######## block 1 ########
Figure 1. Clock nets (block 1).
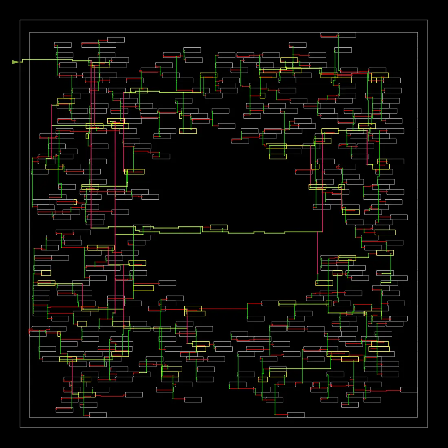
--- src/rtl/dla_axi_lite_regs_if.sv ---
// AXI-Lite bus bundle (AW, W, B, AR and R channels) used between the DLA manager and its register bank.
// Latency: none. This file only groups wires.
// Backpressure: standard valid/ready on every channel. The Master modport drives the valids and b_ready/r_ready.
interface AXI_LITE #(
  parameter int AXI_ADDR_WIDTH = 16,
  parameter int AXI_DATA_WIDTH = 32
);
  logic [AXI_ADDR_WIDTH-1:0]   aw_addr;
  logic [2:0]                  aw_prot;
  logic                        aw_valid;
  logic                        aw_ready;
  logic [AXI_DATA_WIDTH-1:0]   w_data;
  logic [AXI_DATA_WIDTH/8-1:0] w_strb;
  logic                        w_valid;
  logic                        w_ready;
  logic [1:0]                  b_resp;
  logic                        b_valid;
  logic                        b_ready;
  logic [AXI_ADDR_WIDTH-1:0]   ar_addr;
  logic [2:0]                  ar_prot;
  logic                        ar_valid;
  logic                        ar_ready;
  logic [AXI_DATA_WIDTH-1:0]   r_data;
  logic [1:0]                  r_resp;
  logic                        r_valid;
  logic                        r_ready;

  modport Master (
    output aw_addr, aw_prot, aw_valid, input aw_ready,
    output w_data, w_strb, w_valid, input w_ready,
    input b_resp, b_valid, output b_ready,
    output ar_addr, ar_prot, ar_valid, input ar_ready,
    input r_data, r_resp, r_valid, output r_ready
  );

  modport Slave (
    input aw_addr, aw_prot, aw_valid, output aw_ready,
    input w_data, w_strb, w_valid, output w_ready,
    output b_resp, b_valid, input b_ready,
    input ar_addr, ar_prot, ar_valid, output ar_ready,
    output r_data, r_resp, r_valid, input r_ready
  );
endinterface

--- src/rtl/dla_axi_lite_regs.sv ---
// AXI-Lite subordinate register bank: N_REGS RW control registers followed by N_STATUS RO status words.
// Latency: write commits and b_valid rises 1 cycle after the later AW/W handshake; r_valid rises on the AR handshake edge.
// Backpressure: b_valid/r_valid are held until b_ready/r_ready, and each channel stalls independently of the other.
// Ports: clk_i/rstn_i (async active-low reset), pp_if (AXI-Lite slave), ctrl_regs_o (reg k at [k*W +: W]),
//        wr_pulse_o (1-cycle pulse per written reg), status_i (status word s at [s*W +: W]).
module dla_axi_lite_regs #(
  parameter int AXI_ADDR_WIDTH = 16,
  parameter int AXI_DATA_WIDTH = 32,
  parameter int N_REGS         = 8,
  parameter int N_STATUS       = 4
) (
  input  logic                               clk_i,
  input  logic                               rstn_i,
  AXI_LITE.Slave                             pp_if,
  output logic [N_REGS*AXI_DATA_WIDTH-1:0]   ctrl_regs_o,
  output logic [N_REGS-1:0]                  wr_pulse_o,
  input  logic [N_STATUS*AXI_DATA_WIDTH-1:0] status_i
);
  localparam int W      = AXI_DATA_WIDTH;
  localparam int STRB_W = AXI_DATA_WIDTH / 8;
  localparam int IDX_W  = AXI_ADDR_WIDTH - 2;

  localparam logic [1:0] RESP_OKAY   = 2'b00;
  localparam logic [1:0] RESP_SLVERR = 2'b10;

  typedef enum logic [1:0] {TGT_RW, TGT_RO, TGT_NONE} tgt_e;
  typedef enum logic [1:0] {WR_IDLE, WR_COMMIT, WR_B} wr_state_e;
  typedef enum logic       {RD_IDLE, RD_DATA} rd_state_e;

  function automatic tgt_e decode(input logic [IDX_W-1:0] idx);
    if (idx < IDX_W'(N_REGS))                 return TGT_RW;
    else if (idx < IDX_W'(N_REGS + N_STATUS)) return TGT_RO;
    else                                      return TGT_NONE;
  endfunction

  // Write channel state
  wr_state_e               wr_state;
  logic                    aw_ready_q, w_ready_q;
  logic                    aw_got_q, w_got_q;
  logic                    b_valid_q;
  logic [1:0]              b_resp_q;
  logic [IDX_W-1:0]        aw_idx_q;
  logic [W-1:0]            w_data_q;
  logic [STRB_W-1:0]       w_strb_q;
  logic [N_REGS-1:0][W-1:0] ctrl_q;
  logic [N_REGS-1:0]       wr_pulse_q;

  // Read channel state
  rd_state_e               rd_state;
  logic                    ar_ready_q;
  logic                    r_valid_q;
  logic [1:0]              r_resp_q;
  logic [W-1:0]            r_data_q;

  logic                    aw_hs, w_hs, ar_hs;
  logic [IDX_W-1:0]        ar_idx;
  logic [W-1:0]            rw_rdata, ro_rdata;
  logic                    unused_bits;

  assign aw_hs  = pp_if.aw_valid && aw_ready_q;
  assign w_hs   = pp_if.w_valid && w_ready_q;
  assign ar_hs  = pp_if.ar_valid && ar_ready_q;
  assign ar_idx = pp_if.ar_addr[AXI_ADDR_WIDTH-1:2];

  // Protection bits and the byte offset within a word carry no meaning here.
  assign unused_bits = ^{pp_if.aw_prot, pp_if.ar_prot, pp_if.aw_addr[1:0], pp_if.ar_addr[1:0]};

  // ---------------------------------------------------------------- write FSM
  always_ff @(posedge clk_i or negedge rstn_i) begin
    if (!rstn_i) begin
      wr_state   <= WR_IDLE;
      aw_ready_q <= 1'b0;
      w_ready_q  <= 1'b0;
      aw_got_q   <= 1'b0;
      w_got_q    <= 1'b0;
      b_valid_q  <= 1'b0;
      b_resp_q   <= RESP_OKAY;
      aw_idx_q   <= '0;
      w_data_q   <= '0;
      w_strb_q   <= '0;
      ctrl_q     <= '0;
      wr_pulse_q <= '0;
    end else begin
      wr_pulse_q <= '0;
      case (wr_state)
        WR_IDLE: begin
          // Each channel is captured once; its ready stays low until the response completes.
          // A ready that is low without a capture (first cycle after reset) is raised here.
          if (aw_hs) begin
            aw_idx_q   <= pp_if.aw_addr[AXI_ADDR_WIDTH-1:2];
            aw_got_q   <= 1'b1;
            aw_ready_q <= 1'b0;
          end else if (!aw_got_q) begin
            aw_ready_q <= 1'b1;
          end
          if (w_hs) begin
            w_data_q  <= pp_if.w_data;
            w_strb_q  <= pp_if.w_strb;
            w_got_q   <= 1'b1;
            w_ready_q <= 1'b0;
          end else if (!w_got_q) begin
            w_ready_q <= 1'b1;
          end
          if ((aw_got_q || aw_hs) && (w_got_q || w_hs)) begin
            wr_state <= WR_COMMIT;
          end
        end
        WR_COMMIT: begin
          aw_got_q <= 1'b0;
          w_got_q  <= 1'b0;
          if (decode(aw_idx_q) == TGT_RW) begin
            b_resp_q <= RESP_OKAY;
            for (int k = 0; k < N_REGS; k++) begin
              if (aw_idx_q == IDX_W'(k)) begin
                for (int i = 0; i < STRB_W; i++) begin
                  if (w_strb_q[i]) begin
                    ctrl_q[k][i*8 +: 8] <= w_data_q[i*8 +: 8];
                  end
                end
                // An all-zero strobe changes nothing, so nothing is announced.
                wr_pulse_q[k] <= |w_strb_q;
              end
            end
          end else begin
            b_resp_q <= RESP_SLVERR;
          end
          b_valid_q <= 1'b1;
          wr_state  <= WR_B;
        end
        WR_B: begin
          if (pp_if.b_ready) begin
            b_valid_q  <= 1'b0;
            aw_ready_q <= 1'b1;
            w_ready_q  <= 1'b1;
            wr_state   <= WR_IDLE;
          end
        end
        default: wr_state <= WR_IDLE;
      endcase
    end
  end

  // ---------------------------------------------------------------- read decode
  always_comb begin
    rw_rdata = '0;
    ro_rdata = '0;
    for (int k = 0; k < N_REGS; k++) begin
      if (ar_idx == IDX_W'(k)) rw_rdata = ctrl_q[k];
    end
    for (int s = 0; s < N_STATUS; s++) begin
      if (ar_idx == IDX_W'(N_REGS + s)) ro_rdata = status_i[s*W +: W];
    end
  end

  // ---------------------------------------------------------------- read FSM
  // ctrl_q is sampled before any same-edge commit lands, so a colliding read sees the old value.
  always_ff @(posedge clk_i or negedge rstn_i) begin
    if (!rstn_i) begin
      rd_state   <= RD_IDLE;
      ar_ready_q <= 1'b0;
      r_valid_q  <= 1'b0;
      r_resp_q   <= RESP_OKAY;
      r_data_q   <= '0;
    end else begin
      case (rd_state)
        RD_IDLE: begin
          if (ar_hs) begin
            ar_ready_q <= 1'b0;
            r_valid_q  <= 1'b1;
            rd_state   <= RD_DATA;
            case (decode(ar_idx))
              TGT_RW: begin
                r_data_q <= rw_rdata;
                r_resp_q <= RESP_OKAY;
              end
              TGT_RO: begin
                r_data_q <= ro_rdata;
                r_resp_q <= RESP_OKAY;
              end
              default: begin
                r_data_q <= '0;
                r_resp_q <= RESP_SLVERR;
              end
            endcase
          end else begin
            ar_ready_q <= 1'b1;
          end
        end
        RD_DATA: begin
          if (pp_if.r_ready) begin
            r_valid_q  <= 1'b0;
            ar_ready_q <= 1'b1;
            rd_state   <= RD_IDLE;
          end
        end
        default: rd_state <= RD_IDLE;
      endcase
    end
  end

  assign pp_if.aw_ready = aw_ready_q;
  assign pp_if.w_ready  = w_ready_q;
  assign pp_if.b_valid  = b_valid_q;
  assign pp_if.b_resp   = b_resp_q;
  assign pp_if.ar_ready = ar_ready_q;
  assign pp_if.r_valid  = r_valid_q;
  assign pp_if.r_resp   = r_resp_q;
  assign pp_if.r_data   = r_data_q;
  assign ctrl_regs_o    = ctrl_q;
  assign wr_pulse_o     = wr_pulse_q;
endmodule

--- src/flat_wrapper.sv ---
// flat-port wrapper written by rule: the top's interface ports become plain ports
module dla_axi_lite_regs_flat 
#(
  parameter int AXI_ADDR_WIDTH = 16,
  parameter int AXI_DATA_WIDTH = 32,
  parameter int N_REGS         = 8,
  parameter int N_STATUS       = 4
)
  (clk_i, rstn_i, ctrl_regs_o, wr_pulse_o, status_i, pp_if_aw_addr, pp_if_aw_prot, pp_if_aw_valid, pp_if_aw_ready, pp_if_w_data, pp_if_w_strb, pp_if_w_valid, pp_if_w_ready, pp_if_b_resp, pp_if_b_valid, pp_if_b_ready, pp_if_ar_addr, pp_if_ar_prot, pp_if_ar_valid, pp_if_ar_ready, pp_if_r_data, pp_if_r_resp, pp_if_r_valid, pp_if_r_ready);
  AXI_LITE #(.AXI_ADDR_WIDTH(AXI_ADDR_WIDTH), .AXI_DATA_WIDTH(AXI_DATA_WIDTH)) pp_if_i ();
  input  logic clk_i;
  input  logic rstn_i;
  output logic [N_REGS*AXI_DATA_WIDTH-1:0] ctrl_regs_o;
  output logic [N_REGS-1:0] wr_pulse_o;
  input  logic [N_STATUS*AXI_DATA_WIDTH-1:0] status_i;
  input wire logic [$bits(pp_if_i.aw_addr)-1:0] pp_if_aw_addr;
  input wire logic [$bits(pp_if_i.aw_prot)-1:0] pp_if_aw_prot;
  input wire logic [$bits(pp_if_i.aw_valid)-1:0] pp_if_aw_valid;
  output wire logic [$bits(pp_if_i.aw_ready)-1:0] pp_if_aw_ready;
  input wire logic [$bits(pp_if_i.w_data)-1:0] pp_if_w_data;
  input wire logic [$bits(pp_if_i.w_strb)-1:0] pp_if_w_strb;
  input wire logic [$bits(pp_if_i.w_valid)-1:0] pp_if_w_valid;
  output wire logic [$bits(pp_if_i.w_ready)-1:0] pp_if_w_ready;
  output wire logic [$bits(pp_if_i.b_resp)-1:0] pp_if_b_resp;
  output wire logic [$bits(pp_if_i.b_valid)-1:0] pp_if_b_valid;
  input wire logic [$bits(pp_if_i.b_ready)-1:0] pp_if_b_ready;
  input wire logic [$bits(pp_if_i.ar_addr)-1:0] pp_if_ar_addr;
  input wire logic [$bits(pp_if_i.ar_prot)-1:0] pp_if_ar_prot;
  input wire logic [$bits(pp_if_i.ar_valid)-1:0] pp_if_ar_valid;
  output wire logic [$bits(pp_if_i.ar_ready)-1:0] pp_if_ar_ready;
  output wire logic [$bits(pp_if_i.r_data)-1:0] pp_if_r_data;
  output wire logic [$bits(pp_if_i.r_resp)-1:0] pp_if_r_resp;
  output wire logic [$bits(pp_if_i.r_valid)-1:0] pp_if_r_valid;
  input wire logic [$bits(pp_if_i.r_ready)-1:0] pp_if_r_ready;
  assign pp_if_i.aw_addr = pp_if_aw_addr;
  assign pp_if_i.aw_prot = pp_if_aw_prot;
  assign pp_if_i.aw_valid = pp_if_aw_valid;
  assign pp_if_aw_ready = pp_if_i.aw_ready;
  assign pp_if_i.w_data = pp_if_w_data;
  assign pp_if_i.w_strb = pp_if_w_strb;
  assign pp_if_i.w_valid = pp_if_w_valid;
  assign pp_if_w_ready = pp_if_i.w_ready;
  assign pp_if_b_resp = pp_if_i.b_resp;
  assign pp_if_b_valid = pp_if_i.b_valid;
  assign pp_if_i.b_ready = pp_if_b_ready;
  assign pp_if_i.ar_addr = pp_if_ar_addr;
  assign pp_if_i.ar_prot = pp_if_ar_prot;
  assign pp_if_i.ar_valid = pp_if_ar_valid;
  assign pp_if_ar_ready = pp_if_i.ar_ready;
  assign pp_if_r_data = pp_if_i.r_data;
  assign pp_if_r_resp = pp_if_i.r_resp;
  assign pp_if_r_valid = pp_if_i.r_valid;
  assign pp_if_i.r_ready = pp_if_r_ready;
  dla_axi_lite_regs #(.AXI_ADDR_WIDTH(AXI_ADDR_WIDTH), .AXI_DATA_WIDTH(AXI_DATA_WIDTH), .N_REGS(N_REGS), .N_STATUS(N_STATUS)) u_core (.clk_i(clk_i), .rstn_i(rstn_i), .pp_if(pp_if_i), .ctrl_regs_o(ctrl_regs_o), .wr_pulse_o(wr_pulse_o), .status_i(status_i));
endmodule
--- config.mk ---
export PLATFORM = sky130hd
export DESIGN_NAME = dla_axi_lite_regs_flat
export DESIGN_NICKNAME = d
export VERILOG_FILES = /design/src/rtl/dla_axi_lite_regs_if.sv /design/src/rtl/dla_axi_lite_regs.sv /design/src/flat_wrapper.sv
export SDC_FILE = /design/constraint.sdc
export NUM_CORES = 1
export LEC_CHECK = 0
export CAP_MARGIN = 20
export CORE_MARGIN = 5
export CORE_UTILIZATION = 40
export DETAILED_ROUTE_END_ITERATION = 10
export PLACE_DENSITY = 0.73
export SLEW_MARGIN = 5
export SYNTH_ARGS = -nofsm -noshare
export SYNTH_HDL_FRONTEND = slang
export SYNTH_SLANG_ARGS = --single-unit
--- constraint.sdc ---
create_clock -name clk_i -period 6.7 [get_ports clk_i]
set_clock_uncertainty 0.15 [all_clocks]
set_input_delay 1.34 -clock clk_i [delete_from_list [all_inputs] [get_ports clk_i]]
set_output_delay 1.34 -clock clk_i [all_outputs]
set_load 0.005 [all_outputs]
==> results.rst <==
Flow metrics
------------

.. list-table::
   :header-rows: 1

   * - Metric
     - Value
   * - Final estimated routing congestion in global placement
     - 0.8695
   * - Final critical-path setup slack
     - 2.430 ns
   * - H-tree depth reported by CTS
     - 2
   * - Result of the run
     - finished, final reports clean
   * - FF-to-FF path depth
     - 5
   * - Final Max-Slew Violation Tally
     - 0
   * - FF+latch area
     - 0.008959 mm²
   * - Routed WL
     - 65660 µm
   * - Met3 track utilization from global routing
     - 7.422%
   * - VDD IR max
     - 0.2265 mV
   * - Global-route layer with the greatest usage
     - met2
   * - GRT overflow
     - 0
   * - CP Launch Type
     - primary input
   * - Synthesized instance count
     - 1256
   * - Number of detailed-route iterations in the first pass
     - 5
   * - Number of multi-input combinational cells
     - 818
   * - Setup TNS after final layout
     - 0 ns
   * - Switching fraction of total power
     - 27.57%
   * - Crit path required time
     - 6.97 ns
   * - Hold bufs inserted after CTS
     - 0
   * - RSZ-0062 raised after global routing
     - false
   * - Most frequent logic cells in the routed design
     - 497 x clkdlybuf4s50_1, 358 x dfrtp_1, 168 x mux2_1
   * - Most frequently placed logic cell in the final layout
     - clkdlybuf4s50_1
   * - Reported combinational group power
     - 775 µW
   * - Number of violations reported at the end of detailed-routing iteration 0
     - 1093
   * - Number of warning messages in the logs
     - 39
   * - EDFF count, synth
     - 0
   * - Cycle use final
     - 63.74%
   * - Post-layout utilization of the core
     - 57.29%
Notes on Figure 1 above:
layout clock buffer count: 56
clk ins delay skew pair: 0.56 ns
sinks on the clock net: 358
Num CTS Buffers: 41
flip-flop and latch count: 358

==> cells by family (layout without fill, tap and decap cells) <==
| family | after synthesis | after routing | share of synthesized area, % |
|---|---|---|---|
| AND-OR/OR-AND | 259 | 259 | 9.997 |
| buffers and inverters | 81 | 606 | 1.830 |
| flip-flops | 358 | 358 | 51.39 |
| multiplexers | 375 | 375 | 28.17 |
| other | 1 | 4 | 0.02151 |
| AND/OR/NAND/NOR | 182 | 182 | 8.598 |
==> worst register-to-register path: cells and delay by family (launching register included) <==
family	cells	cell delay (ns)
DFF	1	0.38
and+or+nand+nor	4	2.40
muxes	1	0.38

######## block 2 ########
<file path="src/rtl/keyboard_command_sender_pkg.sv">
// Shared types and constants for the PS/2 host-to-device command path.
// States, well-known command bytes and default timing values.
package keyboard_command_sender_pkg;

  typedef enum logic [2:0] {
    IDLE,
    INHIBIT,
    START,
    SEND,
    ACK,
    RELEASE,
    DONE
  } kcs_state_t;

  localparam logic [7:0] CMD_SET_LEDS = 8'hED;
  localparam logic [7:0] CMD_ECHO     = 8'hEE;
  localparam logic [7:0] CMD_RESET    = 8'hFF;
  localparam logic [7:0] CMD_ACK_BYTE = 8'hFA;

  localparam int DEF_INHIBIT_CYCLES = 5000;
  localparam int DEF_START_CYCLES   = 10;
  localparam int DEF_TIMEOUT_CYCLES = 750000;

  // Stop bit, odd parity, data; shifted out LSB first.
  function automatic logic [9:0] ps2_frame(input logic [7:0] b);
    return {1'b1, ~^b, b};
  endfunction

endpackage

</file>
<file path="src/rtl/ps2_line_sync.sv">
// Two-flop synchronizer for the PS/2 clock and data pins.
// Also flags a falling edge of the synchronized clock.
module ps2_line_sync (
  input  logic clk_50,
  input  logic reset_n,
  input  logic clk_in,
  input  logic dat_in,
  output logic clk_sync,
  output logic dat_sync,
  output logic clk_fall
);

  logic [1:0] clk_ff;
  logic [1:0] dat_ff;
  logic       clk_prev;

  // Idle bus level is high, so reset to 1 to avoid a false edge.
  always_ff @(posedge clk_50) begin
    if (!reset_n) begin
      clk_ff   <= 2'b11;
      dat_ff   <= 2'b11;
      clk_prev <= 1'b1;
    end else begin
      clk_ff   <= {clk_ff[0], clk_in};
      dat_ff   <= {dat_ff[0], dat_in};
      clk_prev <= clk_ff[1];
    end
  end

  assign clk_sync = clk_ff[1];
  assign dat_sync = dat_ff[1];
  assign clk_fall = clk_prev & ~clk_ff[1];

endmodule

</file>
<file path="src/rtl/keyboard_command_sender.sv">
// PS/2 host-to-device transmitter: inhibit, start, 10 bits, ack.
// Open-drain pins driven via output enables; all outputs registered.
module keyboard_command_sender
  import keyboard_command_sender_pkg::*;
#(
  parameter int INHIBIT_CYCLES = DEF_INHIBIT_CYCLES,
  parameter int START_CYCLES   = DEF_START_CYCLES,
  parameter int TIMEOUT_CYCLES = DEF_TIMEOUT_CYCLES
) (
  input  logic       clk_50,
  input  logic       reset_n,
  input  logic [7:0] cmd_byte,
  input  logic       cmd_valid,
  output logic       cmd_ready,
  output logic       done,
  output logic       error,
  output logic       rx_hold,
  input  logic       PS2_CLK_IN,
  input  logic       PS2_DAT_IN,
  output logic       PS2_CLK_OE,
  output logic       PS2_DAT_OE
);

  localparam int MAX_A = (INHIBIT_CYCLES > START_CYCLES) ?
                         INHIBIT_CYCLES : START_CYCLES;
  localparam int MAX_C = (TIMEOUT_CYCLES > MAX_A) ?
                         TIMEOUT_CYCLES : MAX_A;
  localparam int CW = $clog2(MAX_C + 1);

  localparam logic [CW-1:0] INH_LAST = CW'(INHIBIT_CYCLES - 1);
  localparam logic [CW-1:0] STA_LAST = CW'(START_CYCLES - 1);
  localparam logic [CW-1:0] TO_LAST  = CW'(TIMEOUT_CYCLES - 1);

  logic clk_sync;
  logic dat_sync;
  logic clk_fall;

  ps2_line_sync u_sync (
    .clk_50   (clk_50),
    .reset_n  (reset_n),
    .clk_in   (PS2_CLK_IN),
    .dat_in   (PS2_DAT_IN),
    .clk_sync (clk_sync),
    .dat_sync (dat_sync),
    .clk_fall (clk_fall)
  );

  kcs_state_t    state_q, state_d;
  logic [CW-1:0] cnt_q, cnt_d;
  logic [3:0]    bit_q, bit_d;
  logic [9:0]    frame_q, frame_d;
  logic          ack_err_q, ack_err_d;
  logic          error_q, error_d;
  logic          dat_oe_q, dat_oe_d;
  logic          clk_oe_q, clk_oe_d;
  logic          ready_q, ready_d;
  logic          done_q, done_d;
  logic          hold_q, hold_d;
  logic          to_hit;

  assign to_hit = (cnt_q == TO_LAST);

  // Next state, counters, frame shifting and next registered outputs.
  always_comb begin
    state_d   = state_q;
    cnt_d     = cnt_q;
    bit_d     = bit_q;
    frame_d   = frame_q;
    ack_err_d = ack_err_q;
    error_d   = error_q;
    dat_oe_d  = dat_oe_q;
    unique case (state_q)
      IDLE: begin
        dat_oe_d = 1'b0;
        if (cmd_valid && ready_q) begin
          state_d   = INHIBIT;
          frame_d   = ps2_frame(cmd_byte);
          bit_d     = 4'd0;
          cnt_d     = '0;
          ack_err_d = 1'b0;
          error_d   = 1'b0;
        end
      end
      INHIBIT: begin
        dat_oe_d = 1'b0;
        if (cnt_q == INH_LAST) begin
          state_d  = START;
          cnt_d    = '0;
          dat_oe_d = 1'b1;
        end else begin
          cnt_d = cnt_q + CW'(1);
        end
      end
      START: begin
        dat_oe_d = 1'b1;
        if (cnt_q == STA_LAST) begin
          state_d = SEND;
          cnt_d   = '0;
        end else begin
          cnt_d = cnt_q + CW'(1);
        end
      end
      SEND: begin
        if (to_hit) begin
          state_d  = DONE;
          dat_oe_d = 1'b0;
          error_d  = 1'b1;
        end else begin
          cnt_d = cnt_q + CW'(1);
          if (clk_fall) begin
            bit_d = bit_q + 4'd1;
            if (bit_q == 4'd9) begin
              dat_oe_d = 1'b0;
              state_d  = ACK;
            end else begin
              dat_oe_d = ~frame_q[0];
              frame_d  = frame_q >> 1;
            end
          end
        end
      end
      ACK: begin
        dat_oe_d = 1'b0;
        if (to_hit) begin
          state_d = DONE;
          error_d = 1'b1;
        end else begin
          cnt_d = cnt_q + CW'(1);
          if (clk_fall) begin
            ack_err_d = dat_sync;
            state_d   = RELEASE;
          end
        end
      end
      RELEASE: begin
        dat_oe_d = 1'b0;
        if (to_hit) begin
          state_d = DONE;
          error_d = 1'b1;
        end else begin
          cnt_d = cnt_q + CW'(1);
          if (clk_sync && dat_sync) begin
            state_d = DONE;
            error_d = ack_err_q;
          end
        end
      end
      DONE: begin
        dat_oe_d = 1'b0;
        state_d  = IDLE;
      end
      default: begin
        dat_oe_d = 1'b0;
        state_d  = IDLE;
      end
    endcase
    clk_oe_d = (state_d == INHIBIT) || (state_d == START);
    ready_d  = (state_d == IDLE);
    done_d   = (state_d == DONE);
    hold_d   = (state_d != IDLE);
  end

  // State and registered-output flops with synchronous reset.
  always_ff @(posedge clk_50) begin
    if (!reset_n) begin
      state_q   <= IDLE;
      cnt_q     <= '0;
      bit_q     <= 4'd0;
      frame_q   <= 10'd0;
      ack_err_q <= 1'b0;
      error_q   <= 1'b0;
      dat_oe_q  <= 1'b0;
      clk_oe_q  <= 1'b0;
      ready_q   <= 1'b1;
      done_q    <= 1'b0;
      hold_q    <= 1'b0;
    end else begin
      state_q   <= state_d;
      cnt_q     <= cnt_d;
      bit_q     <= bit_d;
      frame_q   <= frame_d;
      ack_err_q <= ack_err_d;
      error_q   <= error_d;
      dat_oe_q  <= dat_oe_d;
      clk_oe_q  <= clk_oe_d;
      ready_q   <= ready_d;
      done_q    <= done_d;
      hold_q    <= hold_d;
    end
  end

  assign cmd_ready  = ready_q;
  assign done       = done_q;
  assign error      = error_q;
  assign rx_hold    = hold_q;
  assign PS2_CLK_OE = clk_oe_q;
  assign PS2_DAT_OE = dat_oe_q;

endmodule
</file>
<file path="config.mk">
export PLATFORM = sky130hd
export DESIGN_NAME = keyboard_command_sender
export DESIGN_NICKNAME = d
export VERILOG_FILES = /design/src/rtl/keyboard_command_sender_pkg.sv /design/src/rtl/ps2_line_sync.sv /design/src/rtl/keyboard_command_sender.sv
export SDC_FILE = /design/constraint.sdc
export NUM_CORES = 1
export LEC_CHECK = 0
export CAP_MARGIN = 10
export CORE_MARGIN = 2
export CORE_UTILIZATION = 35
export CTS_CLUSTER_SIZE = 28
export DETAILED_ROUTE_END_ITERATION = 16
export GPL_TIMING_DRIVEN = 0
export SLEW_MARGIN = 30
export SYNTH_ARGS = -nofsm -noshare
export SYNTH_HDL_FRONTEND = slang
export SYNTH_SLANG_ARGS = --single-unit
</file>
<file path="constraint.sdc">
create_clock -name clk_50 -period 2.1 [get_ports clk_50]
set_input_delay 0.315 -clock clk_50 [delete_from_list [all_inputs] [get_ports clk_50]]
set_output_delay 0.315 -clock clk_50 [all_outputs]
set_load 0.03 [all_outputs]
</file>
Figure 2. The metal 1 layer (block 2).
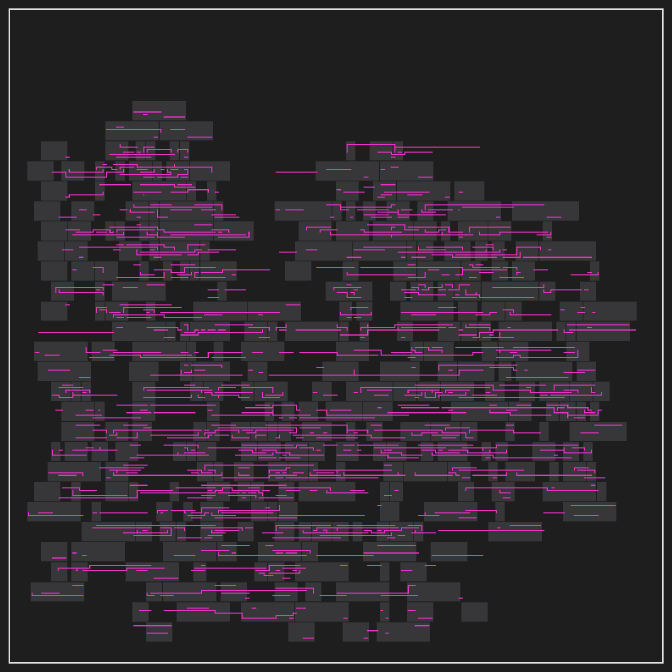
main direction: horizontal
share of all routed wire: 49%
longest straight run: 25.8 µm

Figure 3. Routed metal per tile (block 2).
The bar under the picture is 20 µm long. The die is cut into 18 by 18 equal tiles; dark purple is low, yellow is high, scaled to the fullest tile. Values are wire area over tile area, all layers added.
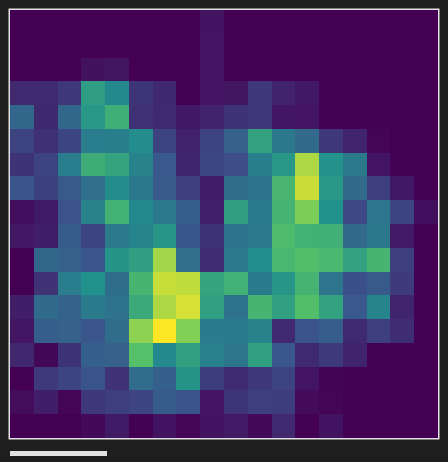
densest ninth of the die: centre
emptiest ninth of the die: upper right
nearly empty tiles: 31%
tiles over half the peak: 16%
Tot GR Track Use: 15.09%
Routed WL: 5561 µm

==> results.rst <==
Flow metrics
------------

.. list-table::
   :header-rows: 1

   * - Metric
     - Value
   * - Result of the run
     - finished with violations
   * - Violated checks
     - negative setup slack
   * - Most frequently placed logic cell in the final layout
     - dfxtp_1
   * - Register share after synthesis
     - 39.28%
   * - Top flop regs
     - cnt_q (20), frame_q (10), bit_q (4)
   * - Area-dominant cell class after layout
     - combinational gates
   * - EDFF count, synth
     - 0
   * - GRT overflow
     - 0
   * - Max-slew headroom at the worst pin
     - 62.21%
   * - Average via count per standard cell
     - 5.101
   * - Leakage Power
     - 1.087 nW
   * - Clock Tree Root
     - clkbuf_8
   * - Area occupied by multi-input gates
     - 0.001578 mm²
   * - CTS tree
     - done
   * - Placed cell area
     - 0.002798 mm²
   * - Via count of the first global-routing pass
     - 2024
   * - Final Max-Slew Violation Tally
     - 0
   * - Final critical-path setup slack
     - -0.07542 ns
   * - Met1 capacity usage during global routing
     - 20.19%
   * - FF-to-FF path depth
     - 7
   * - Number of setup violations in the final report
     - 22
   * - Clk ins delay skew pair
     - 0.30 ns
   * - Most frequently used flop master after synthesis
     - dfxtp_1
per-stage QoR:
step,std cells,TNS [ns]
2_1_floorplan,293,0
3_3_place_gp,407,-5.333
3_5_place_dp,407,-5.246
4_1_cts,422,-0.7651
5_1_grt,424,-2.970
6_report,424,-1.361
logic make-up (layout without fill, tap and decap cells):
| group | count (synthesis) | count (layout) |
|---|---|---|
| AOI/OAI and AO/OA | 45 | 45 |
| xor gates and xnor gates | 29 | 29 |
| adders and majority gates | 4 | 4 |
| buffers and inverters | 20 | 55 |
| DFF | 49 | 49 |
| and+or+nand+nor | 146 | 146 |

######## block 3 ########
`src/rtl/bra_upd_queue.sv`:
```
// bra_upd_queue: in-order branch update queue for the branch predictor.
// Fetch pushes one prediction record per branch. Execute resolves records
// out of order by tag. The head retires in order and emits a one-cycle
// training pulse. A mispredicting retire also emits a GHR repair and a
// fetch flush/redirect, clears the queue and spends one cycle in RECOVER.
// Optional build macro: BRA_UPD_TARGET_CHK_EN. When it is defined, a taken
// branch whose resolved target differs from the predicted target also
// counts as a mispredict.
module bra_upd_queue #(
    parameter int GHR_W  = 14,
    parameter int ADDR_W = 32,
    parameter int DEPTH  = 8,
    parameter int TAG_W  = 3
) (
    input  logic              clk,
    input  logic              reset,
    // Push handshake: a record transfers on a rising edge where pre_valid
    // and pre_ready are both 1. pre_ready depends only on internal state and
    // never on pre_valid. pre_tag names the slot the record will occupy.
    input  logic              pre_valid,
    output logic              pre_ready,
    input  logic [ADDR_W-1:0] pre_pc,
    input  logic              pre_torn,
    input  logic [ADDR_W-1:0] pre_tar,
    input  logic [GHR_W-1:0]  pre_ghr,
    output logic [TAG_W-1:0]  pre_tag,
    input  logic              res_valid,
    input  logic [TAG_W-1:0]  res_tag,
    input  logic              res_torn,
    input  logic [ADDR_W-1:0] res_tar,
    output logic              up_en,
    output logic              up_torn,
    output logic [ADDR_W-1:0] up_addr,
    output logic [ADDR_W-1:0] up_tar,
    output logic              ghr_reen,
    output logic [GHR_W-1:0]  ghr_re,
    output logic              flush,
    output logic [ADDR_W-1:0] redir_addr,
    output logic [TAG_W:0]    count
);

    typedef enum logic {ST_RUN = 1'b0, ST_RECOVER = 1'b1} state_e;

    state_e state_q, state_d;

    logic [DEPTH-1:0]  valid_q, resolved_q;
    logic [DEPTH-1:0]  ptorn_q, atorn_q;
    logic [ADDR_W-1:0] pc_q   [DEPTH];
    logic [ADDR_W-1:0] atar_q [DEPTH];
    // Only the low GHR_W-1 bits survive the repair shift, so only they are kept.
    logic [GHR_W-2:0]  ghr_q  [DEPTH];
`ifdef BRA_UPD_TARGET_CHK_EN
    logic [ADDR_W-1:0] ptar_q [DEPTH];
    logic              unused_bits;
    assign unused_bits = pre_ghr[GHR_W-1];
`else
    logic [ADDR_W:0]   unused_bits;
    assign unused_bits = {pre_ghr[GHR_W-1], pre_tar};
`endif

    logic [TAG_W-1:0]  head_q, tail_q;
    logic [TAG_W:0]    count_q;

    logic              up_en_q, up_torn_q, ghr_reen_q, flush_q;
    logic [ADDR_W-1:0] up_addr_q, up_tar_q, redir_q;
    logic [GHR_W-1:0]  ghr_re_q;

    logic              push, res_ok, bypass, retire, mispredict, ret_torn;
    logic [ADDR_W-1:0] ret_tar;

    assign pre_ready  = (state_q == ST_RUN) && (count_q < (TAG_W+1)'(DEPTH));
    assign pre_tag    = tail_q;
    assign count      = count_q;
    assign up_en      = up_en_q;
    assign up_torn    = up_torn_q;
    assign up_addr    = up_addr_q;
    assign up_tar     = up_tar_q;
    assign ghr_reen   = ghr_reen_q;
    assign ghr_re     = ghr_re_q;
    assign flush      = flush_q;
    assign redir_addr = redir_q;

    // Event decode: push, resolve, head retire (with same-cycle resolve bypass) and mispredict.
    always_comb begin
        push     = pre_valid && pre_ready;
        res_ok   = res_valid && (state_q == ST_RUN) && valid_q[res_tag];
        bypass   = res_ok && (res_tag == head_q);
        retire   = (state_q == ST_RUN) && valid_q[head_q] && (resolved_q[head_q] || bypass);
        ret_torn = bypass ? res_torn : atorn_q[head_q];
        ret_tar  = bypass ? res_tar : atar_q[head_q];
        mispredict = retire && (ret_torn != ptorn_q[head_q]);
`ifdef BRA_UPD_TARGET_CHK_EN
        if (retire && ret_torn && (ret_tar != ptar_q[head_q])) begin
            mispredict = 1'b1;
        end
`endif
    end

    // Next state: a mispredict enters RECOVER, which always lasts one cycle.
    always_comb begin
        state_d = state_q;
        if (state_q == ST_RECOVER) begin
            state_d = ST_RUN;
        end else if (mispredict) begin
            state_d = ST_RECOVER;
        end
    end

    // State register.
    always_ff @(posedge clk or negedge reset) begin
        if (!reset) begin
            state_q <= ST_RUN;
        end else begin
            state_q <= state_d;
        end
    end

    // Pointers, occupancy and per-entry flags; a mispredict clear wins over everything.
    always_ff @(posedge clk or negedge reset) begin
        if (!reset) begin
            head_q     <= '0;
            tail_q     <= '0;
            count_q    <= '0;
            valid_q    <= '0;
            resolved_q <= '0;
        end else if (mispredict) begin
            valid_q    <= '0;
            resolved_q <= '0;
            head_q     <= head_q + 1'b1;
            tail_q     <= head_q + 1'b1;
            count_q    <= '0;
        end else begin
            if (res_ok) begin
                resolved_q[res_tag] <= 1'b1;
            end
            if (push) begin
                valid_q[tail_q]    <= 1'b1;
                resolved_q[tail_q] <= 1'b0;
                tail_q             <= tail_q + 1'b1;
            end
            if (retire) begin
                valid_q[head_q]    <= 1'b0;
                resolved_q[head_q] <= 1'b0;
                head_q             <= head_q + 1'b1;
            end
            if (push && !retire) begin
                count_q <= count_q + 1'b1;
            end else if (retire && !push) begin
                count_q <= count_q - 1'b1;
            end
        end
    end

    // Record payload; validity is tracked by the flags, so no reset is needed.
    always_ff @(posedge clk) begin
        if (push) begin
            pc_q[tail_q]    <= pre_pc;
            ptorn_q[tail_q] <= pre_torn;
            ghr_q[tail_q]   <= pre_ghr[GHR_W-2:0];
`ifdef BRA_UPD_TARGET_CHK_EN
            ptar_q[tail_q]  <= pre_tar;
`endif
        end
        if (res_ok) begin
            atorn_q[res_tag] <= res_torn;
            atar_q[res_tag]  <= res_tar;
        end
    end

    // Registered retire/repair outputs: strobes pulse for one cycle, data holds between pulses.
    always_ff @(posedge clk or negedge reset) begin
        if (!reset) begin
            up_en_q    <= 1'b0;
            up_torn_q  <= 1'b0;
            up_addr_q  <= '0;
            up_tar_q   <= '0;
            ghr_reen_q <= 1'b0;
            ghr_re_q   <= '0;
            flush_q    <= 1'b0;
            redir_q    <= '0;
        end else begin
            up_en_q    <= retire;
            ghr_reen_q <= mispredict;
            flush_q    <= mispredict;
            if (retire) begin
                up_torn_q <= ret_torn;
                up_addr_q <= pc_q[head_q];
                up_tar_q  <= ret_tar;
            end
            if (mispredict) begin
                ghr_re_q <= {ghr_q[head_q], ret_torn};
                redir_q  <= ret_torn ? ret_tar : pc_q[head_q] + ADDR_W'(4);
            end
        end
    end

endmodule

```
`config.mk`:
```
export PLATFORM = sky130hd
export DESIGN_NAME = bra_upd_queue
export DESIGN_NICKNAME = d
export VERILOG_FILES = /design/src/rtl/bra_upd_queue.sv
export SDC_FILE = /design/constraint.sdc
export NUM_CORES = 1
export LEC_CHECK = 0
export ABC_CLOCK_PERIOD_IN_PS = 5740
export CAP_MARGIN = 0
export CORE_MARGIN = 4
export CORE_UTILIZATION = 30
export DETAILED_ROUTE_END_ITERATION = 6
export HOLD_SLACK_MARGIN = 0.05
export PLACE_DENSITY_LB_ADDON = 0.05
export SLEW_MARGIN = 20
export SYNTH_ARGS = -nofsm -noshare
export SYNTH_HDL_FRONTEND = slang
export SYNTH_SLANG_ARGS = --single-unit
```
`constraint.sdc`:
```
create_clock -name clk -period 5.74 [get_ports clk]
set_input_delay 0.861 -clock clk [delete_from_list [all_inputs] [get_ports clk]]
set_output_delay 0.861 -clock clk [all_outputs]
set_load 0.02 [all_outputs]
```
Figure 4. The metal 1 layer (block 3).
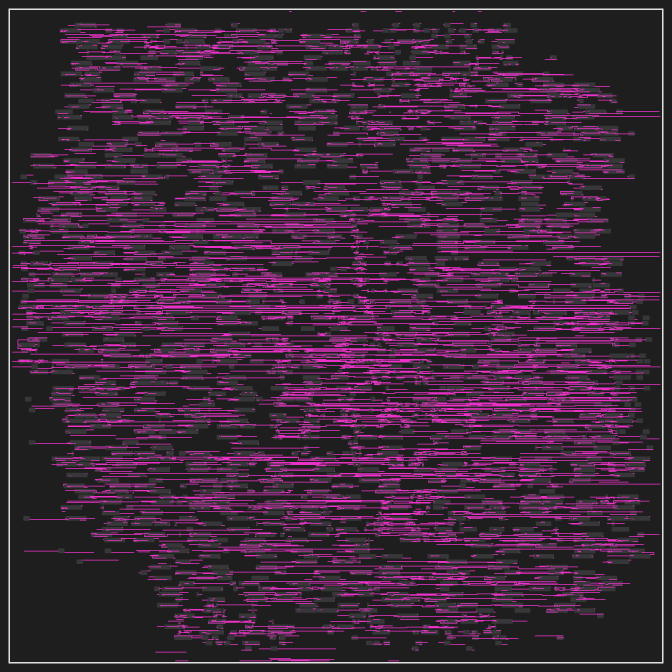
wire length on this layer: 40.2 mm
main direction: horizontal
longest straight run: 105 µm
nets with wire on the layer: 1894

Figure 5. Met2 routing (block 3).
The bar under the picture is 100 µm long.
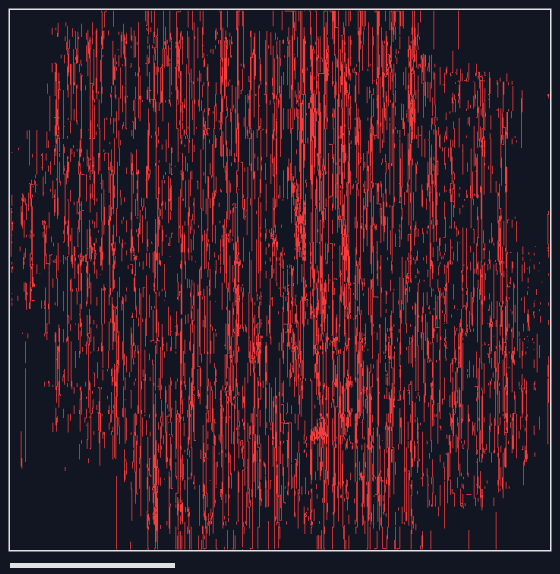
nets with wire on the layer: 1783
share of all routed wire: 49%
main direction: vertical
longest straight run: 135 µm
wire length on this layer: 42.8 mm

Figure 6. Signal wires on met3 (block 3).
The bar under the picture is 100 µm long.
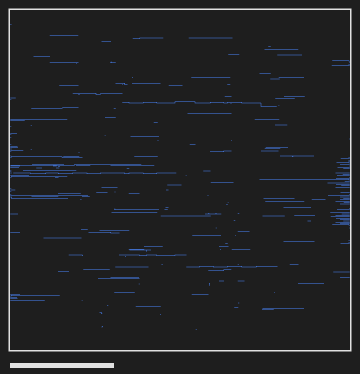
nets with wire on the layer: 141
longest straight run: 85.8 µm
share of all routed wire: 4.1%
wire length on this layer: 3650 µm
vias after detailed routing: 16220
met3 track utilization from global routing: 3.274%
Routed WL: 88340 µm

==> results.rst <==
Flow metrics
------------

.. list-table::
   :header-rows: 1

   * - Metric
     - Value
   * - Dominant kind of combinational cell
     - multiplexers
   * - Hold bufs inserted after CTS
     - 0
   * - Clk ins delay skew pair
     - 0.65 ns
   * - Synthesized-area fraction occupied by adder cells
     - 0.2702%
   * - Most common cell in the netlist
     - edfxtp_1
   * - Final instance area
     - 0.03747 mm²
   * - Worst Setup End Kind
     - flop
   * - Tot GR Track Use
     - 16.49%
   * - Number of buffers and inverters on the critical path
     - 2
   * - Total stage count of the critical path
     - 8
   * - Power Total
     - 20.03 mW
   * - EDFF count, synth
     - 632
   * - Placed cell area
     - 0.03454 mm²
   * - Cell taking the most area after synthesis
     - edfxtp_1
   * - Critical path class
     - reg2reg
   * - VDD IR max
     - 0.3165 mV
   * - Sequential Power
     - 7.44 mW
   * - Slowest cell delay on critical path
     - 0.91 ns
   * - Netlist cell types
     - 58
   * - H-tree depth reported by CTS
     - 3
   * - Largest net degree at the start of global routing
     - 113
   * - Clock slew at the register clock pins of the worst setup and hold paths
     - 0.06 ns
   * - Share of total power in combinational logic
     - 34.8%
   * - Number of design rule violations left after detail routing
     - 0
   * - Post-synthesis cell area
     - 0.03057 mm²
   * - Via count of the first global-routing pass
     - 17094
   * - Reported combinational group power
     - 6.96 mW
   * - Final number of hold-violating endpoints
     - 0
   * - Result of the run
     - finished, final reports clean
==> sequential cells by signal, indices dropped and copies added, names as in the netlist, 8 cells and up <==
signal / flops
pc_q: 256
ptorn_q: 8
resolved_q: 8
ghr_q: 104
atorn_q: 8
up_tar: 32
up_addr: 32
ghr_re: 14
valid_q: 8
atar_q: 256
redir_addr: 32
==> final cells by class <==
cell class,count,area (µm²),share of cell area (%)
repair buffers,265,2609,6.962
diodes,6,15.01,0.04007
flip-flops and latches,772,22490,60.03
inverters,11,42.54,0.1135
clock inverters,35,312.8,0.8348
multi-input cells,787,7696,20.54
well taps,1357,1698,4.531
clock buffers,135,2605,6.952

######## block 4 ########
Figure 7. The metal 1 layer (block 4).
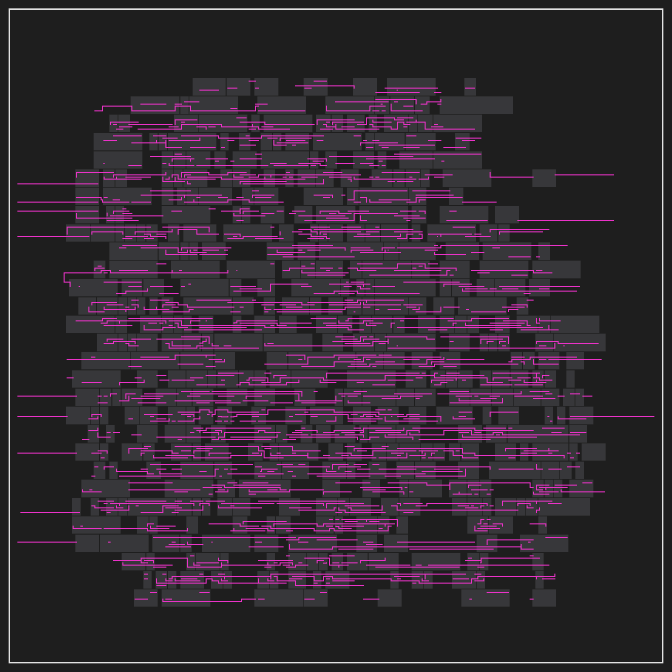
==> src/rtl/uart_rx.sv <==
// 8N1 UART receiver with mid-bit sampling and a runtime baud divider.
// Define UART_RX_PARITY_EN to receive 8E1 frames with even-parity checking.
module uart_rx #(
    parameter int unsigned DATA_BITS   = 8,
    parameter int unsigned SYNC_STAGES = 2
) (
    input  logic                 clk,
    input  logic                 rst,
    input  logic [15:0]          baud_div,
    input  logic                 RX,
    output logic [DATA_BITS-1:0] rx_data,
    output logic                 rx_valid,
    output logic                 rx_busy,
    output logic                 frame_err,
    output logic                 parity_err
);

    localparam int unsigned IDX_W = $clog2(DATA_BITS);
    localparam logic [IDX_W-1:0] LAST_IDX = IDX_W'(DATA_BITS - 1);

    typedef enum logic [2:0] {
        IDLE,
        START,
        DATA,
        PARITY,
        STOP,
        BREAK
    } state_t;

    state_t                 state, state_next;
    logic [SYNC_STAGES-1:0] sync_q;
    logic                   rxs;
    logic [15:0]            cnt, cnt_next;
    logic [15:0]            div_q, div_next;
    logic [IDX_W-1:0]       idx, idx_next;
    logic [DATA_BITS-1:0]   shift, shift_next;
    logic [DATA_BITS-1:0]   data_next;
    logic                   valid_next;
    logic                   ferr_next;
    logic [15:0]            half_m1;
    logic [15:0]            full_m1;

    assign rxs     = sync_q[SYNC_STAGES-1];
    assign half_m1 = (div_q >> 1) - 16'd1;
    assign full_m1 = div_q - 16'd1;
    assign rx_busy = (state != IDLE);

`ifdef UART_RX_PARITY_EN
    logic par_bad, par_bad_next;
    logic perr_q, perr_next;
    assign parity_err = perr_q;
`else
    assign parity_err = 1'b0;
`endif

    always_ff @(posedge clk) begin
        if (rst) begin
            sync_q    <= '1;
            state     <= IDLE;
            cnt       <= '0;
            div_q     <= '0;
            idx       <= '0;
            shift     <= '0;
            rx_data   <= '0;
            rx_valid  <= 1'b0;
            frame_err <= 1'b0;
        end else begin
            sync_q    <= {sync_q[SYNC_STAGES-2:0], RX};
            state     <= state_next;
            cnt       <= cnt_next;
            div_q     <= div_next;
            idx       <= idx_next;
            shift     <= shift_next;
            rx_data   <= data_next;
            rx_valid  <= valid_next;
            frame_err <= ferr_next;
        end
    end

`ifdef UART_RX_PARITY_EN
    always_ff @(posedge clk) begin
        if (rst) begin
            par_bad <= 1'b0;
            perr_q  <= 1'b0;
        end else begin
            par_bad <= par_bad_next;
            perr_q  <= perr_next;
        end
    end
`endif

    always_comb begin
        state_next = state;
        cnt_next   = cnt + 16'd1;
        div_next   = div_q;
        idx_next   = idx;
        shift_next = shift;
        data_next  = rx_data;
        valid_next = 1'b0;
        ferr_next  = 1'b0;
`ifdef UART_RX_PARITY_EN
        par_bad_next = par_bad;
        perr_next    = 1'b0;
`endif
        case (state)
            IDLE: begin
                cnt_next = '0;
                if (!rxs) begin
                    state_next = START;
                    div_next   = baud_div;
                end
            end
            START: begin
                if (cnt == half_m1) begin
                    cnt_next   = '0;
                    idx_next   = '0;
                    state_next = rxs ? IDLE : DATA;
                end
            end
            DATA: begin
                if (cnt == full_m1) begin
                    cnt_next   = '0;
                    shift_next = {rxs, shift[DATA_BITS-1:1]};
                    idx_next   = idx + IDX_W'(1);
                    if (idx == LAST_IDX) begin
`ifdef UART_RX_PARITY_EN
                        state_next = PARITY;
`else
                        state_next = STOP;
`endif
                    end
                end
            end
`ifdef UART_RX_PARITY_EN
            PARITY: begin
                if (cnt == full_m1) begin
                    cnt_next     = '0;
                    par_bad_next = rxs ^ (^shift);
                    state_next   = STOP;
                end
            end
`endif
            STOP: begin
                if (cnt == full_m1) begin
                    cnt_next = '0;
`ifdef UART_RX_PARITY_EN
                    perr_next = par_bad;
`endif
                    if (rxs) begin
                        data_next  = shift;
                        valid_next = 1'b1;
                        state_next = IDLE;
                    end else begin
                        ferr_next  = 1'b1;
                        state_next = BREAK;
                    end
                end
            end
            // Held-low line must return high before a new start bit is accepted.
            BREAK: begin
                cnt_next = '0;
                if (rxs) state_next = IDLE;
            end
            default: begin
                cnt_next   = '0;
                state_next = IDLE;
            end
        endcase
    end

endmodule

==> config.mk <==
export PLATFORM = sky130hd
export DESIGN_NAME = uart_rx
export DESIGN_NICKNAME = d
export VERILOG_FILES = /design/src/rtl/uart_rx.sv
export SDC_FILE = /design/constraint.sdc
export NUM_CORES = 1
export LEC_CHECK = 0
export ABC_AREA = 0
export CAP_MARGIN = 0
export CORE_MARGIN = 8
export CORE_UTILIZATION = 54
export CTS_BUF_LIST = sky130_fd_sc_hd__clkbuf_8
export DETAILED_ROUTE_END_ITERATION = 16
export PLACE_DENSITY = 0.78
export SLEW_MARGIN = 0
export SYNTH_ARGS = -nofsm -noshare
export SYNTH_HDL_FRONTEND = slang
export SYNTH_SLANG_ARGS = --single-unit
==> constraint.sdc <==
create_clock -name clk -period 3.06 [get_ports clk]
set_input_delay 0.612 -clock clk [delete_from_list [all_inputs] [get_ports clk]]
set_output_delay 0.612 -clock clk [all_outputs]
set_load 0.05 [all_outputs]
==> results.rst <==
Flow metrics
------------

.. list-table::
   :header-rows: 1

   * - Metric
     - Value
   * - Result of the run
     - finished, final reports clean
   * - Heaviest power group
     - sequential cells
   * - Cell taking the most area after synthesis
     - dfxtp_1
   * - Share of total power in the clock network
     - 39.2%
   * - Wire length of the first global-routing pass
     - 14420 µm
   * - VDD IR max
     - 0.3116 mV
   * - Placed cell area
     - 0.003908 mm²
   * - Post-layout utilization of the core
     - 66.74%
   * - Register share after synthesis
     - 32.66%
   * - Net Count, Synth
     - 451
   * - Worst Skew
     - 0.008146 ns
   * - Minimum clock period
     - 3.028 ns
   * - Number of warnings printed during yosys synthesis
     - 0
   * - Detail Route met3 WL
     - 490 µm
   * - Io pins
     - 31
   * - Num CTS Buffers
     - 9
   * - List of most frequent post-synthesis cells
     - 58 x dfxtp_1, 57 x nand2_1, 35 x xnor2_1
   * - Critical register-to-register path startpoint
     - div_q[2]
   * - Critical path class
     - reg2reg
   * - Clk ins delay skew pair
     - 0.34 ns
   * - Clock network power consumption
     - 700 µW
   * - Top area cell types
     - dfxtp_1 33%, xnor2_1 8.6%, nand2_1 6.0%
   * - I/O Buffers
     - 29
Notes on Figure 7 above:
nets with wire on the layer: 459
share of all routed wire: 46%

## worst max-delay path: stages, from the launching register on
cell,delay (ns)
dfxtp_2,0.35
inv_1,0.06
ha_2,0.21
nor3b_1,0.48
nand4_1,0.18
xnor2_1,0.17
a2111o_1,0.38
or4_4,0.59
o21ai_4,0.16
mux2_1,0.35
## timing repair
| item | CTS | global route |
|---|---|---|
| gates resized | 2 | 18 |
| setup buffers | 0 | 3 |
| setup endpoints to repair | 17 | 38 |
| gates cloned | 0 | 2 |
| endpoints found under the hold margin | 0 | 0 |
| hold buffers | 0 | 0 |
| pin swaps | 0 | 5 |

######## block 5 ########
Figure 8. The metal 1 layer (block 5).
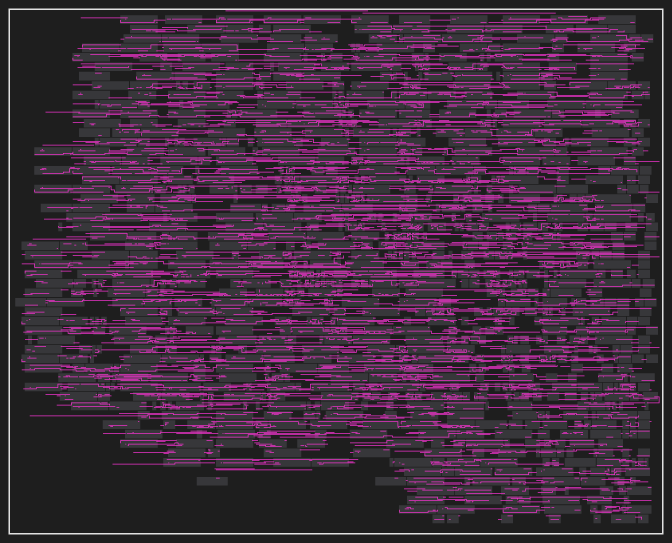
`src/rtl/nn_dma_resp.sv`:
```
// DMA target: queues master read requests, returns memory bytes in order, absorbs writes, exposes a host port.
// Latency: read ready strobe RD_LATENCY+1 cycles after the request edge when idle; each stall cycle adds one.
// Backpressure: none toward the master; requests arriving with the FIFO full are dropped and flagged sticky.
module nn_dma_resp #(
    parameter int DMA_ADDR_WIDTH = 5,
    parameter int DATA_WIDTH     = 8,
    parameter int RD_LATENCY     = 2,
    parameter int FIFO_DEPTH     = 4
) (
    input  logic                                      i_clk,
    input  logic                                      i_rst,
    input  logic                                      i_dma_rd_en,
    input  logic [DMA_ADDR_WIDTH-1:0]                 i_dma_rd_addr,
    output logic [DATA_WIDTH-1:0]                     o_dma_rd_data,
    output logic                                      o_dma_rd_ready,
    input  logic                                      i_dma_wr_en,
    input  logic [DMA_ADDR_WIDTH-1:0]                 i_dma_wr_addr,
    input  logic [DATA_WIDTH-1:0]                     i_dma_wr_data,
    input  logic                                      i_stall,
    input  logic                                      i_host_wr_en,
    input  logic                                      i_host_rd_en,
    input  logic [DMA_ADDR_WIDTH-1:0]                 i_host_addr,
    input  logic [DATA_WIDTH-1:0]                     i_host_wr_data,
    output logic [DATA_WIDTH-1:0]                     o_host_rd_data,
    output logic [$clog2(FIFO_DEPTH+RD_LATENCY):0]    o_pending,
    output logic                                      o_err_ovf,
    output logic                                      o_err_col
);
    localparam int MEM_DEPTH = 1 << DMA_ADDR_WIDTH;
    localparam int FPW       = $clog2(FIFO_DEPTH);
    localparam int CW        = FPW + 1;
    localparam int PW        = $clog2(FIFO_DEPTH + RD_LATENCY) + 1;

    logic [DATA_WIDTH-1:0]     mem [MEM_DEPTH];
    logic [DMA_ADDR_WIDTH-1:0] fifo_q [FIFO_DEPTH];
    logic [FPW-1:0]            wr_ptr, rd_ptr;
    logic [CW-1:0]             fifo_cnt;

    logic                      fifo_empty, fifo_full, pop, push, host_wr;
    logic [DMA_ADDR_WIDTH-1:0] head_addr;
    logic [DATA_WIDTH-1:0]     issue_dat, host_rd_dat;

    logic [RD_LATENCY-1:0]     pipe_vld, stg_in_vld;
    logic [DATA_WIDTH-1:0]     pipe_dat   [RD_LATENCY];
    logic [DATA_WIDTH-1:0]     stg_in_dat [RD_LATENCY];

    assign fifo_empty = (fifo_cnt == '0);
    assign fifo_full  = (fifo_cnt == CW'(FIFO_DEPTH));
    assign pop        = !fifo_empty && !i_stall;
    // A full FIFO still accepts a push when the head leaves in the same cycle.
    assign push       = i_dma_rd_en && (!fifo_full || pop);
    assign host_wr    = i_host_wr_en && !i_dma_wr_en;
    assign head_addr  = fifo_q[rd_ptr];

    // Write-first bypass for both the issuing read and the host read.
    always_comb begin
        issue_dat = mem[head_addr];
        if (i_dma_wr_en && i_dma_wr_addr == head_addr)
            issue_dat = i_dma_wr_data;
        else if (host_wr && i_host_addr == head_addr)
            issue_dat = i_host_wr_data;

        host_rd_dat = mem[i_host_addr];
        if (i_dma_wr_en && i_dma_wr_addr == i_host_addr)
            host_rd_dat = i_dma_wr_data;
        else if (host_wr)
            host_rd_dat = i_host_wr_data;
    end

    always_comb begin
        stg_in_vld[0] = pop;
        stg_in_dat[0] = issue_dat;
        for (int i = 1; i < RD_LATENCY; i++) begin
            stg_in_vld[i] = pipe_vld[i-1];
            stg_in_dat[i] = pipe_dat[i-1];
        end
    end

    always_ff @(posedge i_clk) begin
        if (i_dma_wr_en)
            mem[i_dma_wr_addr] <= i_dma_wr_data;
        else if (i_host_wr_en)
            mem[i_host_addr] <= i_host_wr_data;
        if (push)
            fifo_q[wr_ptr] <= i_dma_rd_addr;
    end

    always_ff @(posedge i_clk) begin
        if (!i_rst) begin
            wr_ptr         <= '0;
            rd_ptr         <= '0;
            fifo_cnt       <= '0;
            pipe_vld       <= '0;
            for (int i = 0; i < RD_LATENCY; i++)
                pipe_dat[i] <= '0;
            o_host_rd_data <= '0;
            o_pending      <= '0;
            o_err_ovf      <= 1'b0;
            o_err_col      <= 1'b0;
        end else begin
            if (push)
                wr_ptr <= wr_ptr + FPW'(1);
            if (pop)
                rd_ptr <= rd_ptr + FPW'(1);
            fifo_cnt <= fifo_cnt + CW'(push) - CW'(pop);

            // The last stage doubles as the output data register, so it holds between strobes.
            for (int i = 0; i < RD_LATENCY; i++) begin
                pipe_vld[i] <= stg_in_vld[i];
                if (i < RD_LATENCY - 1 || stg_in_vld[i])
                    pipe_dat[i] <= stg_in_dat[i];
            end

            if (i_host_rd_en)
                o_host_rd_data <= host_rd_dat;
            o_pending <= o_pending + PW'(push) - PW'(pipe_vld[RD_LATENCY-1]);
            if (i_dma_rd_en && !push)
                o_err_ovf <= 1'b1;
            if (i_host_wr_en && i_dma_wr_en)
                o_err_col <= 1'b1;
        end
    end

    assign o_dma_rd_ready = pipe_vld[RD_LATENCY-1];
    assign o_dma_rd_data  = pipe_dat[RD_LATENCY-1];
endmodule

```
`config.mk`:
```
export PLATFORM = sky130hd
export DESIGN_NAME = nn_dma_resp
export DESIGN_NICKNAME = d
export VERILOG_FILES = /design/src/rtl/nn_dma_resp.sv
export SDC_FILE = /design/constraint.sdc
export NUM_CORES = 1
export LEC_CHECK = 0
export CAP_MARGIN = 30
export CORE_ASPECT_RATIO = 0.8
export CORE_UTILIZATION = 55
export CTS_CLUSTER_SIZE = 30
export DETAILED_ROUTE_END_ITERATION = 10
export GPL_TIMING_DRIVEN = 0
export HOLD_SLACK_MARGIN = 0.1
export PLACE_DENSITY = 0.73
export RECOVER_POWER = 25
export SLEW_MARGIN = 20
export SYNTH_ARGS = -nofsm -noshare
export SYNTH_HDL_FRONTEND = slang
export SYNTH_SLANG_ARGS = --single-unit
```
`constraint.sdc`:
```
create_clock -name i_clk -period 3.4 [get_ports i_clk]
set_input_delay 0.68 -clock i_clk [delete_from_list [all_inputs] [get_ports i_clk]]
set_output_delay 0.68 -clock i_clk [all_outputs]
set_load 0.01 [all_outputs]
```
==> results.rst <==
Flow metrics
------------

.. list-table::
   :header-rows: 1

   * - Metric
     - Value
   * - GRT overflow
     - 0
   * - Simple-gate area share of the yosys netlist
     - 7.819%
   * - FF-to-FF path depth
     - 11
   * - Hold endpoint
     - pipe_vld[1]
   * - Critical path class
     - in2reg
   * - Final Max-Slew Violation Tally
     - 0
   * - Die area
     - 0.02843 mm²
   * - Num CTS Buffers
     - 31
   * - Topmost layer with routed signal wires
     - met4
   * - Number of design rule violations left after detail routing
     - 2
   * - Inverter count
     - 12
   * - Number of buffers and inverters on the critical path
     - 3
   * - Violated checks
     - design-rule violations, negative setup slack
   * - Share of cell area taken by flip-flops and latches
     - 53.60%
   * - Global-route layer with the greatest usage
     - met1
   * - WL met1
     - 16880 µm
   * - Die X
     - 188.3 µm
   * - Area occupied by multi-input gates
     - 0.005667 mm²
   * - Fraction of final layout cells with drive strength greater than 1
     - 18.64%
   * - Average wire per standard cell
     - 28.71 µm
   * - Placed cell area
     - 0.01632 mm²
   * - Clock slew at the register clock pins of the worst setup and hold paths
     - 0.06 ns
   * - Area-dominant cell class after layout
     - registers
   * - Synthesis-to-finish area growth
     - 13.27%
   * - Number of setup violations in the final report
     - 40
   * - Final critical-path setup slack
     - -0.06009 ns
   * - H-tree depth reported by CTS
     - 1
   * - Max-cap viol count
     - 0
   * - Result of the run
     - finished with violations
Notes on Figure 8 above:
longest straight run: 75.9 µm
main direction: horizontal
vias after detailed routing: 9631
Routed WL: 42040 µm
met1 capacity usage during global routing: 43.64%

-- state kept, by name (all words and copies together), names as in the netlist, named ones only --
name,flops
fifo_cnt,3
fifo_q,20
mem,256
o_err_col,1
o_err_ovf,1
o_host_rd_data,8
o_pending,4
pipe_dat,16
pipe_vld,2
rd_ptr,2
wr_ptr,2
-- power breakdown --
group / leakage [nW] / switching (mW) / total, mW / internal [mW]
logic: 2.62 / 1.97 / 3.24 / 1.27
clock network: 0.424 / 1.42 / 3.08 / 1.66
registers: 2.86 / 0.0964 / 4.61 / 4.52
total: 5.91 / 3.49 / 10.9 / 7.45

######## block 6 ########
Figure 9. The metal 1 layer (block 6).
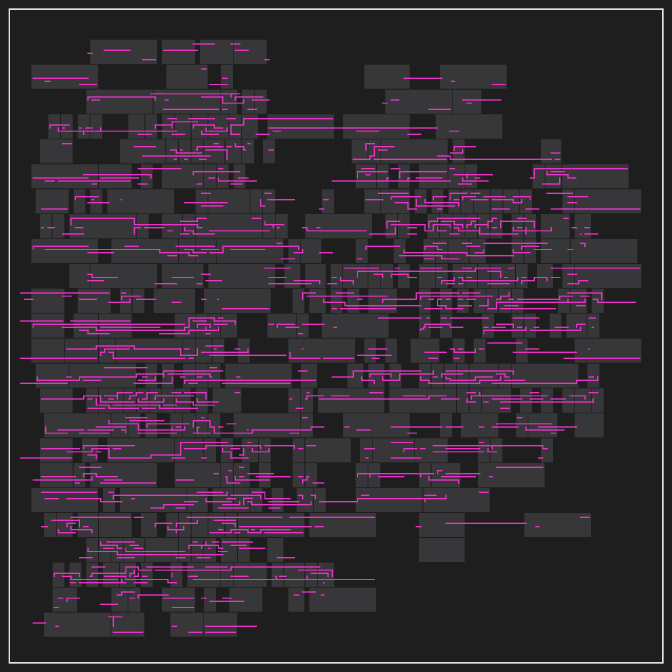
Figure 10. Met2 routing (block 6).
The bar under the picture is 20 µm long.
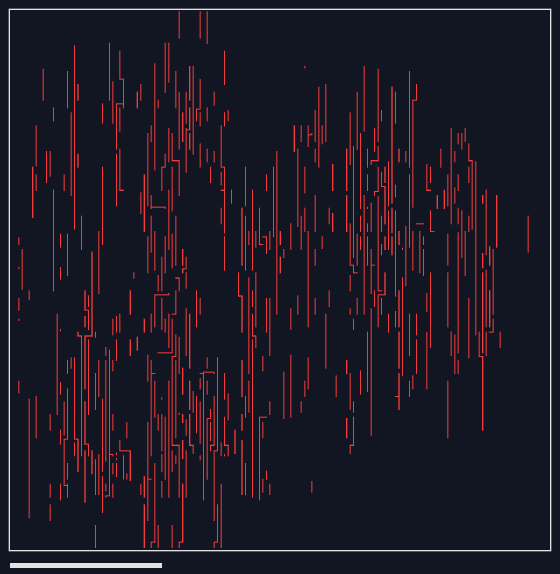
--- config.mk ---
export PLATFORM = sky130hd
export DESIGN_NAME = proc_clk_ctrl
export DESIGN_NICKNAME = d
export VERILOG_FILES = /design/src/rtl/proc_clk_ctrl.sv
export SDC_FILE = /design/constraint.sdc
export NUM_CORES = 1
export LEC_CHECK = 0
export ABC_AREA = 1
export CAP_MARGIN = 15
export CORE_MARGIN = 2
export CORE_UTILIZATION = 50
export DETAILED_ROUTE_END_ITERATION = 8
export MAX_ROUTING_LAYER = met4
export PLACE_DENSITY = 0.84
export SLEW_MARGIN = 20
export SYNTH_ARGS = -nofsm -noshare
export SYNTH_HDL_FRONTEND = slang
export SYNTH_SLANG_ARGS = --single-unit
--- constraint.sdc ---
create_clock -name clkIn -period 3.29 [get_ports clkIn]
set_input_delay 0.4935 -clock clkIn [delete_from_list [all_inputs] [get_ports clkIn]]
set_output_delay 0.4935 -clock clkIn [all_outputs]
set_load 0.02 [all_outputs]
--- src/rtl/proc_clk_ctrl.sv ---
// Processor clock controller.
// Turns the clock divider's slow square wave into single-cycle ticks and
// debounces the manual step key. A HALTED/RUN/STEP machine then issues one
// cpuEn pulse per executed instruction cycle.
// cpuEn contract: a registered, one-cycle enable. The processor advances in
// exactly those clkIn cycles where cpuEn is high. There is no back-pressure.
module proc_clk_ctrl #(
  parameter int DB_CYCLES = 500000,
  parameter int DB_W      = 20
) (
  input  logic        clkIn,
  input  logic        rst,
  input  logic        slowClk,
  input  logic        stepKey,
  input  logic        runSw,
  input  logic        haltReq,
  output logic        cpuEn,
  output logic        running,
  output logic [1:0]  fsmState,
  output logic [15:0] stepCount
);

  typedef enum logic [1:0] {
    ST_HALTED = 2'd0,
    ST_RUN    = 2'd1,
    ST_STEP   = 2'd2
  } state_e;

  localparam logic [DB_W-1:0] DB_LAST = DB_W'(DB_CYCLES - 1);

  // Bit 0 is the first synchronizer flop. Bit 2 of slow_sh is the edge-detect flop.
  logic [2:0]      slow_sh_q, slow_sh_d;
  logic [1:0]      key_sh_q, key_sh_d;
  logic [1:0]      run_sh_q, run_sh_d;
  logic            key_stable_q, key_stable_d;
  logic            key_prev_q, key_prev_d;
  logic [DB_W-1:0] db_cnt_q, db_cnt_d;

  state_e          state_q, state_d;
  logic            cpu_en_q, cpu_en_d;
  logic [15:0]     step_count_q, step_count_d;
  logic            run_arm_q, run_arm_d;

  logic tick;
  logic press;
  logic key_sync;
  logic run_sync;

  assign tick     = slow_sh_q[1] & ~slow_sh_q[2];
  assign key_sync = key_sh_q[1];
  assign run_sync = run_sh_q[1];
  // The key is active-low, so a press is a 1->0 move of the debounced level.
  assign press    = key_prev_q & ~key_stable_q;

  // Next values for the synchronizers and the key debouncer.
  always_comb begin
    slow_sh_d    = {slow_sh_q[1:0], slowClk};
    key_sh_d     = {key_sh_q[0], stepKey};
    run_sh_d     = {run_sh_q[0], runSw};
    key_prev_d   = key_stable_q;
    key_stable_d = key_stable_q;
    db_cnt_d     = '0;
    if (key_sync != key_stable_q) begin
      if (db_cnt_q == DB_LAST) begin
        key_stable_d = key_sync;
      end else begin
        db_cnt_d = db_cnt_q + DB_W'(1);
      end
    end
  end

  // Register the synchronizers and the debouncer. The key path resets to "released".
  always_ff @(posedge clkIn) begin
    if (rst) begin
      slow_sh_q    <= '0;
      key_sh_q     <= '1;
      run_sh_q     <= '0;
      key_stable_q <= 1'b1;
      key_prev_q   <= 1'b1;
      db_cnt_q     <= '0;
    end else begin
      slow_sh_q    <= slow_sh_d;
      key_sh_q     <= key_sh_d;
      run_sh_q     <= run_sh_d;
      key_stable_q <= key_stable_d;
      key_prev_q   <= key_prev_d;
      db_cnt_q     <= db_cnt_d;
    end
  end

  // Run/step/halt decisions. A halt beats a tick in the same cycle.
  // A HALT instruction disarms run until runSw is seen low again.
  always_comb begin
    state_d   = state_q;
    cpu_en_d  = 1'b0;
    run_arm_d = run_arm_q | ~run_sync;
    case (state_q)
      ST_HALTED: begin
        if (run_sync && run_arm_q) begin
          state_d = ST_RUN;
        end else if (press) begin
          state_d = ST_STEP;
        end
      end
      ST_RUN: begin
        if (haltReq) begin
          state_d   = ST_HALTED;
          run_arm_d = 1'b0;
        end else if (!run_sync) begin
          state_d = ST_HALTED;
        end else if (tick) begin
          cpu_en_d = 1'b1;
        end
      end
      ST_STEP: begin
        if (tick) begin
          cpu_en_d = 1'b1;
          state_d  = ST_HALTED;
        end
      end
      default: state_d = ST_HALTED;
    endcase
    step_count_d = step_count_q + {15'd0, cpu_en_d};
  end

  // FSM state, the registered enable and the pulse counter.
  always_ff @(posedge clkIn) begin
    if (rst) begin
      state_q      <= ST_HALTED;
      cpu_en_q     <= 1'b0;
      step_count_q <= '0;
      run_arm_q    <= 1'b1;
    end else begin
      state_q      <= state_d;
      cpu_en_q     <= cpu_en_d;
      step_count_q <= step_count_d;
      run_arm_q    <= run_arm_d;
    end
  end

  assign cpuEn     = cpu_en_q;
  assign stepCount = step_count_q;
  assign running   = (state_q == ST_RUN);
  assign fsmState  = state_q;

endmodule

==> results.rst <==
Flow metrics
------------

.. list-table::
   :header-rows: 1

   * - Metric
     - Value
   * - Result of the run
     - finished, final reports clean
   * - Post-synthesis cell area
     - 0.002258 mm²
   * - Reported combinational group power
     - 61.6 µW
   * - Final estimated routing congestion in global placement
     - 0.8916
   * - Standard cell core area
     - 0.004354 mm²
   * - Register-to-register setup slack
     - 1.07 ns
   * - Synthesis-to-finish area growth
     - 17.23%
   * - WL met1
     - 1916 µm
   * - I/O Buffers
     - 25
   * - Cell taking the most area after synthesis
     - dfxtp_1
   * - AO/OA Area Share
     - 4.432%
   * - Met2 layer wire length in the routed design
     - 1970 µm
   * - Power Total
     - 1.035 mW
   * - Clock network power consumption
     - 369 µW
   * - Fin nets
     - 360
   * - Worst min-delay path category
     - reg2reg
   * - Minimum clock period
     - 2.235 ns
   * - Number of detailed-route iterations in the first pass
     - 4
   * - Die X
     - 71.21 µm
   * - Placed cell area
     - 0.002551 mm²
   * - Clock network contribution to total cell area
     - 3.639%
   * - Via count of the first global-routing pass
     - 1783
   * - EDFF count, synth
     - 0
   * - Final number of hold-violating endpoints
     - 0
   * - Number of rows created at floorplan
     - 24
   * - Max-cap viol count
     - 0
   * - Placed cells
     - 393
## Picture notes: Figure 9
wire length on this layer: 1920 µm
main direction: horizontal
share of all routed wire: 46%
longest straight run: 19.8 µm

## Picture notes: Figure 10
main direction: vertical
nets with wire on the layer: 293
longest straight run: 24.1 µm
vias after detailed routing: 1993
Routed WL: 4204 µm

cells in the final DEF, fill, tap and decap left out, types with 8 or more instances in the layout:
master	n
nand2_1	69
nor2_1	68
dfxtp_1	49
inv_1	39
clkdlybuf4s50_1	25
nand3_1	17
a21oi_1	13
nor3_1	10
xnor2_1	8
nand4_1	8
worst max-delay path: stages:
cell             delay [ns]
clkdlybuf4s50_1        0.42
inv_1                  0.06
nand3_1                0.11
inv_1                  0.09
nor2_1                 0.05
nor3_1                 0.20
ha_1                   0.19
nand2_1                0.08
nor2_1                 0.34
nand2_1                0.17
o21ai_0                0.18
a21oi_1                0.05

######## block 7 ########
Figure 11. The metal 1 layer (block 7).
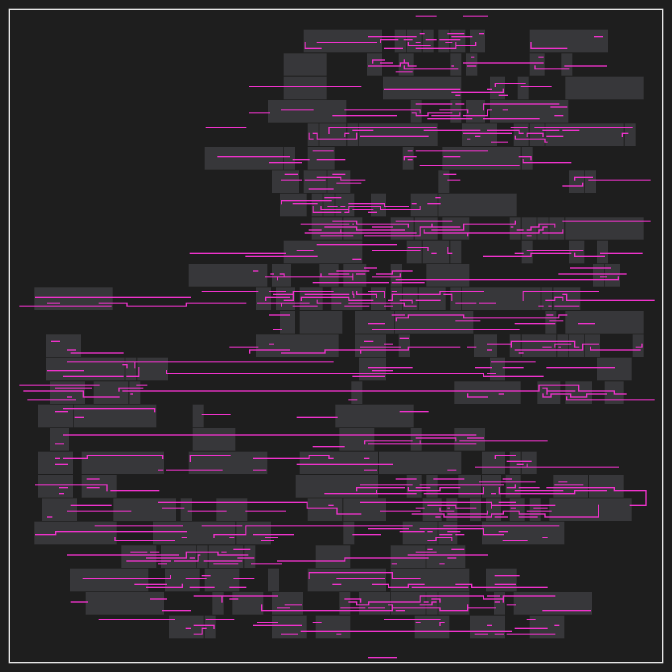
Figure 12. Met2 routing (block 7).
The bar under the picture is 20 µm long.
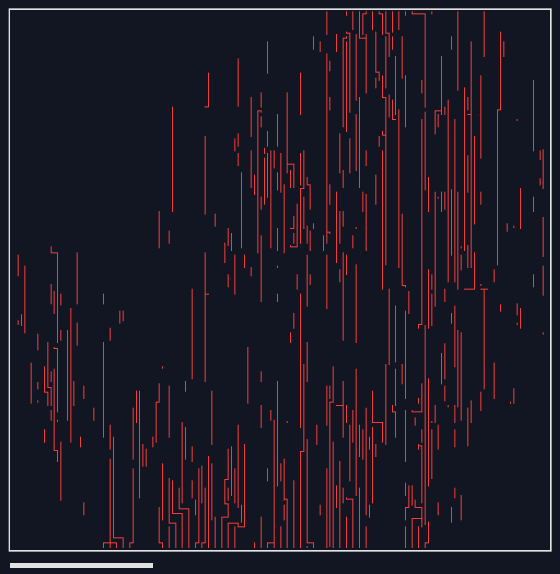
Figure 13. Signal wires on met3 (block 7).
The bar under the picture is 20 µm long.
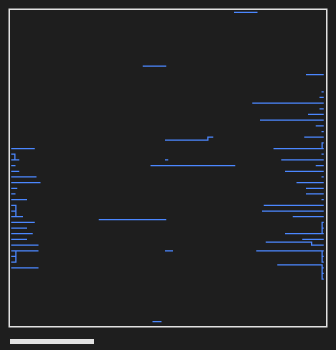
<file path="src/rtl/sm83_pkg.sv">
// rtl/sm83_pkg.sv - shared SM83 bus types, OAM DMA states and memory-map constants
package sm83_pkg;

  typedef logic [15:0] addr_t;
  typedef logic [7:0]  data_t;

  typedef enum logic [1:0] {
    DMA_IDLE,
    DMA_START,
    DMA_ACTIVE,
    DMA_DRAIN
  } dma_state_t;

  localparam addr_t DMA_REG_ADDR    = 16'hFF46;
  localparam addr_t OAM_BASE        = 16'hFE00;
  localparam addr_t HRAM_LO         = 16'hFF80;
  localparam addr_t HRAM_HI         = 16'hFFFE;
  localparam int    DMA_LEN_DEFAULT = 160;

  // Sources in E0..FF alias work RAM through the echo region.
  function automatic data_t dma_src_hi(input data_t reg_val);
    return (reg_val >= 8'hE0) ? data_t'(reg_val - 8'h20) : reg_val;
  endfunction

  function automatic logic is_hram_addr(input addr_t a);
    return (a >= HRAM_LO) && (a <= HRAM_HI);
  endfunction

endpackage

</file>
<file path="src/rtl/oam_dma_bus_engine.sv">
// rtl/oam_dma_bus_engine.sv - OAM DMA sequencer: source register, byte counter, one-cycle OAM write pipeline
module oam_dma_bus_engine
  import sm83_pkg::*;
#(
  parameter int DMA_LEN = DMA_LEN_DEFAULT
) (
  input  logic       clk,
  input  logic       rst_n,
  input  logic       start,
  input  logic [7:0] start_src,
  input  logic [7:0] mem_rdata,
  output logic [7:0] dma_reg,
  output logic [7:0] src_hi,
  output logic [7:0] cnt,
  output logic       active,
  output logic [7:0] oam_addr,
  output logic [7:0] oam_wdata,
  output logic       oam_wen
);

  localparam logic [7:0] LAST = 8'(DMA_LEN - 1);

  dma_state_t state;
  logic       valid_q;
  logic [7:0] data_q;
  logic [7:0] idx_q;

  always_ff @(posedge clk or negedge rst_n) begin
    if (!rst_n) begin
      state   <= DMA_IDLE;
      dma_reg <= 8'hFF;
      cnt     <= 8'h00;
      active  <= 1'b0;
      valid_q <= 1'b0;
      data_q  <= 8'h00;
      idx_q   <= 8'h00;
    end else begin
      // Every ACTIVE cycle captures a byte, including one cut short by a restart.
      valid_q <= active;
      if (active) begin
        data_q <= mem_rdata;
        idx_q  <= cnt;
      end

      if (start) begin
        dma_reg <= start_src;
        cnt     <= 8'h00;
        state   <= DMA_START;
        active  <= 1'b0;
      end else begin
        case (state)
          DMA_IDLE: begin
            active <= 1'b0;
          end
          DMA_START: begin
            state  <= DMA_ACTIVE;
            active <= 1'b1;
          end
          DMA_ACTIVE: begin
            if (cnt == LAST) begin
              state  <= DMA_DRAIN;
              active <= 1'b0;
            end else begin
              cnt <= cnt + 8'h01;
            end
          end
          DMA_DRAIN: begin
            state  <= DMA_IDLE;
            active <= 1'b0;
          end
          default: begin
            state  <= DMA_IDLE;
            active <= 1'b0;
          end
        endcase
      end
    end
  end

  assign src_hi    = dma_src_hi(dma_reg);
  assign oam_wen   = valid_q;
  assign oam_addr  = idx_q;
  assign oam_wdata = data_q;

endmodule

</file>
<file path="src/rtl/oam_dma_bus.sv">
// rtl/oam_dma_bus.sv - core bus splitter owning FF46 OAM DMA and private HRAM port; OAM_DMA_BUS_CONFLICT_EN selects blocked-read data
module oam_dma_bus #(
  parameter int          DMA_LEN      = sm83_pkg::DMA_LEN_DEFAULT,
  parameter logic [15:0] DMA_REG_ADDR = sm83_pkg::DMA_REG_ADDR
) (
  input  logic        clk,
  input  logic        rst_n,
  input  logic [15:0] core_addr,
  input  logic [7:0]  core_wdata,
  input  logic        core_wen,
  output logic [7:0]  core_rdata,
  output logic [15:0] mem_addr,
  output logic [7:0]  mem_wdata,
  output logic        mem_wen,
  input  logic [7:0]  mem_rdata,
  output logic [6:0]  hram_addr,
  output logic [7:0]  hram_wdata,
  output logic        hram_wen,
  input  logic [7:0]  hram_rdata,
  output logic [7:0]  oam_addr,
  output logic [7:0]  oam_wdata,
  output logic        oam_wen,
  output logic        dma_active
);
  import sm83_pkg::*;

  logic       is_hram;
  logic       is_reg;
  logic       dma_start;
  logic [7:0] dma_reg;
  logic [7:0] src_hi;
  logic [7:0] cnt;

  // HRAM wins the decode so FF46 can never shadow it.
  assign is_hram   = is_hram_addr(core_addr);
  assign is_reg    = !is_hram && (core_addr == DMA_REG_ADDR);
  assign dma_start = core_wen && is_reg;

  oam_dma_bus_engine #(
    .DMA_LEN (DMA_LEN)
  ) u_engine (
    .clk       (clk),
    .rst_n     (rst_n),
    .start     (dma_start),
    .start_src (core_wdata),
    .mem_rdata (mem_rdata),
    .dma_reg   (dma_reg),
    .src_hi    (src_hi),
    .cnt       (cnt),
    .active    (dma_active),
    .oam_addr  (oam_addr),
    .oam_wdata (oam_wdata),
    .oam_wen   (oam_wen)
  );

  assign hram_addr  = core_addr[6:0];
  assign hram_wdata = core_wdata;
  assign hram_wen   = core_wen && is_hram;
  assign mem_wdata  = core_wdata;

  always_comb begin
    mem_addr = core_addr;
    mem_wen  = 1'b0;
    if (dma_active) begin
      mem_addr = {src_hi, cnt};
    end else begin
      mem_wen = core_wen && !is_hram && !is_reg;
    end
  end

  always_comb begin
    core_rdata = mem_rdata;
    if (is_hram) begin
      core_rdata = hram_rdata;
    end else if (is_reg) begin
      core_rdata = dma_reg;
    end else if (dma_active) begin
`ifdef OAM_DMA_BUS_CONFLICT_EN
      core_rdata = mem_rdata;
`else
      core_rdata = 8'hFF;
`endif
    end
  end

endmodule

</file>
<file path="config.mk">
export PLATFORM = sky130hd
export DESIGN_NAME = oam_dma_bus
export DESIGN_NICKNAME = d
export VERILOG_FILES = /design/src/rtl/sm83_pkg.sv /design/src/rtl/oam_dma_bus_engine.sv /design/src/rtl/oam_dma_bus.sv
export SDC_FILE = /design/constraint.sdc
export NUM_CORES = 1
export LEC_CHECK = 0
export ABC_AREA = 0
export ABC_CLOCK_PERIOD_IN_PS = 3150
export CAP_MARGIN = 20
export CORE_MARGIN = 2
export CORE_UTILIZATION = 43
export DETAILED_ROUTE_END_ITERATION = 7
export DONT_BUFFER_PORTS = 1
export PLACE_DENSITY = 0.58
export SYNTH_ARGS = -nofsm -noshare
export SYNTH_HDL_FRONTEND = slang
export SYNTH_SLANG_ARGS = --single-unit
</file>
<file path="constraint.sdc">
create_clock -name clk -period 3.15 [get_ports clk]
set_clock_uncertainty 0.05 [all_clocks]
set_input_delay 0.63 -clock clk [delete_from_list [all_inputs] [get_ports clk]]
set_output_delay 0.63 -clock clk [all_outputs]
set_load 0.01 [all_outputs]
</file>
==> results.rst <==
Flow metrics
------------

.. list-table::
   :header-rows: 1

   * - Metric
     - Value
   * - Total stage count of the critical path
     - 5
   * - Dominant kind of combinational cell
     - multiplexers
   * - Result of the run
     - finished, final reports clean
   * - Average via count per standard cell
     - 5.375
   * - Antenna violations before repair
     - 0
   * - Top delay family on crit path
     - simple AND/OR/NAND/NOR gates
   * - Met1 capacity usage during global routing
     - 21.80%
   * - Number of violations reported at the end of detailed-routing iteration 0
     - 49
   * - RSZ-0062 raised after global routing
     - false
   * - Critical path capture point
     - core_rdata[3]
   * - Switching fraction of total power
     - 36.09%
   * - Crit path required time
     - 2.47 ns
   * - Chip Height
     - 75.69 µm
   * - Switch Pwr
     - 491.8 µW
   * - Number of detailed-route iterations in the first pass
     - 4
   * - Series of cell instances along the critical path
     - or4_4 -> nor4_4 -> buf_4 -> mux2i_1 -> mux2_2
   * - Simple-gate area share of the yosys netlist
     - 12.46%
   * - Heaviest power group
     - sequential cells
   * - Fraction of final layout cells with drive strength greater than 1
     - 25.25%
   * - AO/OA Area Share
     - 8.607%
   * - Critical path class
     - in2out
   * - Topmost layer with routed signal wires
     - met4
   * - Worst min-delay path category
     - in2async
   * - Worst slack, placed
     - 0.3628 ns
## Picture notes: Figure 11
longest straight run: 48.3 µm
nets with wire on the layer: 214
main direction: horizontal

## Picture notes: Figure 12
nets with wire on the layer: 215
wire length on this layer: 2100 µm
main direction: vertical
vias after detailed routing: 1462
Routed WL: 4607 µm
GR Layer Usage met2: 26.38%

## Picture notes: Figure 13
wire length on this layer: 334 µm
longest straight run: 20.0 µm
main direction: horizontal
nets with wire on the layer: 44
share of all routed wire: 7.3%

## stage by stage
step / total power, mW / hold slack (ns)
global route: 1.476 / 0.1102
finish: 1.363 / 0.1134
floorplan: 0.9911 / 0.2844
detailed placement: 1.028 / 0.2851
global placement: 1.021 / 0.2851
CTS: 1.388 / 0.1028
## layout make-up
cell class                 count  area [µm²]  share of cell area (%)
clock buffer                   8       90.09                   4.112
multi-input combinational    129       968.4                   44.20
tap                           70       87.58                   3.998
sequential                    36       912.1                   41.63
timing repair buffer           3       35.03                   1.599
inverter                      26       97.59                   4.455

######## block 8 ########
`src/rtl/ras_stack_pkg.sv`:
```
// ras_stack_pkg: shared fetch-side types for the return-address stack.
package cva5_types;
   localparam int RAS_DEPTH_DEFAULT = 8;
   typedef logic [$clog2(RAS_DEPTH_DEFAULT)-1:0] ras_index_t;
   typedef struct packed {
      logic        push;
      logic        pop;
      logic [31:0] new_addr;
      logic        branch_fetched;
      logic        branch_retired;
      logic        flush;
   } ras_interface_t;
endpackage

```
`src/rtl/ras_stack_lutram.sv`:
```
// lutram_1w_1r: unreset distributed RAM, one sync write port, one async read port.
module lutram_1w_1r #(
   parameter int WIDTH = 32,
   parameter int DEPTH = 8
) (
   input  logic                     clk,
   input  logic                     we_i,
   input  logic [$clog2(DEPTH)-1:0] waddr_i,
   input  logic [WIDTH-1:0]         wdata_i,
   input  logic [$clog2(DEPTH)-1:0] raddr_i,
   output logic [WIDTH-1:0]         rdata_o
);
   logic [WIDTH-1:0] mem [DEPTH];
   always_ff @(posedge clk)
      if (we_i) mem[waddr_i] <= wdata_i;
   assign rdata_o = mem[raddr_i];
endmodule

```
`src/rtl/ras_stack.sv`:
```
// ras_stack: circular return-address stack with inflight-branch tracking.
// Define RAS_CHECKPOINT_EN to let flush restore the stack pointer/count from a checkpoint.
module ras_stack
   import cva5_types::*;
#(
   parameter int RAS_DEPTH    = RAS_DEPTH_DEFAULT,
   parameter int MAX_INFLIGHT = 4
) (
   input  logic        clk,
   input  logic        rst_n,
   input  logic        push,
   input  logic        pop,
   input  logic [31:0] new_addr,
   input  logic        branch_fetched,
   input  logic        branch_retired,
   input  logic        flush,
   output logic [31:0] addr
);
   localparam int IW = $clog2(RAS_DEPTH);
   localparam int CW = $clog2(RAS_DEPTH + 1);
   localparam int FW = $clog2(MAX_INFLIGHT + 1);
   localparam logic [CW-1:0] FULL = CW'(RAS_DEPTH);
   localparam logic [FW-1:0] FMAX = FW'(MAX_INFLIGHT);
   ras_interface_t req;
   logic [IW-1:0] read_index_q, read_index_d, wr_index;
   logic [CW-1:0] count_q, count_d;
   logic [FW-1:0] inflight_q, inflight_d;
   logic [31:0]   rd_data;
   logic          we;
   assign req = '{push: push, pop: pop, new_addr: new_addr, branch_fetched: branch_fetched,
                  branch_retired: branch_retired, flush: flush};
`ifdef RAS_CHECKPOINT_EN
   logic [IW-1:0] ckpt_index_q;
   logic [CW-1:0] ckpt_count_q;
   // Snapshot is taken from pre-update state, at the oldest unretired branch.
   always_ff @(posedge clk or negedge rst_n)
      if (!rst_n) begin
         ckpt_index_q <= '0;
         ckpt_count_q <= '0;
      end else if (req.branch_fetched && !req.flush && inflight_q == '0) begin
         ckpt_index_q <= read_index_q;
         ckpt_count_q <= count_q;
      end
`endif
   always_comb begin
      read_index_d = read_index_q;
      count_d      = count_q;
      inflight_d   = inflight_q;
      if (req.push && req.pop) count_d = (count_q == '0) ? CW'(1) : count_q;
      else if (req.push) begin
         read_index_d = read_index_q + IW'(1);
         count_d      = (count_q == FULL) ? FULL : count_q + CW'(1);
      end else if (req.pop && count_q != '0) begin
         read_index_d = read_index_q - IW'(1);
         count_d      = count_q - CW'(1);
      end
      if (req.branch_fetched && !req.branch_retired && inflight_q != FMAX)
         inflight_d = inflight_q + FW'(1);
      else if (req.branch_retired && !req.branch_fetched && inflight_q != '0)
         inflight_d = inflight_q - FW'(1);
      if (req.flush) begin
         inflight_d   = '0;
`ifdef RAS_CHECKPOINT_EN
         read_index_d = (inflight_q != '0) ? ckpt_index_q : read_index_q;
         count_d      = (inflight_q != '0) ? ckpt_count_q : count_q;
`else
         read_index_d = read_index_q;
         count_d      = count_q;
`endif
      end
   end
   always_ff @(posedge clk or negedge rst_n)
      if (!rst_n) begin
         read_index_q <= '0;
         count_q      <= '0;
         inflight_q   <= '0;
      end else begin
         read_index_q <= read_index_d;
         count_q      <= count_d;
         inflight_q   <= inflight_d;
      end
   // Push+pop replaces the top in place; a lone push writes the next slot.
   assign wr_index = req.pop ? read_index_q : read_index_q + IW'(1);
   assign we       = req.push && !req.flush;
   lutram_1w_1r #(.WIDTH(32), .DEPTH(RAS_DEPTH)) u_mem (
      .clk     (clk),
      .we_i    (we),
      .waddr_i (wr_index),
      .wdata_i (req.new_addr),
      .raddr_i (read_index_q),
      .rdata_o (rd_data)
   );
   assign addr = (count_q == '0) ? 32'h0 : rd_data;
endmodule

```
`config.mk`:
```
export PLATFORM = sky130hd
export DESIGN_NAME = ras_stack
export DESIGN_NICKNAME = d
export VERILOG_FILES = /design/src/rtl/ras_stack_pkg.sv /design/src/rtl/ras_stack_lutram.sv /design/src/rtl/ras_stack.sv
export SDC_FILE = /design/constraint.sdc
export NUM_CORES = 1
export LEC_CHECK = 0
export ABC_AREA = 1
export CAP_MARGIN = 20
export CORE_MARGIN = 4
export CORE_UTILIZATION = 30
export CTS_CLUSTER_DIAMETER = 120
export CTS_CLUSTER_SIZE = 40
export DETAILED_ROUTE_END_ITERATION = 7
export PLACE_DENSITY = 0.51
export SYNTH_ARGS = -nofsm -noshare
export SYNTH_HDL_FRONTEND = slang
export SYNTH_SLANG_ARGS = --single-unit
```
`constraint.sdc`:
```
create_clock -name clk -period 4.43 [get_ports clk]
set_input_delay 0.443 -clock clk [delete_from_list [all_inputs] [get_ports clk]]
set_output_delay 0.443 -clock clk [all_outputs]
set_load 0.05 [all_outputs]
```
==> results.rst <==
Flow metrics
------------

.. list-table::
   :header-rows: 1

   * - Metric
     - Value
   * - Most common cell in the netlist
     - nor2_1
   * - Wire length of the first global-routing pass
     - 37990 µm
   * - Final-layout non-clock buffer area share
     - 7.494%
   * - Worst Max-Slew Pin Slew
     - 0.8016 ns
   * - Io pins
     - 71
   * - Die area
     - 0.03911 mm²
   * - Leakage Power
     - 4.131 nW
   * - Met2 layer wire length in the routed design
     - 11340 µm
   * - Fraction of standard cell area in multi-input logic
     - 21.31%
   * - Clk ins delay skew pair
     - 0.49 ns
   * - Area fraction in mux cells
     - 0%
   * - Top delay family on crit path
     - buffers and inverters
   * - Final number of hold-violating endpoints
     - 0
   * - # Cells Yosys
     - 923
   * - Clock network power consumption
     - 1.17 mW
   * - Register share after synthesis
     - 72.78%
   * - Final critical-path setup slack
     - 0.5753 ns
   * - Placed cells
     - 1419
   * - Result of the run
     - finished, final reports clean
   * - Repair and plain buffers
     - 89
   * - Via count of the first global-routing pass
     - 6434
   * - Seq pwr share
     - 37.9%
   * - Worst slack, placed
     - 1.040 ns
[path summary, 6_finish.rpt]
path | from | end | slack, ns
worst max register to register | read_index_q[0] | u_mem.mem[7][9] | 1.26
worst min-delay path | rst_n | read_index_q[0] | 0.21
worst max-delay path | read_index_q[0] | addr[11] | 0.58
min in group clk | count_q[0] | count_q[0] | 0.62
max in group asynchronous | rst_n | read_index_q[0] | 3.95
worst min register to register | count_q[0] | count_q[0] | 0.62
[state kept, by name, summed over array words and instances (netlist names)]
register and flops:
u_mem.mem 256, count_q 4, read_index_q 3
Figure 14. The metal 1 layer (block 8).
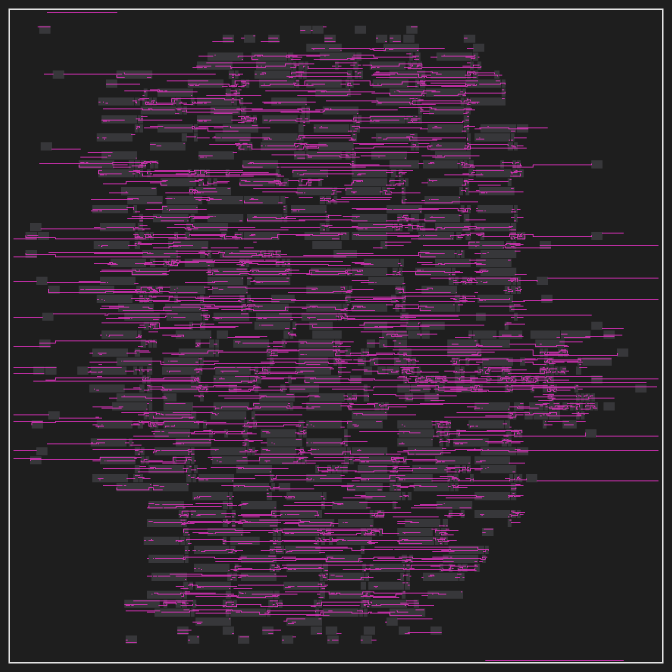
wire length on this layer: 12000 µm
longest straight run: 57.5 µm

Figure 15. Met2 routing (block 8).
The bar under the picture is 50 µm long.
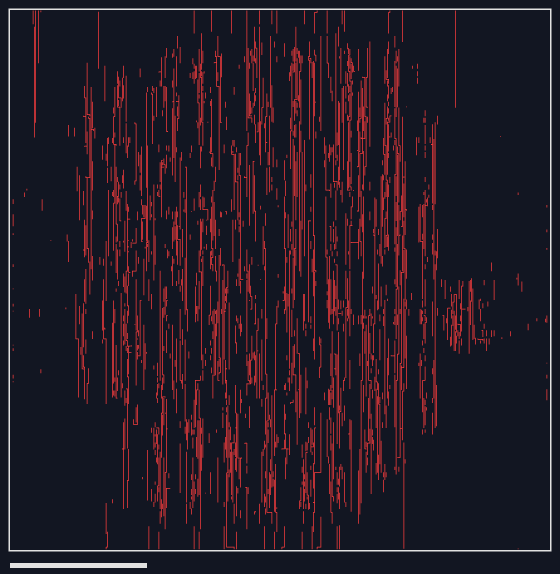
longest straight run: 66.6 µm
main direction: vertical
share of all routed wire: 46%
wire length on this layer: 11300 µm
nets with wire on the layer: 664


######## block 9 ########
## src/rtl/noc_pkg.sv

```systemverilog
`default_nettype none
// ============================================================================
// Module      : noc_pkg
// Description : Shared mesh-router definitions: flit field offsets, route
//               label encodings and coordinate width.
// Revision    : 1.0 - initial release
// ============================================================================
package noc_pkg;

    // Coordinate width of the mesh (X and Y each)
    localparam int COORD_W = 2;

    // Flit field offsets for the 40-bit flit
    localparam int SRC_HI  = 39;
    localparam int SRC_LO  = 36;
    localparam int DST_HI  = 35;
    localparam int DST_LO  = 32;
    localparam int TS_HI   = 31;
    localparam int TS_LO   = 24;
    localparam int DATA_HI = 23;
    localparam int DATA_LO = 2;
    localparam int TYPE_HI = 1;
    localparam int TYPE_LO = 0;

    // One-hot {W,N,E,S} route labels
    localparam logic [3:0] LBL_W     = 4'b1000;
    localparam logic [3:0] LBL_N     = 4'b0100;
    localparam logic [3:0] LBL_E     = 4'b0010;
    localparam logic [3:0] LBL_S     = 4'b0001;
    localparam logic [3:0] LBL_LOCAL = 4'b0000;
    localparam logic [3:0] LBL_NONE  = 4'b1111;

endpackage : noc_pkg
`default_nettype wire

```

## src/rtl/xy_route.sv

```systemverilog
`default_nettype none
// ============================================================================
// Module      : xy_route
// Description : Combinational dimension-order (X first, then Y) route
//               computation for a head flit. Reports LBL_NONE when there is
//               no flit to route.
// Revision    : 1.0 - initial release
// ============================================================================
module xy_route
    import noc_pkg::*;
#(
    parameter int LOCAL_X = 0,
    parameter int LOCAL_Y = 0
) (
    input  logic [3:0] dst,
    input  logic       empty,
    output logic [3:0] label
);

    localparam logic [COORD_W-1:0] c_local_x = COORD_W'(LOCAL_X);
    localparam logic [COORD_W-1:0] c_local_y = COORD_W'(LOCAL_Y);

    logic [COORD_W-1:0] w_dst_x;
    logic [COORD_W-1:0] w_dst_y;

    assign w_dst_x = dst[3:2];
    assign w_dst_y = dst[1:0];

    // Resolve X first; only once X matches does Y decide the direction
    always_comb begin
        label = LBL_LOCAL;
        if (empty) begin
            label = LBL_NONE;
        end else if (w_dst_x < c_local_x) begin
            label = LBL_W;
        end else if (w_dst_x > c_local_x) begin
            label = LBL_E;
        end else if (w_dst_y < c_local_y) begin
            label = LBL_N;
        end else if (w_dst_y > c_local_y) begin
            label = LBL_S;
        end
    end

endmodule : xy_route
`default_nettype wire

```

## src/rtl/input_port_unit.sv

```systemverilog
`default_nettype none
// ============================================================================
// Module      : input_port_unit
// Description : Router input stage. Buffers incoming flits in a DEPTH-entry
//               FIFO and presents the head flit with its XY route label to
//               the switch allocator, popping on the allocator's ready.
//               Optional macro IPU_STATS_EN adds pop / peak-occupancy
//               statistics outputs.
// Revision    : 1.0 - initial release
// ============================================================================
module input_port_unit
    import noc_pkg::*;
#(
    parameter int DEPTH    = 8,
    parameter int WIDTH    = 3,
    parameter int DATASIZE = 40,
    parameter int LOCAL_X  = 0,
    parameter int LOCAL_Y  = 0
) (
    input  logic                clk,
    input  logic                rst_n,
    input  logic                in_valid,
    input  logic [DATASIZE-1:0] in_data,
    output logic                full,
    input  logic                ready,
    output logic [3:0]          label,
    output logic [DATASIZE-1:0] data_out,
    output logic                empty,
`ifdef IPU_STATS_EN
    output logic [15:0]         pop_count,
    output logic [WIDTH:0]      peak_count,
`endif
    output logic [WIDTH:0]      count
);

    localparam logic [WIDTH:0] c_full_count = (WIDTH+1)'(DEPTH);

    logic [DATASIZE-1:0] mem_q [DEPTH];
    logic [WIDTH-1:0]    wptr_q, wptr_d;
    logic [WIDTH-1:0]    rptr_q, rptr_d;
    logic [WIDTH:0]      count_q, count_d;
    logic                w_push;
    logic                w_pop;

    // Status is decoded from the registered count so reset takes effect at once
    assign full     = (count_q == c_full_count);
    assign empty    = (count_q == '0);
    assign count    = count_q;
    assign data_out = mem_q[rptr_q];

    // A full FIFO refuses the push even when the head is leaving this cycle
    assign w_push = in_valid && !full;
    assign w_pop  = ready && !empty;

    // Next-state for pointers and occupancy; pointers wrap by overflow
    always_comb begin
        wptr_d  = wptr_q;
        rptr_d  = rptr_q;
        count_d = count_q;
        if (w_push) begin
            wptr_d = wptr_q + 1'b1;
        end
        if (w_pop) begin
            rptr_d = rptr_q + 1'b1;
        end
        case ({w_push, w_pop})
            2'b10:   count_d = count_q + 1'b1;
            2'b01:   count_d = count_q - 1'b1;
            default: count_d = count_q;
        endcase
    end

    // Pointer and occupancy registers
    always_ff @(posedge clk or negedge rst_n) begin
        if (!rst_n) begin
            wptr_q  <= '0;
            rptr_q  <= '0;
            count_q <= '0;
        end else begin
            wptr_q  <= wptr_d;
            rptr_q  <= rptr_d;
            count_q <= count_d;
        end
    end

    // Flit storage; contents are meaningless until written so no reset
    always_ff @(posedge clk) begin
        if (w_push) begin
            mem_q[wptr_q] <= in_data;
        end
    end

    // Route label for the current head flit
    xy_route #(
        .LOCAL_X (LOCAL_X),
        .LOCAL_Y (LOCAL_Y)
    ) u_xy_route (
        .dst   (data_out[DST_HI:DST_LO]),
        .empty (empty),
        .label (label)
    );

`ifdef IPU_STATS_EN
    logic [15:0]    pop_count_q, pop_count_d;
    logic [WIDTH:0] peak_count_q, peak_count_d;

    // Saturating pop counter and running maximum of occupancy
    always_comb begin
        pop_count_d  = pop_count_q;
        peak_count_d = peak_count_q;
        if (w_pop && (pop_count_q != 16'hFFFF)) begin
            pop_count_d = pop_count_q + 16'd1;
        end
        if (count_q > peak_count_q) begin
            peak_count_d = count_q;
        end
    end

    // Statistics registers
    always_ff @(posedge clk or negedge rst_n) begin
        if (!rst_n) begin
            pop_count_q  <= '0;
            peak_count_q <= '0;
        end else begin
            pop_count_q  <= pop_count_d;
            peak_count_q <= peak_count_d;
        end
    end

    assign pop_count  = pop_count_q;
    assign peak_count = peak_count_q;
`endif

endmodule : input_port_unit
`default_nettype wire

```

## config.mk

```make
export PLATFORM = sky130hd
export DESIGN_NAME = input_port_unit
export DESIGN_NICKNAME = d
export VERILOG_FILES = /design/src/rtl/noc_pkg.sv /design/src/rtl/xy_route.sv /design/src/rtl/input_port_unit.sv
export SDC_FILE = /design/constraint.sdc
export NUM_CORES = 1
export LEC_CHECK = 0
export CAP_MARGIN = 20
export CELL_PAD_IN_SITES_DETAIL_PLACEMENT = 1
export CELL_PAD_IN_SITES_GLOBAL_PLACEMENT = 1
export CORE_ASPECT_RATIO = 1.1
export CORE_MARGIN = 2
export CORE_UTILIZATION = 52
export DETAILED_ROUTE_END_ITERATION = 7
export GPL_TIMING_DRIVEN = 0
export PLACE_DENSITY_LB_ADDON = 0.3
export SYNTH_ARGS = -nofsm -noshare
export SYNTH_HDL_FRONTEND = slang
export SYNTH_SLANG_ARGS = --single-unit
```

## constraint.sdc

```tcl
create_clock -name clk -period 4.8 [get_ports clk]
set_input_delay 0.72 -clock clk [delete_from_list [all_inputs] [get_ports clk]]
set_output_delay 0.72 -clock clk [all_outputs]
set_load 0.01 [all_outputs]
```

==> results.rst <==
Flow metrics
------------

.. list-table::
   :header-rows: 1

   * - Metric
     - Value
   * - Worst min-delay path category
     - reg2reg
   * - HPWL after detailed placement
     - 17350 µm
   * - VDD IR max
     - 0.3497 mV
   * - Top reg by flops
     - mem_q
   * - Worst Max-Slew Pin Slew
     - 1.019 ns
   * - Dominant kind of combinational cell
     - multiplexers
   * - FF+latch area
     - 0.009859 mm²
   * - Wire length of the first global-routing pass
     - 42680 µm
   * - Setup TNS after final layout
     - 0 ns
   * - Standard cell core area
     - 0.02377 mm²
   * - GR Layer Usage met2
     - 39.01%
   * - Area-dominant cell class after layout
     - registers
   * - Synthesized instance count
     - 528
   * - Result of the run
     - finished, final reports clean
   * - Share of total power in combinational logic
     - 34.9%
   * - Repair and plain buffers
     - 134
   * - Area fraction in mux cells
     - 18.13%
[cell usage after synthesis, types with 2 or more instances]
library cell  instances
edfxtp_1            320
mux4_2               77
mux2_2               41
buf_4                10
dfrtp_1              10
nand2_1               9
nor2_1                8
clkbuf_1              7
buf_2                 5
ha_1                  5
nand2b_1              4
xnor2_1               4
xor2_1                4
inv_1                 3
mux4_1                3
nor3_1                3
a211oi_1              2
buf_6                 2
[critical path, stage by stage (launching register included)]
cell,delay (ns)
dfrtp_1,0.36
clkbuf_1,0.42
clkbuf_1,0.61
buf_2,0.42
mux4_2,0.37
mux2_2,0.32
clkdlybuf4s50_1,0.49
Figure 16. The metal 1 layer (block 9).
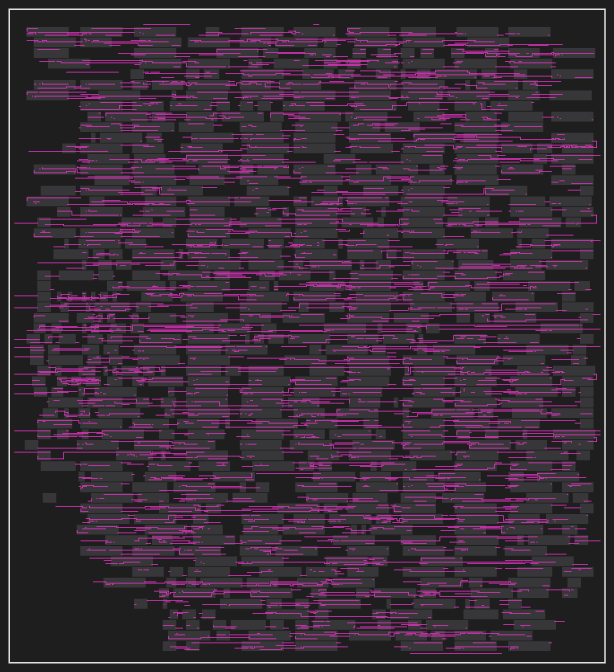
wire length on this layer: 11300 µm
nets with wire on the layer: 683
share of all routed wire: 41%
main direction: horizontal
longest straight run: 63.5 µm

Figure 17. Met2 routing (block 9).
The bar under the picture is 50 µm long.
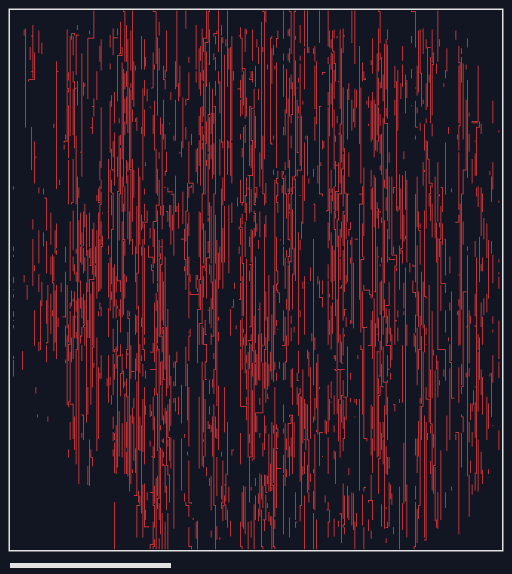
longest straight run: 72.4 µm
share of all routed wire: 53%


######## block 10 ########
[src/rtl/bram_fifo_ctrl_pkg.sv]
// Shared definitions for the BRAM-backed FWFT FIFO controller.
//   MEM_SIZE / XLEN_DEF : default geometry (log2 entries, data width)
//   DEPTH, PTR_W, CNT_W : derived sizes for the default geometry
//   next_count()        : occupancy update for one clock
package bram_fifo_ctrl_pkg;

  localparam int unsigned MEM_SIZE = 6;
  localparam int unsigned XLEN_DEF = 32;
  localparam int unsigned DEPTH    = 1 << MEM_SIZE;
  localparam int unsigned PTR_W    = MEM_SIZE;
  localparam int unsigned CNT_W    = MEM_SIZE + 1;

  // A write into memory and a read out of it in the same cycle cancel.
  // Callers guarantee inc is never set at DEPTH and dec never at 0.
  function automatic logic [31:0] next_count(input logic [31:0] cnt,
                                             input logic        inc,
                                             input logic        dec);
    logic [31:0] res;
    case ({inc, dec})
      2'b10:   res = cnt + 32'd1;
      2'b01:   res = cnt - 32'd1;
      default: res = cnt;
    endcase
    return res;
  endfunction

endpackage

[src/rtl/bram_dual_re.sv]
// Simple dual-port block RAM with registered read and read enable.
//   clk_i   : clock
//   write_i : write strobe, stores data_i at waddr_i
//   read_i  : read strobe, loads data_o from raddr_i; data_o holds otherwise
//   waddr_i / raddr_i : write / read addresses
//   data_i  : write data
//   data_o  : registered read data
module bram_dual_re
  import bram_fifo_ctrl_pkg::*;
#(
  parameter int unsigned memSize_p = MEM_SIZE,
  parameter int unsigned XLEN      = XLEN_DEF
) (
  input  logic                 clk_i,
  input  logic                 write_i,
  input  logic                 read_i,
  input  logic [memSize_p-1:0] waddr_i,
  input  logic [memSize_p-1:0] raddr_i,
  input  logic [XLEN-1:0]      data_i,
  output logic [XLEN-1:0]      data_o
);

  logic [XLEN-1:0] mem_reg [0:(1<<memSize_p)-1];
  logic [XLEN-1:0] rdata_reg;

  always_ff @(posedge clk_i) begin
    if (write_i) begin
      mem_reg[waddr_i] <= data_i;
    end
    if (read_i) begin
      // Same-address collision returns the incoming word (write-through),
      // which lets the FIFO bypass an empty memory in one cycle.
      if (write_i && (waddr_i == raddr_i)) begin
        rdata_reg <= data_i;
      end else begin
        rdata_reg <= mem_reg[raddr_i];
      end
    end
  end

  assign data_o = rdata_reg;

endmodule

[src/rtl/bram_fifo_ctrl.sv]
// First-word-fall-through FIFO controller around one bram_dual_re.
//   clk_i, rst_i  : clock, synchronous active-high reset
//   push_i/data_i : write request and data; dropped while full_o
//   pop_i         : consume the head shown on data_o
//   data_o/valid_o: head entry and its valid flag (output slot)
//   full_o        : memory holds DEPTH entries
//   count_o       : entries in memory, output slot excluded
//   overflow_o    : sticky, push seen while full
//   underflow_o   : sticky, pop seen while empty
// The RAM output register doubles as the output slot, so total capacity
// is DEPTH+1.
module bram_fifo_ctrl
  import bram_fifo_ctrl_pkg::*;
#(
  parameter int unsigned memSize_p = MEM_SIZE,
  parameter int unsigned XLEN      = XLEN_DEF
) (
  input  logic                 clk_i,
  input  logic                 rst_i,
  input  logic                 push_i,
  input  logic [XLEN-1:0]      data_i,
  output logic                 full_o,
  input  logic                 pop_i,
  output logic [XLEN-1:0]      data_o,
  output logic                 valid_o,
  output logic [memSize_p:0]   count_o,
  output logic                 overflow_o,
  output logic                 underflow_o
);

  localparam int unsigned DEPTH_L = 1 << memSize_p;
  localparam int unsigned CNT_W_L = memSize_p + 1;

  logic [memSize_p-1:0] wptr_reg, rptr_reg;
  logic [CNT_W_L-1:0]   count_reg, count_next;
  logic                 valid_reg, valid_next;
  logic                 overflow_reg, underflow_reg;
  logic                 push_acc, pop_acc, fetch;

  assign full_o   = (count_reg == CNT_W_L'(DEPTH_L));
  assign push_acc = push_i & ~full_o;
  assign pop_acc  = pop_i & valid_reg;
  // Refill the output slot whenever it is free or being vacated and
  // something is available, either in memory or arriving this cycle.
  assign fetch    = (~valid_reg | pop_i) & ((count_reg != '0) | push_acc);

  assign count_next = CNT_W_L'(next_count(32'(count_reg), push_acc, fetch));

  always_comb begin
    valid_next = valid_reg;
    if (fetch) begin
      valid_next = 1'b1;
    end else if (pop_acc) begin
      valid_next = 1'b0;
    end
  end

  always_ff @(posedge clk_i) begin
    if (rst_i) begin
      wptr_reg      <= '0;
      rptr_reg      <= '0;
      count_reg     <= '0;
      valid_reg     <= 1'b0;
      overflow_reg  <= 1'b0;
      underflow_reg <= 1'b0;
    end else begin
      if (push_acc) wptr_reg <= wptr_reg + 1'b1;
      if (fetch)    rptr_reg <= rptr_reg + 1'b1;
      count_reg <= count_next;
      valid_reg <= valid_next;
      if (push_i && full_o)     overflow_reg  <= 1'b1;
      if (pop_i && !valid_reg)  underflow_reg <= 1'b1;
    end
  end

  bram_dual_re #(
    .memSize_p (memSize_p),
    .XLEN      (XLEN)
  ) u_ram (
    .clk_i   (clk_i),
    .write_i (push_acc),
    .read_i  (fetch),
    .waddr_i (wptr_reg),
    .raddr_i (rptr_reg),
    .data_i  (data_i),
    .data_o  (data_o)
  );

  assign valid_o     = valid_reg;
  assign count_o     = count_reg;
  assign overflow_o  = overflow_reg;
  assign underflow_o = underflow_reg;

endmodule

[config.mk]
export PLATFORM = sky130hd
export DESIGN_NAME = bram_fifo_ctrl
export DESIGN_NICKNAME = d
export VERILOG_FILES = /design/src/rtl/bram_fifo_ctrl_pkg.sv /design/src/rtl/bram_dual_re.sv /design/src/rtl/bram_fifo_ctrl.sv
export SDC_FILE = /design/constraint.sdc
export NUM_CORES = 2
export LEC_CHECK = 0
export CAP_MARGIN = 20
export CORE_UTILIZATION = 45
export CTS_BUF_LIST = sky130_fd_sc_hd__clkbuf_8 sky130_fd_sc_hd__clkbuf_16
export DETAILED_ROUTE_END_ITERATION = 12
export GPL_TIMING_DRIVEN = 1
export SLEW_MARGIN = 5
export SYNTH_ARGS = -nofsm -noshare
export SYNTH_HDL_FRONTEND = slang
export SYNTH_SLANG_ARGS = --single-unit
[constraint.sdc]
create_clock -name clk_i -period 12.7 [get_ports clk_i]
set_input_delay 3.81 -clock clk_i [delete_from_list [all_inputs] [get_ports clk_i]]
set_output_delay 3.81 -clock clk_i [all_outputs]
set_load 0.05 [all_outputs]
Figure 18. The metal 1 layer (block 10).
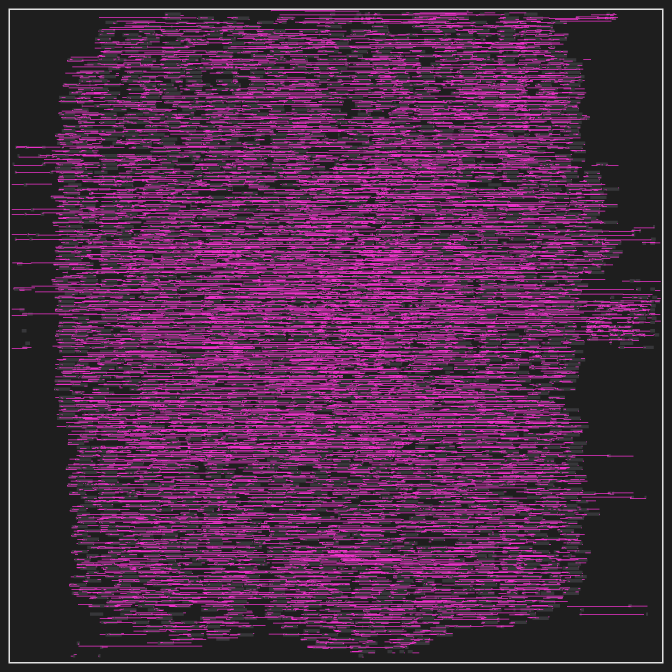
main direction: horizontal
wire length on this layer: 88.5 mm
share of all routed wire: 40%
nets with wire on the layer: 3796
longest straight run: 145 µm
Routed WL: 219800 µm
vias after detailed routing: 39257
met1 capacity usage during global routing: 34.38%

Figure 19. Met2 routing (block 10).
The bar under the picture is 100 µm long.
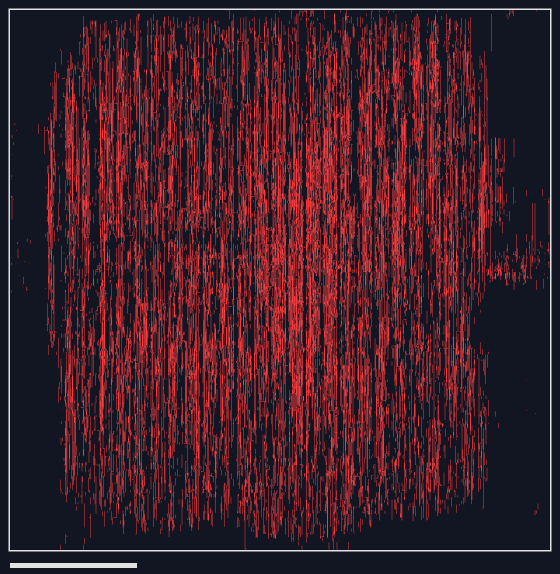
share of all routed wire: 46%
longest straight run: 160 µm
wire length on this layer: 101 mm
main direction: vertical
GR Layer Usage met2: 36.57%

Figure 20. Signal wires on met3 (block 10).
The bar under the picture is 100 µm long.
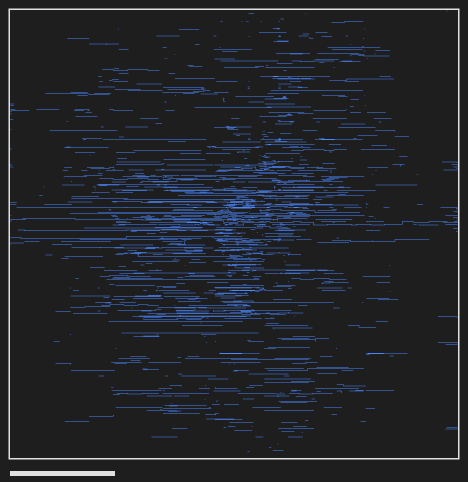
wire length on this layer: 19300 µm
longest straight run: 150 µm

==> results.rst <==
Flow metrics
------------

.. list-table::
   :header-rows: 1

   * - Metric
     - Value
   * - Result of the run
     - finished, final reports clean
   * - Top-area cell share
     - 77.34%
   * - Die area
     - 0.1812 mm²
   * - Simple-gate area share of the yosys netlist
     - 1.714%
   * - Worst slack, placed
     - 4.806 ns
   * - Minimum clock period
     - 7.059 ns
   * - Critical register-to-register path startpoint
     - rptr_reg[0]
   * - Power Total
     - 18.17 mW
   * - Final instance area
     - 0.09156 mm²
   * - Total stage count of the critical path
     - 8
   * - List of most frequent post-synthesis cells
     - 2080 x edfxtp_1, 450 x mux4_2, 223 x mux2i_1
   * - Via count of the first global-routing pass
     - 38195
   * - Final number of hold-violating endpoints
     - 0
   * - Topmost layer with routed signal wires
     - met5
   * - CTS tree
     - done
   * - Initial core utilization
     - 45.26%
   * - AO/OA Area Share
     - 3.066%
   * - Average via count per standard cell
     - 6.148
   * - Wire length of the first global-routing pass
     - 304600 µm
   * - Max-slew headroom at the worst pin
     - 19.63%
   * - Number of design rule violations left after detail routing
     - 0
   * - Critical path peak fanout
     - 32
   * - Hold endpoint
     - overflow_o
   * - Netlist cell types
     - 64
   * - RSZ-0062 raised after global routing
     - false
report_power, final:
| part | switching (mW) | total [mW] | internal [mW] |
|---|---|---|---|
| Sequential | 0.267 | 8.06 | 7.79 |
| Combinational | 2.57 | 4.25 | 1.67 |
| Clock | 2.58 | 5.86 | 3.28 |
layout make-up:
cell class,instances,area share (%)
inverter,9,0.03826
antenna,2,0.005466
tap,2355,3.218
timing repair buffer,203,2.163
clock buffer,209,5.712
multi-input combinational,1334,18.81
sequential,2102,68.71
clock inverter,171,1.343

######## block 11 ########
`src/rtl/vga_timing_gen_if.sv`:
```
// vga_timing_gen_if: raster timing bundle between the timing generator and its consumers
// (pixel renderer, frame-synchronous game-state logic).
// Signals: pix_en (consumer -> generator), Hsync/Vsync, hc/vc raster counts, vidon, x/y
// active-area coordinates, line_end/frame_start strobes (generator -> consumer).
// master = timing generator, slave = consumer.
interface vga_timing_gen_if #(
  parameter int CNT_W = 10
);
  logic             pix_en;
  logic             Hsync;
  logic             Vsync;
  logic [CNT_W-1:0] hc;
  logic [CNT_W-1:0] vc;
  logic             vidon;
  logic [CNT_W-1:0] x;
  logic [CNT_W-1:0] y;
  logic             line_end;
  logic             frame_start;

  modport master (
    input  pix_en,
    output Hsync, Vsync, hc, vc, vidon, x, y, line_end, frame_start
  );

  modport slave (
    output pix_en,
    input  Hsync, Vsync, hc, vc, vidon, x, y, line_end, frame_start
  );
endinterface

```
`src/rtl/vga_timing_gen.sv`:
```
// vga_timing_gen: parametrised VGA raster timing generator (sync, counters, active flag,
// active-area coordinates, line/frame strobes). Counters advance only on pix_en cycles.
// Ports: clk, rst (synchronous, active-high), bus (vga_timing_gen_if.master).
// Latency: decoded outputs are combinational from hc/vc by default; with VGA_OUT_REG_EN
// defined they are registered and lag hc/vc by exactly one pixel.
// Backpressure: none; pix_en is the only pacing input and all outputs hold between enables.
module vga_timing_gen #(
  parameter int H_ACTIVE = 640,
  parameter int H_FP     = 16,
  parameter int H_SYNC   = 96,
  parameter int H_BP     = 48,
  parameter int V_ACTIVE = 480,
  parameter int V_FP     = 10,
  parameter int V_SYNC   = 2,
  parameter int V_BP     = 33,
  parameter int H_POL    = 0,
  parameter int V_POL    = 0,
  parameter int CNT_W    = 10
) (
  input  logic       clk,
  input  logic       rst,
  vga_timing_gen_if.master bus
);

  localparam int H_TOTAL = H_SYNC + H_BP + H_ACTIVE + H_FP;
  localparam int V_TOTAL = V_SYNC + V_BP + V_ACTIVE + V_FP;
  localparam int H_START = H_SYNC + H_BP;
  localparam int V_START = V_SYNC + V_BP;

  localparam logic [CNT_W-1:0] H_LAST_C  = CNT_W'(H_TOTAL - 1);
  localparam logic [CNT_W-1:0] V_LAST_C  = CNT_W'(V_TOTAL - 1);
  localparam logic [CNT_W-1:0] H_SYNC_C  = CNT_W'(H_SYNC);
  localparam logic [CNT_W-1:0] V_SYNC_C  = CNT_W'(V_SYNC);
  localparam logic [CNT_W-1:0] H_START_C = CNT_W'(H_START);
  localparam logic [CNT_W-1:0] V_START_C = CNT_W'(V_START);
  localparam logic [CNT_W-1:0] H_END_C   = CNT_W'(H_START + H_ACTIVE);
  localparam logic [CNT_W-1:0] V_END_C   = CNT_W'(V_START + V_ACTIVE);

  localparam logic HS_ON = (H_POL != 0);
  localparam logic VS_ON = (V_POL != 0);

  logic [CNT_W-1:0] hc;
  logic [CNT_W-1:0] vc;

  // Raster counters: vc steps only on the hc wrap so both change on the same edge.
  always_ff @(posedge clk) begin
    if (rst) begin
      hc <= '0;
      vc <= '0;
    end else if (bus.pix_en) begin
      if (hc == H_LAST_C) begin
        hc <= '0;
        vc <= (vc == V_LAST_C) ? '0 : vc + 1'b1;
      end else begin
        hc <= hc + 1'b1;
      end
    end
  end

  // Decode of the current raster position.
  logic             hs_d;
  logic             vs_d;
  logic             vid_d;
  logic [CNT_W-1:0] x_d;
  logic [CNT_W-1:0] y_d;
  logic             line_end_d;
  logic             frame_start_d;

  always_comb begin
    hs_d  = (hc < H_SYNC_C) ? HS_ON : ~HS_ON;
    vs_d  = (vc < V_SYNC_C) ? VS_ON : ~VS_ON;
    vid_d = (hc >= H_START_C) && (hc < H_END_C) &&
            (vc >= V_START_C) && (vc < V_END_C);
    x_d   = vid_d ? (hc - H_START_C) : '0;
    y_d   = vid_d ? (vc - V_START_C) : '0;
    // Strobes are qualified by pix_en so each fires once per pixel step regardless of
    // enable ratio, and suppressed while rst is held so no strobe appears during reset.
    line_end_d    = bus.pix_en && !rst && (hc == H_LAST_C);
    frame_start_d = bus.pix_en && !rst && (hc == '0) && (vc == '0);
  end

  assign bus.hc = hc;
  assign bus.vc = vc;

`ifdef VGA_OUT_REG_EN
  logic             hs_q;
  logic             vs_q;
  logic             vid_q;
  logic [CNT_W-1:0] x_q;
  logic [CNT_W-1:0] y_q;
  logic             line_end_q;
  logic             frame_start_q;

  // Levels capture the decode of the pixel being left, so they trail hc/vc by one pixel.
  // Strobes reload every clk so they are one clk wide even at low enable ratios.
  always_ff @(posedge clk) begin
    if (rst) begin
      hs_q          <= HS_ON;
      vs_q          <= VS_ON;
      vid_q         <= 1'b0;
      x_q           <= '0;
      y_q           <= '0;
      line_end_q    <= 1'b0;
      frame_start_q <= 1'b0;
    end else begin
      if (bus.pix_en) begin
        hs_q  <= hs_d;
        vs_q  <= vs_d;
        vid_q <= vid_d;
        x_q   <= x_d;
        y_q   <= y_d;
      end
      line_end_q    <= line_end_d;
      frame_start_q <= frame_start_d;
    end
  end

  assign bus.Hsync       = hs_q;
  assign bus.Vsync       = vs_q;
  assign bus.vidon       = vid_q;
  assign bus.x           = x_q;
  assign bus.y           = y_q;
  assign bus.line_end    = line_end_q;
  assign bus.frame_start = frame_start_q;
`else
  assign bus.Hsync       = hs_d;
  assign bus.Vsync       = vs_d;
  assign bus.vidon       = vid_d;
  assign bus.x           = x_d;
  assign bus.y           = y_d;
  assign bus.line_end    = line_end_d;
  assign bus.frame_start = frame_start_d;
`endif

endmodule

```
`src/flat_wrapper.sv`:
```
// flat-port wrapper written by rule: the top's interface ports become plain ports
module vga_timing_gen_flat 
#(
  parameter int H_ACTIVE = 640,
  parameter int H_FP     = 16,
  parameter int H_SYNC   = 96,
  parameter int H_BP     = 48,
  parameter int V_ACTIVE = 480,
  parameter int V_FP     = 10,
  parameter int V_SYNC   = 2,
  parameter int V_BP     = 33,
  parameter int H_POL    = 0,
  parameter int V_POL    = 0,
  parameter int CNT_W    = 10
)
  (clk, rst, bus_pix_en, bus_Hsync, bus_Vsync, bus_hc, bus_vc, bus_vidon, bus_x, bus_y, bus_line_end, bus_frame_start);
  vga_timing_gen_if #(.CNT_W(CNT_W)) bus_i ();
  input  logic clk;
  input  logic rst;
  input wire logic [$bits(bus_i.pix_en)-1:0] bus_pix_en;
  output wire logic [$bits(bus_i.Hsync)-1:0] bus_Hsync;
  output wire logic [$bits(bus_i.Vsync)-1:0] bus_Vsync;
  output wire logic [$bits(bus_i.hc)-1:0] bus_hc;
  output wire logic [$bits(bus_i.vc)-1:0] bus_vc;
  output wire logic [$bits(bus_i.vidon)-1:0] bus_vidon;
  output wire logic [$bits(bus_i.x)-1:0] bus_x;
  output wire logic [$bits(bus_i.y)-1:0] bus_y;
  output wire logic [$bits(bus_i.line_end)-1:0] bus_line_end;
  output wire logic [$bits(bus_i.frame_start)-1:0] bus_frame_start;
  assign bus_i.pix_en = bus_pix_en;
  assign bus_Hsync = bus_i.Hsync;
  assign bus_Vsync = bus_i.Vsync;
  assign bus_hc = bus_i.hc;
  assign bus_vc = bus_i.vc;
  assign bus_vidon = bus_i.vidon;
  assign bus_x = bus_i.x;
  assign bus_y = bus_i.y;
  assign bus_line_end = bus_i.line_end;
  assign bus_frame_start = bus_i.frame_start;
  vga_timing_gen #(.H_ACTIVE(H_ACTIVE), .H_FP(H_FP), .H_SYNC(H_SYNC), .H_BP(H_BP), .V_ACTIVE(V_ACTIVE), .V_FP(V_FP), .V_SYNC(V_SYNC), .V_BP(V_BP), .H_POL(H_POL), .V_POL(V_POL), .CNT_W(CNT_W)) u_core (.clk(clk), .rst(rst), .bus(bus_i));
endmodule
```
`config.mk`:
```
export PLATFORM = sky130hd
export DESIGN_NAME = vga_timing_gen_flat
export DESIGN_NICKNAME = d
export VERILOG_FILES = /design/src/rtl/vga_timing_gen_if.sv /design/src/rtl/vga_timing_gen.sv /design/src/flat_wrapper.sv
export SDC_FILE = /design/constraint.sdc
export NUM_CORES = 1
export LEC_CHECK = 0
export CORE_ASPECT_RATIO = 0.6
export CORE_UTILIZATION = 40
export DETAILED_ROUTE_END_ITERATION = 16
export GPL_TIMING_DRIVEN = 0
export PLACE_DENSITY = 0.8
export SYNTH_ARGS = -nofsm -noshare
export SYNTH_HDL_FRONTEND = slang
export SYNTH_SLANG_ARGS = --single-unit
```
`constraint.sdc`:
```
create_clock -name clk -period 2.6 [get_ports clk]
set_input_delay 0.52 -clock clk [delete_from_list [all_inputs] [get_ports clk]]
set_output_delay 0.52 -clock clk [all_outputs]
set_load 0.01 [all_outputs]
```
Figure 21. The metal 1 layer (block 11).
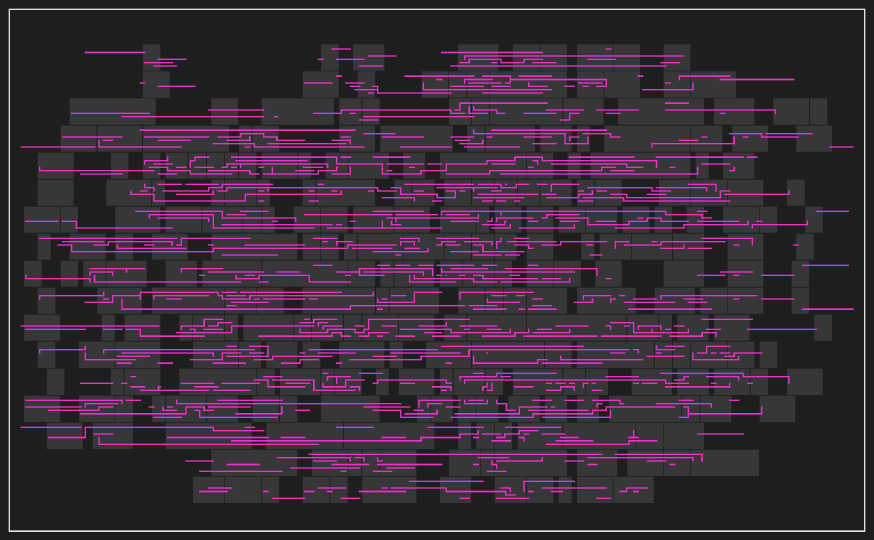
longest straight run: 29.4 µm
nets with wire on the layer: 252
main direction: horizontal
share of all routed wire: 44%
wire length on this layer: 2670 µm

Figure 22. Met2 routing (block 11).
The bar under the picture is 20 µm long.
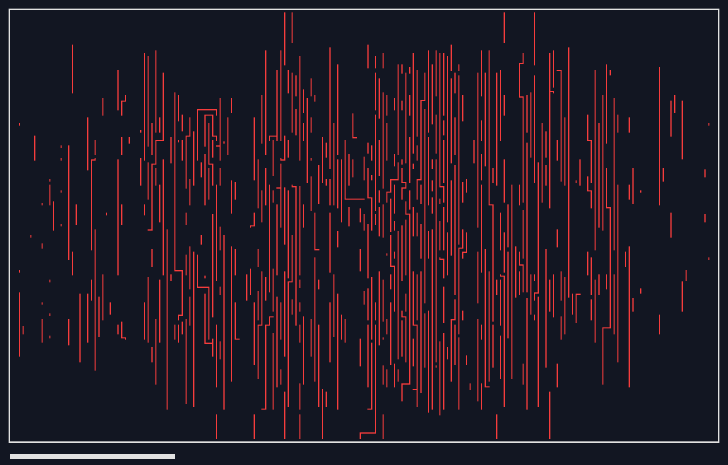
nets with wire on the layer: 246
longest straight run: 30.3 µm

registers in the layout (all words and copies together) (netlist names):
register and flops:
u_core.bus.hc 10, u_core.bus.vc 10
through the flow:
step | cell area [µm²] | util (%) | cells | setup slack, ns | total power, mW
after global routing | 2635 | 68.44 | 339 | -0.1700 | 0.6940
final | 2635 | 68.44 | 339 | -0.1027 | 0.6656
after CTS | 2444 | 63.47 | 319 | -0.05515 | 0.6561
after detailed placement | 2225 | 57.78 | 299 | -0.5070 | 0.4051
after global placement | 2225 | 57.78 | 299 | -0.5057 | 0.4041
after floorplan | 1693 | - | 196 | 0.2985 | 0.3749
==> results.rst <==
Flow metrics
------------

.. list-table::
   :header-rows: 1

   * - Metric
     - Value
   * - Result of the run
     - finished with violations
   * - Violated checks
     - negative setup slack
   * - CTS tree
     - done
   * - Synthesized-area fraction occupied by xor and xnor cells
     - 11.38%
   * - Cycle use final
     - 103.9%
   * - Origin of the worst min-delay path
     - u_core.bus.hc[1]
   * - Post-synth area from yosys stat
     - 0.001693 mm²
   * - Synthesis-to-finish area growth
     - 55.65%
   * - Final critical-path setup slack
     - -0.1027 ns
   * - Number of setup violations in the final report
     - 15
   * - Max-slew headroom at the worst pin
     - 62.95%
   * - Most frequently placed logic cell in the final layout
     - buf_4
   * - Number of violations reported at the end of detailed-routing iteration 0
     - 331
   * - Power density over the cells
     - 252.6 mW/mm²
   * - Share of cell area taken by flip-flops and latches
     - 16.57%
   * - Clock network power consumption
     - 245 µW

######## block 12 ########
**config.mk**
```make
export PLATFORM = sky130hd
export DESIGN_NAME = key_debounce
export DESIGN_NICKNAME = d
export VERILOG_FILES = /design/src/rtl/key_debounce.sv
export SDC_FILE = /design/constraint.sdc
export NUM_CORES = 1
export LEC_CHECK = 0
export ABC_AREA = 1
export CAP_MARGIN = 20
export CORE_ASPECT_RATIO = 1.25
export CORE_MARGIN = 8
export CORE_UTILIZATION = 40
export CTS_CLUSTER_DIAMETER = 80
export DETAILED_ROUTE_END_ITERATION = 7
export PLACE_DENSITY = 0.56
export SYNTH_ARGS = -nofsm -noshare
export SYNTH_HDL_FRONTEND = slang
export SYNTH_SLANG_ARGS = --single-unit
```
**constraint.sdc**
```tcl
create_clock -name clk -period 2.9 [get_ports clk]
set_clock_uncertainty 0.1 [all_clocks]
set_input_delay 0.29 -clock clk [delete_from_list [all_inputs] [get_ports clk]]
set_output_delay 0.29 -clock clk [all_outputs]
set_load 0.02 [all_outputs]
```
**src/rtl/key_debounce.sv**
```systemverilog
// -----------------------------------------------------------------------------
// key_debounce
//
// Purpose:
//   Conditions raw push-button levels before they reach the speed/pause status
//   machine. Each key is handled by its own independent channel:
//     1. two-flop synchroniser that brings the asynchronous level into clk,
//     2. four-state FSM with a stable-time counter that rejects contact bounce,
//     3. registered outputs: a one-cycle press pulse and a debounced level.
//   Bit order matches the consumer: bit0 BTNU, bit1 BTND, bit2 BTNC.
//
// Parameters:
//   N_KEYS          number of independent button channels
//   DEBOUNCE_CYCLES clk cycles a synchronised level must stay stable (>= 2)
//   CNT_W           stable-counter width, 2**CNT_W >= DEBOUNCE_CYCLES
//
// Ports:
//   clk        in   1       system clock, rising edge
//   rst_n      in   1       synchronous active-low reset
//   key_in     in   N_KEYS  raw button levels, active-high, asynchronous
//   key_press  out  N_KEYS  registered one-cycle pulse per accepted press
//   key_level  out  N_KEYS  registered debounced level (1 while held)
// -----------------------------------------------------------------------------
module key_debounce #(
  parameter int N_KEYS          = 3,
  parameter int DEBOUNCE_CYCLES = 1000000,
  parameter int CNT_W           = 20
) (
  input  logic              clk,
  input  logic              rst_n,
  input  logic [N_KEYS-1:0] key_in,
  output logic [N_KEYS-1:0] key_press,
  output logic [N_KEYS-1:0] key_level
);

  typedef enum logic [1:0] {
    ST_IDLE         = 2'd0,
    ST_PRESS_WAIT   = 2'd1,
    ST_PRESSED      = 2'd2,
    ST_RELEASE_WAIT = 2'd3
  } state_t;

  // Terminal count of the stable counter. The counter starts at 0 on entry to
  // a wait state and the level is accepted on the edge that sees this value,
  // so the counter never goes beyond it and needs no wrap or saturation logic.
  localparam logic [CNT_W-1:0] CNT_LAST = CNT_W'(DEBOUNCE_CYCLES - 1);
  localparam logic [CNT_W-1:0] CNT_ONE  = CNT_W'(1);

  genvar gi;
  generate
    for (gi = 0; gi < N_KEYS; gi++) begin : g_key
      // Synchroniser stages
      logic             r_s1;
      logic             r_s2;

      // Channel FSM and stable counter
      state_t           r_state;
      state_t           w_state_next;
      logic [CNT_W-1:0] r_cnt;
      logic [CNT_W-1:0] w_cnt_next;

      // Registered outputs and their next values
      logic             r_press;
      logic             r_level;
      logic             w_press_next;
      logic             w_level_next;

      // -----------------------------------------------------------------------
      // State register
      // -----------------------------------------------------------------------
      always_ff @(posedge clk) begin
        if (!rst_n) begin
          r_s1    <= 1'b0;
          r_s2    <= 1'b0;
          r_state <= ST_IDLE;
          r_cnt   <= '0;
          r_press <= 1'b0;
          r_level <= 1'b0;
        end else begin
          r_s1    <= key_in[gi];
          r_s2    <= r_s1;
          r_state <= w_state_next;
          r_cnt   <= w_cnt_next;
          r_press <= w_press_next;
          r_level <= w_level_next;
        end
      end

      // -----------------------------------------------------------------------
      // Next-state and output logic. Only the second synchroniser stage is
      // looked at; the first may still be metastable.
      // -----------------------------------------------------------------------
      always_comb begin
        w_state_next = r_state;
        w_cnt_next   = r_cnt;
        w_press_next = 1'b0;

        case (r_state)
          ST_IDLE: begin
            if (r_s2) begin
              w_state_next = ST_PRESS_WAIT;
              w_cnt_next   = '0;
            end
          end

          ST_PRESS_WAIT: begin
            if (!r_s2) begin
              // Level dropped before it was stable long enough: bounce.
              w_state_next = ST_IDLE;
            end else if (r_cnt == CNT_LAST) begin
              w_state_next = ST_PRESSED;
              w_press_next = 1'b1;
            end else begin
              w_cnt_next = r_cnt + CNT_ONE;
            end
          end

          ST_PRESSED: begin
            if (!r_s2) begin
              w_state_next = ST_RELEASE_WAIT;
              w_cnt_next   = '0;
            end
          end

          ST_RELEASE_WAIT: begin
            if (r_s2) begin
              // Release glitch: return to held without a new press pulse.
              w_state_next = ST_PRESSED;
            end else if (r_cnt == CNT_LAST) begin
              w_state_next = ST_IDLE;
            end else begin
              w_cnt_next = r_cnt + CNT_ONE;
            end
          end

          default: begin
            w_state_next = ST_IDLE;
            w_cnt_next   = '0;
          end
        endcase

        // The level follows the state being entered, so it rises together
        // with the press pulse and stays up through a release glitch.
        w_level_next = (w_state_next == ST_PRESSED) ||
                       (w_state_next == ST_RELEASE_WAIT);
      end

      assign key_press[gi] = r_press;
      assign key_level[gi] = r_level;
    end
  endgenerate

endmodule
```
Figure 23. The metal 1 layer (block 12).
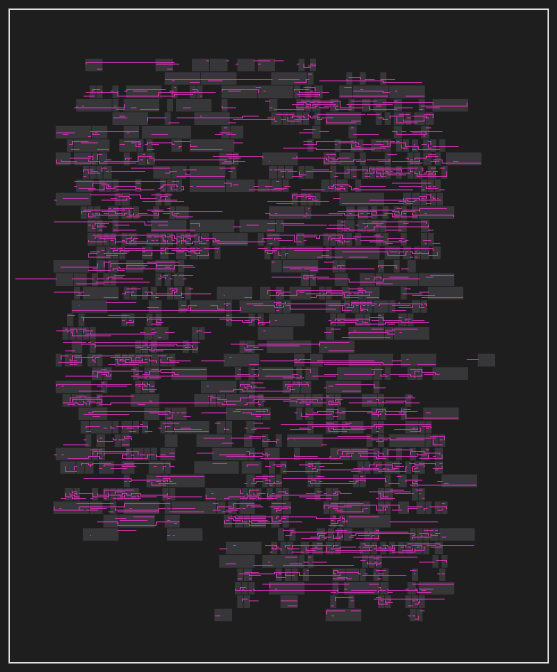
share of all routed wire: 45%
wire length on this layer: 4620 µm
main direction: horizontal
longest straight run: 35.4 µm
nets with wire on the layer: 641
Routed WL: 10160 µm
vias after detailed routing: 4034
met1 capacity usage during global routing: 17.18%

Figure 24. Met2 routing (block 12).
The bar under the picture is 20 µm long.
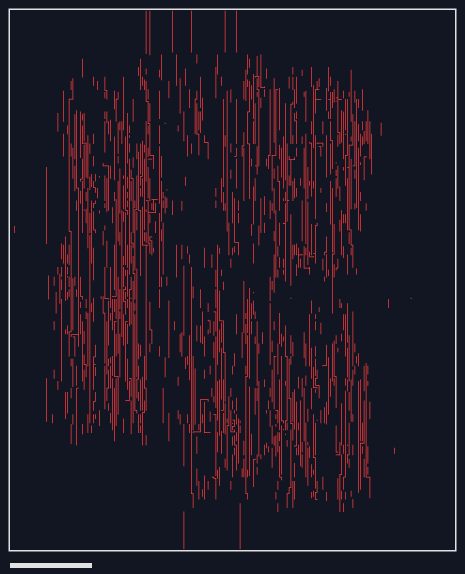
main direction: vertical
nets with wire on the layer: 506
share of all routed wire: 50%
longest straight run: 55.4 µm
wire length on this layer: 5110 µm

-- worst paths after layout --
check / from / end / depth (start not counted)
worst max register to register: g_key[0].r_cnt[0] / g_key[0].r_cnt[13] / 9
worst max-delay path: g_key[0].r_cnt[0] / g_key[0].r_cnt[13] / 9
worst min-delay path: g_key[0].r_s1 / g_key[0].r_s2 / 2
worst min register to register: g_key[0].r_s1 / g_key[0].r_s2 / 2
-- final cells by class --
class	count	area share [%]
Tap cell	132	3.455
Multi-Input combinational cell	478	48.68
Clock buffer	9	4.711
Clock inverter	7	1.204
Sequential cell	76	31.82
Inverter	85	6.778
Timing Repair Buffer	18	3.350
==> results.rst <==
Flow metrics
------------

.. list-table::
   :header-rows: 1

   * - Metric
     - Value
   * - FF+latch area
     - 0.001521 mm²
   * - Worst slack, placed
     - 0.7880 ns
   * - Clock Tree Root
     - clkbuf_16
   * - Final Max-Slew Violation Tally
     - 0
   * - Critical path class
     - reg2reg
   * - Simple-gate area share of the yosys netlist
     - 40.20%
   * - Critical path peak fanout
     - 18
   * - Chip Height
     - 132.2 µm
   * - Tot GR Track Use
     - 14.79%
   * - Most frequent logic cells in the routed design
     - 151 x nand2_1, 122 x nor2_1, 80 x inv_1
   * - Critical path arrival
     - 2.29 ns
   * - WL met1
     - 4615 µm
   * - Top delay family on crit path
     - simple AND/OR/NAND/NOR gates
   * - Slowest stage cell on the critical path
     - dfxtp_1
   * - Result of the run
     - finished, final reports clean
   * - Clock network power consumption
     - 1.07 mW
   * - Global-route layer with the greatest usage
     - met2
   * - Count of instances resized after the clock tree is built
     - 0

######## block 13 ########
Figure 25. The metal 1 layer (block 13).
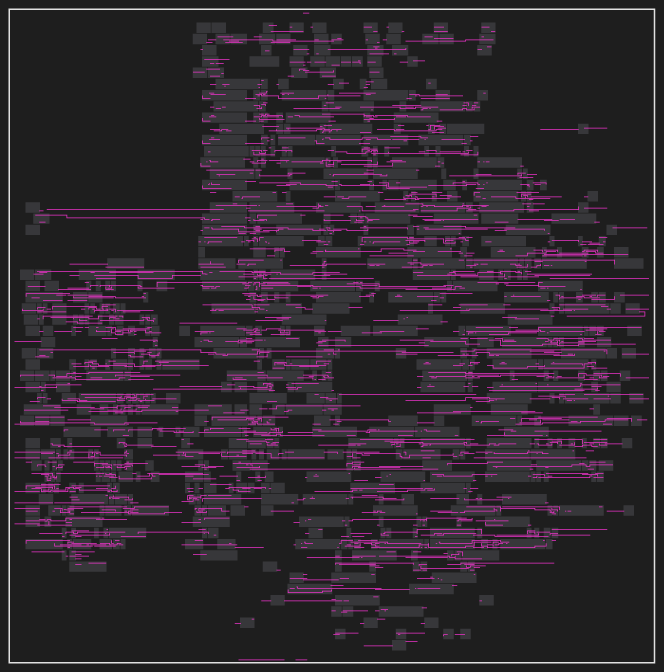
Figure 26. Met2 routing (block 13).
The bar under the picture is 50 µm long.
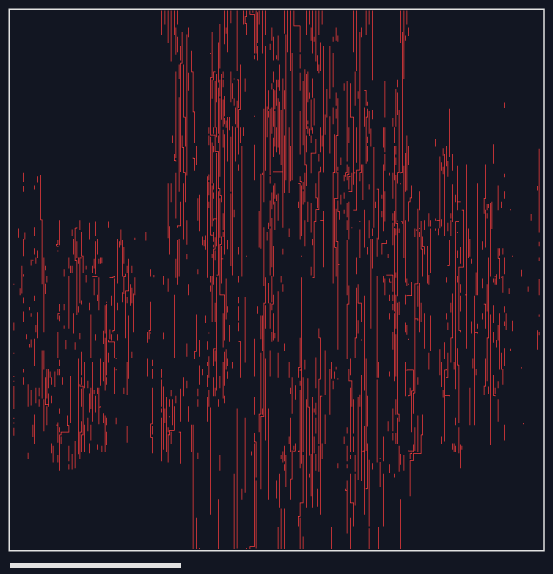
<file path="config.mk">
export PLATFORM = sky130hd
export DESIGN_NAME = instr_encoder_loader
export DESIGN_NICKNAME = d
export VERILOG_FILES = /design/src/rtl/instr_encoder_loader.sv
export SDC_FILE = /design/constraint.sdc
export NUM_CORES = 1
export LEC_CHECK = 0
export ABC_AREA = 1
export CAP_MARGIN = 20
export CORE_AREA = 2 2 154 156
export CTS_CLUSTER_SIZE = 12
export DETAILED_ROUTE_END_ITERATION = 7
export DIE_AREA = 0 0 156 158
export HOLD_SLACK_MARGIN = 0.06
export PLACE_DENSITY = 0.57
export SLEW_MARGIN = 5
export SYNTH_ARGS = -nofsm -noshare
export SYNTH_HDL_FRONTEND = slang
export SYNTH_SLANG_ARGS = --single-unit
</file>
<file path="constraint.sdc">
create_clock -name clk -period 3.08 [get_ports clk]
set_clock_uncertainty 0.2 [all_clocks]
set_input_delay 0.308 -clock clk [delete_from_list [all_inputs] [get_ports clk]]
set_output_delay 0.308 -clock clk [all_outputs]
set_load 0.03 [all_outputs]
</file>
<file path="src/rtl/instr_encoder_loader.sv">
// Packs MIPS R/I-format field sets into 32-bit words and streams them into instruction memory.
// Latency: a field set accepted at edge N is on the write port from cycle N+1, 1 word/cycle.
// Backpressure: mem_ready stalls the FIFO head; in_ready drops only while the FIFO is full.

module instr_encoder_fifo #(
    parameter int WIDTH = 32,
    parameter int DEPTH = 4
) (
    input  logic             clk,
    input  logic             rst_n,
    input  logic             i_push,
    input  logic [WIDTH-1:0] i_dat,
    input  logic             i_pop,
    output logic [WIDTH-1:0] o_dat,
    output logic             o_full,
    output logic             o_empty,
    output logic             o_single
);
    localparam int AW = $clog2(DEPTH);
    localparam logic [AW:0] FULL_CNT = (AW+1)'(DEPTH);
    localparam logic [AW:0] ONE_CNT  = (AW+1)'(1);

    logic [WIDTH-1:0] r_mem [DEPTH];
    logic [AW-1:0]    r_wptr;
    logic [AW-1:0]    r_rptr;
    logic [AW:0]      r_count;

    always_ff @(posedge clk or negedge rst_n) begin
        if (!rst_n) begin
            r_wptr  <= '0;
            r_rptr  <= '0;
            r_count <= '0;
        end else begin
            if (i_push) r_wptr <= r_wptr + 1'b1;
            if (i_pop)  r_rptr <= r_rptr + 1'b1;
            case ({i_push, i_pop})
                2'b10:   r_count <= r_count + 1'b1;
                2'b01:   r_count <= r_count - 1'b1;
                default: r_count <= r_count;
            endcase
        end
    end

    // Storage needs no reset: reads are qualified by o_empty.
    always_ff @(posedge clk) begin
        if (i_push) r_mem[r_wptr] <= i_dat;
    end

    assign o_dat    = r_mem[r_rptr];
    assign o_full   = (r_count == FULL_CNT);
    assign o_empty  = (r_count == '0);
    assign o_single = (r_count == ONE_CNT);
endmodule

module instr_encoder_loader #(
    parameter int ADDR_W     = 8,
    parameter int DEPTH      = 4,
    parameter int WORD_BYTES = 4
) (
    input  logic              clk,
    input  logic              rst_n,
    input  logic              start,
    input  logic [ADDR_W-1:0] base_addr,
    input  logic              in_valid,
    output logic              in_ready,
    input  logic              in_rtype,
    input  logic [5:0]        in_opcode,
    input  logic [4:0]        in_rs,
    input  logic [4:0]        in_rt,
    input  logic [4:0]        in_rd,
    input  logic [4:0]        in_shamt,
    input  logic [5:0]        in_funct,
    input  logic [15:0]       in_constant,
    input  logic              in_last,
    output logic              mem_we,
    output logic [ADDR_W-1:0] mem_addr,
    output logic [31:0]       mem_wdata,
    input  logic              mem_ready,
    output logic              busy,
    output logic              done,
    output logic [ADDR_W-1:0] word_count,
    output logic              wrap_err
);
    typedef enum logic [1:0] {S_IDLE, S_LOAD, S_DRAIN, S_DONE} state_t;

    localparam logic [ADDR_W:0] ADDR_INC = (ADDR_W+1)'(WORD_BYTES);

    state_t            r_state;
    state_t            w_state_nxt;
    logic              w_push;
    logic              w_pop;
    logic              w_fifo_full;
    logic              w_fifo_empty;
    logic              w_fifo_single;
    logic [31:0]       w_enc_word;
    logic [31:0]       w_fifo_head;
    logic [ADDR_W:0]   w_addr_sum;
    logic [ADDR_W-1:0] r_mem_addr;
    logic [ADDR_W-1:0] r_word_count;
    logic              r_wrap_err;

    assign w_enc_word = in_rtype ? {in_opcode, in_rs, in_rt, in_rd, in_shamt, in_funct}
                                 : {in_opcode, in_rs, in_rt, in_constant};

    assign w_push = in_valid && in_ready;
    assign w_pop  = mem_we && mem_ready;

    instr_encoder_fifo #(.WIDTH(32), .DEPTH(DEPTH)) u_fifo (
        .clk      (clk),
        .rst_n    (rst_n),
        .i_push   (w_push),
        .i_dat    (w_enc_word),
        .i_pop    (w_pop),
        .o_dat    (w_fifo_head),
        .o_full   (w_fifo_full),
        .o_empty  (w_fifo_empty),
        .o_single (w_fifo_single)
    );

    always_ff @(posedge clk or negedge rst_n) begin
        if (!rst_n) r_state <= S_IDLE;
        else        r_state <= w_state_nxt;
    end

    // Handshake outputs depend on registered state and FIFO count only.
    always_comb begin
        w_state_nxt = r_state;
        in_ready    = 1'b0;
        mem_we      = 1'b0;
        case (r_state)
            S_IDLE: begin
                if (start) w_state_nxt = S_LOAD;
            end
            S_LOAD: begin
                in_ready = !w_fifo_full;
                mem_we   = !w_fifo_empty;
                if (in_valid && !w_fifo_full && in_last) w_state_nxt = S_DRAIN;
            end
            S_DRAIN: begin
                mem_we = !w_fifo_empty;
                if (mem_ready && w_fifo_single) w_state_nxt = S_DONE;
            end
            S_DONE: begin
                w_state_nxt = S_IDLE;
            end
            default: w_state_nxt = S_IDLE;
        endcase
    end

    assign w_addr_sum = {1'b0, r_mem_addr} + ADDR_INC;

    always_ff @(posedge clk or negedge rst_n) begin
        if (!rst_n) begin
            r_mem_addr   <= '0;
            r_word_count <= '0;
            r_wrap_err   <= 1'b0;
        end else if (r_state == S_IDLE && start) begin
            r_mem_addr   <= base_addr;
            r_word_count <= '0;
            r_wrap_err   <= 1'b0;
        end else if (w_pop) begin
            r_mem_addr <= w_addr_sum[ADDR_W-1:0];
            if (w_addr_sum[ADDR_W]) r_wrap_err <= 1'b1;
            if (r_word_count != '1) r_word_count <= r_word_count + 1'b1;
        end
    end

    assign mem_addr   = r_mem_addr;
    assign mem_wdata  = w_fifo_empty ? 32'h0 : w_fifo_head;
    assign word_count = r_word_count;
    assign wrap_err   = r_wrap_err;
    assign busy       = (r_state != S_IDLE);
    assign done       = (r_state == S_DONE);
endmodule

</file>
==> results.rst <==
Flow metrics
------------

.. list-table::
   :header-rows: 1

   * - Metric
     - Value
   * - Result of the run
     - finished, final reports clean
   * - GRT overflow
     - 0
   * - Crit path required time
     - 2.57 ns
   * - Synthesized-area fraction occupied by adder cells
     - 2.756%
   * - Post-synth ARST share
     - 16.88%
   * - WL met1
     - 6878 µm
   * - Worst min-delay path category
     - in2async
   * - Max-slew headroom at the worst pin
     - 40.05%
   * - H-tree depth reported by CTS
     - 4
   * - Cell taking the most area after synthesis
     - edfxtp_1
   * - Leakage Power
     - 3.278 nW
   * - Synthesized-area fraction occupied by xor and xnor cells
     - 1.157%
   * - Largest net degree at the start of global routing
     - 65
   * - CTS tree
     - done
   * - Critical path capture point
     - mem_wdata[15]
   * - Final instance area
     - 0.008845 mm²
   * - Simple-gate area share of the yosys netlist
     - 14.83%
   * - Post-CTS Setup Bufs
     - 0
   * - Setup TNS after final layout
     - 0 ns
Notes on Figure 25 above:
wire length on this layer: 6880 µm
share of all routed wire: 44%
nets with wire on the layer: 705
longest straight run: 45.5 µm
Routed WL: 15590 µm
vias after detailed routing: 4586
met1 capacity usage during global routing: 15.90%

Notes on Figure 26 above:
longest straight run: 54.4 µm
wire length on this layer: 7500 µm
GR Layer Usage met2: 22.14%

[metal layers]
layer	global-route usage, %	vias to the layer above
met5	0	-
met4	4.587	0
met3	4.298	15
met2	22.14	113
met1	15.90	2145
li1	-	2313
[cell type report]
class	instances	area, µm²
clock buffer	17	425.4
multi-input combinational	395	2049
clock inverter	15	163.9
fill	2239	14210
tap	290	362.8
inverter	31	116.4
sequential	154	4496
timing repair buffer	128	1231
[where the power goes]
group	total [mW]	switching (mW)	internal (mW)
Combinational	4.16	2.70	1.46
Clock	2.06	0.851	1.21
Sequential	2.72	0.160	2.56

######## block 14 ########
Figure 27. The metal 1 layer (block 14).
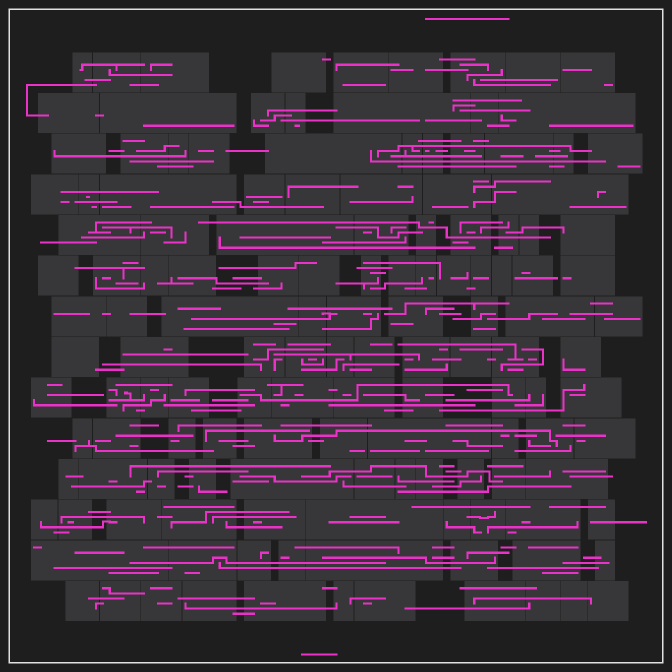
Figure 28. Met2 routing (block 14).
The bar under the picture is 10 µm long.
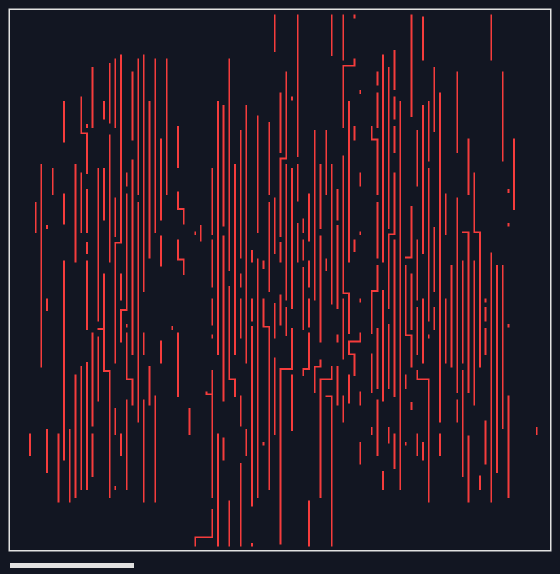
Figure 29. Signal wires on met3 (block 14).
The bar under the picture is 10 µm long.
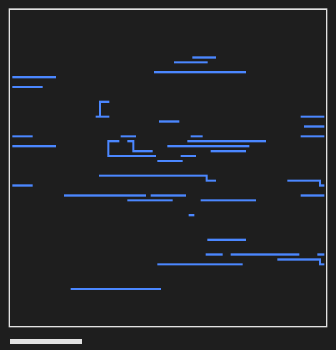
File: src/rtl/t_ff_sequencer.sv
// Programmable modulo counter built on a bank of T flip-flops.
// The toggle vector is the only write path into the bank, apart from the asynchronous Clear.
module t_ff_sequencer #(
    parameter int WIDTH = 4
) (
    input  logic             Clock,
    input  logic             Clear,
    input  logic             start,
    input  logic             stop,
    input  logic             dir,
    input  logic             mode_cont,
    input  logic [WIDTH-1:0] limit,
    input  logic             load_req,
    input  logic [WIDTH-1:0] load_val,
    output logic             load_ack,
    output logic [WIDTH-1:0] T_vec,
    output logic [WIDTH-1:0] Q,
    output logic             busy,
    output logic             tc
);

    typedef enum logic [1:0] {
        IDLE = 2'b00,
        RUN  = 2'b01,
        LOAD = 2'b10,
        DONE = 2'b11
    } state_t;

    state_t           state_r;
    logic [WIDTH-1:0] q_r;
    logic             tc_r;

    logic [WIDTH-1:0] inc_t_s;
    logic [WIDTH-1:0] dec_t_s;
    logic [WIDTH-1:0] clamp_s;
    logic [WIDTH-1:0] t_vec_s;
    logic             wrap_s;
    logic             up_carry_s;
    logic             dn_carry_s;

    // Ripple toggle enables: bit i toggles when all lower bits are 1 (up) or all 0 (down).
    always_comb begin
        inc_t_s    = '0;
        dec_t_s    = '0;
        up_carry_s = 1'b1;
        dn_carry_s = 1'b1;
        for (int i = 0; i < WIDTH; i++) begin
            inc_t_s[i] = up_carry_s;
            dec_t_s[i] = dn_carry_s;
            up_carry_s = up_carry_s & q_r[i];
            dn_carry_s = dn_carry_s & ~q_r[i];
        end
    end

    // Saturate the load value at the terminal value.
    always_comb begin
        if (load_val > limit) begin
            clamp_s = limit;
        end else begin
            clamp_s = load_val;
        end
    end

    // Toggle vector and wrap detection for the current state and inputs.
    always_comb begin
        t_vec_s = '0;
        wrap_s  = 1'b0;
        case (state_r)
            RUN: begin
                if (stop) begin
                    t_vec_s = '0;
                end else if (load_req) begin
                    t_vec_s = '0;
                end else if (dir) begin
                    if (q_r >= limit) begin
                        wrap_s  = 1'b1;
                        t_vec_s = q_r;
                    end else begin
                        t_vec_s = inc_t_s;
                    end
                end else begin
                    if (q_r == '0) begin
                        wrap_s  = 1'b1;
                        t_vec_s = limit;
                    end else begin
                        t_vec_s = dec_t_s;
                    end
                end
            end
            LOAD:    t_vec_s = q_r ^ clamp_s;
            default: t_vec_s = '0;
        endcase
    end

    // Sequencer state, flip-flop bank and terminal-count pulse.
    always_ff @(posedge Clock or negedge Clear) begin
        if (!Clear) begin
            state_r <= IDLE;
            q_r     <= '0;
            tc_r    <= 1'b0;
        end else begin
            q_r  <= q_r ^ t_vec_s;
            tc_r <= wrap_s;
            case (state_r)
                IDLE, DONE: begin
                    if (load_req) begin
                        state_r <= LOAD;
                    end else if (start) begin
                        state_r <= RUN;
                    end else begin
                        state_r <= state_r;
                    end
                end
                RUN: begin
                    if (stop) begin
                        state_r <= IDLE;
                    end else if (load_req) begin
                        state_r <= LOAD;
                    end else if (wrap_s && !mode_cont) begin
                        state_r <= DONE;
                    end else begin
                        state_r <= RUN;
                    end
                end
                LOAD:    state_r <= IDLE;
                default: state_r <= IDLE;
            endcase
        end
    end

    assign T_vec    = t_vec_s;
    assign Q        = q_r;
    assign tc       = tc_r;
    assign load_ack = (state_r == LOAD);
    assign busy     = (state_r == RUN) || (state_r == LOAD);

endmodule
File: config.mk
export PLATFORM = sky130hd
export DESIGN_NAME = t_ff_sequencer
export DESIGN_NICKNAME = d
export VERILOG_FILES = /design/src/rtl/t_ff_sequencer.sv
export SDC_FILE = /design/constraint.sdc
export NUM_CORES = 1
export LEC_CHECK = 0
export CORE_UTILIZATION = 49
export DETAILED_ROUTE_END_ITERATION = 12
export GPL_TIMING_DRIVEN = 0
export HOLD_SLACK_MARGIN = 0.12
export PLACE_DENSITY_LB_ADDON = 0.2
export SETUP_SLACK_MARGIN = 0.4
export SLEW_MARGIN = 20
export SYNTH_ARGS = -nofsm -noshare
export SYNTH_HDL_FRONTEND = slang
export SYNTH_SLANG_ARGS = --single-unit
File: constraint.sdc
create_clock -name Clock -period 5.25 [get_ports Clock]
set_clock_uncertainty 0.05 [all_clocks]
set_input_delay 1.575 -clock Clock [delete_from_list [all_inputs] [get_ports Clock]]
set_output_delay 1.575 -clock Clock [all_outputs]
set_load 0.05 [all_outputs]
==> results.rst <==
Flow metrics
------------

.. list-table::
   :header-rows: 1

   * - Metric
     - Value
   * - Critical path class
     - in2out
   * - Clk ins delay skew pair
     - 0.27 ns
   * - Post-synthesis cell area
     - 848.3 µm²
   * - FF-to-FF path depth
     - 9
   * - Number of design rule violations left after detail routing
     - 2
   * - Slowest cell delay on critical path
     - 0.36 ns
   * - Result of the run
     - finished with violations
   * - WL met1
     - 1089 µm
   * - Violated checks
     - design-rule violations
   * - Tot GR Track Use
     - 31.80%
   * - Clock network contribution to total cell area
     - 1.979%
   * - I/O Buffers
     - 25
   * - Fraction of standard cell area in multi-input logic
     - 56.64%
   * - Largest register FFs
     - 4
   * - Area-dominant cell class after layout
     - combinational gates
Notes on Figure 27 above:
main direction: horizontal
nets with wire on the layer: 146
share of all routed wire: 39%
longest straight run: 17.0 µm
wire length on this layer: 1090 µm
met1 capacity usage during global routing: 36.20%
Routed WL: 2772 µm
vias after detailed routing: 979

Notes on Figure 28 above:
nets with wire on the layer: 150
wire length on this layer: 1400 µm
longest straight run: 31.3 µm
main direction: vertical
share of all routed wire: 50%
GR Layer Usage met2: 53.13%

Notes on Figure 29 above:
wire length on this layer: 206 µm
share of all routed wire: 7.4%
nets with wire on the layer: 33

## how the worst max path moves through the flow
| stage | from | endpoint | slack, ns | depth (start not counted) |
|---|---|---|---|---|
| finish | limit[1] | T_vec[3] | 0.30 | 11 |
| detailed placement | limit[1] | T_vec[1] | -0.82 | 10 |
| global placement | limit[1] | T_vec[1] | -0.77 | 10 |
| global route | limit[1] | T_vec[3] | 0.26 | 11 |
| CTS | load_val[3] | T_vec[3] | 0.40 | 10 |
| floorplan | limit[1] | T_vec[0] | 0.35 | 8 |

######## block 15 ########
Figure 30. Met2 routing (block 15).
The bar under the picture is 50 µm long.
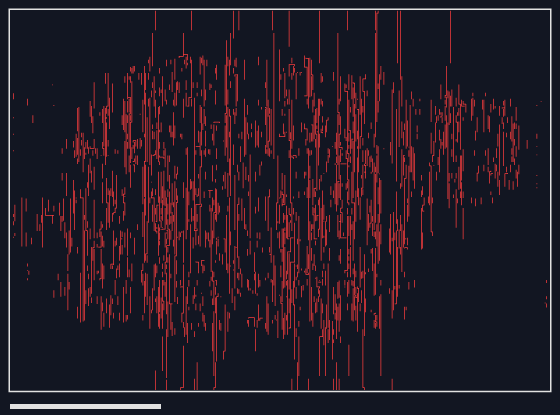
### config.mk
export PLATFORM = sky130hd
export DESIGN_NAME = atmos_light_estimator
export DESIGN_NICKNAME = d
export VERILOG_FILES = /design/src/rtl/atmos_light_estimator.sv
export SDC_FILE = /design/constraint.sdc
export NUM_CORES = 1
export LEC_CHECK = 0
export ABC_AREA = 1
export CORE_ASPECT_RATIO = 0.7
export CORE_MARGIN = 1.5
export CORE_UTILIZATION = 30
export CTS_CLUSTER_SIZE = 28
export DETAILED_ROUTE_END_ITERATION = 7
export GPL_TIMING_DRIVEN = 0
export SLEW_MARGIN = 20
export SYNTH_ARGS = -nofsm -noshare
export SYNTH_HDL_FRONTEND = slang
export SYNTH_SLANG_ARGS = --single-unit
### constraint.sdc
create_clock -name clk -period 5.4 [get_ports clk]
set_input_delay 0.81 -clock clk [delete_from_list [all_inputs] [get_ports clk]]
set_output_delay 0.81 -clock clk [all_outputs]
set_load 0.01 [all_outputs]
### src/rtl/atmos_light_estimator.sv
// Atmospheric light estimator.
// Scans one RGB frame and keeps the pixel with the brightest dark channel, min(r,g,b). When
// the sum r+g+b ties on the dark channel, the larger sum wins; full ties keep the earlier
// pixel. At end of frame the winner is IIR-smoothed against earlier frames, floored, and
// presented with a one-cycle valid_out strobe.
//
// Ports:
//   clk, rst              clock; asynchronous active-low reset
//   pix_r/g/b, pix_valid  pixel stream; accepted when pix_valid && in_ready
//   sof, eof              first / last pixel of frame (qualified by pix_valid)
//   in_ready              low only during the single UPDATE cycle
//   ar, ag, ab            atmospheric light; held between frames
//   valid_out             one-cycle pulse when ar/ag/ab are updated
//   sof_err               one-cycle pulse when sof arrives mid-frame
module atmos_light_estimator #(
  parameter int unsigned SMOOTH_SHIFT = 2,
  parameter logic [7:0]  A_FLOOR      = 8'd0
) (
  input  logic       clk,
  input  logic       rst,
  input  logic [7:0] pix_r,
  input  logic [7:0] pix_g,
  input  logic [7:0] pix_b,
  input  logic       pix_valid,
  input  logic       sof,
  input  logic       eof,
  output logic       in_ready,
  output logic [7:0] ar,
  output logic [7:0] ag,
  output logic [7:0] ab,
  output logic       valid_out,
  output logic       sof_err
);

  typedef enum logic [1:0] {StIdle, StScan, StUpdate} state_e;

  state_e     state_q, state_d;
  logic [7:0] cand_r_q, cand_g_q, cand_b_q;
  logic [7:0] sa_r_q, sa_g_q, sa_b_q;
  logic [7:0] sa_r_n, sa_g_n, sa_b_n;
  logic [7:0] ar_q, ag_q, ab_q;
  logic       first_done_q;
  logic       valid_q;
  logic       sof_err_q, sof_err_d;
  logic       load;
  logic       accept;
  logic       better;
  logic [7:0] pix_dk, cand_dk;
  logic [9:0] pix_sum, cand_sum;

  function automatic logic [7:0] min3(input logic [7:0] a, input logic [7:0] b,
                                      input logic [7:0] c);
    logic [7:0] m;
    m = (a < b) ? a : b;
    return (c < m) ? c : m;
  endfunction

  function automatic logic [9:0] sum3(input logic [7:0] a, input logic [7:0] b,
                                      input logic [7:0] c);
    return {2'b00, a} + {2'b00, b} + {2'b00, c};
  endfunction

  // sa + ((cand - sa) >>> SMOOTH_SHIFT); the step never leaves 0..255, so 8-bit wrap is exact.
  function automatic logic [7:0] smooth(input logic [7:0] sa, input logic [7:0] cand);
    logic signed [8:0] diff;
    logic signed [8:0] step;
    diff = $signed({1'b0, cand}) - $signed({1'b0, sa});
    step = diff >>> SMOOTH_SHIFT;
    return sa + step[7:0];
  endfunction

  function automatic logic [7:0] floor_a(input logic [7:0] x);
    return (x < A_FLOOR) ? A_FLOOR : x;
  endfunction

  assign in_ready = (state_q != StUpdate);
  assign accept   = pix_valid && in_ready;

  assign pix_dk   = min3(pix_r, pix_g, pix_b);
  assign cand_dk  = min3(cand_r_q, cand_g_q, cand_b_q);
  assign pix_sum  = sum3(pix_r, pix_g, pix_b);
  assign cand_sum = sum3(cand_r_q, cand_g_q, cand_b_q);
  assign better   = (pix_dk > cand_dk) || ((pix_dk == cand_dk) && (pix_sum > cand_sum));

  always_comb begin
    state_d   = state_q;
    load      = 1'b0;
    sof_err_d = 1'b0;
    unique case (state_q)
      StIdle: begin
        if (accept && sof) begin
          load    = 1'b1;
          state_d = eof ? StUpdate : StScan;
        end
      end
      StScan: begin
        if (accept) begin
          if (sof) begin
            // Restart: the partial frame so far is discarded.
            load      = 1'b1;
            sof_err_d = 1'b1;
          end else if (better) begin
            load = 1'b1;
          end
          if (eof) state_d = StUpdate;
        end
      end
      StUpdate: state_d = StIdle;
      default:  state_d = StIdle;
    endcase
  end

  // The very first frame seeds the smoothing state directly.
  assign sa_r_n = first_done_q ? smooth(sa_r_q, cand_r_q) : cand_r_q;
  assign sa_g_n = first_done_q ? smooth(sa_g_q, cand_g_q) : cand_g_q;
  assign sa_b_n = first_done_q ? smooth(sa_b_q, cand_b_q) : cand_b_q;

  always_ff @(posedge clk or negedge rst) begin
    if (!rst) begin
      state_q      <= StIdle;
      cand_r_q     <= 8'd0;
      cand_g_q     <= 8'd0;
      cand_b_q     <= 8'd0;
      sa_r_q       <= 8'd0;
      sa_g_q       <= 8'd0;
      sa_b_q       <= 8'd0;
      ar_q         <= 8'd0;
      ag_q         <= 8'd0;
      ab_q         <= 8'd0;
      first_done_q <= 1'b0;
      valid_q      <= 1'b0;
      sof_err_q    <= 1'b0;
    end else begin
      state_q   <= state_d;
      sof_err_q <= sof_err_d;
      valid_q   <= (state_q == StUpdate);
      if (load) begin
        cand_r_q <= pix_r;
        cand_g_q <= pix_g;
        cand_b_q <= pix_b;
      end
      if (state_q == StUpdate) begin
        sa_r_q       <= sa_r_n;
        sa_g_q       <= sa_g_n;
        sa_b_q       <= sa_b_n;
        first_done_q <= 1'b1;
        // Floor applies to the outputs only; the smoothing state stays unclamped.
        ar_q         <= floor_a(sa_r_n);
        ag_q         <= floor_a(sa_g_n);
        ab_q         <= floor_a(sa_b_n);
      end
    end
  end

  assign ar        = ar_q;
  assign ag        = ag_q;
  assign ab        = ab_q;
  assign valid_out = valid_q;
  assign sof_err   = sof_err_q;

endmodule
==> results.rst <==
Flow metrics
------------

.. list-table::
   :header-rows: 1

   * - Metric
     - Value
   * - Post-synthesis cell area
     - 0.006464 mm²
   * - Average wire per standard cell
     - 14.91 µm
   * - H-tree depth reported by CTS
     - 2
   * - Most frequently used flop master after synthesis
     - dfrtp_1
   * - Critical path arrival
     - 5.18 ns
   * - Result of the run
     - finished, final reports clean
   * - Placed cells
     - 1204
   * - Topmost layer with routed signal wires
     - met4
   * - Slowest cell delay on critical path
     - 0.48 ns
   * - Syn_area_per_cell
     - 7.412 µm²
   * - FF+latch area
     - 0.001326 mm²
   * - Met1 capacity usage during global routing
     - 26.91%
   * - Final-layout non-clock buffer area share
     - 9.179%
   * - EDFF count, synth
     - 0
   * - Reg2reg end
     - cand_r_q[3]
   * - Top-area cell share
     - 20.52%
   * - Final critical-path setup slack
     - 0.4275 ns
   * - CP Launch Type
     - primary input
   * - Minimum clock period
     - 4.972 ns
   * - Antenna violations before repair
     - 0
   * - Synthesized-area fraction occupied by xor and xnor cells
     - 4.336%
   * - Max-cap viol count
     - 0
   * - Number of multi-input combinational cells
     - 652
   * - CTS tree
     - done
   * - Placed cell area
     - 0.007385 mm²
   * - Worst-case hold slack
     - 0.2905 ns
Notes on Figure 30 above:
nets with wire on the layer: 850
share of all routed wire: 40%
longest straight run: 43.9 µm
vias after detailed routing: 5822
GR Layer Usage met2: 22.96%

kinds of logic after synthesis:
kind of cell    Yosys count
compound gates          185
xor+xnor                 32
fa+ha+maj               125
buf+inv                 168
flops                    53
simple gates            309
state kept, by name, indices dropped and copies added, names as in the netlist:
name          cells
ab                8
ag                8
ar                8
cand_b_q          8
cand_g_q          8
cand_r_q          8
state_q           2
first_done_q      1
sof_err           1
valid_out         1
worst max-delay path: cells and delay by family:
family / cells / cell delay [ns]
AND-OR/OR-AND: 5 / 0.72
adder cells (fa/ha/maj): 3 / 0.82
buffers and inverters: 6 / 1.12
AND/OR/NAND/NOR: 17 / 1.64

######## block 16 ########
<file path="src/rtl/spi_cmd_ctrl.sv">
// rtl/spi_cmd_ctrl.sv - SPI command frame parser driving a req/ack bus master
// Bytes from the sclk-domain receiver are synchronised, decoded and turned into 17-bit bus transactions.
module spi_cmd_ctrl #(
  parameter int SYNC_STAGES = 2,
  parameter int BUS_TIMEOUT = 255
) (
  input  logic        clk,
  input  logic        reset_n,
  input  logic        spi_cs_n,
  input  logic        spi_done,
  input  logic [7:0]  spi_rx,
  output logic [7:0]  spi_tx,
  output logic        bus_req,
  output logic        bus_rw_b,
  output logic [16:0] bus_addr,
  output logic [7:0]  bus_wr_data,
  input  logic [7:0]  bus_rd_data,
  input  logic        bus_ack,
  output logic        busy,
  output logic        cmd_err
);

  typedef enum logic [3:0] {
    ST_IDLE = 4'd0,
    ST_AHI  = 4'd1,
    ST_ALO  = 4'd2,
    ST_DATA = 4'd3,
    ST_REQ  = 4'd4,
    ST_SKIP = 4'd5
  } state_t;

  localparam logic [7:0] TMO_LAST = 8'(BUS_TIMEOUT - 1);

  logic [SYNC_STAGES-1:0] cs_sync_q, cs_sync_d;
  logic [SYNC_STAGES-1:0] done_sync_q, done_sync_d;
  logic                   cs_prev_q, cs_prev_d;
  logic                   done_prev_q, done_prev_d;
  state_t                 state_q, state_d;
  logic                   is_read_q, is_read_d;
  logic [16:0]            addr_q, addr_d;
  logic [16:0]            last_addr_q, last_addr_d;
  logic [7:0]             wr_data_q, wr_data_d;
  logic                   req_q, req_d;
  logic [7:0]             tmo_cnt_q, tmo_cnt_d;
  logic                   cmd_err_q, cmd_err_d;
  logic [7:0]             spi_tx_q, spi_tx_d;
  logic                   tx_hold_q, tx_hold_d;

  logic cs_s, done_s, byte_ev, cs_rise, cs_fall;

  always_comb begin
    cs_sync_d   = {cs_sync_q[SYNC_STAGES-2:0], spi_cs_n};
    done_sync_d = {done_sync_q[SYNC_STAGES-2:0], spi_done};
    cs_s        = cs_sync_q[SYNC_STAGES-1];
    done_s      = done_sync_q[SYNC_STAGES-1];
    byte_ev     = done_s & ~done_prev_q;
    cs_rise     = cs_s & ~cs_prev_q;
    cs_fall     = ~cs_s & cs_prev_q;
    cs_prev_d   = cs_s;
    done_prev_d = done_s;

    state_d     = state_q;
    is_read_d   = is_read_q;
    addr_d      = addr_q;
    last_addr_d = last_addr_q;
    wr_data_d   = wr_data_q;
    req_d       = req_q;
    tmo_cnt_d   = tmo_cnt_q;
    cmd_err_d   = cmd_err_q;
    spi_tx_d    = spi_tx_q;
    tx_hold_d   = tx_hold_q;

    // A frame start clears the error before any byte arriving in the same cycle can set it again.
    if (cs_fall) cmd_err_d = 1'b0;
    if (byte_ev) tx_hold_d = 1'b0;

    case (state_q)
      ST_IDLE: begin
        if (byte_ev && !cs_rise) begin
          case (spi_rx[7:4])
            4'h0: ;
            4'h1, 4'h2: begin
              is_read_d  = (spi_rx[7:4] == 4'h2);
              addr_d[16] = spi_rx[0];
              state_d    = ST_AHI;
            end
            4'h3: begin
              is_read_d = 1'b0;
              addr_d    = last_addr_q + 17'd1;
              state_d   = ST_DATA;
            end
            4'h4: begin
              is_read_d = 1'b1;
              addr_d    = last_addr_q + 17'd1;
              state_d   = ST_REQ;
            end
            default: begin
              cmd_err_d = 1'b1;
              state_d   = ST_SKIP;
            end
          endcase
        end
      end
      ST_AHI: begin
        if (cs_rise) state_d = ST_IDLE;
        else if (byte_ev) begin
          addr_d[15:8] = spi_rx;
          state_d      = ST_ALO;
        end
      end
      ST_ALO: begin
        if (cs_rise) state_d = ST_IDLE;
        else if (byte_ev) begin
          addr_d[7:0] = spi_rx;
          state_d     = is_read_q ? ST_REQ : ST_DATA;
        end
      end
      ST_DATA: begin
        if (cs_rise) state_d = ST_IDLE;
        else if (byte_ev) begin
          wr_data_d = spi_rx;
          state_d   = ST_REQ;
        end
      end
      ST_REQ: begin
        // Bytes arriving here are overruns; a frame abort waits for the handshake to finish.
        if (byte_ev) cmd_err_d = 1'b1;
        if (!req_q) begin
          req_d     = 1'b1;
          tmo_cnt_d = 8'd0;
        end else if (bus_ack) begin
          req_d       = 1'b0;
          last_addr_d = addr_q;
          state_d     = ST_IDLE;
          if (is_read_q) begin
            tx_hold_d = 1'b1;
            spi_tx_d  = bus_rd_data;
          end
        end else if (tmo_cnt_q == TMO_LAST) begin
          req_d     = 1'b0;
          cmd_err_d = 1'b1;
          tx_hold_d = 1'b1;
          spi_tx_d  = 8'hEE;
          state_d   = ST_IDLE;
        end else begin
          tmo_cnt_d = tmo_cnt_q + 8'd1;
        end
      end
      ST_SKIP: begin
        if (cs_rise) state_d = ST_IDLE;
      end
      default: state_d = ST_IDLE;
    endcase

    if (!tx_hold_d) spi_tx_d = {(state_d == ST_REQ), cmd_err_d, 2'b00, state_d};
  end

  always_ff @(posedge clk or negedge reset_n) begin
    if (!reset_n) begin
      cs_sync_q   <= '1;
      done_sync_q <= '0;
      cs_prev_q   <= 1'b1;
      done_prev_q <= 1'b0;
      state_q     <= ST_IDLE;
      is_read_q   <= 1'b0;
      addr_q      <= 17'h0;
      last_addr_q <= 17'h0;
      wr_data_q   <= 8'h00;
      req_q       <= 1'b0;
      tmo_cnt_q   <= 8'd0;
      cmd_err_q   <= 1'b0;
      spi_tx_q    <= 8'h00;
      tx_hold_q   <= 1'b0;
    end else begin
      cs_sync_q   <= cs_sync_d;
      done_sync_q <= done_sync_d;
      cs_prev_q   <= cs_prev_d;
      done_prev_q <= done_prev_d;
      state_q     <= state_d;
      is_read_q   <= is_read_d;
      addr_q      <= addr_d;
      last_addr_q <= last_addr_d;
      wr_data_q   <= wr_data_d;
      req_q       <= req_d;
      tmo_cnt_q   <= tmo_cnt_d;
      cmd_err_q   <= cmd_err_d;
      spi_tx_q    <= spi_tx_d;
      tx_hold_q   <= tx_hold_d;
    end
  end

  assign spi_tx      = spi_tx_q;
  assign bus_req     = req_q;
  assign bus_rw_b    = is_read_q;
  assign bus_addr    = addr_q;
  assign bus_wr_data = wr_data_q;
  assign busy        = (state_q == ST_REQ);
  assign cmd_err     = cmd_err_q;

endmodule
</file>
<file path="config.mk">
export PLATFORM = sky130hd
export DESIGN_NAME = spi_cmd_ctrl
export DESIGN_NICKNAME = d
export VERILOG_FILES = /design/src/rtl/spi_cmd_ctrl.sv
export SDC_FILE = /design/constraint.sdc
export NUM_CORES = 1
export LEC_CHECK = 0
export ABC_AREA = 1
export CAP_MARGIN = 30
export CELL_PAD_IN_SITES_DETAIL_PLACEMENT = 1
export CELL_PAD_IN_SITES_GLOBAL_PLACEMENT = 1
export CORE_AREA = 2 2 99 101
export CTS_BUF_LIST = sky130_fd_sc_hd__clkbuf_8
export CTS_CLUSTER_SIZE = 28
export DETAILED_ROUTE_END_ITERATION = 16
export DIE_AREA = 0 0 101 103
export PLACE_DENSITY_LB_ADDON = 0.1
export SETUP_SLACK_MARGIN = 0.02
export SLEW_MARGIN = 5
export SYNTH_ARGS = -nofsm -noshare
export SYNTH_HDL_FRONTEND = slang
export SYNTH_SLANG_ARGS = --single-unit
</file>
<file path="constraint.sdc">
create_clock -name clk -period 3.9 [get_ports clk]
set_input_delay 0.585 -clock clk [delete_from_list [all_inputs] [get_ports clk]]
set_output_delay 0.585 -clock clk [all_outputs]
set_load 0.01 [all_outputs]
</file>
Figure 31. The metal 1 layer (block 16).
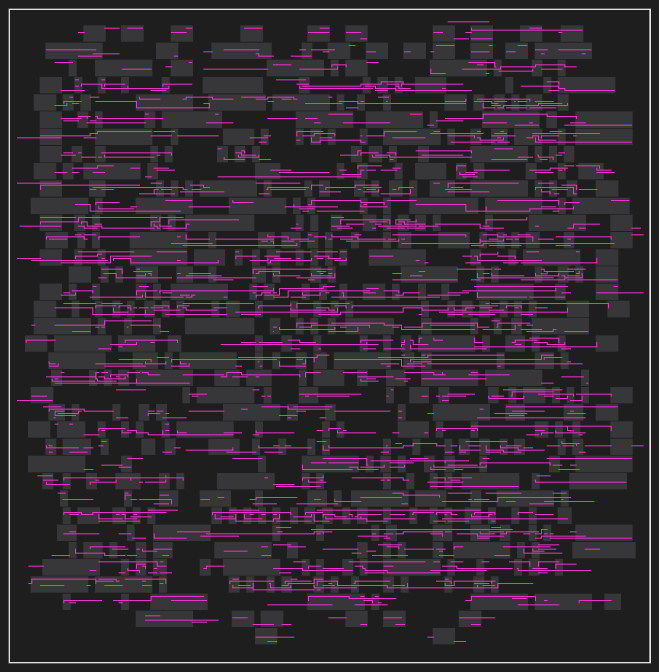
longest straight run: 31.7 µm
main direction: horizontal
nets with wire on the layer: 493
share of all routed wire: 44%
wire length on this layer: 4400 µm
Routed WL: 9935 µm
vias after detailed routing: 3175

==> results.rst <==
Flow metrics
------------

.. list-table::
   :header-rows: 1

   * - Metric
     - Value
   * - Sinks on the clock net
     - 72
   * - RSZ-0062 raised after global routing
     - false
   * - Cycle use final
     - 61.80%
   * - Slowest stage cell on the critical path
     - clkdlybuf4s50_1
   * - Post-synth area from yosys stat
     - 0.003643 mm²
   * - Most frequently placed logic cell in the final layout
     - nand2_1
   * - Most frequently used flop master after synthesis
     - dfrtp_1
   * - Final Max-Slew Violation Tally
     - 0
   * - Number of warnings printed during yosys synthesis
     - 0
   * - Num CTS Buffers
     - 9
   * - Net Count, Synth
     - 480
   * - Layout clock buffer count
     - 10
   * - Synthesized instance count
     - 456
   * - Post-synth ARST share
     - 100.0%
   * - Post-synthesis cell area
     - 0.003643 mm²
   * - Fraction of final layout cells with drive strength greater than 1
     - 9.751%
   * - Result of the run
     - finished, final reports clean
   * - Register share after synthesis
     - 49.55%
   * - Reg2reg end
     - bus_wr_data[2]
   * - Worst slack, placed
     - 1.490 ns
   * - Clock network contribution to total cell area
     - 5.341%
   * - Final-layout non-clock buffer area share
     - 13.13%
   * - Average via count per standard cell
     - 4.984
   * - Area fraction in mux cells
     - 0.8929%
   * - Post-CTS Setup Bufs
     - 0
   * - H-tree depth reported by CTS
     - 3
   * - Synthesized-area fraction occupied by xor and xnor cells
     - 2.644%
   * - Average wire per standard cell
     - 15.60 µm
Figure 32. Met2 routing (block 16).
The bar under the picture is 20 µm long.
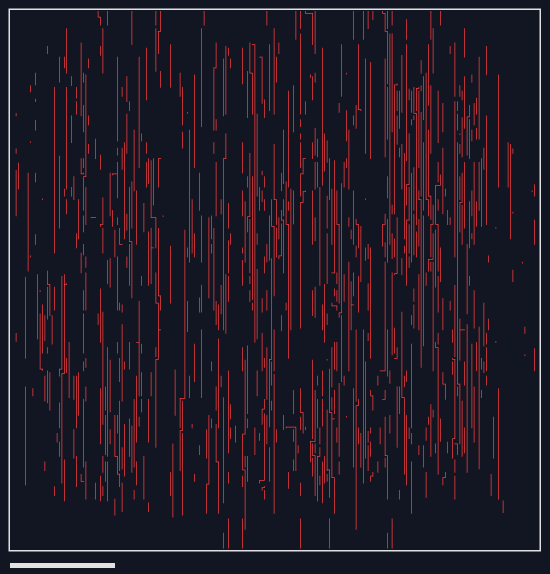
longest straight run: 56.8 µm
wire length on this layer: 4980 µm
share of all routed wire: 50%
GR Layer Usage met2: 35.13%

[where the power goes]
group          total (mW)  internal, mW  switching [mW]  leakage, nW
Sequential           1.13         0.934           0.195        0.872
Combinational       0.679         0.320           0.359         1.25
Clock               0.723         0.440           0.283        0.128
[worst max-delay path by stage]
stage | start | end | slack, ns
after floorplan | spi_rx[7] | bus_addr[12] | 2.33
after global placement | spi_rx[6] | bus_addr[15] | 1.56
after detailed placement | spi_rx[6] | bus_addr[15] | 1.49
after CTS | state_q[0] | busy | 1.46
after global routing | state_q[0] | busy | 1.38
final | state_q[0] | busy | 1.49

######## block 17 ########
[config.mk]
export PLATFORM = sky130hd
export DESIGN_NAME = rrf_alloc_ctrl_flat
export DESIGN_NICKNAME = d
export VERILOG_FILES = /design/src/rtl/rrf_alloc_ctrl_pkg.sv /design/src/rtl/rrf_alloc_ctrl_if.sv /design/src/rtl/rrf_alloc_ctrl_ptr_adv.sv /design/src/rtl/rrf_alloc_ctrl.sv /design/src/flat_wrapper.sv
export SDC_FILE = /design/constraint.sdc
export NUM_CORES = 1
export LEC_CHECK = 0
export CAP_MARGIN = 20
export CORE_UTILIZATION = 50
export DETAILED_ROUTE_END_ITERATION = 10
export PLACE_DENSITY_LB_ADDON = 0.3
export SYNTH_ARGS = -nofsm -noshare
export SYNTH_HDL_FRONTEND = slang
export SYNTH_SLANG_ARGS = --single-unit
[constraint.sdc]
create_clock -name clk -period 4.8 [get_ports clk]
set_clock_uncertainty 0.2 [all_clocks]
set_input_delay 0.48 -clock clk [delete_from_list [all_inputs] [get_ports clk]]
set_output_delay 0.48 -clock clk [all_outputs]
set_load 0.1 [all_outputs]
[src/rtl/rrf_alloc_ctrl_pkg.sv]
// rrf_alloc_ctrl shared constants and helpers.
// RRF sizing lives here next to the other core-wide widths.
package rrf_alloc_ctrl_pkg;

  localparam int RRF_NUM  = 64;
  localparam int RRF_SEL  = 6;
  localparam int REG_SEL  = 5;
  localparam int DATA_LEN = 32;

  // Sum of two request/commit strobes as a 0..2 count.
  function automatic logic [1:0] cnt2(
    input logic a,
    input logic b
  );
    return {1'b0, a} + {1'b0, b};
  endfunction

endpackage

[src/rtl/rrf_alloc_ctrl_if.sv]
// Dispatch / ROB handshake bundle for the RRF allocator.
// master = dispatch + ROB side, slave = allocator.
interface rrf_alloc_ctrl_if #(
  parameter int SEL = 6
);

  logic           dp_req1_i;
  logic           dp_req2_i;
  logic           stall_dp_i;
  logic           com_en1_i;
  logic           com_en2_i;
  logic           flush_i;
  logic [SEL-1:0] dst_rrftag1_o;
  logic [SEL-1:0] dst_rrftag2_o;
  logic           allocatable_o;
  logic           alloc_fire_o;
  logic           stall_o;
  logic [SEL-1:0] rrfptr_o;
  logic [SEL-1:0] comptr_o;
  logic [SEL:0]   freenum_o;
  logic           nextrrfcyc_o;

  modport master (
    output dp_req1_i,
    output dp_req2_i,
    output stall_dp_i,
    output com_en1_i,
    output com_en2_i,
    output flush_i,
    input  dst_rrftag1_o,
    input  dst_rrftag2_o,
    input  allocatable_o,
    input  alloc_fire_o,
    input  stall_o,
    input  rrfptr_o,
    input  comptr_o,
    input  freenum_o,
    input  nextrrfcyc_o
  );

  modport slave (
    input  dp_req1_i,
    input  dp_req2_i,
    input  stall_dp_i,
    input  com_en1_i,
    input  com_en2_i,
    input  flush_i,
    output dst_rrftag1_o,
    output dst_rrftag2_o,
    output allocatable_o,
    output alloc_fire_o,
    output stall_o,
    output rrfptr_o,
    output comptr_o,
    output freenum_o,
    output nextrrfcyc_o
  );

endinterface

[src/rtl/rrf_alloc_ctrl_ptr_adv.sv]
// rrf_ptr_adv: advance a {lap, ptr} pair by 0..2.
// The lap bit flips whenever the pointer wraps past the top.
module rrf_ptr_adv #(
  parameter int SEL = 6
) (
  input  logic           lap_i,
  input  logic [SEL-1:0] ptr_i,
  input  logic [1:0]     inc_i,
  output logic           lap_o,
  output logic [SEL-1:0] ptr_o
);

  logic [SEL:0] sum;

  // Carry out of the pointer bits marks a wrap.
  always_comb begin
    sum   = {1'b0, ptr_i} + {{(SEL-1){1'b0}}, inc_i};
    ptr_o = sum[SEL-1:0];
    lap_o = lap_i ^ sum[SEL];
  end

endmodule

[src/rtl/rrf_alloc_ctrl.sv]
// rrf_alloc_ctrl: in-order RRF tag allocator / freer.
// Hands out up to 2 tags per cycle, frees on commit, resets on flush.
module rrf_alloc_ctrl #(
  parameter int RRF_NUM = rrf_alloc_ctrl_pkg::RRF_NUM,
  parameter int RRF_SEL = rrf_alloc_ctrl_pkg::RRF_SEL
) (
  input logic             clk,
  input logic             reset,
  rrf_alloc_ctrl_if.slave bus
);

  import rrf_alloc_ctrl_pkg::*;

  localparam logic [RRF_SEL:0] FULL = (RRF_SEL+1)'(RRF_NUM);

  logic [RRF_SEL-1:0] rrfptr_q;
  logic [RRF_SEL-1:0] rrfptr_d;
  logic [RRF_SEL-1:0] comptr_q;
  logic [RRF_SEL-1:0] comptr_d;
  logic               rrfcyc_q;
  logic               rrfcyc_d;
  logic               comcyc_q;
  logic               comcyc_d;
  logic [RRF_SEL:0]   freenum_q;
  logic [RRF_SEL:0]   freenum_d;

  logic [1:0]         reqnum;
  logic [1:0]         allocnum;
  logic [1:0]         comnum;
  logic               allocatable;
  logic               fire;

  logic [RRF_SEL-1:0] aptr_nx;
  logic [RRF_SEL-1:0] cptr_nx;
  logic               alap_nx;
  logic               clap_nx;

  // Handshake: capacity check uses the registered free count only,
  // so a same-cycle commit never enables a same-cycle allocation.
  always_comb begin
    reqnum      = cnt2(bus.dp_req1_i, bus.dp_req2_i);
    comnum      = cnt2(bus.com_en1_i, bus.com_en2_i);
    allocatable = ({{(RRF_SEL-1){1'b0}}, reqnum} <= freenum_q);
    fire        = bus.dp_req1_i & allocatable
                & ~bus.stall_dp_i & ~bus.flush_i;
    allocnum    = fire ? reqnum : 2'd0;
  end

  rrf_ptr_adv #(
    .SEL   (RRF_SEL)
  ) u_alloc_adv (
    .lap_i (rrfcyc_q),
    .ptr_i (rrfptr_q),
    .inc_i (allocnum),
    .lap_o (alap_nx),
    .ptr_o (aptr_nx)
  );

  rrf_ptr_adv #(
    .SEL   (RRF_SEL)
  ) u_com_adv (
    .lap_i (comcyc_q),
    .ptr_i (comptr_q),
    .inc_i (comnum),
    .lap_o (clap_nx),
    .ptr_o (cptr_nx)
  );

  // Next state: flush rewinds the alloc pointer onto the
  // post-commit pointer and frees everything.
  always_comb begin
    comptr_d = cptr_nx;
    comcyc_d = clap_nx;
    rrfptr_d = aptr_nx;
    rrfcyc_d = alap_nx;
    freenum_d = freenum_q
              - {{(RRF_SEL-1){1'b0}}, allocnum}
              + {{(RRF_SEL-1){1'b0}}, comnum};
    if (bus.flush_i) begin
      rrfptr_d  = cptr_nx;
      rrfcyc_d  = clap_nx;
      freenum_d = FULL;
    end
  end

  // State registers with asynchronous reset.
  always_ff @(posedge clk or posedge reset) begin
    if (reset) begin
      rrfptr_q  <= '0;
      comptr_q  <= '0;
      rrfcyc_q  <= 1'b0;
      comcyc_q  <= 1'b0;
      freenum_q <= FULL;
    end else begin
      rrfptr_q  <= rrfptr_d;
      comptr_q  <= comptr_d;
      rrfcyc_q  <= rrfcyc_d;
      comcyc_q  <= comcyc_d;
      freenum_q <= freenum_d;
    end
  end

  assign bus.dst_rrftag1_o = rrfptr_q;
  assign bus.dst_rrftag2_o = rrfptr_q
                           + {{(RRF_SEL-1){1'b0}}, 1'b1};
  assign bus.allocatable_o = allocatable;
  assign bus.alloc_fire_o  = fire;
  assign bus.stall_o       = bus.dp_req1_i & ~allocatable;
  assign bus.rrfptr_o      = rrfptr_q;
  assign bus.comptr_o      = comptr_q;
  assign bus.freenum_o     = freenum_q;
  assign bus.nextrrfcyc_o  = rrfcyc_q;

  a_com2_needs_com1 : assert property (
    @(posedge clk) disable iff (reset)
    bus.com_en1_i || !bus.com_en2_i
  );

  a_req2_needs_req1 : assert property (
    @(posedge clk) disable iff (reset)
    bus.dp_req1_i || !bus.dp_req2_i
  );

  a_no_overcommit : assert property (
    @(posedge clk) disable iff (reset)
    ({1'b0, freenum_q} + {{RRF_SEL{1'b0}}, comnum})
      <= {1'b0, FULL}
  );

  a_full_means_aligned : assert property (
    @(posedge clk) disable iff (reset)
    (freenum_q == FULL) |->
      (rrfptr_q == comptr_q && rrfcyc_q == comcyc_q)
  );

endmodule

[src/flat_wrapper.sv]
// flat-port wrapper written by rule: the top's interface ports become plain ports
module rrf_alloc_ctrl_flat import rrf_alloc_ctrl_pkg::*;
#(
  parameter int RRF_NUM = rrf_alloc_ctrl_pkg::RRF_NUM,
  parameter int RRF_SEL = rrf_alloc_ctrl_pkg::RRF_SEL
)
  (clk, reset, bus_dp_req1_i, bus_dp_req2_i, bus_stall_dp_i, bus_com_en1_i, bus_com_en2_i, bus_flush_i, bus_dst_rrftag1_o, bus_dst_rrftag2_o, bus_allocatable_o, bus_alloc_fire_o, bus_stall_o, bus_rrfptr_o, bus_comptr_o, bus_freenum_o, bus_nextrrfcyc_o);
  rrf_alloc_ctrl_if #(.SEL(6)) bus_i ();
  input logic clk;
  input logic reset;
  input wire logic [$bits(bus_i.dp_req1_i)-1:0] bus_dp_req1_i;
  input wire logic [$bits(bus_i.dp_req2_i)-1:0] bus_dp_req2_i;
  input wire logic [$bits(bus_i.stall_dp_i)-1:0] bus_stall_dp_i;
  input wire logic [$bits(bus_i.com_en1_i)-1:0] bus_com_en1_i;
  input wire logic [$bits(bus_i.com_en2_i)-1:0] bus_com_en2_i;
  input wire logic [$bits(bus_i.flush_i)-1:0] bus_flush_i;
  output wire logic [$bits(bus_i.dst_rrftag1_o)-1:0] bus_dst_rrftag1_o;
  output wire logic [$bits(bus_i.dst_rrftag2_o)-1:0] bus_dst_rrftag2_o;
  output wire logic [$bits(bus_i.allocatable_o)-1:0] bus_allocatable_o;
  output wire logic [$bits(bus_i.alloc_fire_o)-1:0] bus_alloc_fire_o;
  output wire logic [$bits(bus_i.stall_o)-1:0] bus_stall_o;
  output wire logic [$bits(bus_i.rrfptr_o)-1:0] bus_rrfptr_o;
  output wire logic [$bits(bus_i.comptr_o)-1:0] bus_comptr_o;
  output wire logic [$bits(bus_i.freenum_o)-1:0] bus_freenum_o;
  output wire logic [$bits(bus_i.nextrrfcyc_o)-1:0] bus_nextrrfcyc_o;
  assign bus_i.dp_req1_i = bus_dp_req1_i;
  assign bus_i.dp_req2_i = bus_dp_req2_i;
  assign bus_i.stall_dp_i = bus_stall_dp_i;
  assign bus_i.com_en1_i = bus_com_en1_i;
  assign bus_i.com_en2_i = bus_com_en2_i;
  assign bus_i.flush_i = bus_flush_i;
  assign bus_dst_rrftag1_o = bus_i.dst_rrftag1_o;
  assign bus_dst_rrftag2_o = bus_i.dst_rrftag2_o;
  assign bus_allocatable_o = bus_i.allocatable_o;
  assign bus_alloc_fire_o = bus_i.alloc_fire_o;
  assign bus_stall_o = bus_i.stall_o;
  assign bus_rrfptr_o = bus_i.rrfptr_o;
  assign bus_comptr_o = bus_i.comptr_o;
  assign bus_freenum_o = bus_i.freenum_o;
  assign bus_nextrrfcyc_o = bus_i.nextrrfcyc_o;
  rrf_alloc_ctrl #(.RRF_NUM(RRF_NUM), .RRF_SEL(RRF_SEL)) u_core (.clk(clk), .reset(reset), .bus(bus_i));
endmodule
Figure 33. The metal 1 layer (block 17).
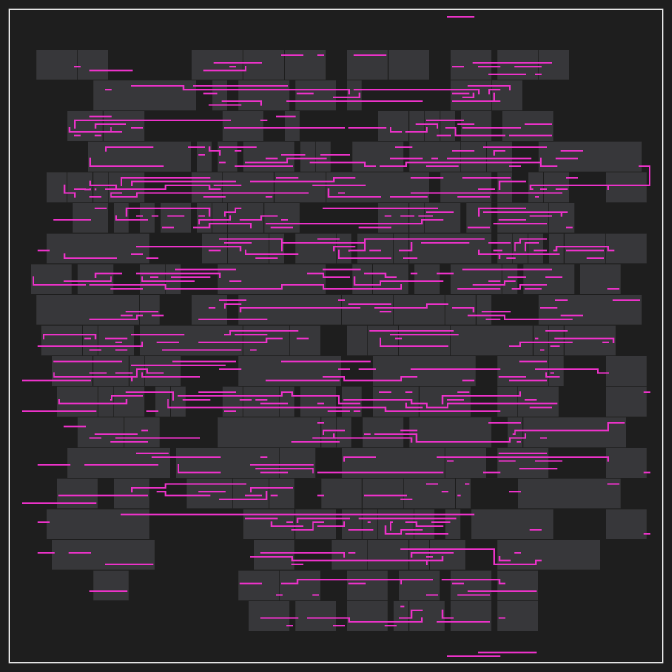
wire length on this layer: 1470 µm
longest straight run: 31.3 µm
nets with wire on the layer: 204
share of all routed wire: 44%
main direction: horizontal
Routed WL: 3365 µm
met1 capacity usage during global routing: 27.14%
vias after detailed routing: 1229

==> results.rst <==
Flow metrics
------------

.. list-table::
   :header-rows: 1

   * - Metric
     - Value
   * - Result of the run
     - finished with violations
   * - Violated checks
     - design-rule violations
   * - Final estimated routing congestion in global placement
     - 0.7829
   * - H-tree depth reported by CTS
     - 1
   * - I/O Buffers
     - 42
   * - Worst-case hold slack
     - 0.2733 ns
   * - Initial core utilization
     - 54.78%
   * - Number of detailed-route iterations in the first pass
     - 7
   * - Fraction of standard cell area in multi-input logic
     - 44.73%
   * - Final instance area
     - 0.001983 mm²
   * - Die area
     - 0.003353 mm²
   * - Max-cap viol count
     - 0
   * - Netlist cell types
     - 38
   * - Number of design rule violations left after detail routing
     - 1
   * - Critical path arrival
     - 3.87 ns
   * - Number of setup violations in the final report
     - 0
   * - Final ANT Viol Nets
     - 0
Figure 34. Met2 routing (block 17).
The bar under the picture is 20 µm long.
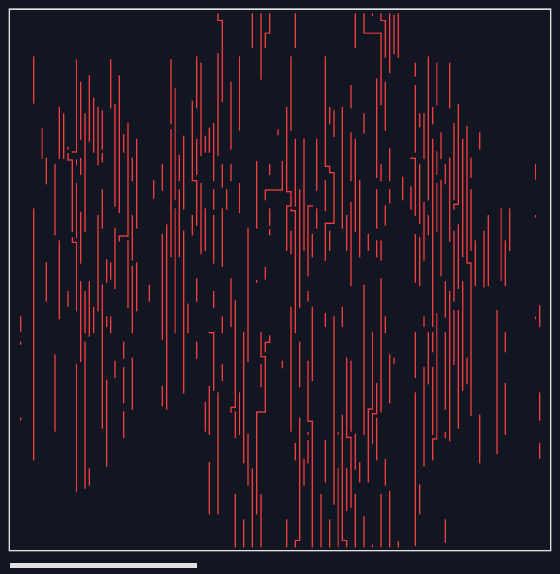
main direction: vertical
share of all routed wire: 51%
nets with wire on the layer: 196
longest straight run: 26.9 µm
GR Layer Usage met2: 36.62%

==> how the worst min path moves through the flow <==
stage | endpoint | slack (ns) | cells past startpoint
2_1_floorplan | u_core.comcyc_q | 0.23 | 1
3_3_place_gp | u_core.comcyc_q | 0.25 | 1
3_5_place_dp | u_core.comcyc_q | 0.26 | 1
4_1_cts | u_core.comcyc_q | 0.28 | 1
5_1_grt | u_core.comcyc_q | 0.30 | 1
6_report | u_core.comcyc_q | 0.27 | 1
==> layer usage <==
layer / routed length (µm) / GRT usage (%)
met5: 0 / 0
met4: 60 / 4.422
met3: 127 / 3.795
met2: 1704 / 36.62
met1: 1473 / 27.14

######## block 18 ########
===== config.mk =====
export PLATFORM = sky130hd
export DESIGN_NAME = step_generator
export DESIGN_NICKNAME = d
export VERILOG_FILES = /design/src/rtl/step_generator.sv
export SDC_FILE = /design/constraint.sdc
export NUM_CORES = 1
export LEC_CHECK = 0
export ABC_AREA = 1
export CAP_MARGIN = 20
export CORE_MARGIN = 1
export CORE_UTILIZATION = 45
export DETAILED_ROUTE_END_ITERATION = 8
export DONT_BUFFER_PORTS = 1
export GPL_TIMING_DRIVEN = 1
export PLACE_DENSITY_LB_ADDON = 0.3
export SLEW_MARGIN = 40
export SYNTH_ARGS = -nofsm -noshare
export SYNTH_HDL_FRONTEND = slang
export SYNTH_SLANG_ARGS = --single-unit

===== constraint.sdc =====
create_clock -name clk -period 2 [get_ports clk]
set_input_delay 0.3 -clock clk [delete_from_list [all_inputs] [get_ports clk]]
set_output_delay 0.3 -clock clk [all_outputs]
set_load 0.005 [all_outputs]

===== src/rtl/step_generator.sv =====
// Step/dir pulse generator for a microstepper driver with dir setup, halt and idle disable.
// Optional `STEPGEN_POSITION_EN adds a signed 32-bit step position counter.
module step_generator #(
  parameter int unsigned PULSE_WIDTH = 8,
  parameter int unsigned DIR_SETUP   = 4,
  parameter int unsigned HOLD_CYCLES = 1000
) (
  input  logic        clk,
  input  logic        resetn,
  input  logic        cmd_valid,
  output logic        cmd_ready,
  input  logic        cmd_dir,
  input  logic [15:0] cmd_steps,
  input  logic [23:0] cmd_period,
  input  logic        halt,
  output logic        step,
  output logic        dir,
  output logic        enable,
  output logic        busy,
  output logic [15:0] steps_remaining
`ifdef STEPGEN_POSITION_EN
  ,
  output logic signed [31:0] position
`endif
);

  localparam int unsigned SW   = 16;
  localparam int unsigned PERW = 24;
  localparam int unsigned IW   = 32;
  localparam logic [PERW-1:0] PW_M1      = PERW'(PULSE_WIDTH - 1);
  localparam logic [PERW-1:0] PW_LEN     = PERW'(PULSE_WIDTH);
  localparam logic [PERW-1:0] MIN_PERIOD = PERW'(PULSE_WIDTH + 1);
  localparam logic [PERW-1:0] SETUP_M1   = PERW'(DIR_SETUP - 1);
  localparam logic [IW-1:0]   HOLD_M1    = IW'(HOLD_CYCLES - 1);

  typedef enum logic [1:0] {S_IDLE, S_SETUP, S_PULSE_HIGH, S_PULSE_LOW} state_t;

  state_t          r_state, w_state;
  logic [PERW-1:0] r_cnt, w_cnt;
  logic [PERW-1:0] r_low_len, w_low_len;
  logic            r_halt_req, w_halt_req;
  logic            r_setup_pend, w_setup_pend;
  logic            r_step, w_step;
  logic            r_dir, w_dir;
  logic            r_enable, w_enable;
  logic [SW-1:0]   r_steps_rem, w_steps_rem;
  logic [IW-1:0]   r_idle_cnt, w_idle_cnt;
  logic            w_enter_high;
  logic            w_accept;
  logic [PERW-1:0] w_eff_period;

  assign cmd_ready       = (r_state == S_IDLE) && !halt;
  assign busy            = (r_state != S_IDLE);
  assign w_accept        = cmd_valid && cmd_ready;
  assign w_eff_period    = (cmd_period < MIN_PERIOD) ? MIN_PERIOD : cmd_period;
  assign step            = r_step;
  assign dir             = r_dir;
  assign enable          = r_enable;
  assign steps_remaining = r_steps_rem;

  // Next-state and next-output logic
  always_comb begin
    w_state      = r_state;
    w_cnt        = r_cnt;
    w_low_len    = r_low_len;
    w_halt_req   = r_halt_req;
    w_setup_pend = r_setup_pend;
    w_step       = r_step;
    w_dir        = r_dir;
    w_enable     = r_enable;
    w_steps_rem  = r_steps_rem;
    w_idle_cnt   = r_idle_cnt;
    w_enter_high = 1'b0;

    case (r_state)
      S_IDLE: begin
        if (w_accept) begin
          w_idle_cnt  = '0;
          w_enable    = 1'b0;
          w_halt_req  = 1'b0;
          w_steps_rem = cmd_steps;
          w_low_len   = w_eff_period - PW_LEN;
          if (cmd_steps == '0) begin
            // Zero-length move: spend one busy cycle, leave dir alone
            w_state = S_PULSE_LOW;
            w_cnt   = '0;
          end else if ((cmd_dir != r_dir) || r_enable || r_setup_pend) begin
            w_dir = cmd_dir;
            if (DIR_SETUP == 0) begin
              w_enter_high = 1'b1;
            end else begin
              w_state      = S_SETUP;
              w_cnt        = SETUP_M1;
              w_setup_pend = 1'b1;
            end
          end else begin
            w_enter_high = 1'b1;
          end
        end else begin
          if (r_idle_cnt != '1) w_idle_cnt = r_idle_cnt + IW'(1);
          if ((HOLD_CYCLES != 0) && (r_idle_cnt == HOLD_M1)) w_enable = 1'b1;
        end
      end
      S_SETUP: begin
        if (halt) begin
          w_state = S_IDLE;
        end else if (r_cnt == '0) begin
          w_setup_pend = 1'b0;
          w_enter_high = 1'b1;
        end else begin
          w_cnt = r_cnt - PERW'(1);
        end
      end
      S_PULSE_HIGH: begin
        if (halt) w_halt_req = 1'b1;
        if (r_cnt == '0) begin
          w_step = 1'b0;
          if (r_halt_req || halt) begin
            w_state = S_IDLE;
          end else begin
            w_state = S_PULSE_LOW;
            w_cnt   = r_low_len - PERW'(1);
          end
        end else begin
          w_cnt = r_cnt - PERW'(1);
        end
      end
      S_PULSE_LOW: begin
        if (halt) begin
          w_state = S_IDLE;
        end else if (r_cnt == '0) begin
          if (r_steps_rem != '0) w_enter_high = 1'b1;
          else                   w_state      = S_IDLE;
        end else begin
          w_cnt = r_cnt - PERW'(1);
        end
      end
      default: w_state = S_IDLE;
    endcase

    // Every pulse starts here so rise-to-rise spacing is exactly the period
    if (w_enter_high) begin
      w_state     = S_PULSE_HIGH;
      w_step      = 1'b1;
      w_cnt       = PW_M1;
      w_steps_rem = w_steps_rem - SW'(1);
    end
  end

  always_ff @(posedge clk or negedge resetn) begin
    if (!resetn) begin
      r_state      <= S_IDLE;
      r_cnt        <= '0;
      r_low_len    <= '0;
      r_halt_req   <= 1'b0;
      r_setup_pend <= 1'b0;
      r_step       <= 1'b0;
      r_dir        <= 1'b0;
      r_enable     <= 1'b1;
      r_steps_rem  <= '0;
      r_idle_cnt   <= '0;
    end else begin
      r_state      <= w_state;
      r_cnt        <= w_cnt;
      r_low_len    <= w_low_len;
      r_halt_req   <= w_halt_req;
      r_setup_pend <= w_setup_pend;
      r_step       <= w_step;
      r_dir        <= w_dir;
      r_enable     <= w_enable;
      r_steps_rem  <= w_steps_rem;
      r_idle_cnt   <= w_idle_cnt;
    end
  end

`ifdef STEPGEN_POSITION_EN
  logic signed [31:0] r_pos;
  assign position = r_pos;

  always_ff @(posedge clk or negedge resetn) begin
    if (!resetn)           r_pos <= '0;
    else if (w_enter_high) r_pos <= r_pos + (w_dir ? 32'sd1 : -32'sd1);
  end
`endif

endmodule


Figure 35. The metal 1 layer (block 18).
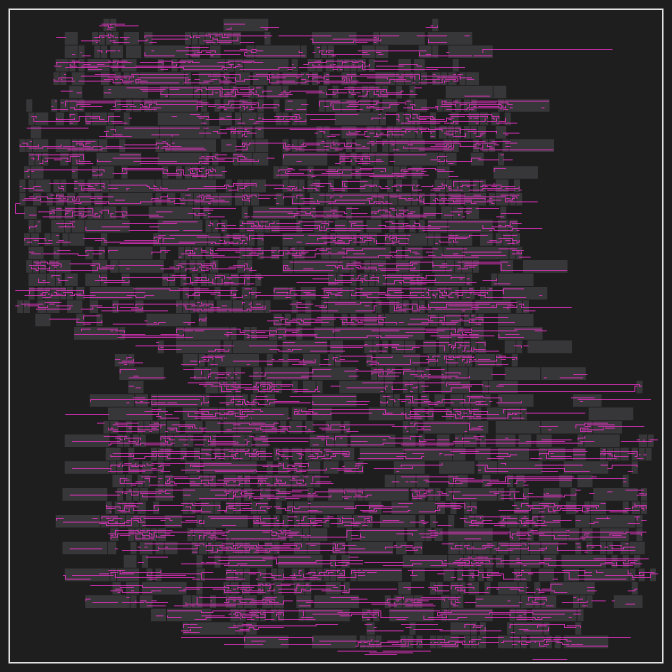
wire length on this layer: 10100 µm
share of all routed wire: 47%
main direction: horizontal
nets with wire on the layer: 1233

==> results.rst <==
Flow metrics
------------

.. list-table::
   :header-rows: 1

   * - Metric
     - Value
   * - Topmost layer with routed signal wires
     - met4
   * - Maximum root-to-sink buffer count
     - 2
   * - Max Clk Rate
     - 507.1 MHz
   * - Die X
     - 132.2 µm
   * - Number of setup violations in the final report
     - 0
   * - Worst-case hold slack
     - -0.3681 ns
   * - Largest net degree at the start of global routing
     - 104
   * - Worst Max-Slew Pin Slew
     - 0.4749 ns
   * - Io pins
     - 66
   * - Violated checks
     - negative hold slack
   * - Series of cell instances along the critical path
     - nor2_2 -> nand2_2 -> nor2_4 -> nand3_4 -> nor2_4 -> nand2_4 -> nand3_4 -> nand2_4 -> a21oi_4 -> clkbuf_16 -> nand2_2 -> nand2_1
   * - Antenna violations before repair
     - 0
   * - Final estimated routing congestion in global placement
     - 0.8999
   * - Non-filler instance count after layout
     - 1473
   * - FF+latch area
     - 0.002581 mm²
   * - Slowest stage cell on the critical path
     - dfrtp_1
   * - Result of the run
     - finished with violations
   * - Initial core utilization
     - 46.02%
   * - Cycle use final
     - 98.60%
   * - Final number of hold-violating endpoints
     - 103
   * - Final Max-Slew Violation Tally
     - 0
   * - Fin nets
     - 1299
   * - Critical path capture point
     - r_cnt[16]
   * - N_diodes
     - 0
Figure 36. Met2 routing (block 18).
The bar under the picture is 50 µm long.
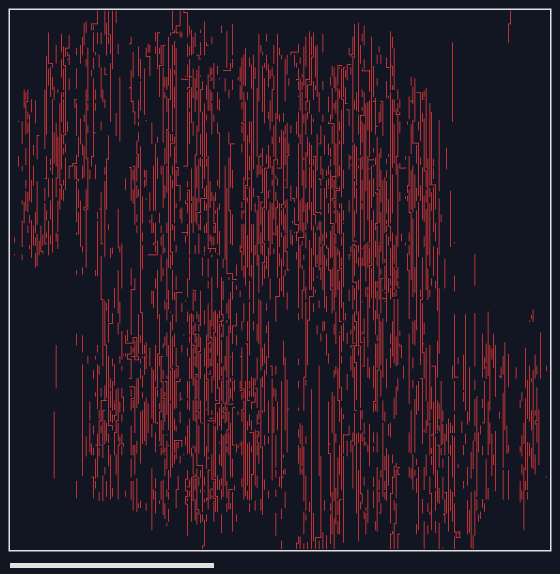
longest straight run: 45.2 µm
share of all routed wire: 47%
nets with wire on the layer: 1010
GR Layer Usage met2: 39.15%
Routed WL: 21580 µm
vias after detailed routing: 7773

==> metrics by stage <==
step | cell area [µm²] | util (%) | setup TNS [ns] | hold WS [ns]
global route | 9328 | 56.25 | -1.140 | -0.3792
CTS | 8816 | 53.16 | 0 | -0.3806
global placement | 8462 | 51.03 | -0.09863 | 0.01047
finish | 9328 | 56.25 | 0 | -0.3681
floorplan | 7640 | - | 0 | 0.004409
detailed placement | 8462 | 51.03 | -0.2961 | 0.01037
==> power by group <==
part | total [mW] | internal (mW) | switching [mW]
Sequential | 3.47 | 2.77 | 0.699
Clock | 2.05 | 1.18 | 0.868
Combinational | 7.71 | 3.05 | 4.66

######## block 19 ########
Figure 37. The metal 1 layer (block 19).
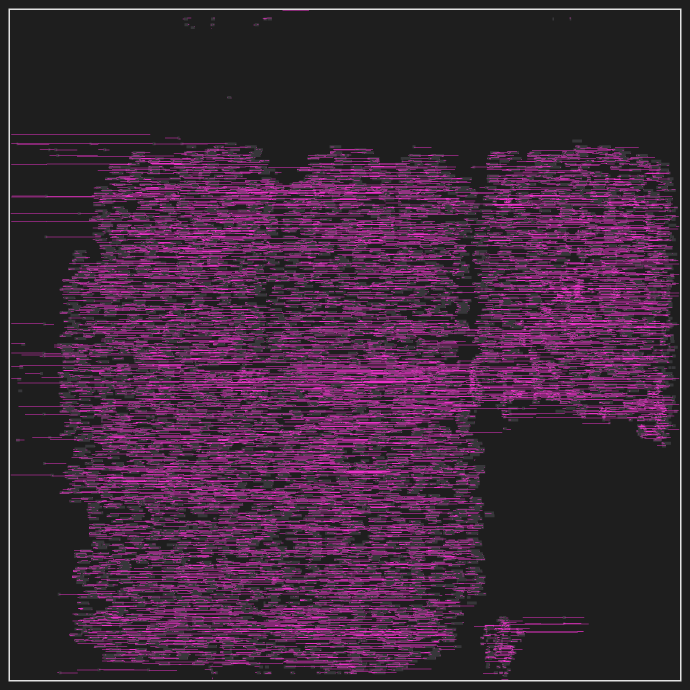
Figure 38. Met2 routing (block 19).
The bar under the picture is 200 µm long.
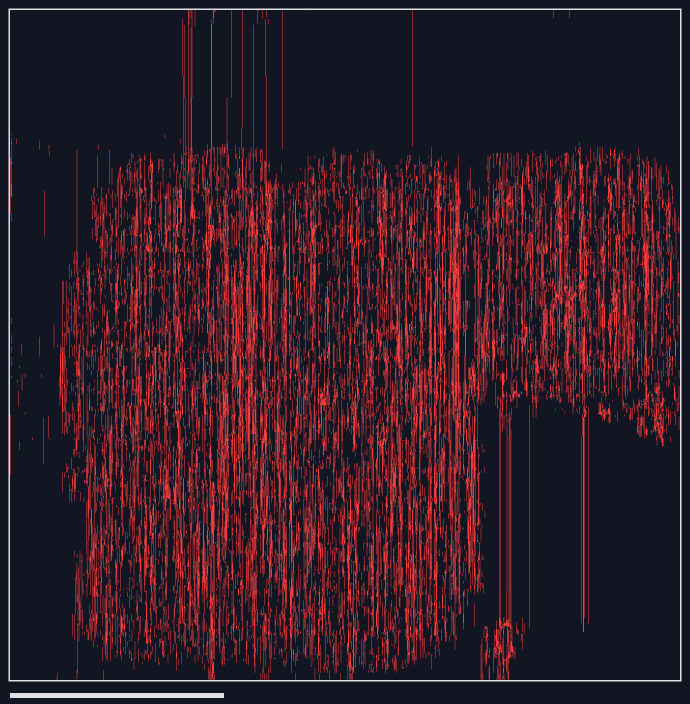
Figure 39. Signal wires on met3 (block 19).
The bar under the picture is 200 µm long.
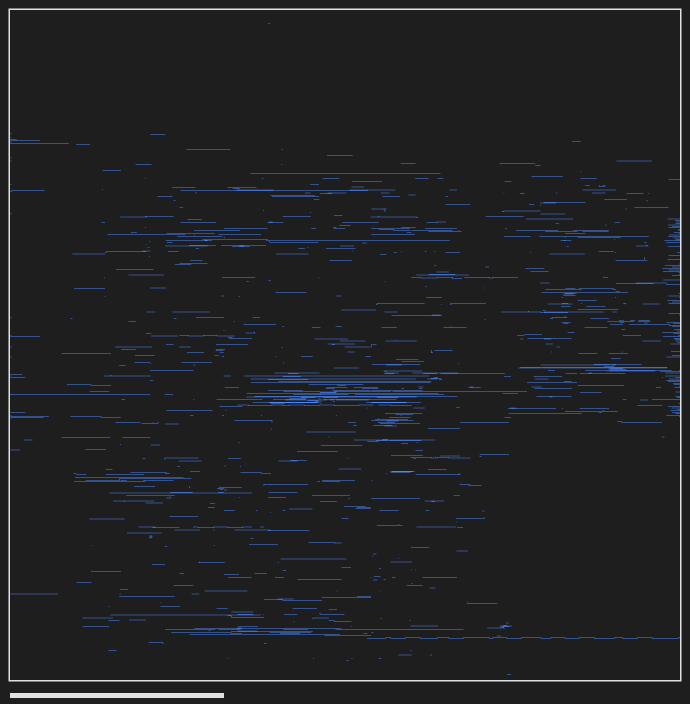
`src/rtl/icache_pkg.sv`:
```
// Shared definitions for the direct-mapped instruction cache.
//   state_e  : refill FSM encoding (IDLE / REFILL / FILL)
//   off_w    : word-offset field width for a given line length
//   idx_w    : index field width for a given line count
//   tag_w    : tag field width for a given address width and geometry
package icache_pkg;

  typedef enum logic [1:0] {
    ST_IDLE   = 2'd0,
    ST_REFILL = 2'd1,
    ST_FILL   = 2'd2
  } state_e;

  // Byte-within-word bits of a fetch address; always ignored by the cache.
  localparam int unsigned BYTE_OFF_W = 2;

  function automatic int unsigned off_w(input int unsigned words_per_ln);
    return $clog2(words_per_ln);
  endfunction

  function automatic int unsigned idx_w(input int unsigned lines);
    return $clog2(lines);
  endfunction

  function automatic int unsigned tag_w(input int unsigned addr_w,
                                        input int unsigned lines,
                                        input int unsigned words_per_ln);
    return addr_w - BYTE_OFF_W - off_w(words_per_ln) - idx_w(lines);
  endfunction

endpackage

```
`src/rtl/icache_refill_ctrl.sv`:
```
// Refill controller for icache_direct_mapped.
// Owns the FSM, the word counter and the latched tag/index of the line being
// refilled, and generates the backing-memory request.
//   clk_i, rst_n   : clock, synchronous active-low reset
//   start_i        : miss detected in IDLE; begin a refill
//   start_tag_i    : tag of the missing fetch
//   start_idx_i    : index of the missing fetch
//   mem_ack_i      : memory data valid (only consumed while mem_req_o=1)
//   state_o        : current FSM state
//   mem_req_o      : memory read request
//   mem_addr_o     : word-aligned refill address
//   wr_en_o        : write mem_data into data[line_idx_o][wr_word_o]
//   wr_word_o      : word slot being written
//   line_idx_o     : index of the line being refilled
//   line_tag_o     : tag of the line being refilled
//   fill_o         : FILL cycle; commit tag and set the valid bit
module icache_refill_ctrl
  import icache_pkg::*;
#(
  parameter int unsigned ADDR_W = 32,
  parameter int unsigned OFF_W  = 2,
  parameter int unsigned IDX_W  = 4,
  parameter int unsigned TAG_W  = ADDR_W - BYTE_OFF_W - OFF_W - IDX_W
) (
  input  logic              clk_i,
  input  logic              rst_n,
  input  logic              start_i,
  input  logic [TAG_W-1:0]  start_tag_i,
  input  logic [IDX_W-1:0]  start_idx_i,
  input  logic              mem_ack_i,
  output state_e            state_o,
  output logic              mem_req_o,
  output logic [ADDR_W-1:0] mem_addr_o,
  output logic              wr_en_o,
  output logic [OFF_W-1:0]  wr_word_o,
  output logic [IDX_W-1:0]  line_idx_o,
  output logic [TAG_W-1:0]  line_tag_o,
  output logic              fill_o
);

  localparam logic [OFF_W-1:0] LAST_WORD = '1;

  state_e           state_q, state_d;
  logic [OFF_W-1:0] cnt_q, cnt_d;
  logic [TAG_W-1:0] tag_q, tag_d;
  logic [IDX_W-1:0] idx_q, idx_d;

  // State register.
  // NOTE: clocked state uses non-blocking assignments so every register
  // samples the pre-edge values, independent of statement order.
  always_ff @(posedge clk_i) begin
    if (!rst_n) begin
      state_q <= ST_IDLE;
      cnt_q   <= '0;
      tag_q   <= '0;
      idx_q   <= '0;
    end else begin
      state_q <= state_d;
      cnt_q   <= cnt_d;
      tag_q   <= tag_d;
      idx_q   <= idx_d;
    end
  end

  // Next-state logic.
  always_comb begin
    // NOTE: every variable gets a default first so no path leaves it
    // unassigned, which would otherwise infer a latch.
    state_d = state_q;
    cnt_d   = cnt_q;
    tag_d   = tag_q;
    idx_d   = idx_q;
    unique case (state_q)
      ST_IDLE: begin
        if (start_i) begin
          state_d = ST_REFILL;
          cnt_d   = '0;
          tag_d   = start_tag_i;
          idx_d   = start_idx_i;
        end
      end
      ST_REFILL: begin
        if (mem_ack_i) begin
          cnt_d = cnt_q + OFF_W'(1);
          if (cnt_q == LAST_WORD) state_d = ST_FILL;
        end
      end
      ST_FILL:  state_d = ST_IDLE;
      default:  state_d = ST_IDLE;
    endcase
  end

  // Outputs: all derived from registered state, so the request and address
  // stay stable for the whole wait on each word.
  always_comb begin
    mem_req_o  = (state_q == ST_REFILL);
    mem_addr_o = '0;
    if (mem_req_o) mem_addr_o = {tag_q, idx_q, cnt_q, 2'b00};
    wr_en_o    = mem_req_o & mem_ack_i;
    fill_o     = (state_q == ST_FILL);
  end

  assign state_o    = state_q;
  assign wr_word_o  = cnt_q;
  assign line_idx_o = idx_q;
  assign line_tag_o = tag_q;

endmodule

```
`src/rtl/icache_direct_mapped.sv`:
```
// Direct-mapped, read-only instruction cache with same-cycle hit and
// whole-line refill from a word-wide req/ack backing memory.
//   clk_i, rst_n   : clock, synchronous active-low reset
//   pc_addr_i      : fetch byte address (bits [1:0] ignored)
//   fetch_en_i     : fetch requested this cycle
//   invalidate_i   : clear all valid bits
//   instr_o        : instruction (meaningful when instr_valid_o=1)
//   instr_valid_o  : fetch hit while idle
//   stall_o        : hold PC / IF-ID while a fetch cannot be served
//   mem_req_o, mem_addr_o, mem_ack_i, mem_data_i : backing-memory port
//   hit_cnt_o      : saturating count of hit cycles
//   miss_cnt_o     : saturating count of refills started
module icache_direct_mapped
  import icache_pkg::*;
#(
  parameter int unsigned ADDR_W       = 32,
  parameter int unsigned LINES        = 16,
  parameter int unsigned WORDS_PER_LN = 4,
  parameter int unsigned CNT_W        = 16
) (
  input  logic              clk_i,
  input  logic              rst_n,
  input  logic [ADDR_W-1:0] pc_addr_i,
  input  logic              fetch_en_i,
  input  logic              invalidate_i,
  output logic [31:0]       instr_o,
  output logic              instr_valid_o,
  output logic              stall_o,
  output logic              mem_req_o,
  output logic [ADDR_W-1:0] mem_addr_o,
  input  logic              mem_ack_i,
  input  logic [31:0]       mem_data_i,
  output logic [CNT_W-1:0]  hit_cnt_o,
  output logic [CNT_W-1:0]  miss_cnt_o
);

  localparam int unsigned OFF_W = off_w(WORDS_PER_LN);
  localparam int unsigned IDX_W = idx_w(LINES);
  localparam int unsigned TAG_W = tag_w(ADDR_W, LINES, WORDS_PER_LN);
  localparam int unsigned IDX_LO = BYTE_OFF_W + OFF_W;
  localparam int unsigned TAG_LO = IDX_LO + IDX_W;

  // Address split of the live fetch address.
  logic [OFF_W-1:0] pc_off;
  logic [IDX_W-1:0] pc_idx;
  logic [TAG_W-1:0] pc_tag;
  logic             unused_pc_bits;

  assign pc_off         = pc_addr_i[IDX_LO-1:BYTE_OFF_W];
  assign pc_idx         = pc_addr_i[TAG_LO-1:IDX_LO];
  assign pc_tag         = pc_addr_i[ADDR_W-1:TAG_LO];
  assign unused_pc_bits = ^pc_addr_i[BYTE_OFF_W-1:0];

  // Storage.
  logic [31:0]      data_arr [LINES][WORDS_PER_LN];
  logic [TAG_W-1:0] tag_arr  [LINES];
  logic [LINES-1:0] valid_q, valid_d;

  // Refill controller.
  state_e           state;
  logic             start;
  logic             wr_en;
  logic [OFF_W-1:0] wr_word;
  logic [IDX_W-1:0] line_idx;
  logic [TAG_W-1:0] line_tag;
  logic             fill;

  icache_refill_ctrl #(
    .ADDR_W (ADDR_W),
    .OFF_W  (OFF_W),
    .IDX_W  (IDX_W),
    .TAG_W  (TAG_W)
  ) u_refill_ctrl (
    .clk_i       (clk_i),
    .rst_n       (rst_n),
    .start_i     (start),
    .start_tag_i (pc_tag),
    .start_idx_i (pc_idx),
    .mem_ack_i   (mem_ack_i),
    .state_o     (state),
    .mem_req_o   (mem_req_o),
    .mem_addr_o  (mem_addr_o),
    .wr_en_o     (wr_en),
    .wr_word_o   (wr_word),
    .line_idx_o  (line_idx),
    .line_tag_o  (line_tag),
    .fill_o      (fill)
  );

  // Combinational lookup against the registered arrays.
  logic hit;
  logic idle;

  assign idle          = (state == ST_IDLE);
  assign hit           = valid_q[pc_idx] & (tag_arr[pc_idx] == pc_tag);
  assign instr_o       = data_arr[pc_idx][pc_off];
  assign instr_valid_o = fetch_en_i & hit & idle;
  assign stall_o       = (fetch_en_i & ~instr_valid_o) | ~idle;
  assign start         = fetch_en_i & ~hit & idle;

  // NOTE: the data and tag arrays are not reset; the valid bits alone decide
  // whether an entry is used, so resetting the storage would only cost area.
  always_ff @(posedge clk_i) begin
    if (wr_en) data_arr[line_idx][wr_word] <= mem_data_i;
    if (fill)  tag_arr[line_idx]           <= line_tag;
  end

  // Invalidate clears everything, but the line completing its refill in
  // this cycle is still marked valid.
  always_comb begin
    valid_d = valid_q;
    if (invalidate_i) valid_d = '0;
    if (fill)         valid_d[line_idx] = 1'b1;
  end

  always_ff @(posedge clk_i) begin
    if (!rst_n) valid_q <= '0;
    else        valid_q <= valid_d;
  end

  // Saturating statistics.
  always_ff @(posedge clk_i) begin
    if (!rst_n) begin
      hit_cnt_o  <= '0;
      miss_cnt_o <= '0;
    end else begin
      if (instr_valid_o && hit_cnt_o != '1) hit_cnt_o  <= hit_cnt_o + CNT_W'(1);
      if (start && miss_cnt_o != '1)        miss_cnt_o <= miss_cnt_o + CNT_W'(1);
    end
  end

endmodule

```
`config.mk`:
```
export PLATFORM = sky130hd
export DESIGN_NAME = icache_direct_mapped
export DESIGN_NICKNAME = d
export VERILOG_FILES = /design/src/rtl/icache_pkg.sv /design/src/rtl/icache_refill_ctrl.sv /design/src/rtl/icache_direct_mapped.sv
export SDC_FILE = /design/constraint.sdc
export NUM_CORES = 2
export LEC_CHECK = 0
export CAP_MARGIN = 20
export CORE_MARGIN = 2
export CORE_UTILIZATION = 25
export CTS_CLUSTER_SIZE = 16
export DETAILED_ROUTE_END_ITERATION = 10
export PLACE_DENSITY = 0.45
export SETUP_SLACK_MARGIN = 0.3
export SLEW_MARGIN = 20
export SYNTH_ARGS = -nofsm -noshare
export SYNTH_HDL_FRONTEND = slang
export SYNTH_SLANG_ARGS = --single-unit
export TNS_END_PERCENT = 10
```
`constraint.sdc`:
```
create_clock -name clk_i -period 8.6 [get_ports clk_i]
set_input_delay 0.86 -clock clk_i [delete_from_list [all_inputs] [get_ports clk_i]]
set_output_delay 0.86 -clock clk_i [all_outputs]
set_load 0.01 [all_outputs]
```
==> results.rst <==
Flow metrics
------------

.. list-table::
   :header-rows: 1

   * - Metric
     - Value
   * - Post-synth ARST share
     - 0%
   * - Placed cell area
     - 0.1058 mm²
   * - Via count of the first global-routing pass
     - 47741
   * - Repair and plain buffers
     - 293
   * - Placed cells
     - 9515
   * - Clock slew at the register clock pins of the worst setup and hold paths
     - 0.06 ns
   * - Flip-flop and latch count
     - 2512
   * - Average via count per standard cell
     - 4.599
   * - VDD IR max
     - 0.1536 mV
   * - GRT overflow
     - 0
   * - Met2 layer wire length in the routed design
     - 132200 µm
   * - Area-dominant cell class after layout
     - registers
   * - Final Max-Slew Violation Tally
     - 0
   * - Synthesized-area fraction occupied by adder cells
     - 0.07733%
   * - FF+latch area
     - 0.07463 mm²
   * - Most frequently used flop master after synthesis
     - edfxtp_1
   * - Critical path arrival
     - 5.62 ns
   * - Number of detailed-route iterations in the first pass
     - 6
   * - Non-filler instance count after layout
     - 10018
   * - Power Total
     - 26.04 mW
   * - Worst slack, placed
     - 1.977 ns
   * - Final-layout non-clock buffer area share
     - 2.343%
   * - Number of warning messages in the logs
     - 36
   * - Synthesized-area fraction occupied by xor and xnor cells
     - 0.1791%
   * - Final estimated routing congestion in global placement
     - 0.7208
   * - Final ANT Viol Nets
     - 0
   * - Final number of hold-violating endpoints
     - 0
   * - Cycle use final
     - 75.38%
   * - Result of the run
     - finished, final reports clean
   * - Crit path required time
     - 7.74 ns
## Picture notes: Figure 37
nets with wire on the layer: 4522
wire length on this layer: 121 mm
main direction: horizontal
share of all routed wire: 44%
longest straight run: 153 µm
met1 capacity usage during global routing: 19.00%
vias after detailed routing: 46070
Routed WL: 276500 µm

## Picture notes: Figure 38
main direction: vertical
wire length on this layer: 132 mm

## Picture notes: Figure 39
main direction: horizontal
longest straight run: 190 µm
wire length on this layer: 16000 µm
met3 track utilization from global routing: 2.420%

## flip-flops by register name, indices dropped and copies added (netlist names)
signal                    flops
data_arr                   2048
hit_cnt_o                    16
miss_cnt_o                   16
tag_arr                     384
u_refill_ctrl.line_idx_o      4
u_refill_ctrl.line_tag_o     24
u_refill_ctrl.state_o         2
u_refill_ctrl.wr_word_o       2
valid_q                      16
## power by group
part	leakage [nW]	switching (mW)	internal [mW]
Clock	4.15	4.82	6.45
Combinational	7.95	0.760	0.512
Sequential	22.6	0.0470	13.4
Total	34.7	5.62	20.4

######## block 20 ########
--- src/rtl/link_arbiter_pkg.sv ---
// Shared interconnect types: the link packet format and
// the link arbiter's default burst allowance.
package link_arbiter_pkg;

    // Transfers one owner may complete back-to-back before
    // priority is forced to rotate.
    localparam int TIA_LINK_ARBITER_MAX_BURST = 1;

    localparam int PKT_DEST_W    = 4;
    localparam int PKT_VC_W      = 2;
    localparam int PKT_PAYLOAD_W = 26;

    typedef struct packed {
        logic [PKT_DEST_W-1:0]    dest;
        logic [PKT_VC_W-1:0]      vc;
        logic [PKT_PAYLOAD_W-1:0] payload;
    } packet_t;

    // Circular successor of idx in a ring of n entries.
    function automatic int unsigned ring_next(
        input int unsigned idx,
        input int unsigned n
    );
        return (idx + 1 >= n) ? 0 : idx + 1;
    endfunction

endpackage

--- src/rtl/link_arbiter_rr_priority_picker.sv ---
// Circular first-one finder: returns the first asserted
// request at or after ptr_i, wrapping N-1 -> 0.
//   req_i   : request vector
//   ptr_i   : position with highest priority
//   found_o : any request asserted
//   index_o : chosen position (0 when none)
module rr_priority_picker #(
    parameter int N = 4,
    localparam int IW = $clog2(N)
) (
    input  logic [N-1:0]  req_i,
    input  logic [IW-1:0] ptr_i,
    output logic          found_o,
    output logic [IW-1:0] index_o
);

    logic [IW-1:0] idx;

    // Scan from the farthest position back toward ptr_i so
    // the nearest asserted request is the last one written.
    always_comb begin
        found_o = 1'b0;
        index_o = '0;
        idx     = '0;
        for (int k = N - 1; k >= 0; k--) begin
            idx = IW'((int'(ptr_i) + k) % N);
            if (req_i[idx]) begin
                found_o = 1'b1;
                index_o = idx;
            end
        end
    end

endmodule

--- src/rtl/link_arbiter.sv ---
// Round-robin link arbiter with grant locking and a burst
// allowance, sharing one link among NUM_REQUESTERS senders.
//   clock, reset : clock, async active-high reset
//   enable       : when low the link idles and state holds
//   in_req       : per-sender request
//   in_packet    : per-sender packet
//   in_ack       : per-sender ack, one-hot or zero
//   out_req      : shared link request
//   out_packet   : shared link packet
//   out_ack      : shared link ack
//   grant_valid  : a sender is selected
//   grant_index  : selected sender
//   quiescent    : no sender is requesting
module link_arbiter
    import link_arbiter_pkg::*;
#(
    parameter int NUM_REQUESTERS = 4,
    parameter int MAX_BURST      = TIA_LINK_ARBITER_MAX_BURST,
    localparam int IW = $clog2(NUM_REQUESTERS),
    localparam int CW = $clog2(MAX_BURST + 1)
) (
    input  logic                               clock,
    input  logic                               reset,
    input  logic                               enable,
    input  logic [NUM_REQUESTERS-1:0]          in_req,
    input  packet_t [NUM_REQUESTERS-1:0]       in_packet,
    output logic [NUM_REQUESTERS-1:0]          in_ack,
    output logic                               out_req,
    output packet_t                            out_packet,
    input  logic                               out_ack,
    output logic                               grant_valid,
    output logic [IW-1:0]                      grant_index,
    output logic                               quiescent
);

    logic          owner_valid_q, owner_valid_d;
    logic [IW-1:0] owner_index_q, owner_index_d;
    logic [IW-1:0] rr_ptr_q, rr_ptr_d;
    logic [CW-1:0] burst_count_q, burst_count_d;

    logic          pick_found;
    logic [IW-1:0] pick_index;
    logic          owner_hit;
    logic [IW-1:0] sel;
    logic [IW-1:0] sel_next;
    logic [CW-1:0] burst_eff;
    logic          burst_last;

    rr_priority_picker #(
        .N (NUM_REQUESTERS)
    ) u_picker (
        .req_i   (in_req),
        .ptr_i   (rr_ptr_q),
        .found_o (pick_found),
        .index_o (pick_index)
    );

    // A lock only holds while its owner still requests; a
    // drained owner falls back to the round-robin scan.
    assign owner_hit = owner_valid_q && in_req[owner_index_q];
    assign sel       = owner_hit ? owner_index_q : pick_index;
    assign sel_next  = IW'(ring_next(int'(sel), NUM_REQUESTERS));

    // A newly selected sender starts its burst from zero.
    assign burst_eff  = owner_hit ? burst_count_q : '0;
    assign burst_last = (int'(burst_eff) + 1) >= MAX_BURST;

    assign grant_valid = enable && pick_found;
    assign grant_index = grant_valid ? sel : '0;
    assign out_req     = grant_valid;
    assign out_packet  = grant_valid ? in_packet[sel] : '0;
    assign quiescent   = ~|in_req;

    always_comb begin
        in_ack = '0;
        if (grant_valid && out_ack) begin
            in_ack[sel] = 1'b1;
        end
    end

    always_comb begin
        owner_valid_d = owner_valid_q;
        owner_index_d = owner_index_q;
        rr_ptr_d      = rr_ptr_q;
        burst_count_d = burst_count_q;
        if (enable) begin
            if (!grant_valid) begin
                owner_valid_d = 1'b0;
                burst_count_d = '0;
            end else if (!out_ack) begin
                // Stalled: pin the grant until the link acks.
                owner_valid_d = 1'b1;
                owner_index_d = sel;
                burst_count_d = burst_eff;
            end else if (burst_last) begin
                owner_valid_d = 1'b0;
                burst_count_d = '0;
                rr_ptr_d      = sel_next;
            end else begin
                owner_valid_d = 1'b1;
                owner_index_d = sel;
                burst_count_d = burst_eff + CW'(1);
            end
        end
    end

    always_ff @(posedge clock or posedge reset) begin
        if (reset) begin
            owner_valid_q <= 1'b0;
            owner_index_q <= '0;
            rr_ptr_q      <= '0;
            burst_count_q <= '0;
        end else begin
            owner_valid_q <= owner_valid_d;
            owner_index_q <= owner_index_d;
            rr_ptr_q      <= rr_ptr_d;
            burst_count_q <= burst_count_d;
        end
    end

endmodule

--- config.mk ---
export PLATFORM = sky130hd
export DESIGN_NAME = link_arbiter
export DESIGN_NICKNAME = d
export VERILOG_FILES = /design/src/rtl/link_arbiter_pkg.sv /design/src/rtl/link_arbiter_rr_priority_picker.sv /design/src/rtl/link_arbiter.sv
export SDC_FILE = /design/constraint.sdc
export NUM_CORES = 1
export LEC_CHECK = 0
export CAP_MARGIN = 20
export CORE_MARGIN = 10
export CORE_UTILIZATION = 29
export DETAILED_ROUTE_END_ITERATION = 8
export GPL_TIMING_DRIVEN = 0
export PLACE_DENSITY = 0.89
export SETUP_SLACK_MARGIN = 0.4
export SLEW_MARGIN = 15
export SYNTH_ARGS = -nofsm -noshare
export SYNTH_HDL_FRONTEND = slang
export SYNTH_SLANG_ARGS = --single-unit
--- constraint.sdc ---
create_clock -name clock -period 4.2 [get_ports clock]
set_input_delay 0.84 -clock clock [delete_from_list [all_inputs] [get_ports clock]]
set_output_delay 0.84 -clock clock [all_outputs]
set_load 0.02 [all_outputs]
Figure 40. The metal 1 layer (block 20).
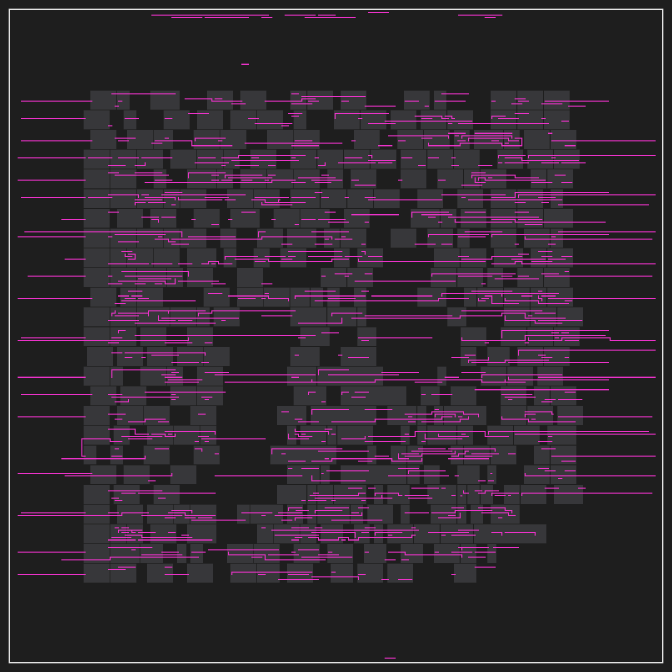
main direction: horizontal
wire length on this layer: 2990 µm
share of all routed wire: 37%
nets with wire on the layer: 439
longest straight run: 24.8 µm

Figure 41. Met2 routing (block 20).
The bar under the picture is 20 µm long.
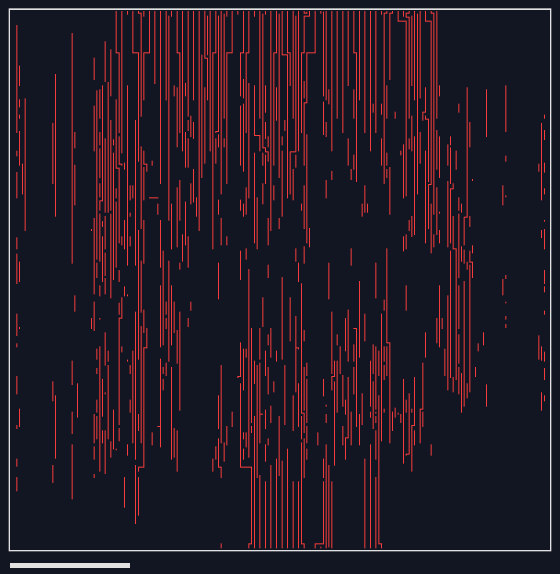
nets with wire on the layer: 419
wire length on this layer: 4040 µm
share of all routed wire: 51%
main direction: vertical
Routed WL: 7985 µm
GR Layer Usage met2: 32.99%
vias after detailed routing: 2055

Figure 42. Signal wires on met3 (block 20).
The bar under the picture is 20 µm long.
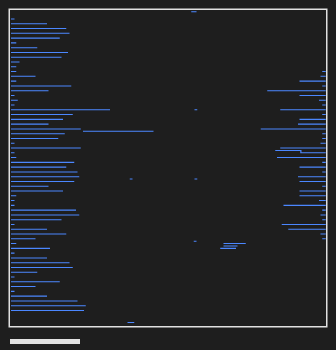
main direction: horizontal
share of all routed wire: 11%
met3 track utilization from global routing: 8.396%

==> results.rst <==
Flow metrics
------------

.. list-table::
   :header-rows: 1

   * - Metric
     - Value
   * - Num CTS Buffers
     - 3
   * - Switching fraction of total power
     - 48.44%
   * - Most common cell in the netlist
     - mux2i_1
   * - Result of the run
     - finished, final reports clean
   * - Critical path peak fanout
     - 11
   * - Worst Setup End Kind
     - primary output
   * - Start point of the critical path
     - in_req[1]
   * - Post-synth area from yosys stat
     - 0.001419 mm²
   * - Number of buffers and inverters on the critical path
     - 5
   * - Area-dominant cell class after layout
     - non-clock buffers
   * - Area fraction in mux cells
     - 48.85%
   * - Critical path arrival
     - 2.78 ns
   * - Tot GR Track Use
     - 18.40%
   * - Standard cell core area
     - 0.004723 mm²
   * - Critical register-to-register path startpoint
     - rr_ptr_q[1]
   * - Largest net degree at the start of global routing
     - 12
   * - I/O Buffers
     - 176
   * - Placed cells
     - 411
   * - Maximum root-to-sink buffer count
     - 2
   * - Heaviest power group
     - combinational logic
   * - Number of warnings printed during yosys synthesis
     - 0
   * - Power Total
     - 1.403 mW
   * - Top-area cell share
     - 47.27%
   * - Global-route layer with the greatest usage
     - met2
   * - Final critical-path setup slack
     - 0.5790 ns
   * - Sequential Power
     - 98.1 µW
   * - Topmost layer with routed signal wires
     - met4
cells in the final DEF, fill, tap and decap left out, types with 2 or more instances in the layout:
cell             Yosys  layout
clkdlybuf4s50_1      0     135
mux2i_1             67      67
o22ai_1             33      32
clkdlybuf4s15_2      0      17
buf_2                3      13
dlygate4sd2_1        0       8
inv_1                6       6
clkbuf_2             0       6
buf_6                5       5
nor2_1               5       5
dfrtp_1              5       5
nand2_1              4       4
inv_2                4       4
and3_1               4       4
ha_1                 4       4
a21oi_1              3       3
buf_4                1       3
clkbuf_8             0       3
nor2_2               2       2
nor4_1               2       2
mux2_2               2       2
clkbuf_4             0       2

######## block 21 ########
**src/rtl/multicycle_control_unit_pkg.sv**
```systemverilog
// rv32i_defs: shared types and opcodes for the multicycle RV32I control unit
package rv32i_defs;
  localparam int OperandSize = 32;
  typedef enum logic [2:0] {SUM, SUB, SLT, OR, AND} alu_opcode_t;
  typedef enum logic [3:0] {
    FETCH, DECODE, MEM_ADR, MEM_READ, MEM_WB, MEM_WRITE,
    EXEC_R, EXEC_I, ALU_WB, BRANCH, JAL, TRAP
  } mcu_state_t;
  localparam logic [6:0] OP_LOAD   = 7'b0000011;
  localparam logic [6:0] OP_STORE  = 7'b0100011;
  localparam logic [6:0] OP_R      = 7'b0110011;
  localparam logic [6:0] OP_IMM    = 7'b0010011;
  localparam logic [6:0] OP_BRANCH = 7'b1100011;
  localparam logic [6:0] OP_JAL    = 7'b1101111;
  typedef enum logic [1:0] {SRC_A_PC, SRC_A_OLD_PC, SRC_A_RS1} src_a_t;
  typedef enum logic [1:0] {SRC_B_RS2, SRC_B_IMM, SRC_B_FOUR} src_b_t;
  typedef enum logic [1:0] {RES_ALUOUT, RES_MEM, RES_ALU} result_src_t;
  typedef enum logic [1:0] {IMM_I, IMM_S, IMM_B, IMM_J} imm_src_t;
endpackage

```
**src/rtl/multicycle_control_unit_alu_decoder.sv**
```systemverilog
// alu_decoder: funct3/funct7_5 to ALU operation, flags unsupported encodings
//   op5 (opcode[5], 1=R-type), funct3, funct7_5, branch -> alu_operation, unsupported
module alu_decoder
  import rv32i_defs::*;
(
  input  logic        op5,
  input  logic [2:0]  funct3,
  input  logic        funct7_5,
  input  logic        branch,
  output alu_opcode_t alu_operation,
  output logic        unsupported
);
  // branches always compare by subtraction; only beq/bne/blt/bge (funct3[1]=0) exist
  always_comb begin
    alu_operation = branch ? SUB :
                    funct3 == 3'b000 ? (op5 && funct7_5 ? SUB : SUM) :
                    funct3 == 3'b010 ? SLT :
                    funct3 == 3'b110 ? OR :
                    funct3 == 3'b111 ? AND : SUM;
    unsupported = branch ? funct3[1] : !(funct3 inside {3'b000, 3'b010, 3'b110, 3'b111});
  end
endmodule

```
**src/rtl/multicycle_control_unit.sv**
```systemverilog
// multicycle_control_unit: multicycle RV32I control FSM driving the datapath selects and ALU
//   in:  clk, rstn (async, active low), opcode, funct3, funct7_5, status {n,z,c,v}, mem_ready
//   out: pc_write, adr_src, mem_write, ir_write, reg_write, result_src, alu_src_a, alu_src_b,
//        imm_src, alu_operation, illegal
module multicycle_control_unit
  import rv32i_defs::*;
(
  input  logic        clk,
  input  logic        rstn,
  input  logic [6:0]  opcode,
  input  logic [2:0]  funct3,
  input  logic        funct7_5,
  input  logic [3:0]  status,
  input  logic        mem_ready,
  output logic        pc_write,
  output logic        adr_src,
  output logic        mem_write,
  output logic        ir_write,
  output logic        reg_write,
  output result_src_t result_src,
  output src_a_t      alu_src_a,
  output src_b_t      alu_src_b,
  output imm_src_t    imm_src,
  output alu_opcode_t alu_operation,
  output logic        illegal
);
  mcu_state_t  state;
  alu_opcode_t dec_op;
  logic        dec_bad, taken, unused_c;
  alu_decoder u_dec (
    .op5(opcode[5]), .funct3(funct3), .funct7_5(funct7_5), .branch(state == BRANCH),
    .alu_operation(dec_op), .unsupported(dec_bad)
  );
  assign unused_c = status[1];
  // funct3[0] inverts the sense (bne/bge), funct3[2] picks signed-less-than over zero
  assign taken = !funct3[1] && (funct3[0] ^ (funct3[2] ? status[3] ^ status[0] : status[2]));
  always_ff @(posedge clk or negedge rstn)
    if (!rstn) state <= FETCH;
    else
      case (state)
        FETCH:          if (mem_ready) state <= DECODE;
        DECODE:         state <= (opcode == OP_LOAD || opcode == OP_STORE) ? MEM_ADR :
                                 opcode == OP_R ? EXEC_R : opcode == OP_IMM ? EXEC_I :
                                 opcode == OP_BRANCH ? BRANCH : opcode == OP_JAL ? JAL : TRAP;
        MEM_ADR:        state <= opcode == OP_STORE ? MEM_WRITE : MEM_READ;
        MEM_READ:       if (mem_ready) state <= MEM_WB;
        MEM_WRITE:      if (mem_ready) state <= FETCH;
        EXEC_R, EXEC_I: state <= dec_bad ? FETCH : ALU_WB;
        JAL:            state <= ALU_WB;
        default:        state <= FETCH;
      endcase
  // outputs decode from state; reset forces them all to their idle values immediately
  always_comb begin
    pc_write = 1'b0;
    adr_src = 1'b0;
    mem_write = 1'b0;
    ir_write = 1'b0;
    reg_write = 1'b0;
    result_src = RES_ALUOUT;
    alu_src_a = SRC_A_PC;
    alu_src_b = SRC_B_RS2;
    imm_src = IMM_I;
    alu_operation = SUM;
    illegal = 1'b0;
    if (rstn) begin
      imm_src = opcode == OP_STORE ? IMM_S : opcode == OP_BRANCH ? IMM_B :
                opcode == OP_JAL ? IMM_J : IMM_I;
      case (state)
        FETCH: begin
          alu_src_b = SRC_B_FOUR;
          result_src = RES_ALU;
          ir_write = mem_ready;
          pc_write = mem_ready;
        end
        DECODE: begin
          alu_src_a = SRC_A_OLD_PC;
          alu_src_b = SRC_B_IMM;
        end
        MEM_ADR: begin
          alu_src_a = SRC_A_RS1;
          alu_src_b = SRC_B_IMM;
        end
        MEM_READ: adr_src = 1'b1;
        MEM_WB: begin
          result_src = RES_MEM;
          reg_write = 1'b1;
        end
        MEM_WRITE: begin
          adr_src = 1'b1;
          mem_write = 1'b1;
        end
        EXEC_R, EXEC_I: begin
          alu_src_a = SRC_A_RS1;
          alu_src_b = state == EXEC_I ? SRC_B_IMM : SRC_B_RS2;
          alu_operation = dec_op;
          illegal = dec_bad;
        end
        ALU_WB: reg_write = 1'b1;
        BRANCH: begin
          alu_src_a = SRC_A_RS1;
          alu_operation = dec_op;
          pc_write = taken;
          illegal = dec_bad;
        end
        JAL: begin
          alu_src_a = SRC_A_OLD_PC;
          alu_src_b = SRC_B_FOUR;
          pc_write = 1'b1;
        end
        TRAP: illegal = 1'b1;
        default: ;
      endcase
    end
  end
endmodule

```
**config.mk**
```make
export PLATFORM = sky130hd
export DESIGN_NAME = multicycle_control_unit
export DESIGN_NICKNAME = d
export VERILOG_FILES = /design/src/rtl/multicycle_control_unit_pkg.sv /design/src/rtl/multicycle_control_unit_alu_decoder.sv /design/src/rtl/multicycle_control_unit.sv
export SDC_FILE = /design/constraint.sdc
export NUM_CORES = 1
export LEC_CHECK = 0
export CORE_AREA = 3 3 44 46
export DETAILED_ROUTE_END_ITERATION = 10
export DIE_AREA = 0 0 47 49
export MAX_ROUTING_LAYER = met4
export PLACE_DENSITY = 0.78
export SETUP_SLACK_MARGIN = 0.02
export SYNTH_ARGS = -nofsm -noshare
export SYNTH_HDL_FRONTEND = slang
export SYNTH_SLANG_ARGS = --single-unit
```
**constraint.sdc**
```tcl
create_clock -name clk -period 2.9 [get_ports clk]
set_clock_uncertainty 0.1 [all_clocks]
set_input_delay 0.435 -clock clk [delete_from_list [all_inputs] [get_ports clk]]
set_output_delay 0.435 -clock clk [all_outputs]
set_load 0.02 [all_outputs]
```
Figure 43. The metal 1 layer (block 21).
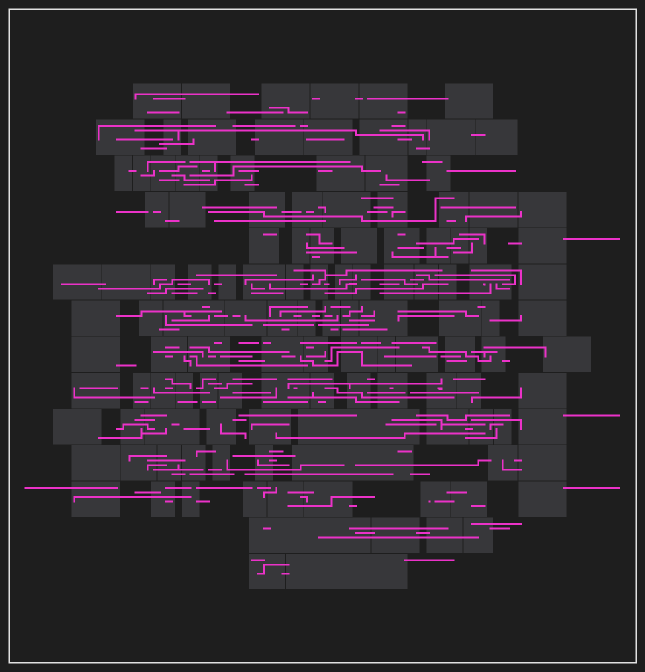
wire length on this layer: 814 µm
main direction: horizontal
nets with wire on the layer: 130
longest straight run: 16.6 µm
vias after detailed routing: 819
met1 capacity usage during global routing: 24.56%
Routed WL: 1818 µm

Figure 44. Met2 routing (block 21).
The bar under the picture is 10 µm long.
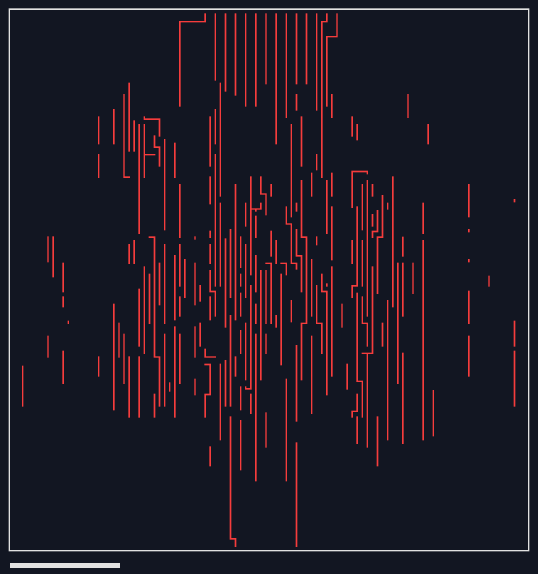
share of all routed wire: 49%
nets with wire on the layer: 118
GR Layer Usage met2: 26.02%

==> results.rst <==
Flow metrics
------------

.. list-table::
   :header-rows: 1

   * - Metric
     - Value
   * - Result of the run
     - finished, final reports clean
   * - Critical register-to-register path startpoint
     - state[0]
   * - Max Clk Rate
     - 377.0 MHz
   * - Die area
     - 0.002303 mm²
   * - Layout clock buffer count
     - 3
   * - Synthesis-to-finish area growth
     - 51.84%
   * - Hold bufs inserted after CTS
     - 0
   * - Clock slew at the register clock pins of the worst setup and hold paths
     - 0.04 ns
   * - Number of warnings printed during yosys synthesis
     - 0
   * - Post-synth ARST share
     - 100.0%
   * - Share of cell area taken by flip-flops and latches
     - 10.19%
   * - Area occupied by multi-input gates
     - 486.7 µm²
   * - Clk ins delay skew pair
     - 0.23 ns
   * - Final ANT Viol Nets
     - 0
   * - Share of total power in combinational logic
     - 68.2%
   * - Switching fraction of total power
     - 49.00%
   * - Io pins
     - 35
   * - Met2 layer wire length in the routed design
     - 888 µm
## logic make-up after synthesis
| family | after synthesis | share of synthesized area, % |
|---|---|---|
| and+or+nand+nor | 54 | 43.33 |
| AOI/OAI and AO/OA | 23 | 23.40 |
| buffers and inverters | 7 | 9.285 |
| xor gates and xnor gates | 4 | 5.415 |
| DFF | 4 | 15.47 |
| muxes | 2 | 3.095 |
## critical path, stage by stage (launching register included)
cell and delay, ns:
dfrtp_1 0.50, and2b_2 0.32, nand2_1 0.12, a211oi_1 0.21
o21a_1 0.14, clkdlybuf4s50_1 0.59

######## block 22 ########
==> src/rtl/crc_pkg.sv <==
// Shared types and helpers for the CRC frame appender: FSM states, byte width, bit reversal.
// Latency: none (package only).
// Backpressure: not applicable.
package crc_pkg;

    typedef enum logic {
        PASS   = 1'b0,
        APPEND = 1'b1
    } state_t;

    localparam int BYTE_W = 8;

    // Reverse the bit order of one byte.
    function automatic logic [7:0] bitrev8(input logic [7:0] v);
        logic [7:0] r;
        r = '0;
        for (int i = 0; i < 8; i++) begin
            r[i] = v[7-i];
        end
        return r;
    endfunction

    // Reverse the low n bits of v; bits at and above n come back as zero.
    function automatic logic [63:0] bitrev_n(input logic [63:0] v, input int n);
        logic [63:0] r;
        r = '0;
        for (int i = 0; i < 64; i++) begin
            if (i < n) begin
                r[i] = v[n-1-i];
            end
        end
        return r;
    endfunction

endpackage

==> src/rtl/crc_byte_step.sv <==
// One-byte CRC update: MSB-first mod-2 division of byte_in through POLY.
// Latency: purely combinational.
// Backpressure: none; the caller decides when crc_out is registered.
module crc_byte_step #(
    parameter int               WIDTH = 32,
    parameter logic [WIDTH-1:0] POLY  = WIDTH'('h04C11DB7)
) (
    input  logic [WIDTH-1:0] crc_in,
    input  logic [7:0]       byte_in,
    output logic [WIDTH-1:0] crc_out
);

    logic [WIDTH-1:0] c;

    // Align the byte with the top of the register, then shift out eight bits.
    always_comb begin
        c = crc_in ^ (WIDTH'(byte_in) << (WIDTH - 8));
        for (int i = 0; i < 8; i++) begin
            c = c[WIDTH-1] ? ((c << 1) ^ POLY) : (c << 1);
        end
        crc_out = c;
    end

endmodule

==> src/rtl/crc_frame_append.sv <==
// Passes payload bytes through and appends WIDTH/8 CRC bytes after each frame; optional frame_cnt under CRC_FRAME_APPEND_STATS_EN.
// Latency: one cycle from input acceptance to m_valid; CRC bytes follow the last payload byte back to back.
// Backpressure: single output register; s_ready drops while it is full and stalled, and for the whole CRC append phase.
module crc_frame_append
    import crc_pkg::*;
#(
    parameter int               WIDTH       = 32,
    parameter logic [WIDTH-1:0] POLY        = WIDTH'('h04C11DB7),
    parameter bit               REFLECT_IN  = 1'b1,
    parameter logic [WIDTH-1:0] XOR_IN      = '1,
    parameter bit               REFLECT_OUT = 1'b1,
    parameter logic [WIDTH-1:0] XOR_OUT     = '1
) (
    input  logic        clk,
    input  logic        rstn,
    input  logic [7:0]  s_data,
    input  logic        s_valid,
    input  logic        s_last,
    output logic        s_ready,
    output logic [7:0]  m_data,
    output logic        m_valid,
    output logic        m_last,
    input  logic        m_ready
`ifdef CRC_FRAME_APPEND_STATS_EN
    ,
    output logic [15:0] frame_cnt
`endif
);

    localparam int NB = WIDTH / BYTE_W;

    state_t           state;
    state_t           state_next;
    logic [WIDTH-1:0] crc;
    logic [WIDTH-1:0] crc_next;
    logic [WIDTH-1:0] fin;
    logic [WIDTH-1:0] sr;
    logic [3:0]       idx;
    logic [7:0]       step_byte;
    logic             in_fire;
    logic             out_fire;
    logic             load_crc;

    assign step_byte = REFLECT_IN ? bitrev8(s_data) : s_data;

    crc_byte_step #(
        .WIDTH (WIDTH),
        .POLY  (POLY)
    ) u_step (
        .crc_in  (crc),
        .byte_in (step_byte),
        .crc_out (crc_next)
    );

    // Gated by rstn so s_ready is low for the whole reset, not just after the first edge.
    assign s_ready  = rstn && (state == PASS) && (!m_valid || m_ready);
    assign in_fire  = s_valid && s_ready;
    assign out_fire = m_valid && m_ready;
    // Next CRC byte enters the output register when it is free and the final byte is not already held.
    assign load_crc = (state == APPEND) && !(m_valid && m_last) && (!m_valid || m_ready);
    assign fin      = (REFLECT_OUT ? WIDTH'(bitrev_n(64'(crc_next), WIDTH)) : crc_next) ^ XOR_OUT;

    // State register.
    always_ff @(posedge clk or negedge rstn) begin
        if (!rstn) begin
            state <= PASS;
        end else begin
            state <= state_next;
        end
    end

    // Next-state: last payload byte opens the append phase, last CRC byte closes it.
    always_comb begin
        state_next = state;
        case (state)
            PASS:    if (in_fire && s_last)  state_next = APPEND;
            APPEND:  if (out_fire && m_last) state_next = PASS;
            default: state_next = PASS;
        endcase
    end

    // CRC accumulator: advance on each payload byte, re-seed once the frame's CRC has left.
    always_ff @(posedge clk or negedge rstn) begin
        if (!rstn) begin
            crc <= XOR_IN;
        end else if ((state == APPEND) && out_fire && m_last) begin
            crc <= XOR_IN;
        end else if (in_fire) begin
            crc <= crc_next;
        end
    end

    // Output register: payload bytes in PASS, serialized CRC bytes in APPEND.
    always_ff @(posedge clk or negedge rstn) begin
        if (!rstn) begin
            m_data  <= '0;
            m_valid <= 1'b0;
            m_last  <= 1'b0;
        end else if (in_fire) begin
            m_data  <= s_data;
            m_valid <= 1'b1;
            m_last  <= 1'b0;
        end else if (load_crc) begin
            m_data  <= REFLECT_OUT ? sr[7:0] : sr[WIDTH-1 -: 8];
            m_valid <= 1'b1;
            m_last  <= (idx == 4'(NB - 1));
        end else if (out_fire) begin
            m_valid <= 1'b0;
            m_last  <= 1'b0;
        end
    end

    // CRC shift register and byte index: latch the final CRC, then shift one byte per load.
    always_ff @(posedge clk or negedge rstn) begin
        if (!rstn) begin
            sr  <= '0;
            idx <= '0;
        end else if (in_fire && s_last) begin
            sr  <= fin;
            idx <= '0;
        end else if (load_crc) begin
            sr  <= REFLECT_OUT ? (sr >> 8) : (sr << 8);
            idx <= idx + 4'd1;
        end
    end

`ifdef CRC_FRAME_APPEND_STATS_EN
    // Completed-frame counter, wraps naturally at 16 bits.
    always_ff @(posedge clk or negedge rstn) begin
        if (!rstn) begin
            frame_cnt <= '0;
        end else if (out_fire && m_last) begin
            frame_cnt <= frame_cnt + 16'd1;
        end
    end
`endif

endmodule

==> config.mk <==
export PLATFORM = sky130hd
export DESIGN_NAME = crc_frame_append
export DESIGN_NICKNAME = d
export VERILOG_FILES = /design/src/rtl/crc_pkg.sv /design/src/rtl/crc_byte_step.sv /design/src/rtl/crc_frame_append.sv
export SDC_FILE = /design/constraint.sdc
export NUM_CORES = 1
export LEC_CHECK = 0
export CAP_MARGIN = 25
export CELL_PAD_IN_SITES_DETAIL_PLACEMENT = 0
export CELL_PAD_IN_SITES_GLOBAL_PLACEMENT = 2
export CORE_ASPECT_RATIO = 1.75
export CORE_MARGIN = 2
export CORE_UTILIZATION = 38
export CTS_BUF_LIST = sky130_fd_sc_hd__clkbuf_8
export DETAILED_ROUTE_END_ITERATION = 8
export HOLD_SLACK_MARGIN = 0.15
export PLACE_DENSITY_LB_ADDON = 0.1
export SLEW_MARGIN = 10
export SYNTH_ARGS = -nofsm -noshare
export SYNTH_HDL_FRONTEND = slang
export SYNTH_SLANG_ARGS = --single-unit
export TNS_END_PERCENT = 20
==> constraint.sdc <==
create_clock -name clk -period 1.85 [get_ports clk]
set_input_delay 0.2775 -clock clk [delete_from_list [all_inputs] [get_ports clk]]
set_output_delay 0.2775 -clock clk [all_outputs]
set_load 0.005 [all_outputs]
==> results.rst <==
Flow metrics
------------

.. list-table::
   :header-rows: 1

   * - Metric
     - Value
   * - Post-synthesis cell area
     - 0.004145 mm²
   * - Reg2reg end
     - sr[20]
   * - Setup TNS after final layout
     - -0.4746 ns
   * - Largest net degree at the start of global routing
     - 46
   * - Result of the run
     - finished with violations
   * - N_diodes
     - 0
   * - Layout clock buffer count
     - 10
   * - Critical path class
     - reg2reg
   * - Met1 capacity usage during global routing
     - 24.22%
   * - Max Clk Rate
     - 514.7 MHz
   * - Synthesized flop and latch total
     - 79
   * - Violated checks
     - negative setup slack
   * - Worst min-delay path category
     - reg2reg
   * - Met2 layer wire length in the routed design
     - 5607 µm
   * - Number of setup violations in the final report
     - 10
   * - Fraction of final layout cells with drive strength greater than 1
     - 31.21%
   * - Final critical-path setup slack
     - -0.09306 ns
   * - List of most frequent post-synthesis cells
     - 47 x dfrtp_1, 39 x a21oi_1, 36 x nand2_1
   * - Final number of hold-violating endpoints
     - 0
   * - Repair and plain buffers
     - 79
   * - Flip-flop and latch count
     - 79
   * - Fraction of standard cell area in multi-input logic
     - 41.06%
   * - Area occupied by multi-input gates
     - 0.002176 mm²
   * - Antenna violations before repair
     - 0
   * - Power density over the cells
     - 2516 mW/mm²
   * - Final ANT Viol Nets
     - 0
   * - Net Count, Synth
     - 366
   * - Dominant kind of combinational cell
     - XOR/XNOR gates
   * - Critical path capture point
     - sr[20]
   * - Seq pwr share
     - 25.0%
==> layout by cell type, fill, tap and decap left out, types with 9 or more instances in the layout <==
cell	count
nand2_1	36
a22oi_1	19
nor2_1	11
o22a_1	30
nand3_1	14
a21oi_1	39
xnor2_2	9
dfstp_2	32
buf_4	42
clkdlybuf4s50_1	21
xnor3_1	11
clkbuf_8	10
xnor2_1	26
dfrtp_1	46
==> worst min-delay path, stage by stage, from the launching register on <==
cell and delay (ns):
dfrtp_1 0.35, nand2_1 0.05, o211ai_1 0.08
Figure 45. The metal 1 layer (block 22).
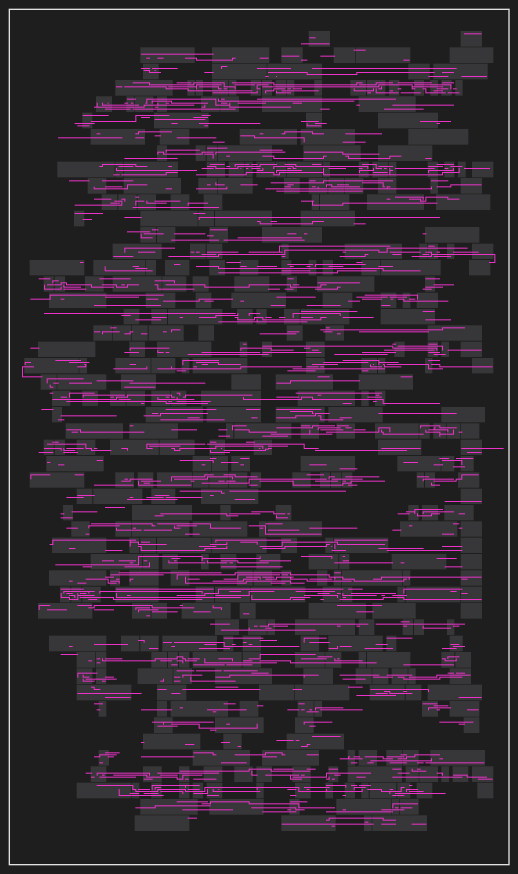
wire length on this layer: 4610 µm
nets with wire on the layer: 396
share of all routed wire: 43%
main direction: horizontal



==> gallery <==
Signal wires on met3.
shot_01.png
The bar under the picture is 20 µm long.
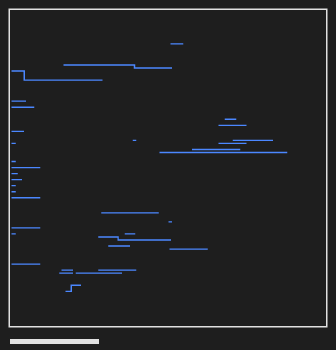
shot_02.png
The bar under the picture is 20 µm long.
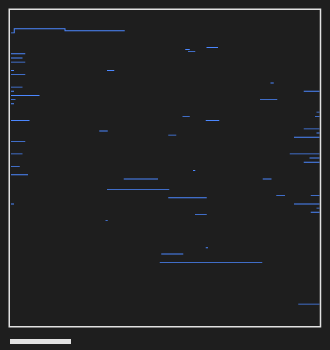
shot_03.png
The bar under the picture is 20 µm long.
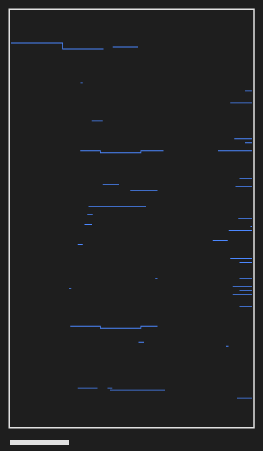
shot_04.png
The bar under the picture is 50 µm long.
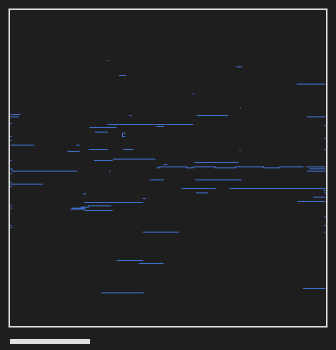
shot_05.png
The bar under the picture is 50 µm long.
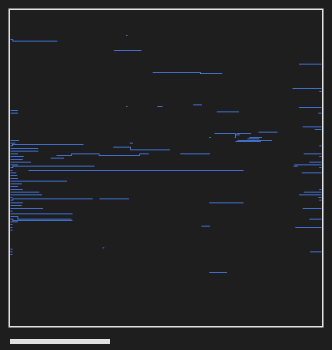
shot_06.png
The bar under the picture is 50 µm long.
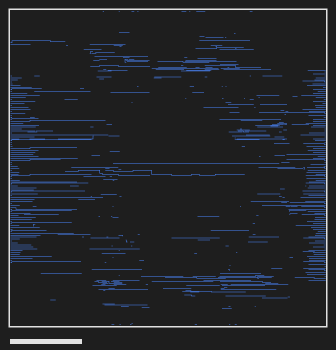
Of these, smallest die: shot_01.png
Of these, largest die: shot_06.png
shot_02.png: block 16
shot_06.png: block 1
shot_04.png: block 8
shot_03.png: block 22
shot_01.png: block 6
shot_05.png: block 13


## Gallery

Signal wires on met3.
picture 1
The bar under the picture is 50 µm long.
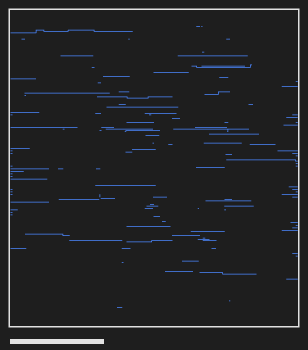
picture 2
The bar under the picture is 10 µm long.
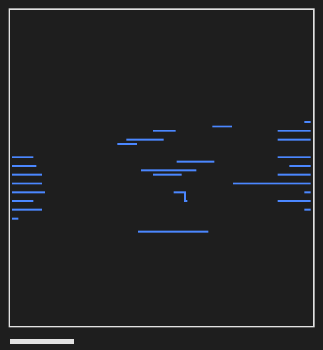
picture 3
The bar under the picture is 20 µm long.
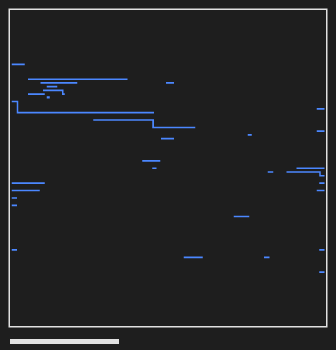
picture 4
The bar under the picture is 50 µm long.
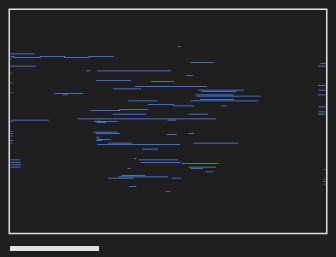
picture 5
The bar under the picture is 50 µm long.
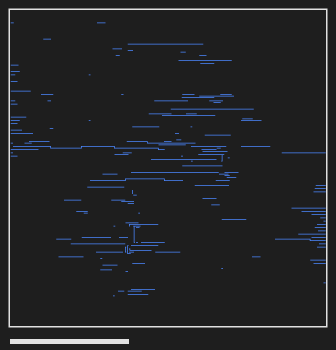
picture 6
The bar under the picture is 20 µm long.
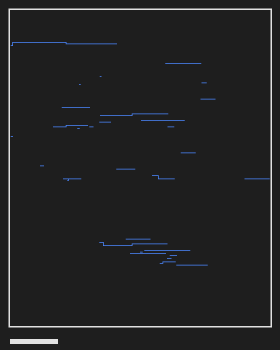
The one with the smallest die is picture 2.
picture 6 -> block 12
picture 1 -> block 9
picture 4 -> block 15
picture 2 -> block 21
picture 3 -> block 17
picture 5 -> block 18

Power is estimated from default activity; no workload was simulated.
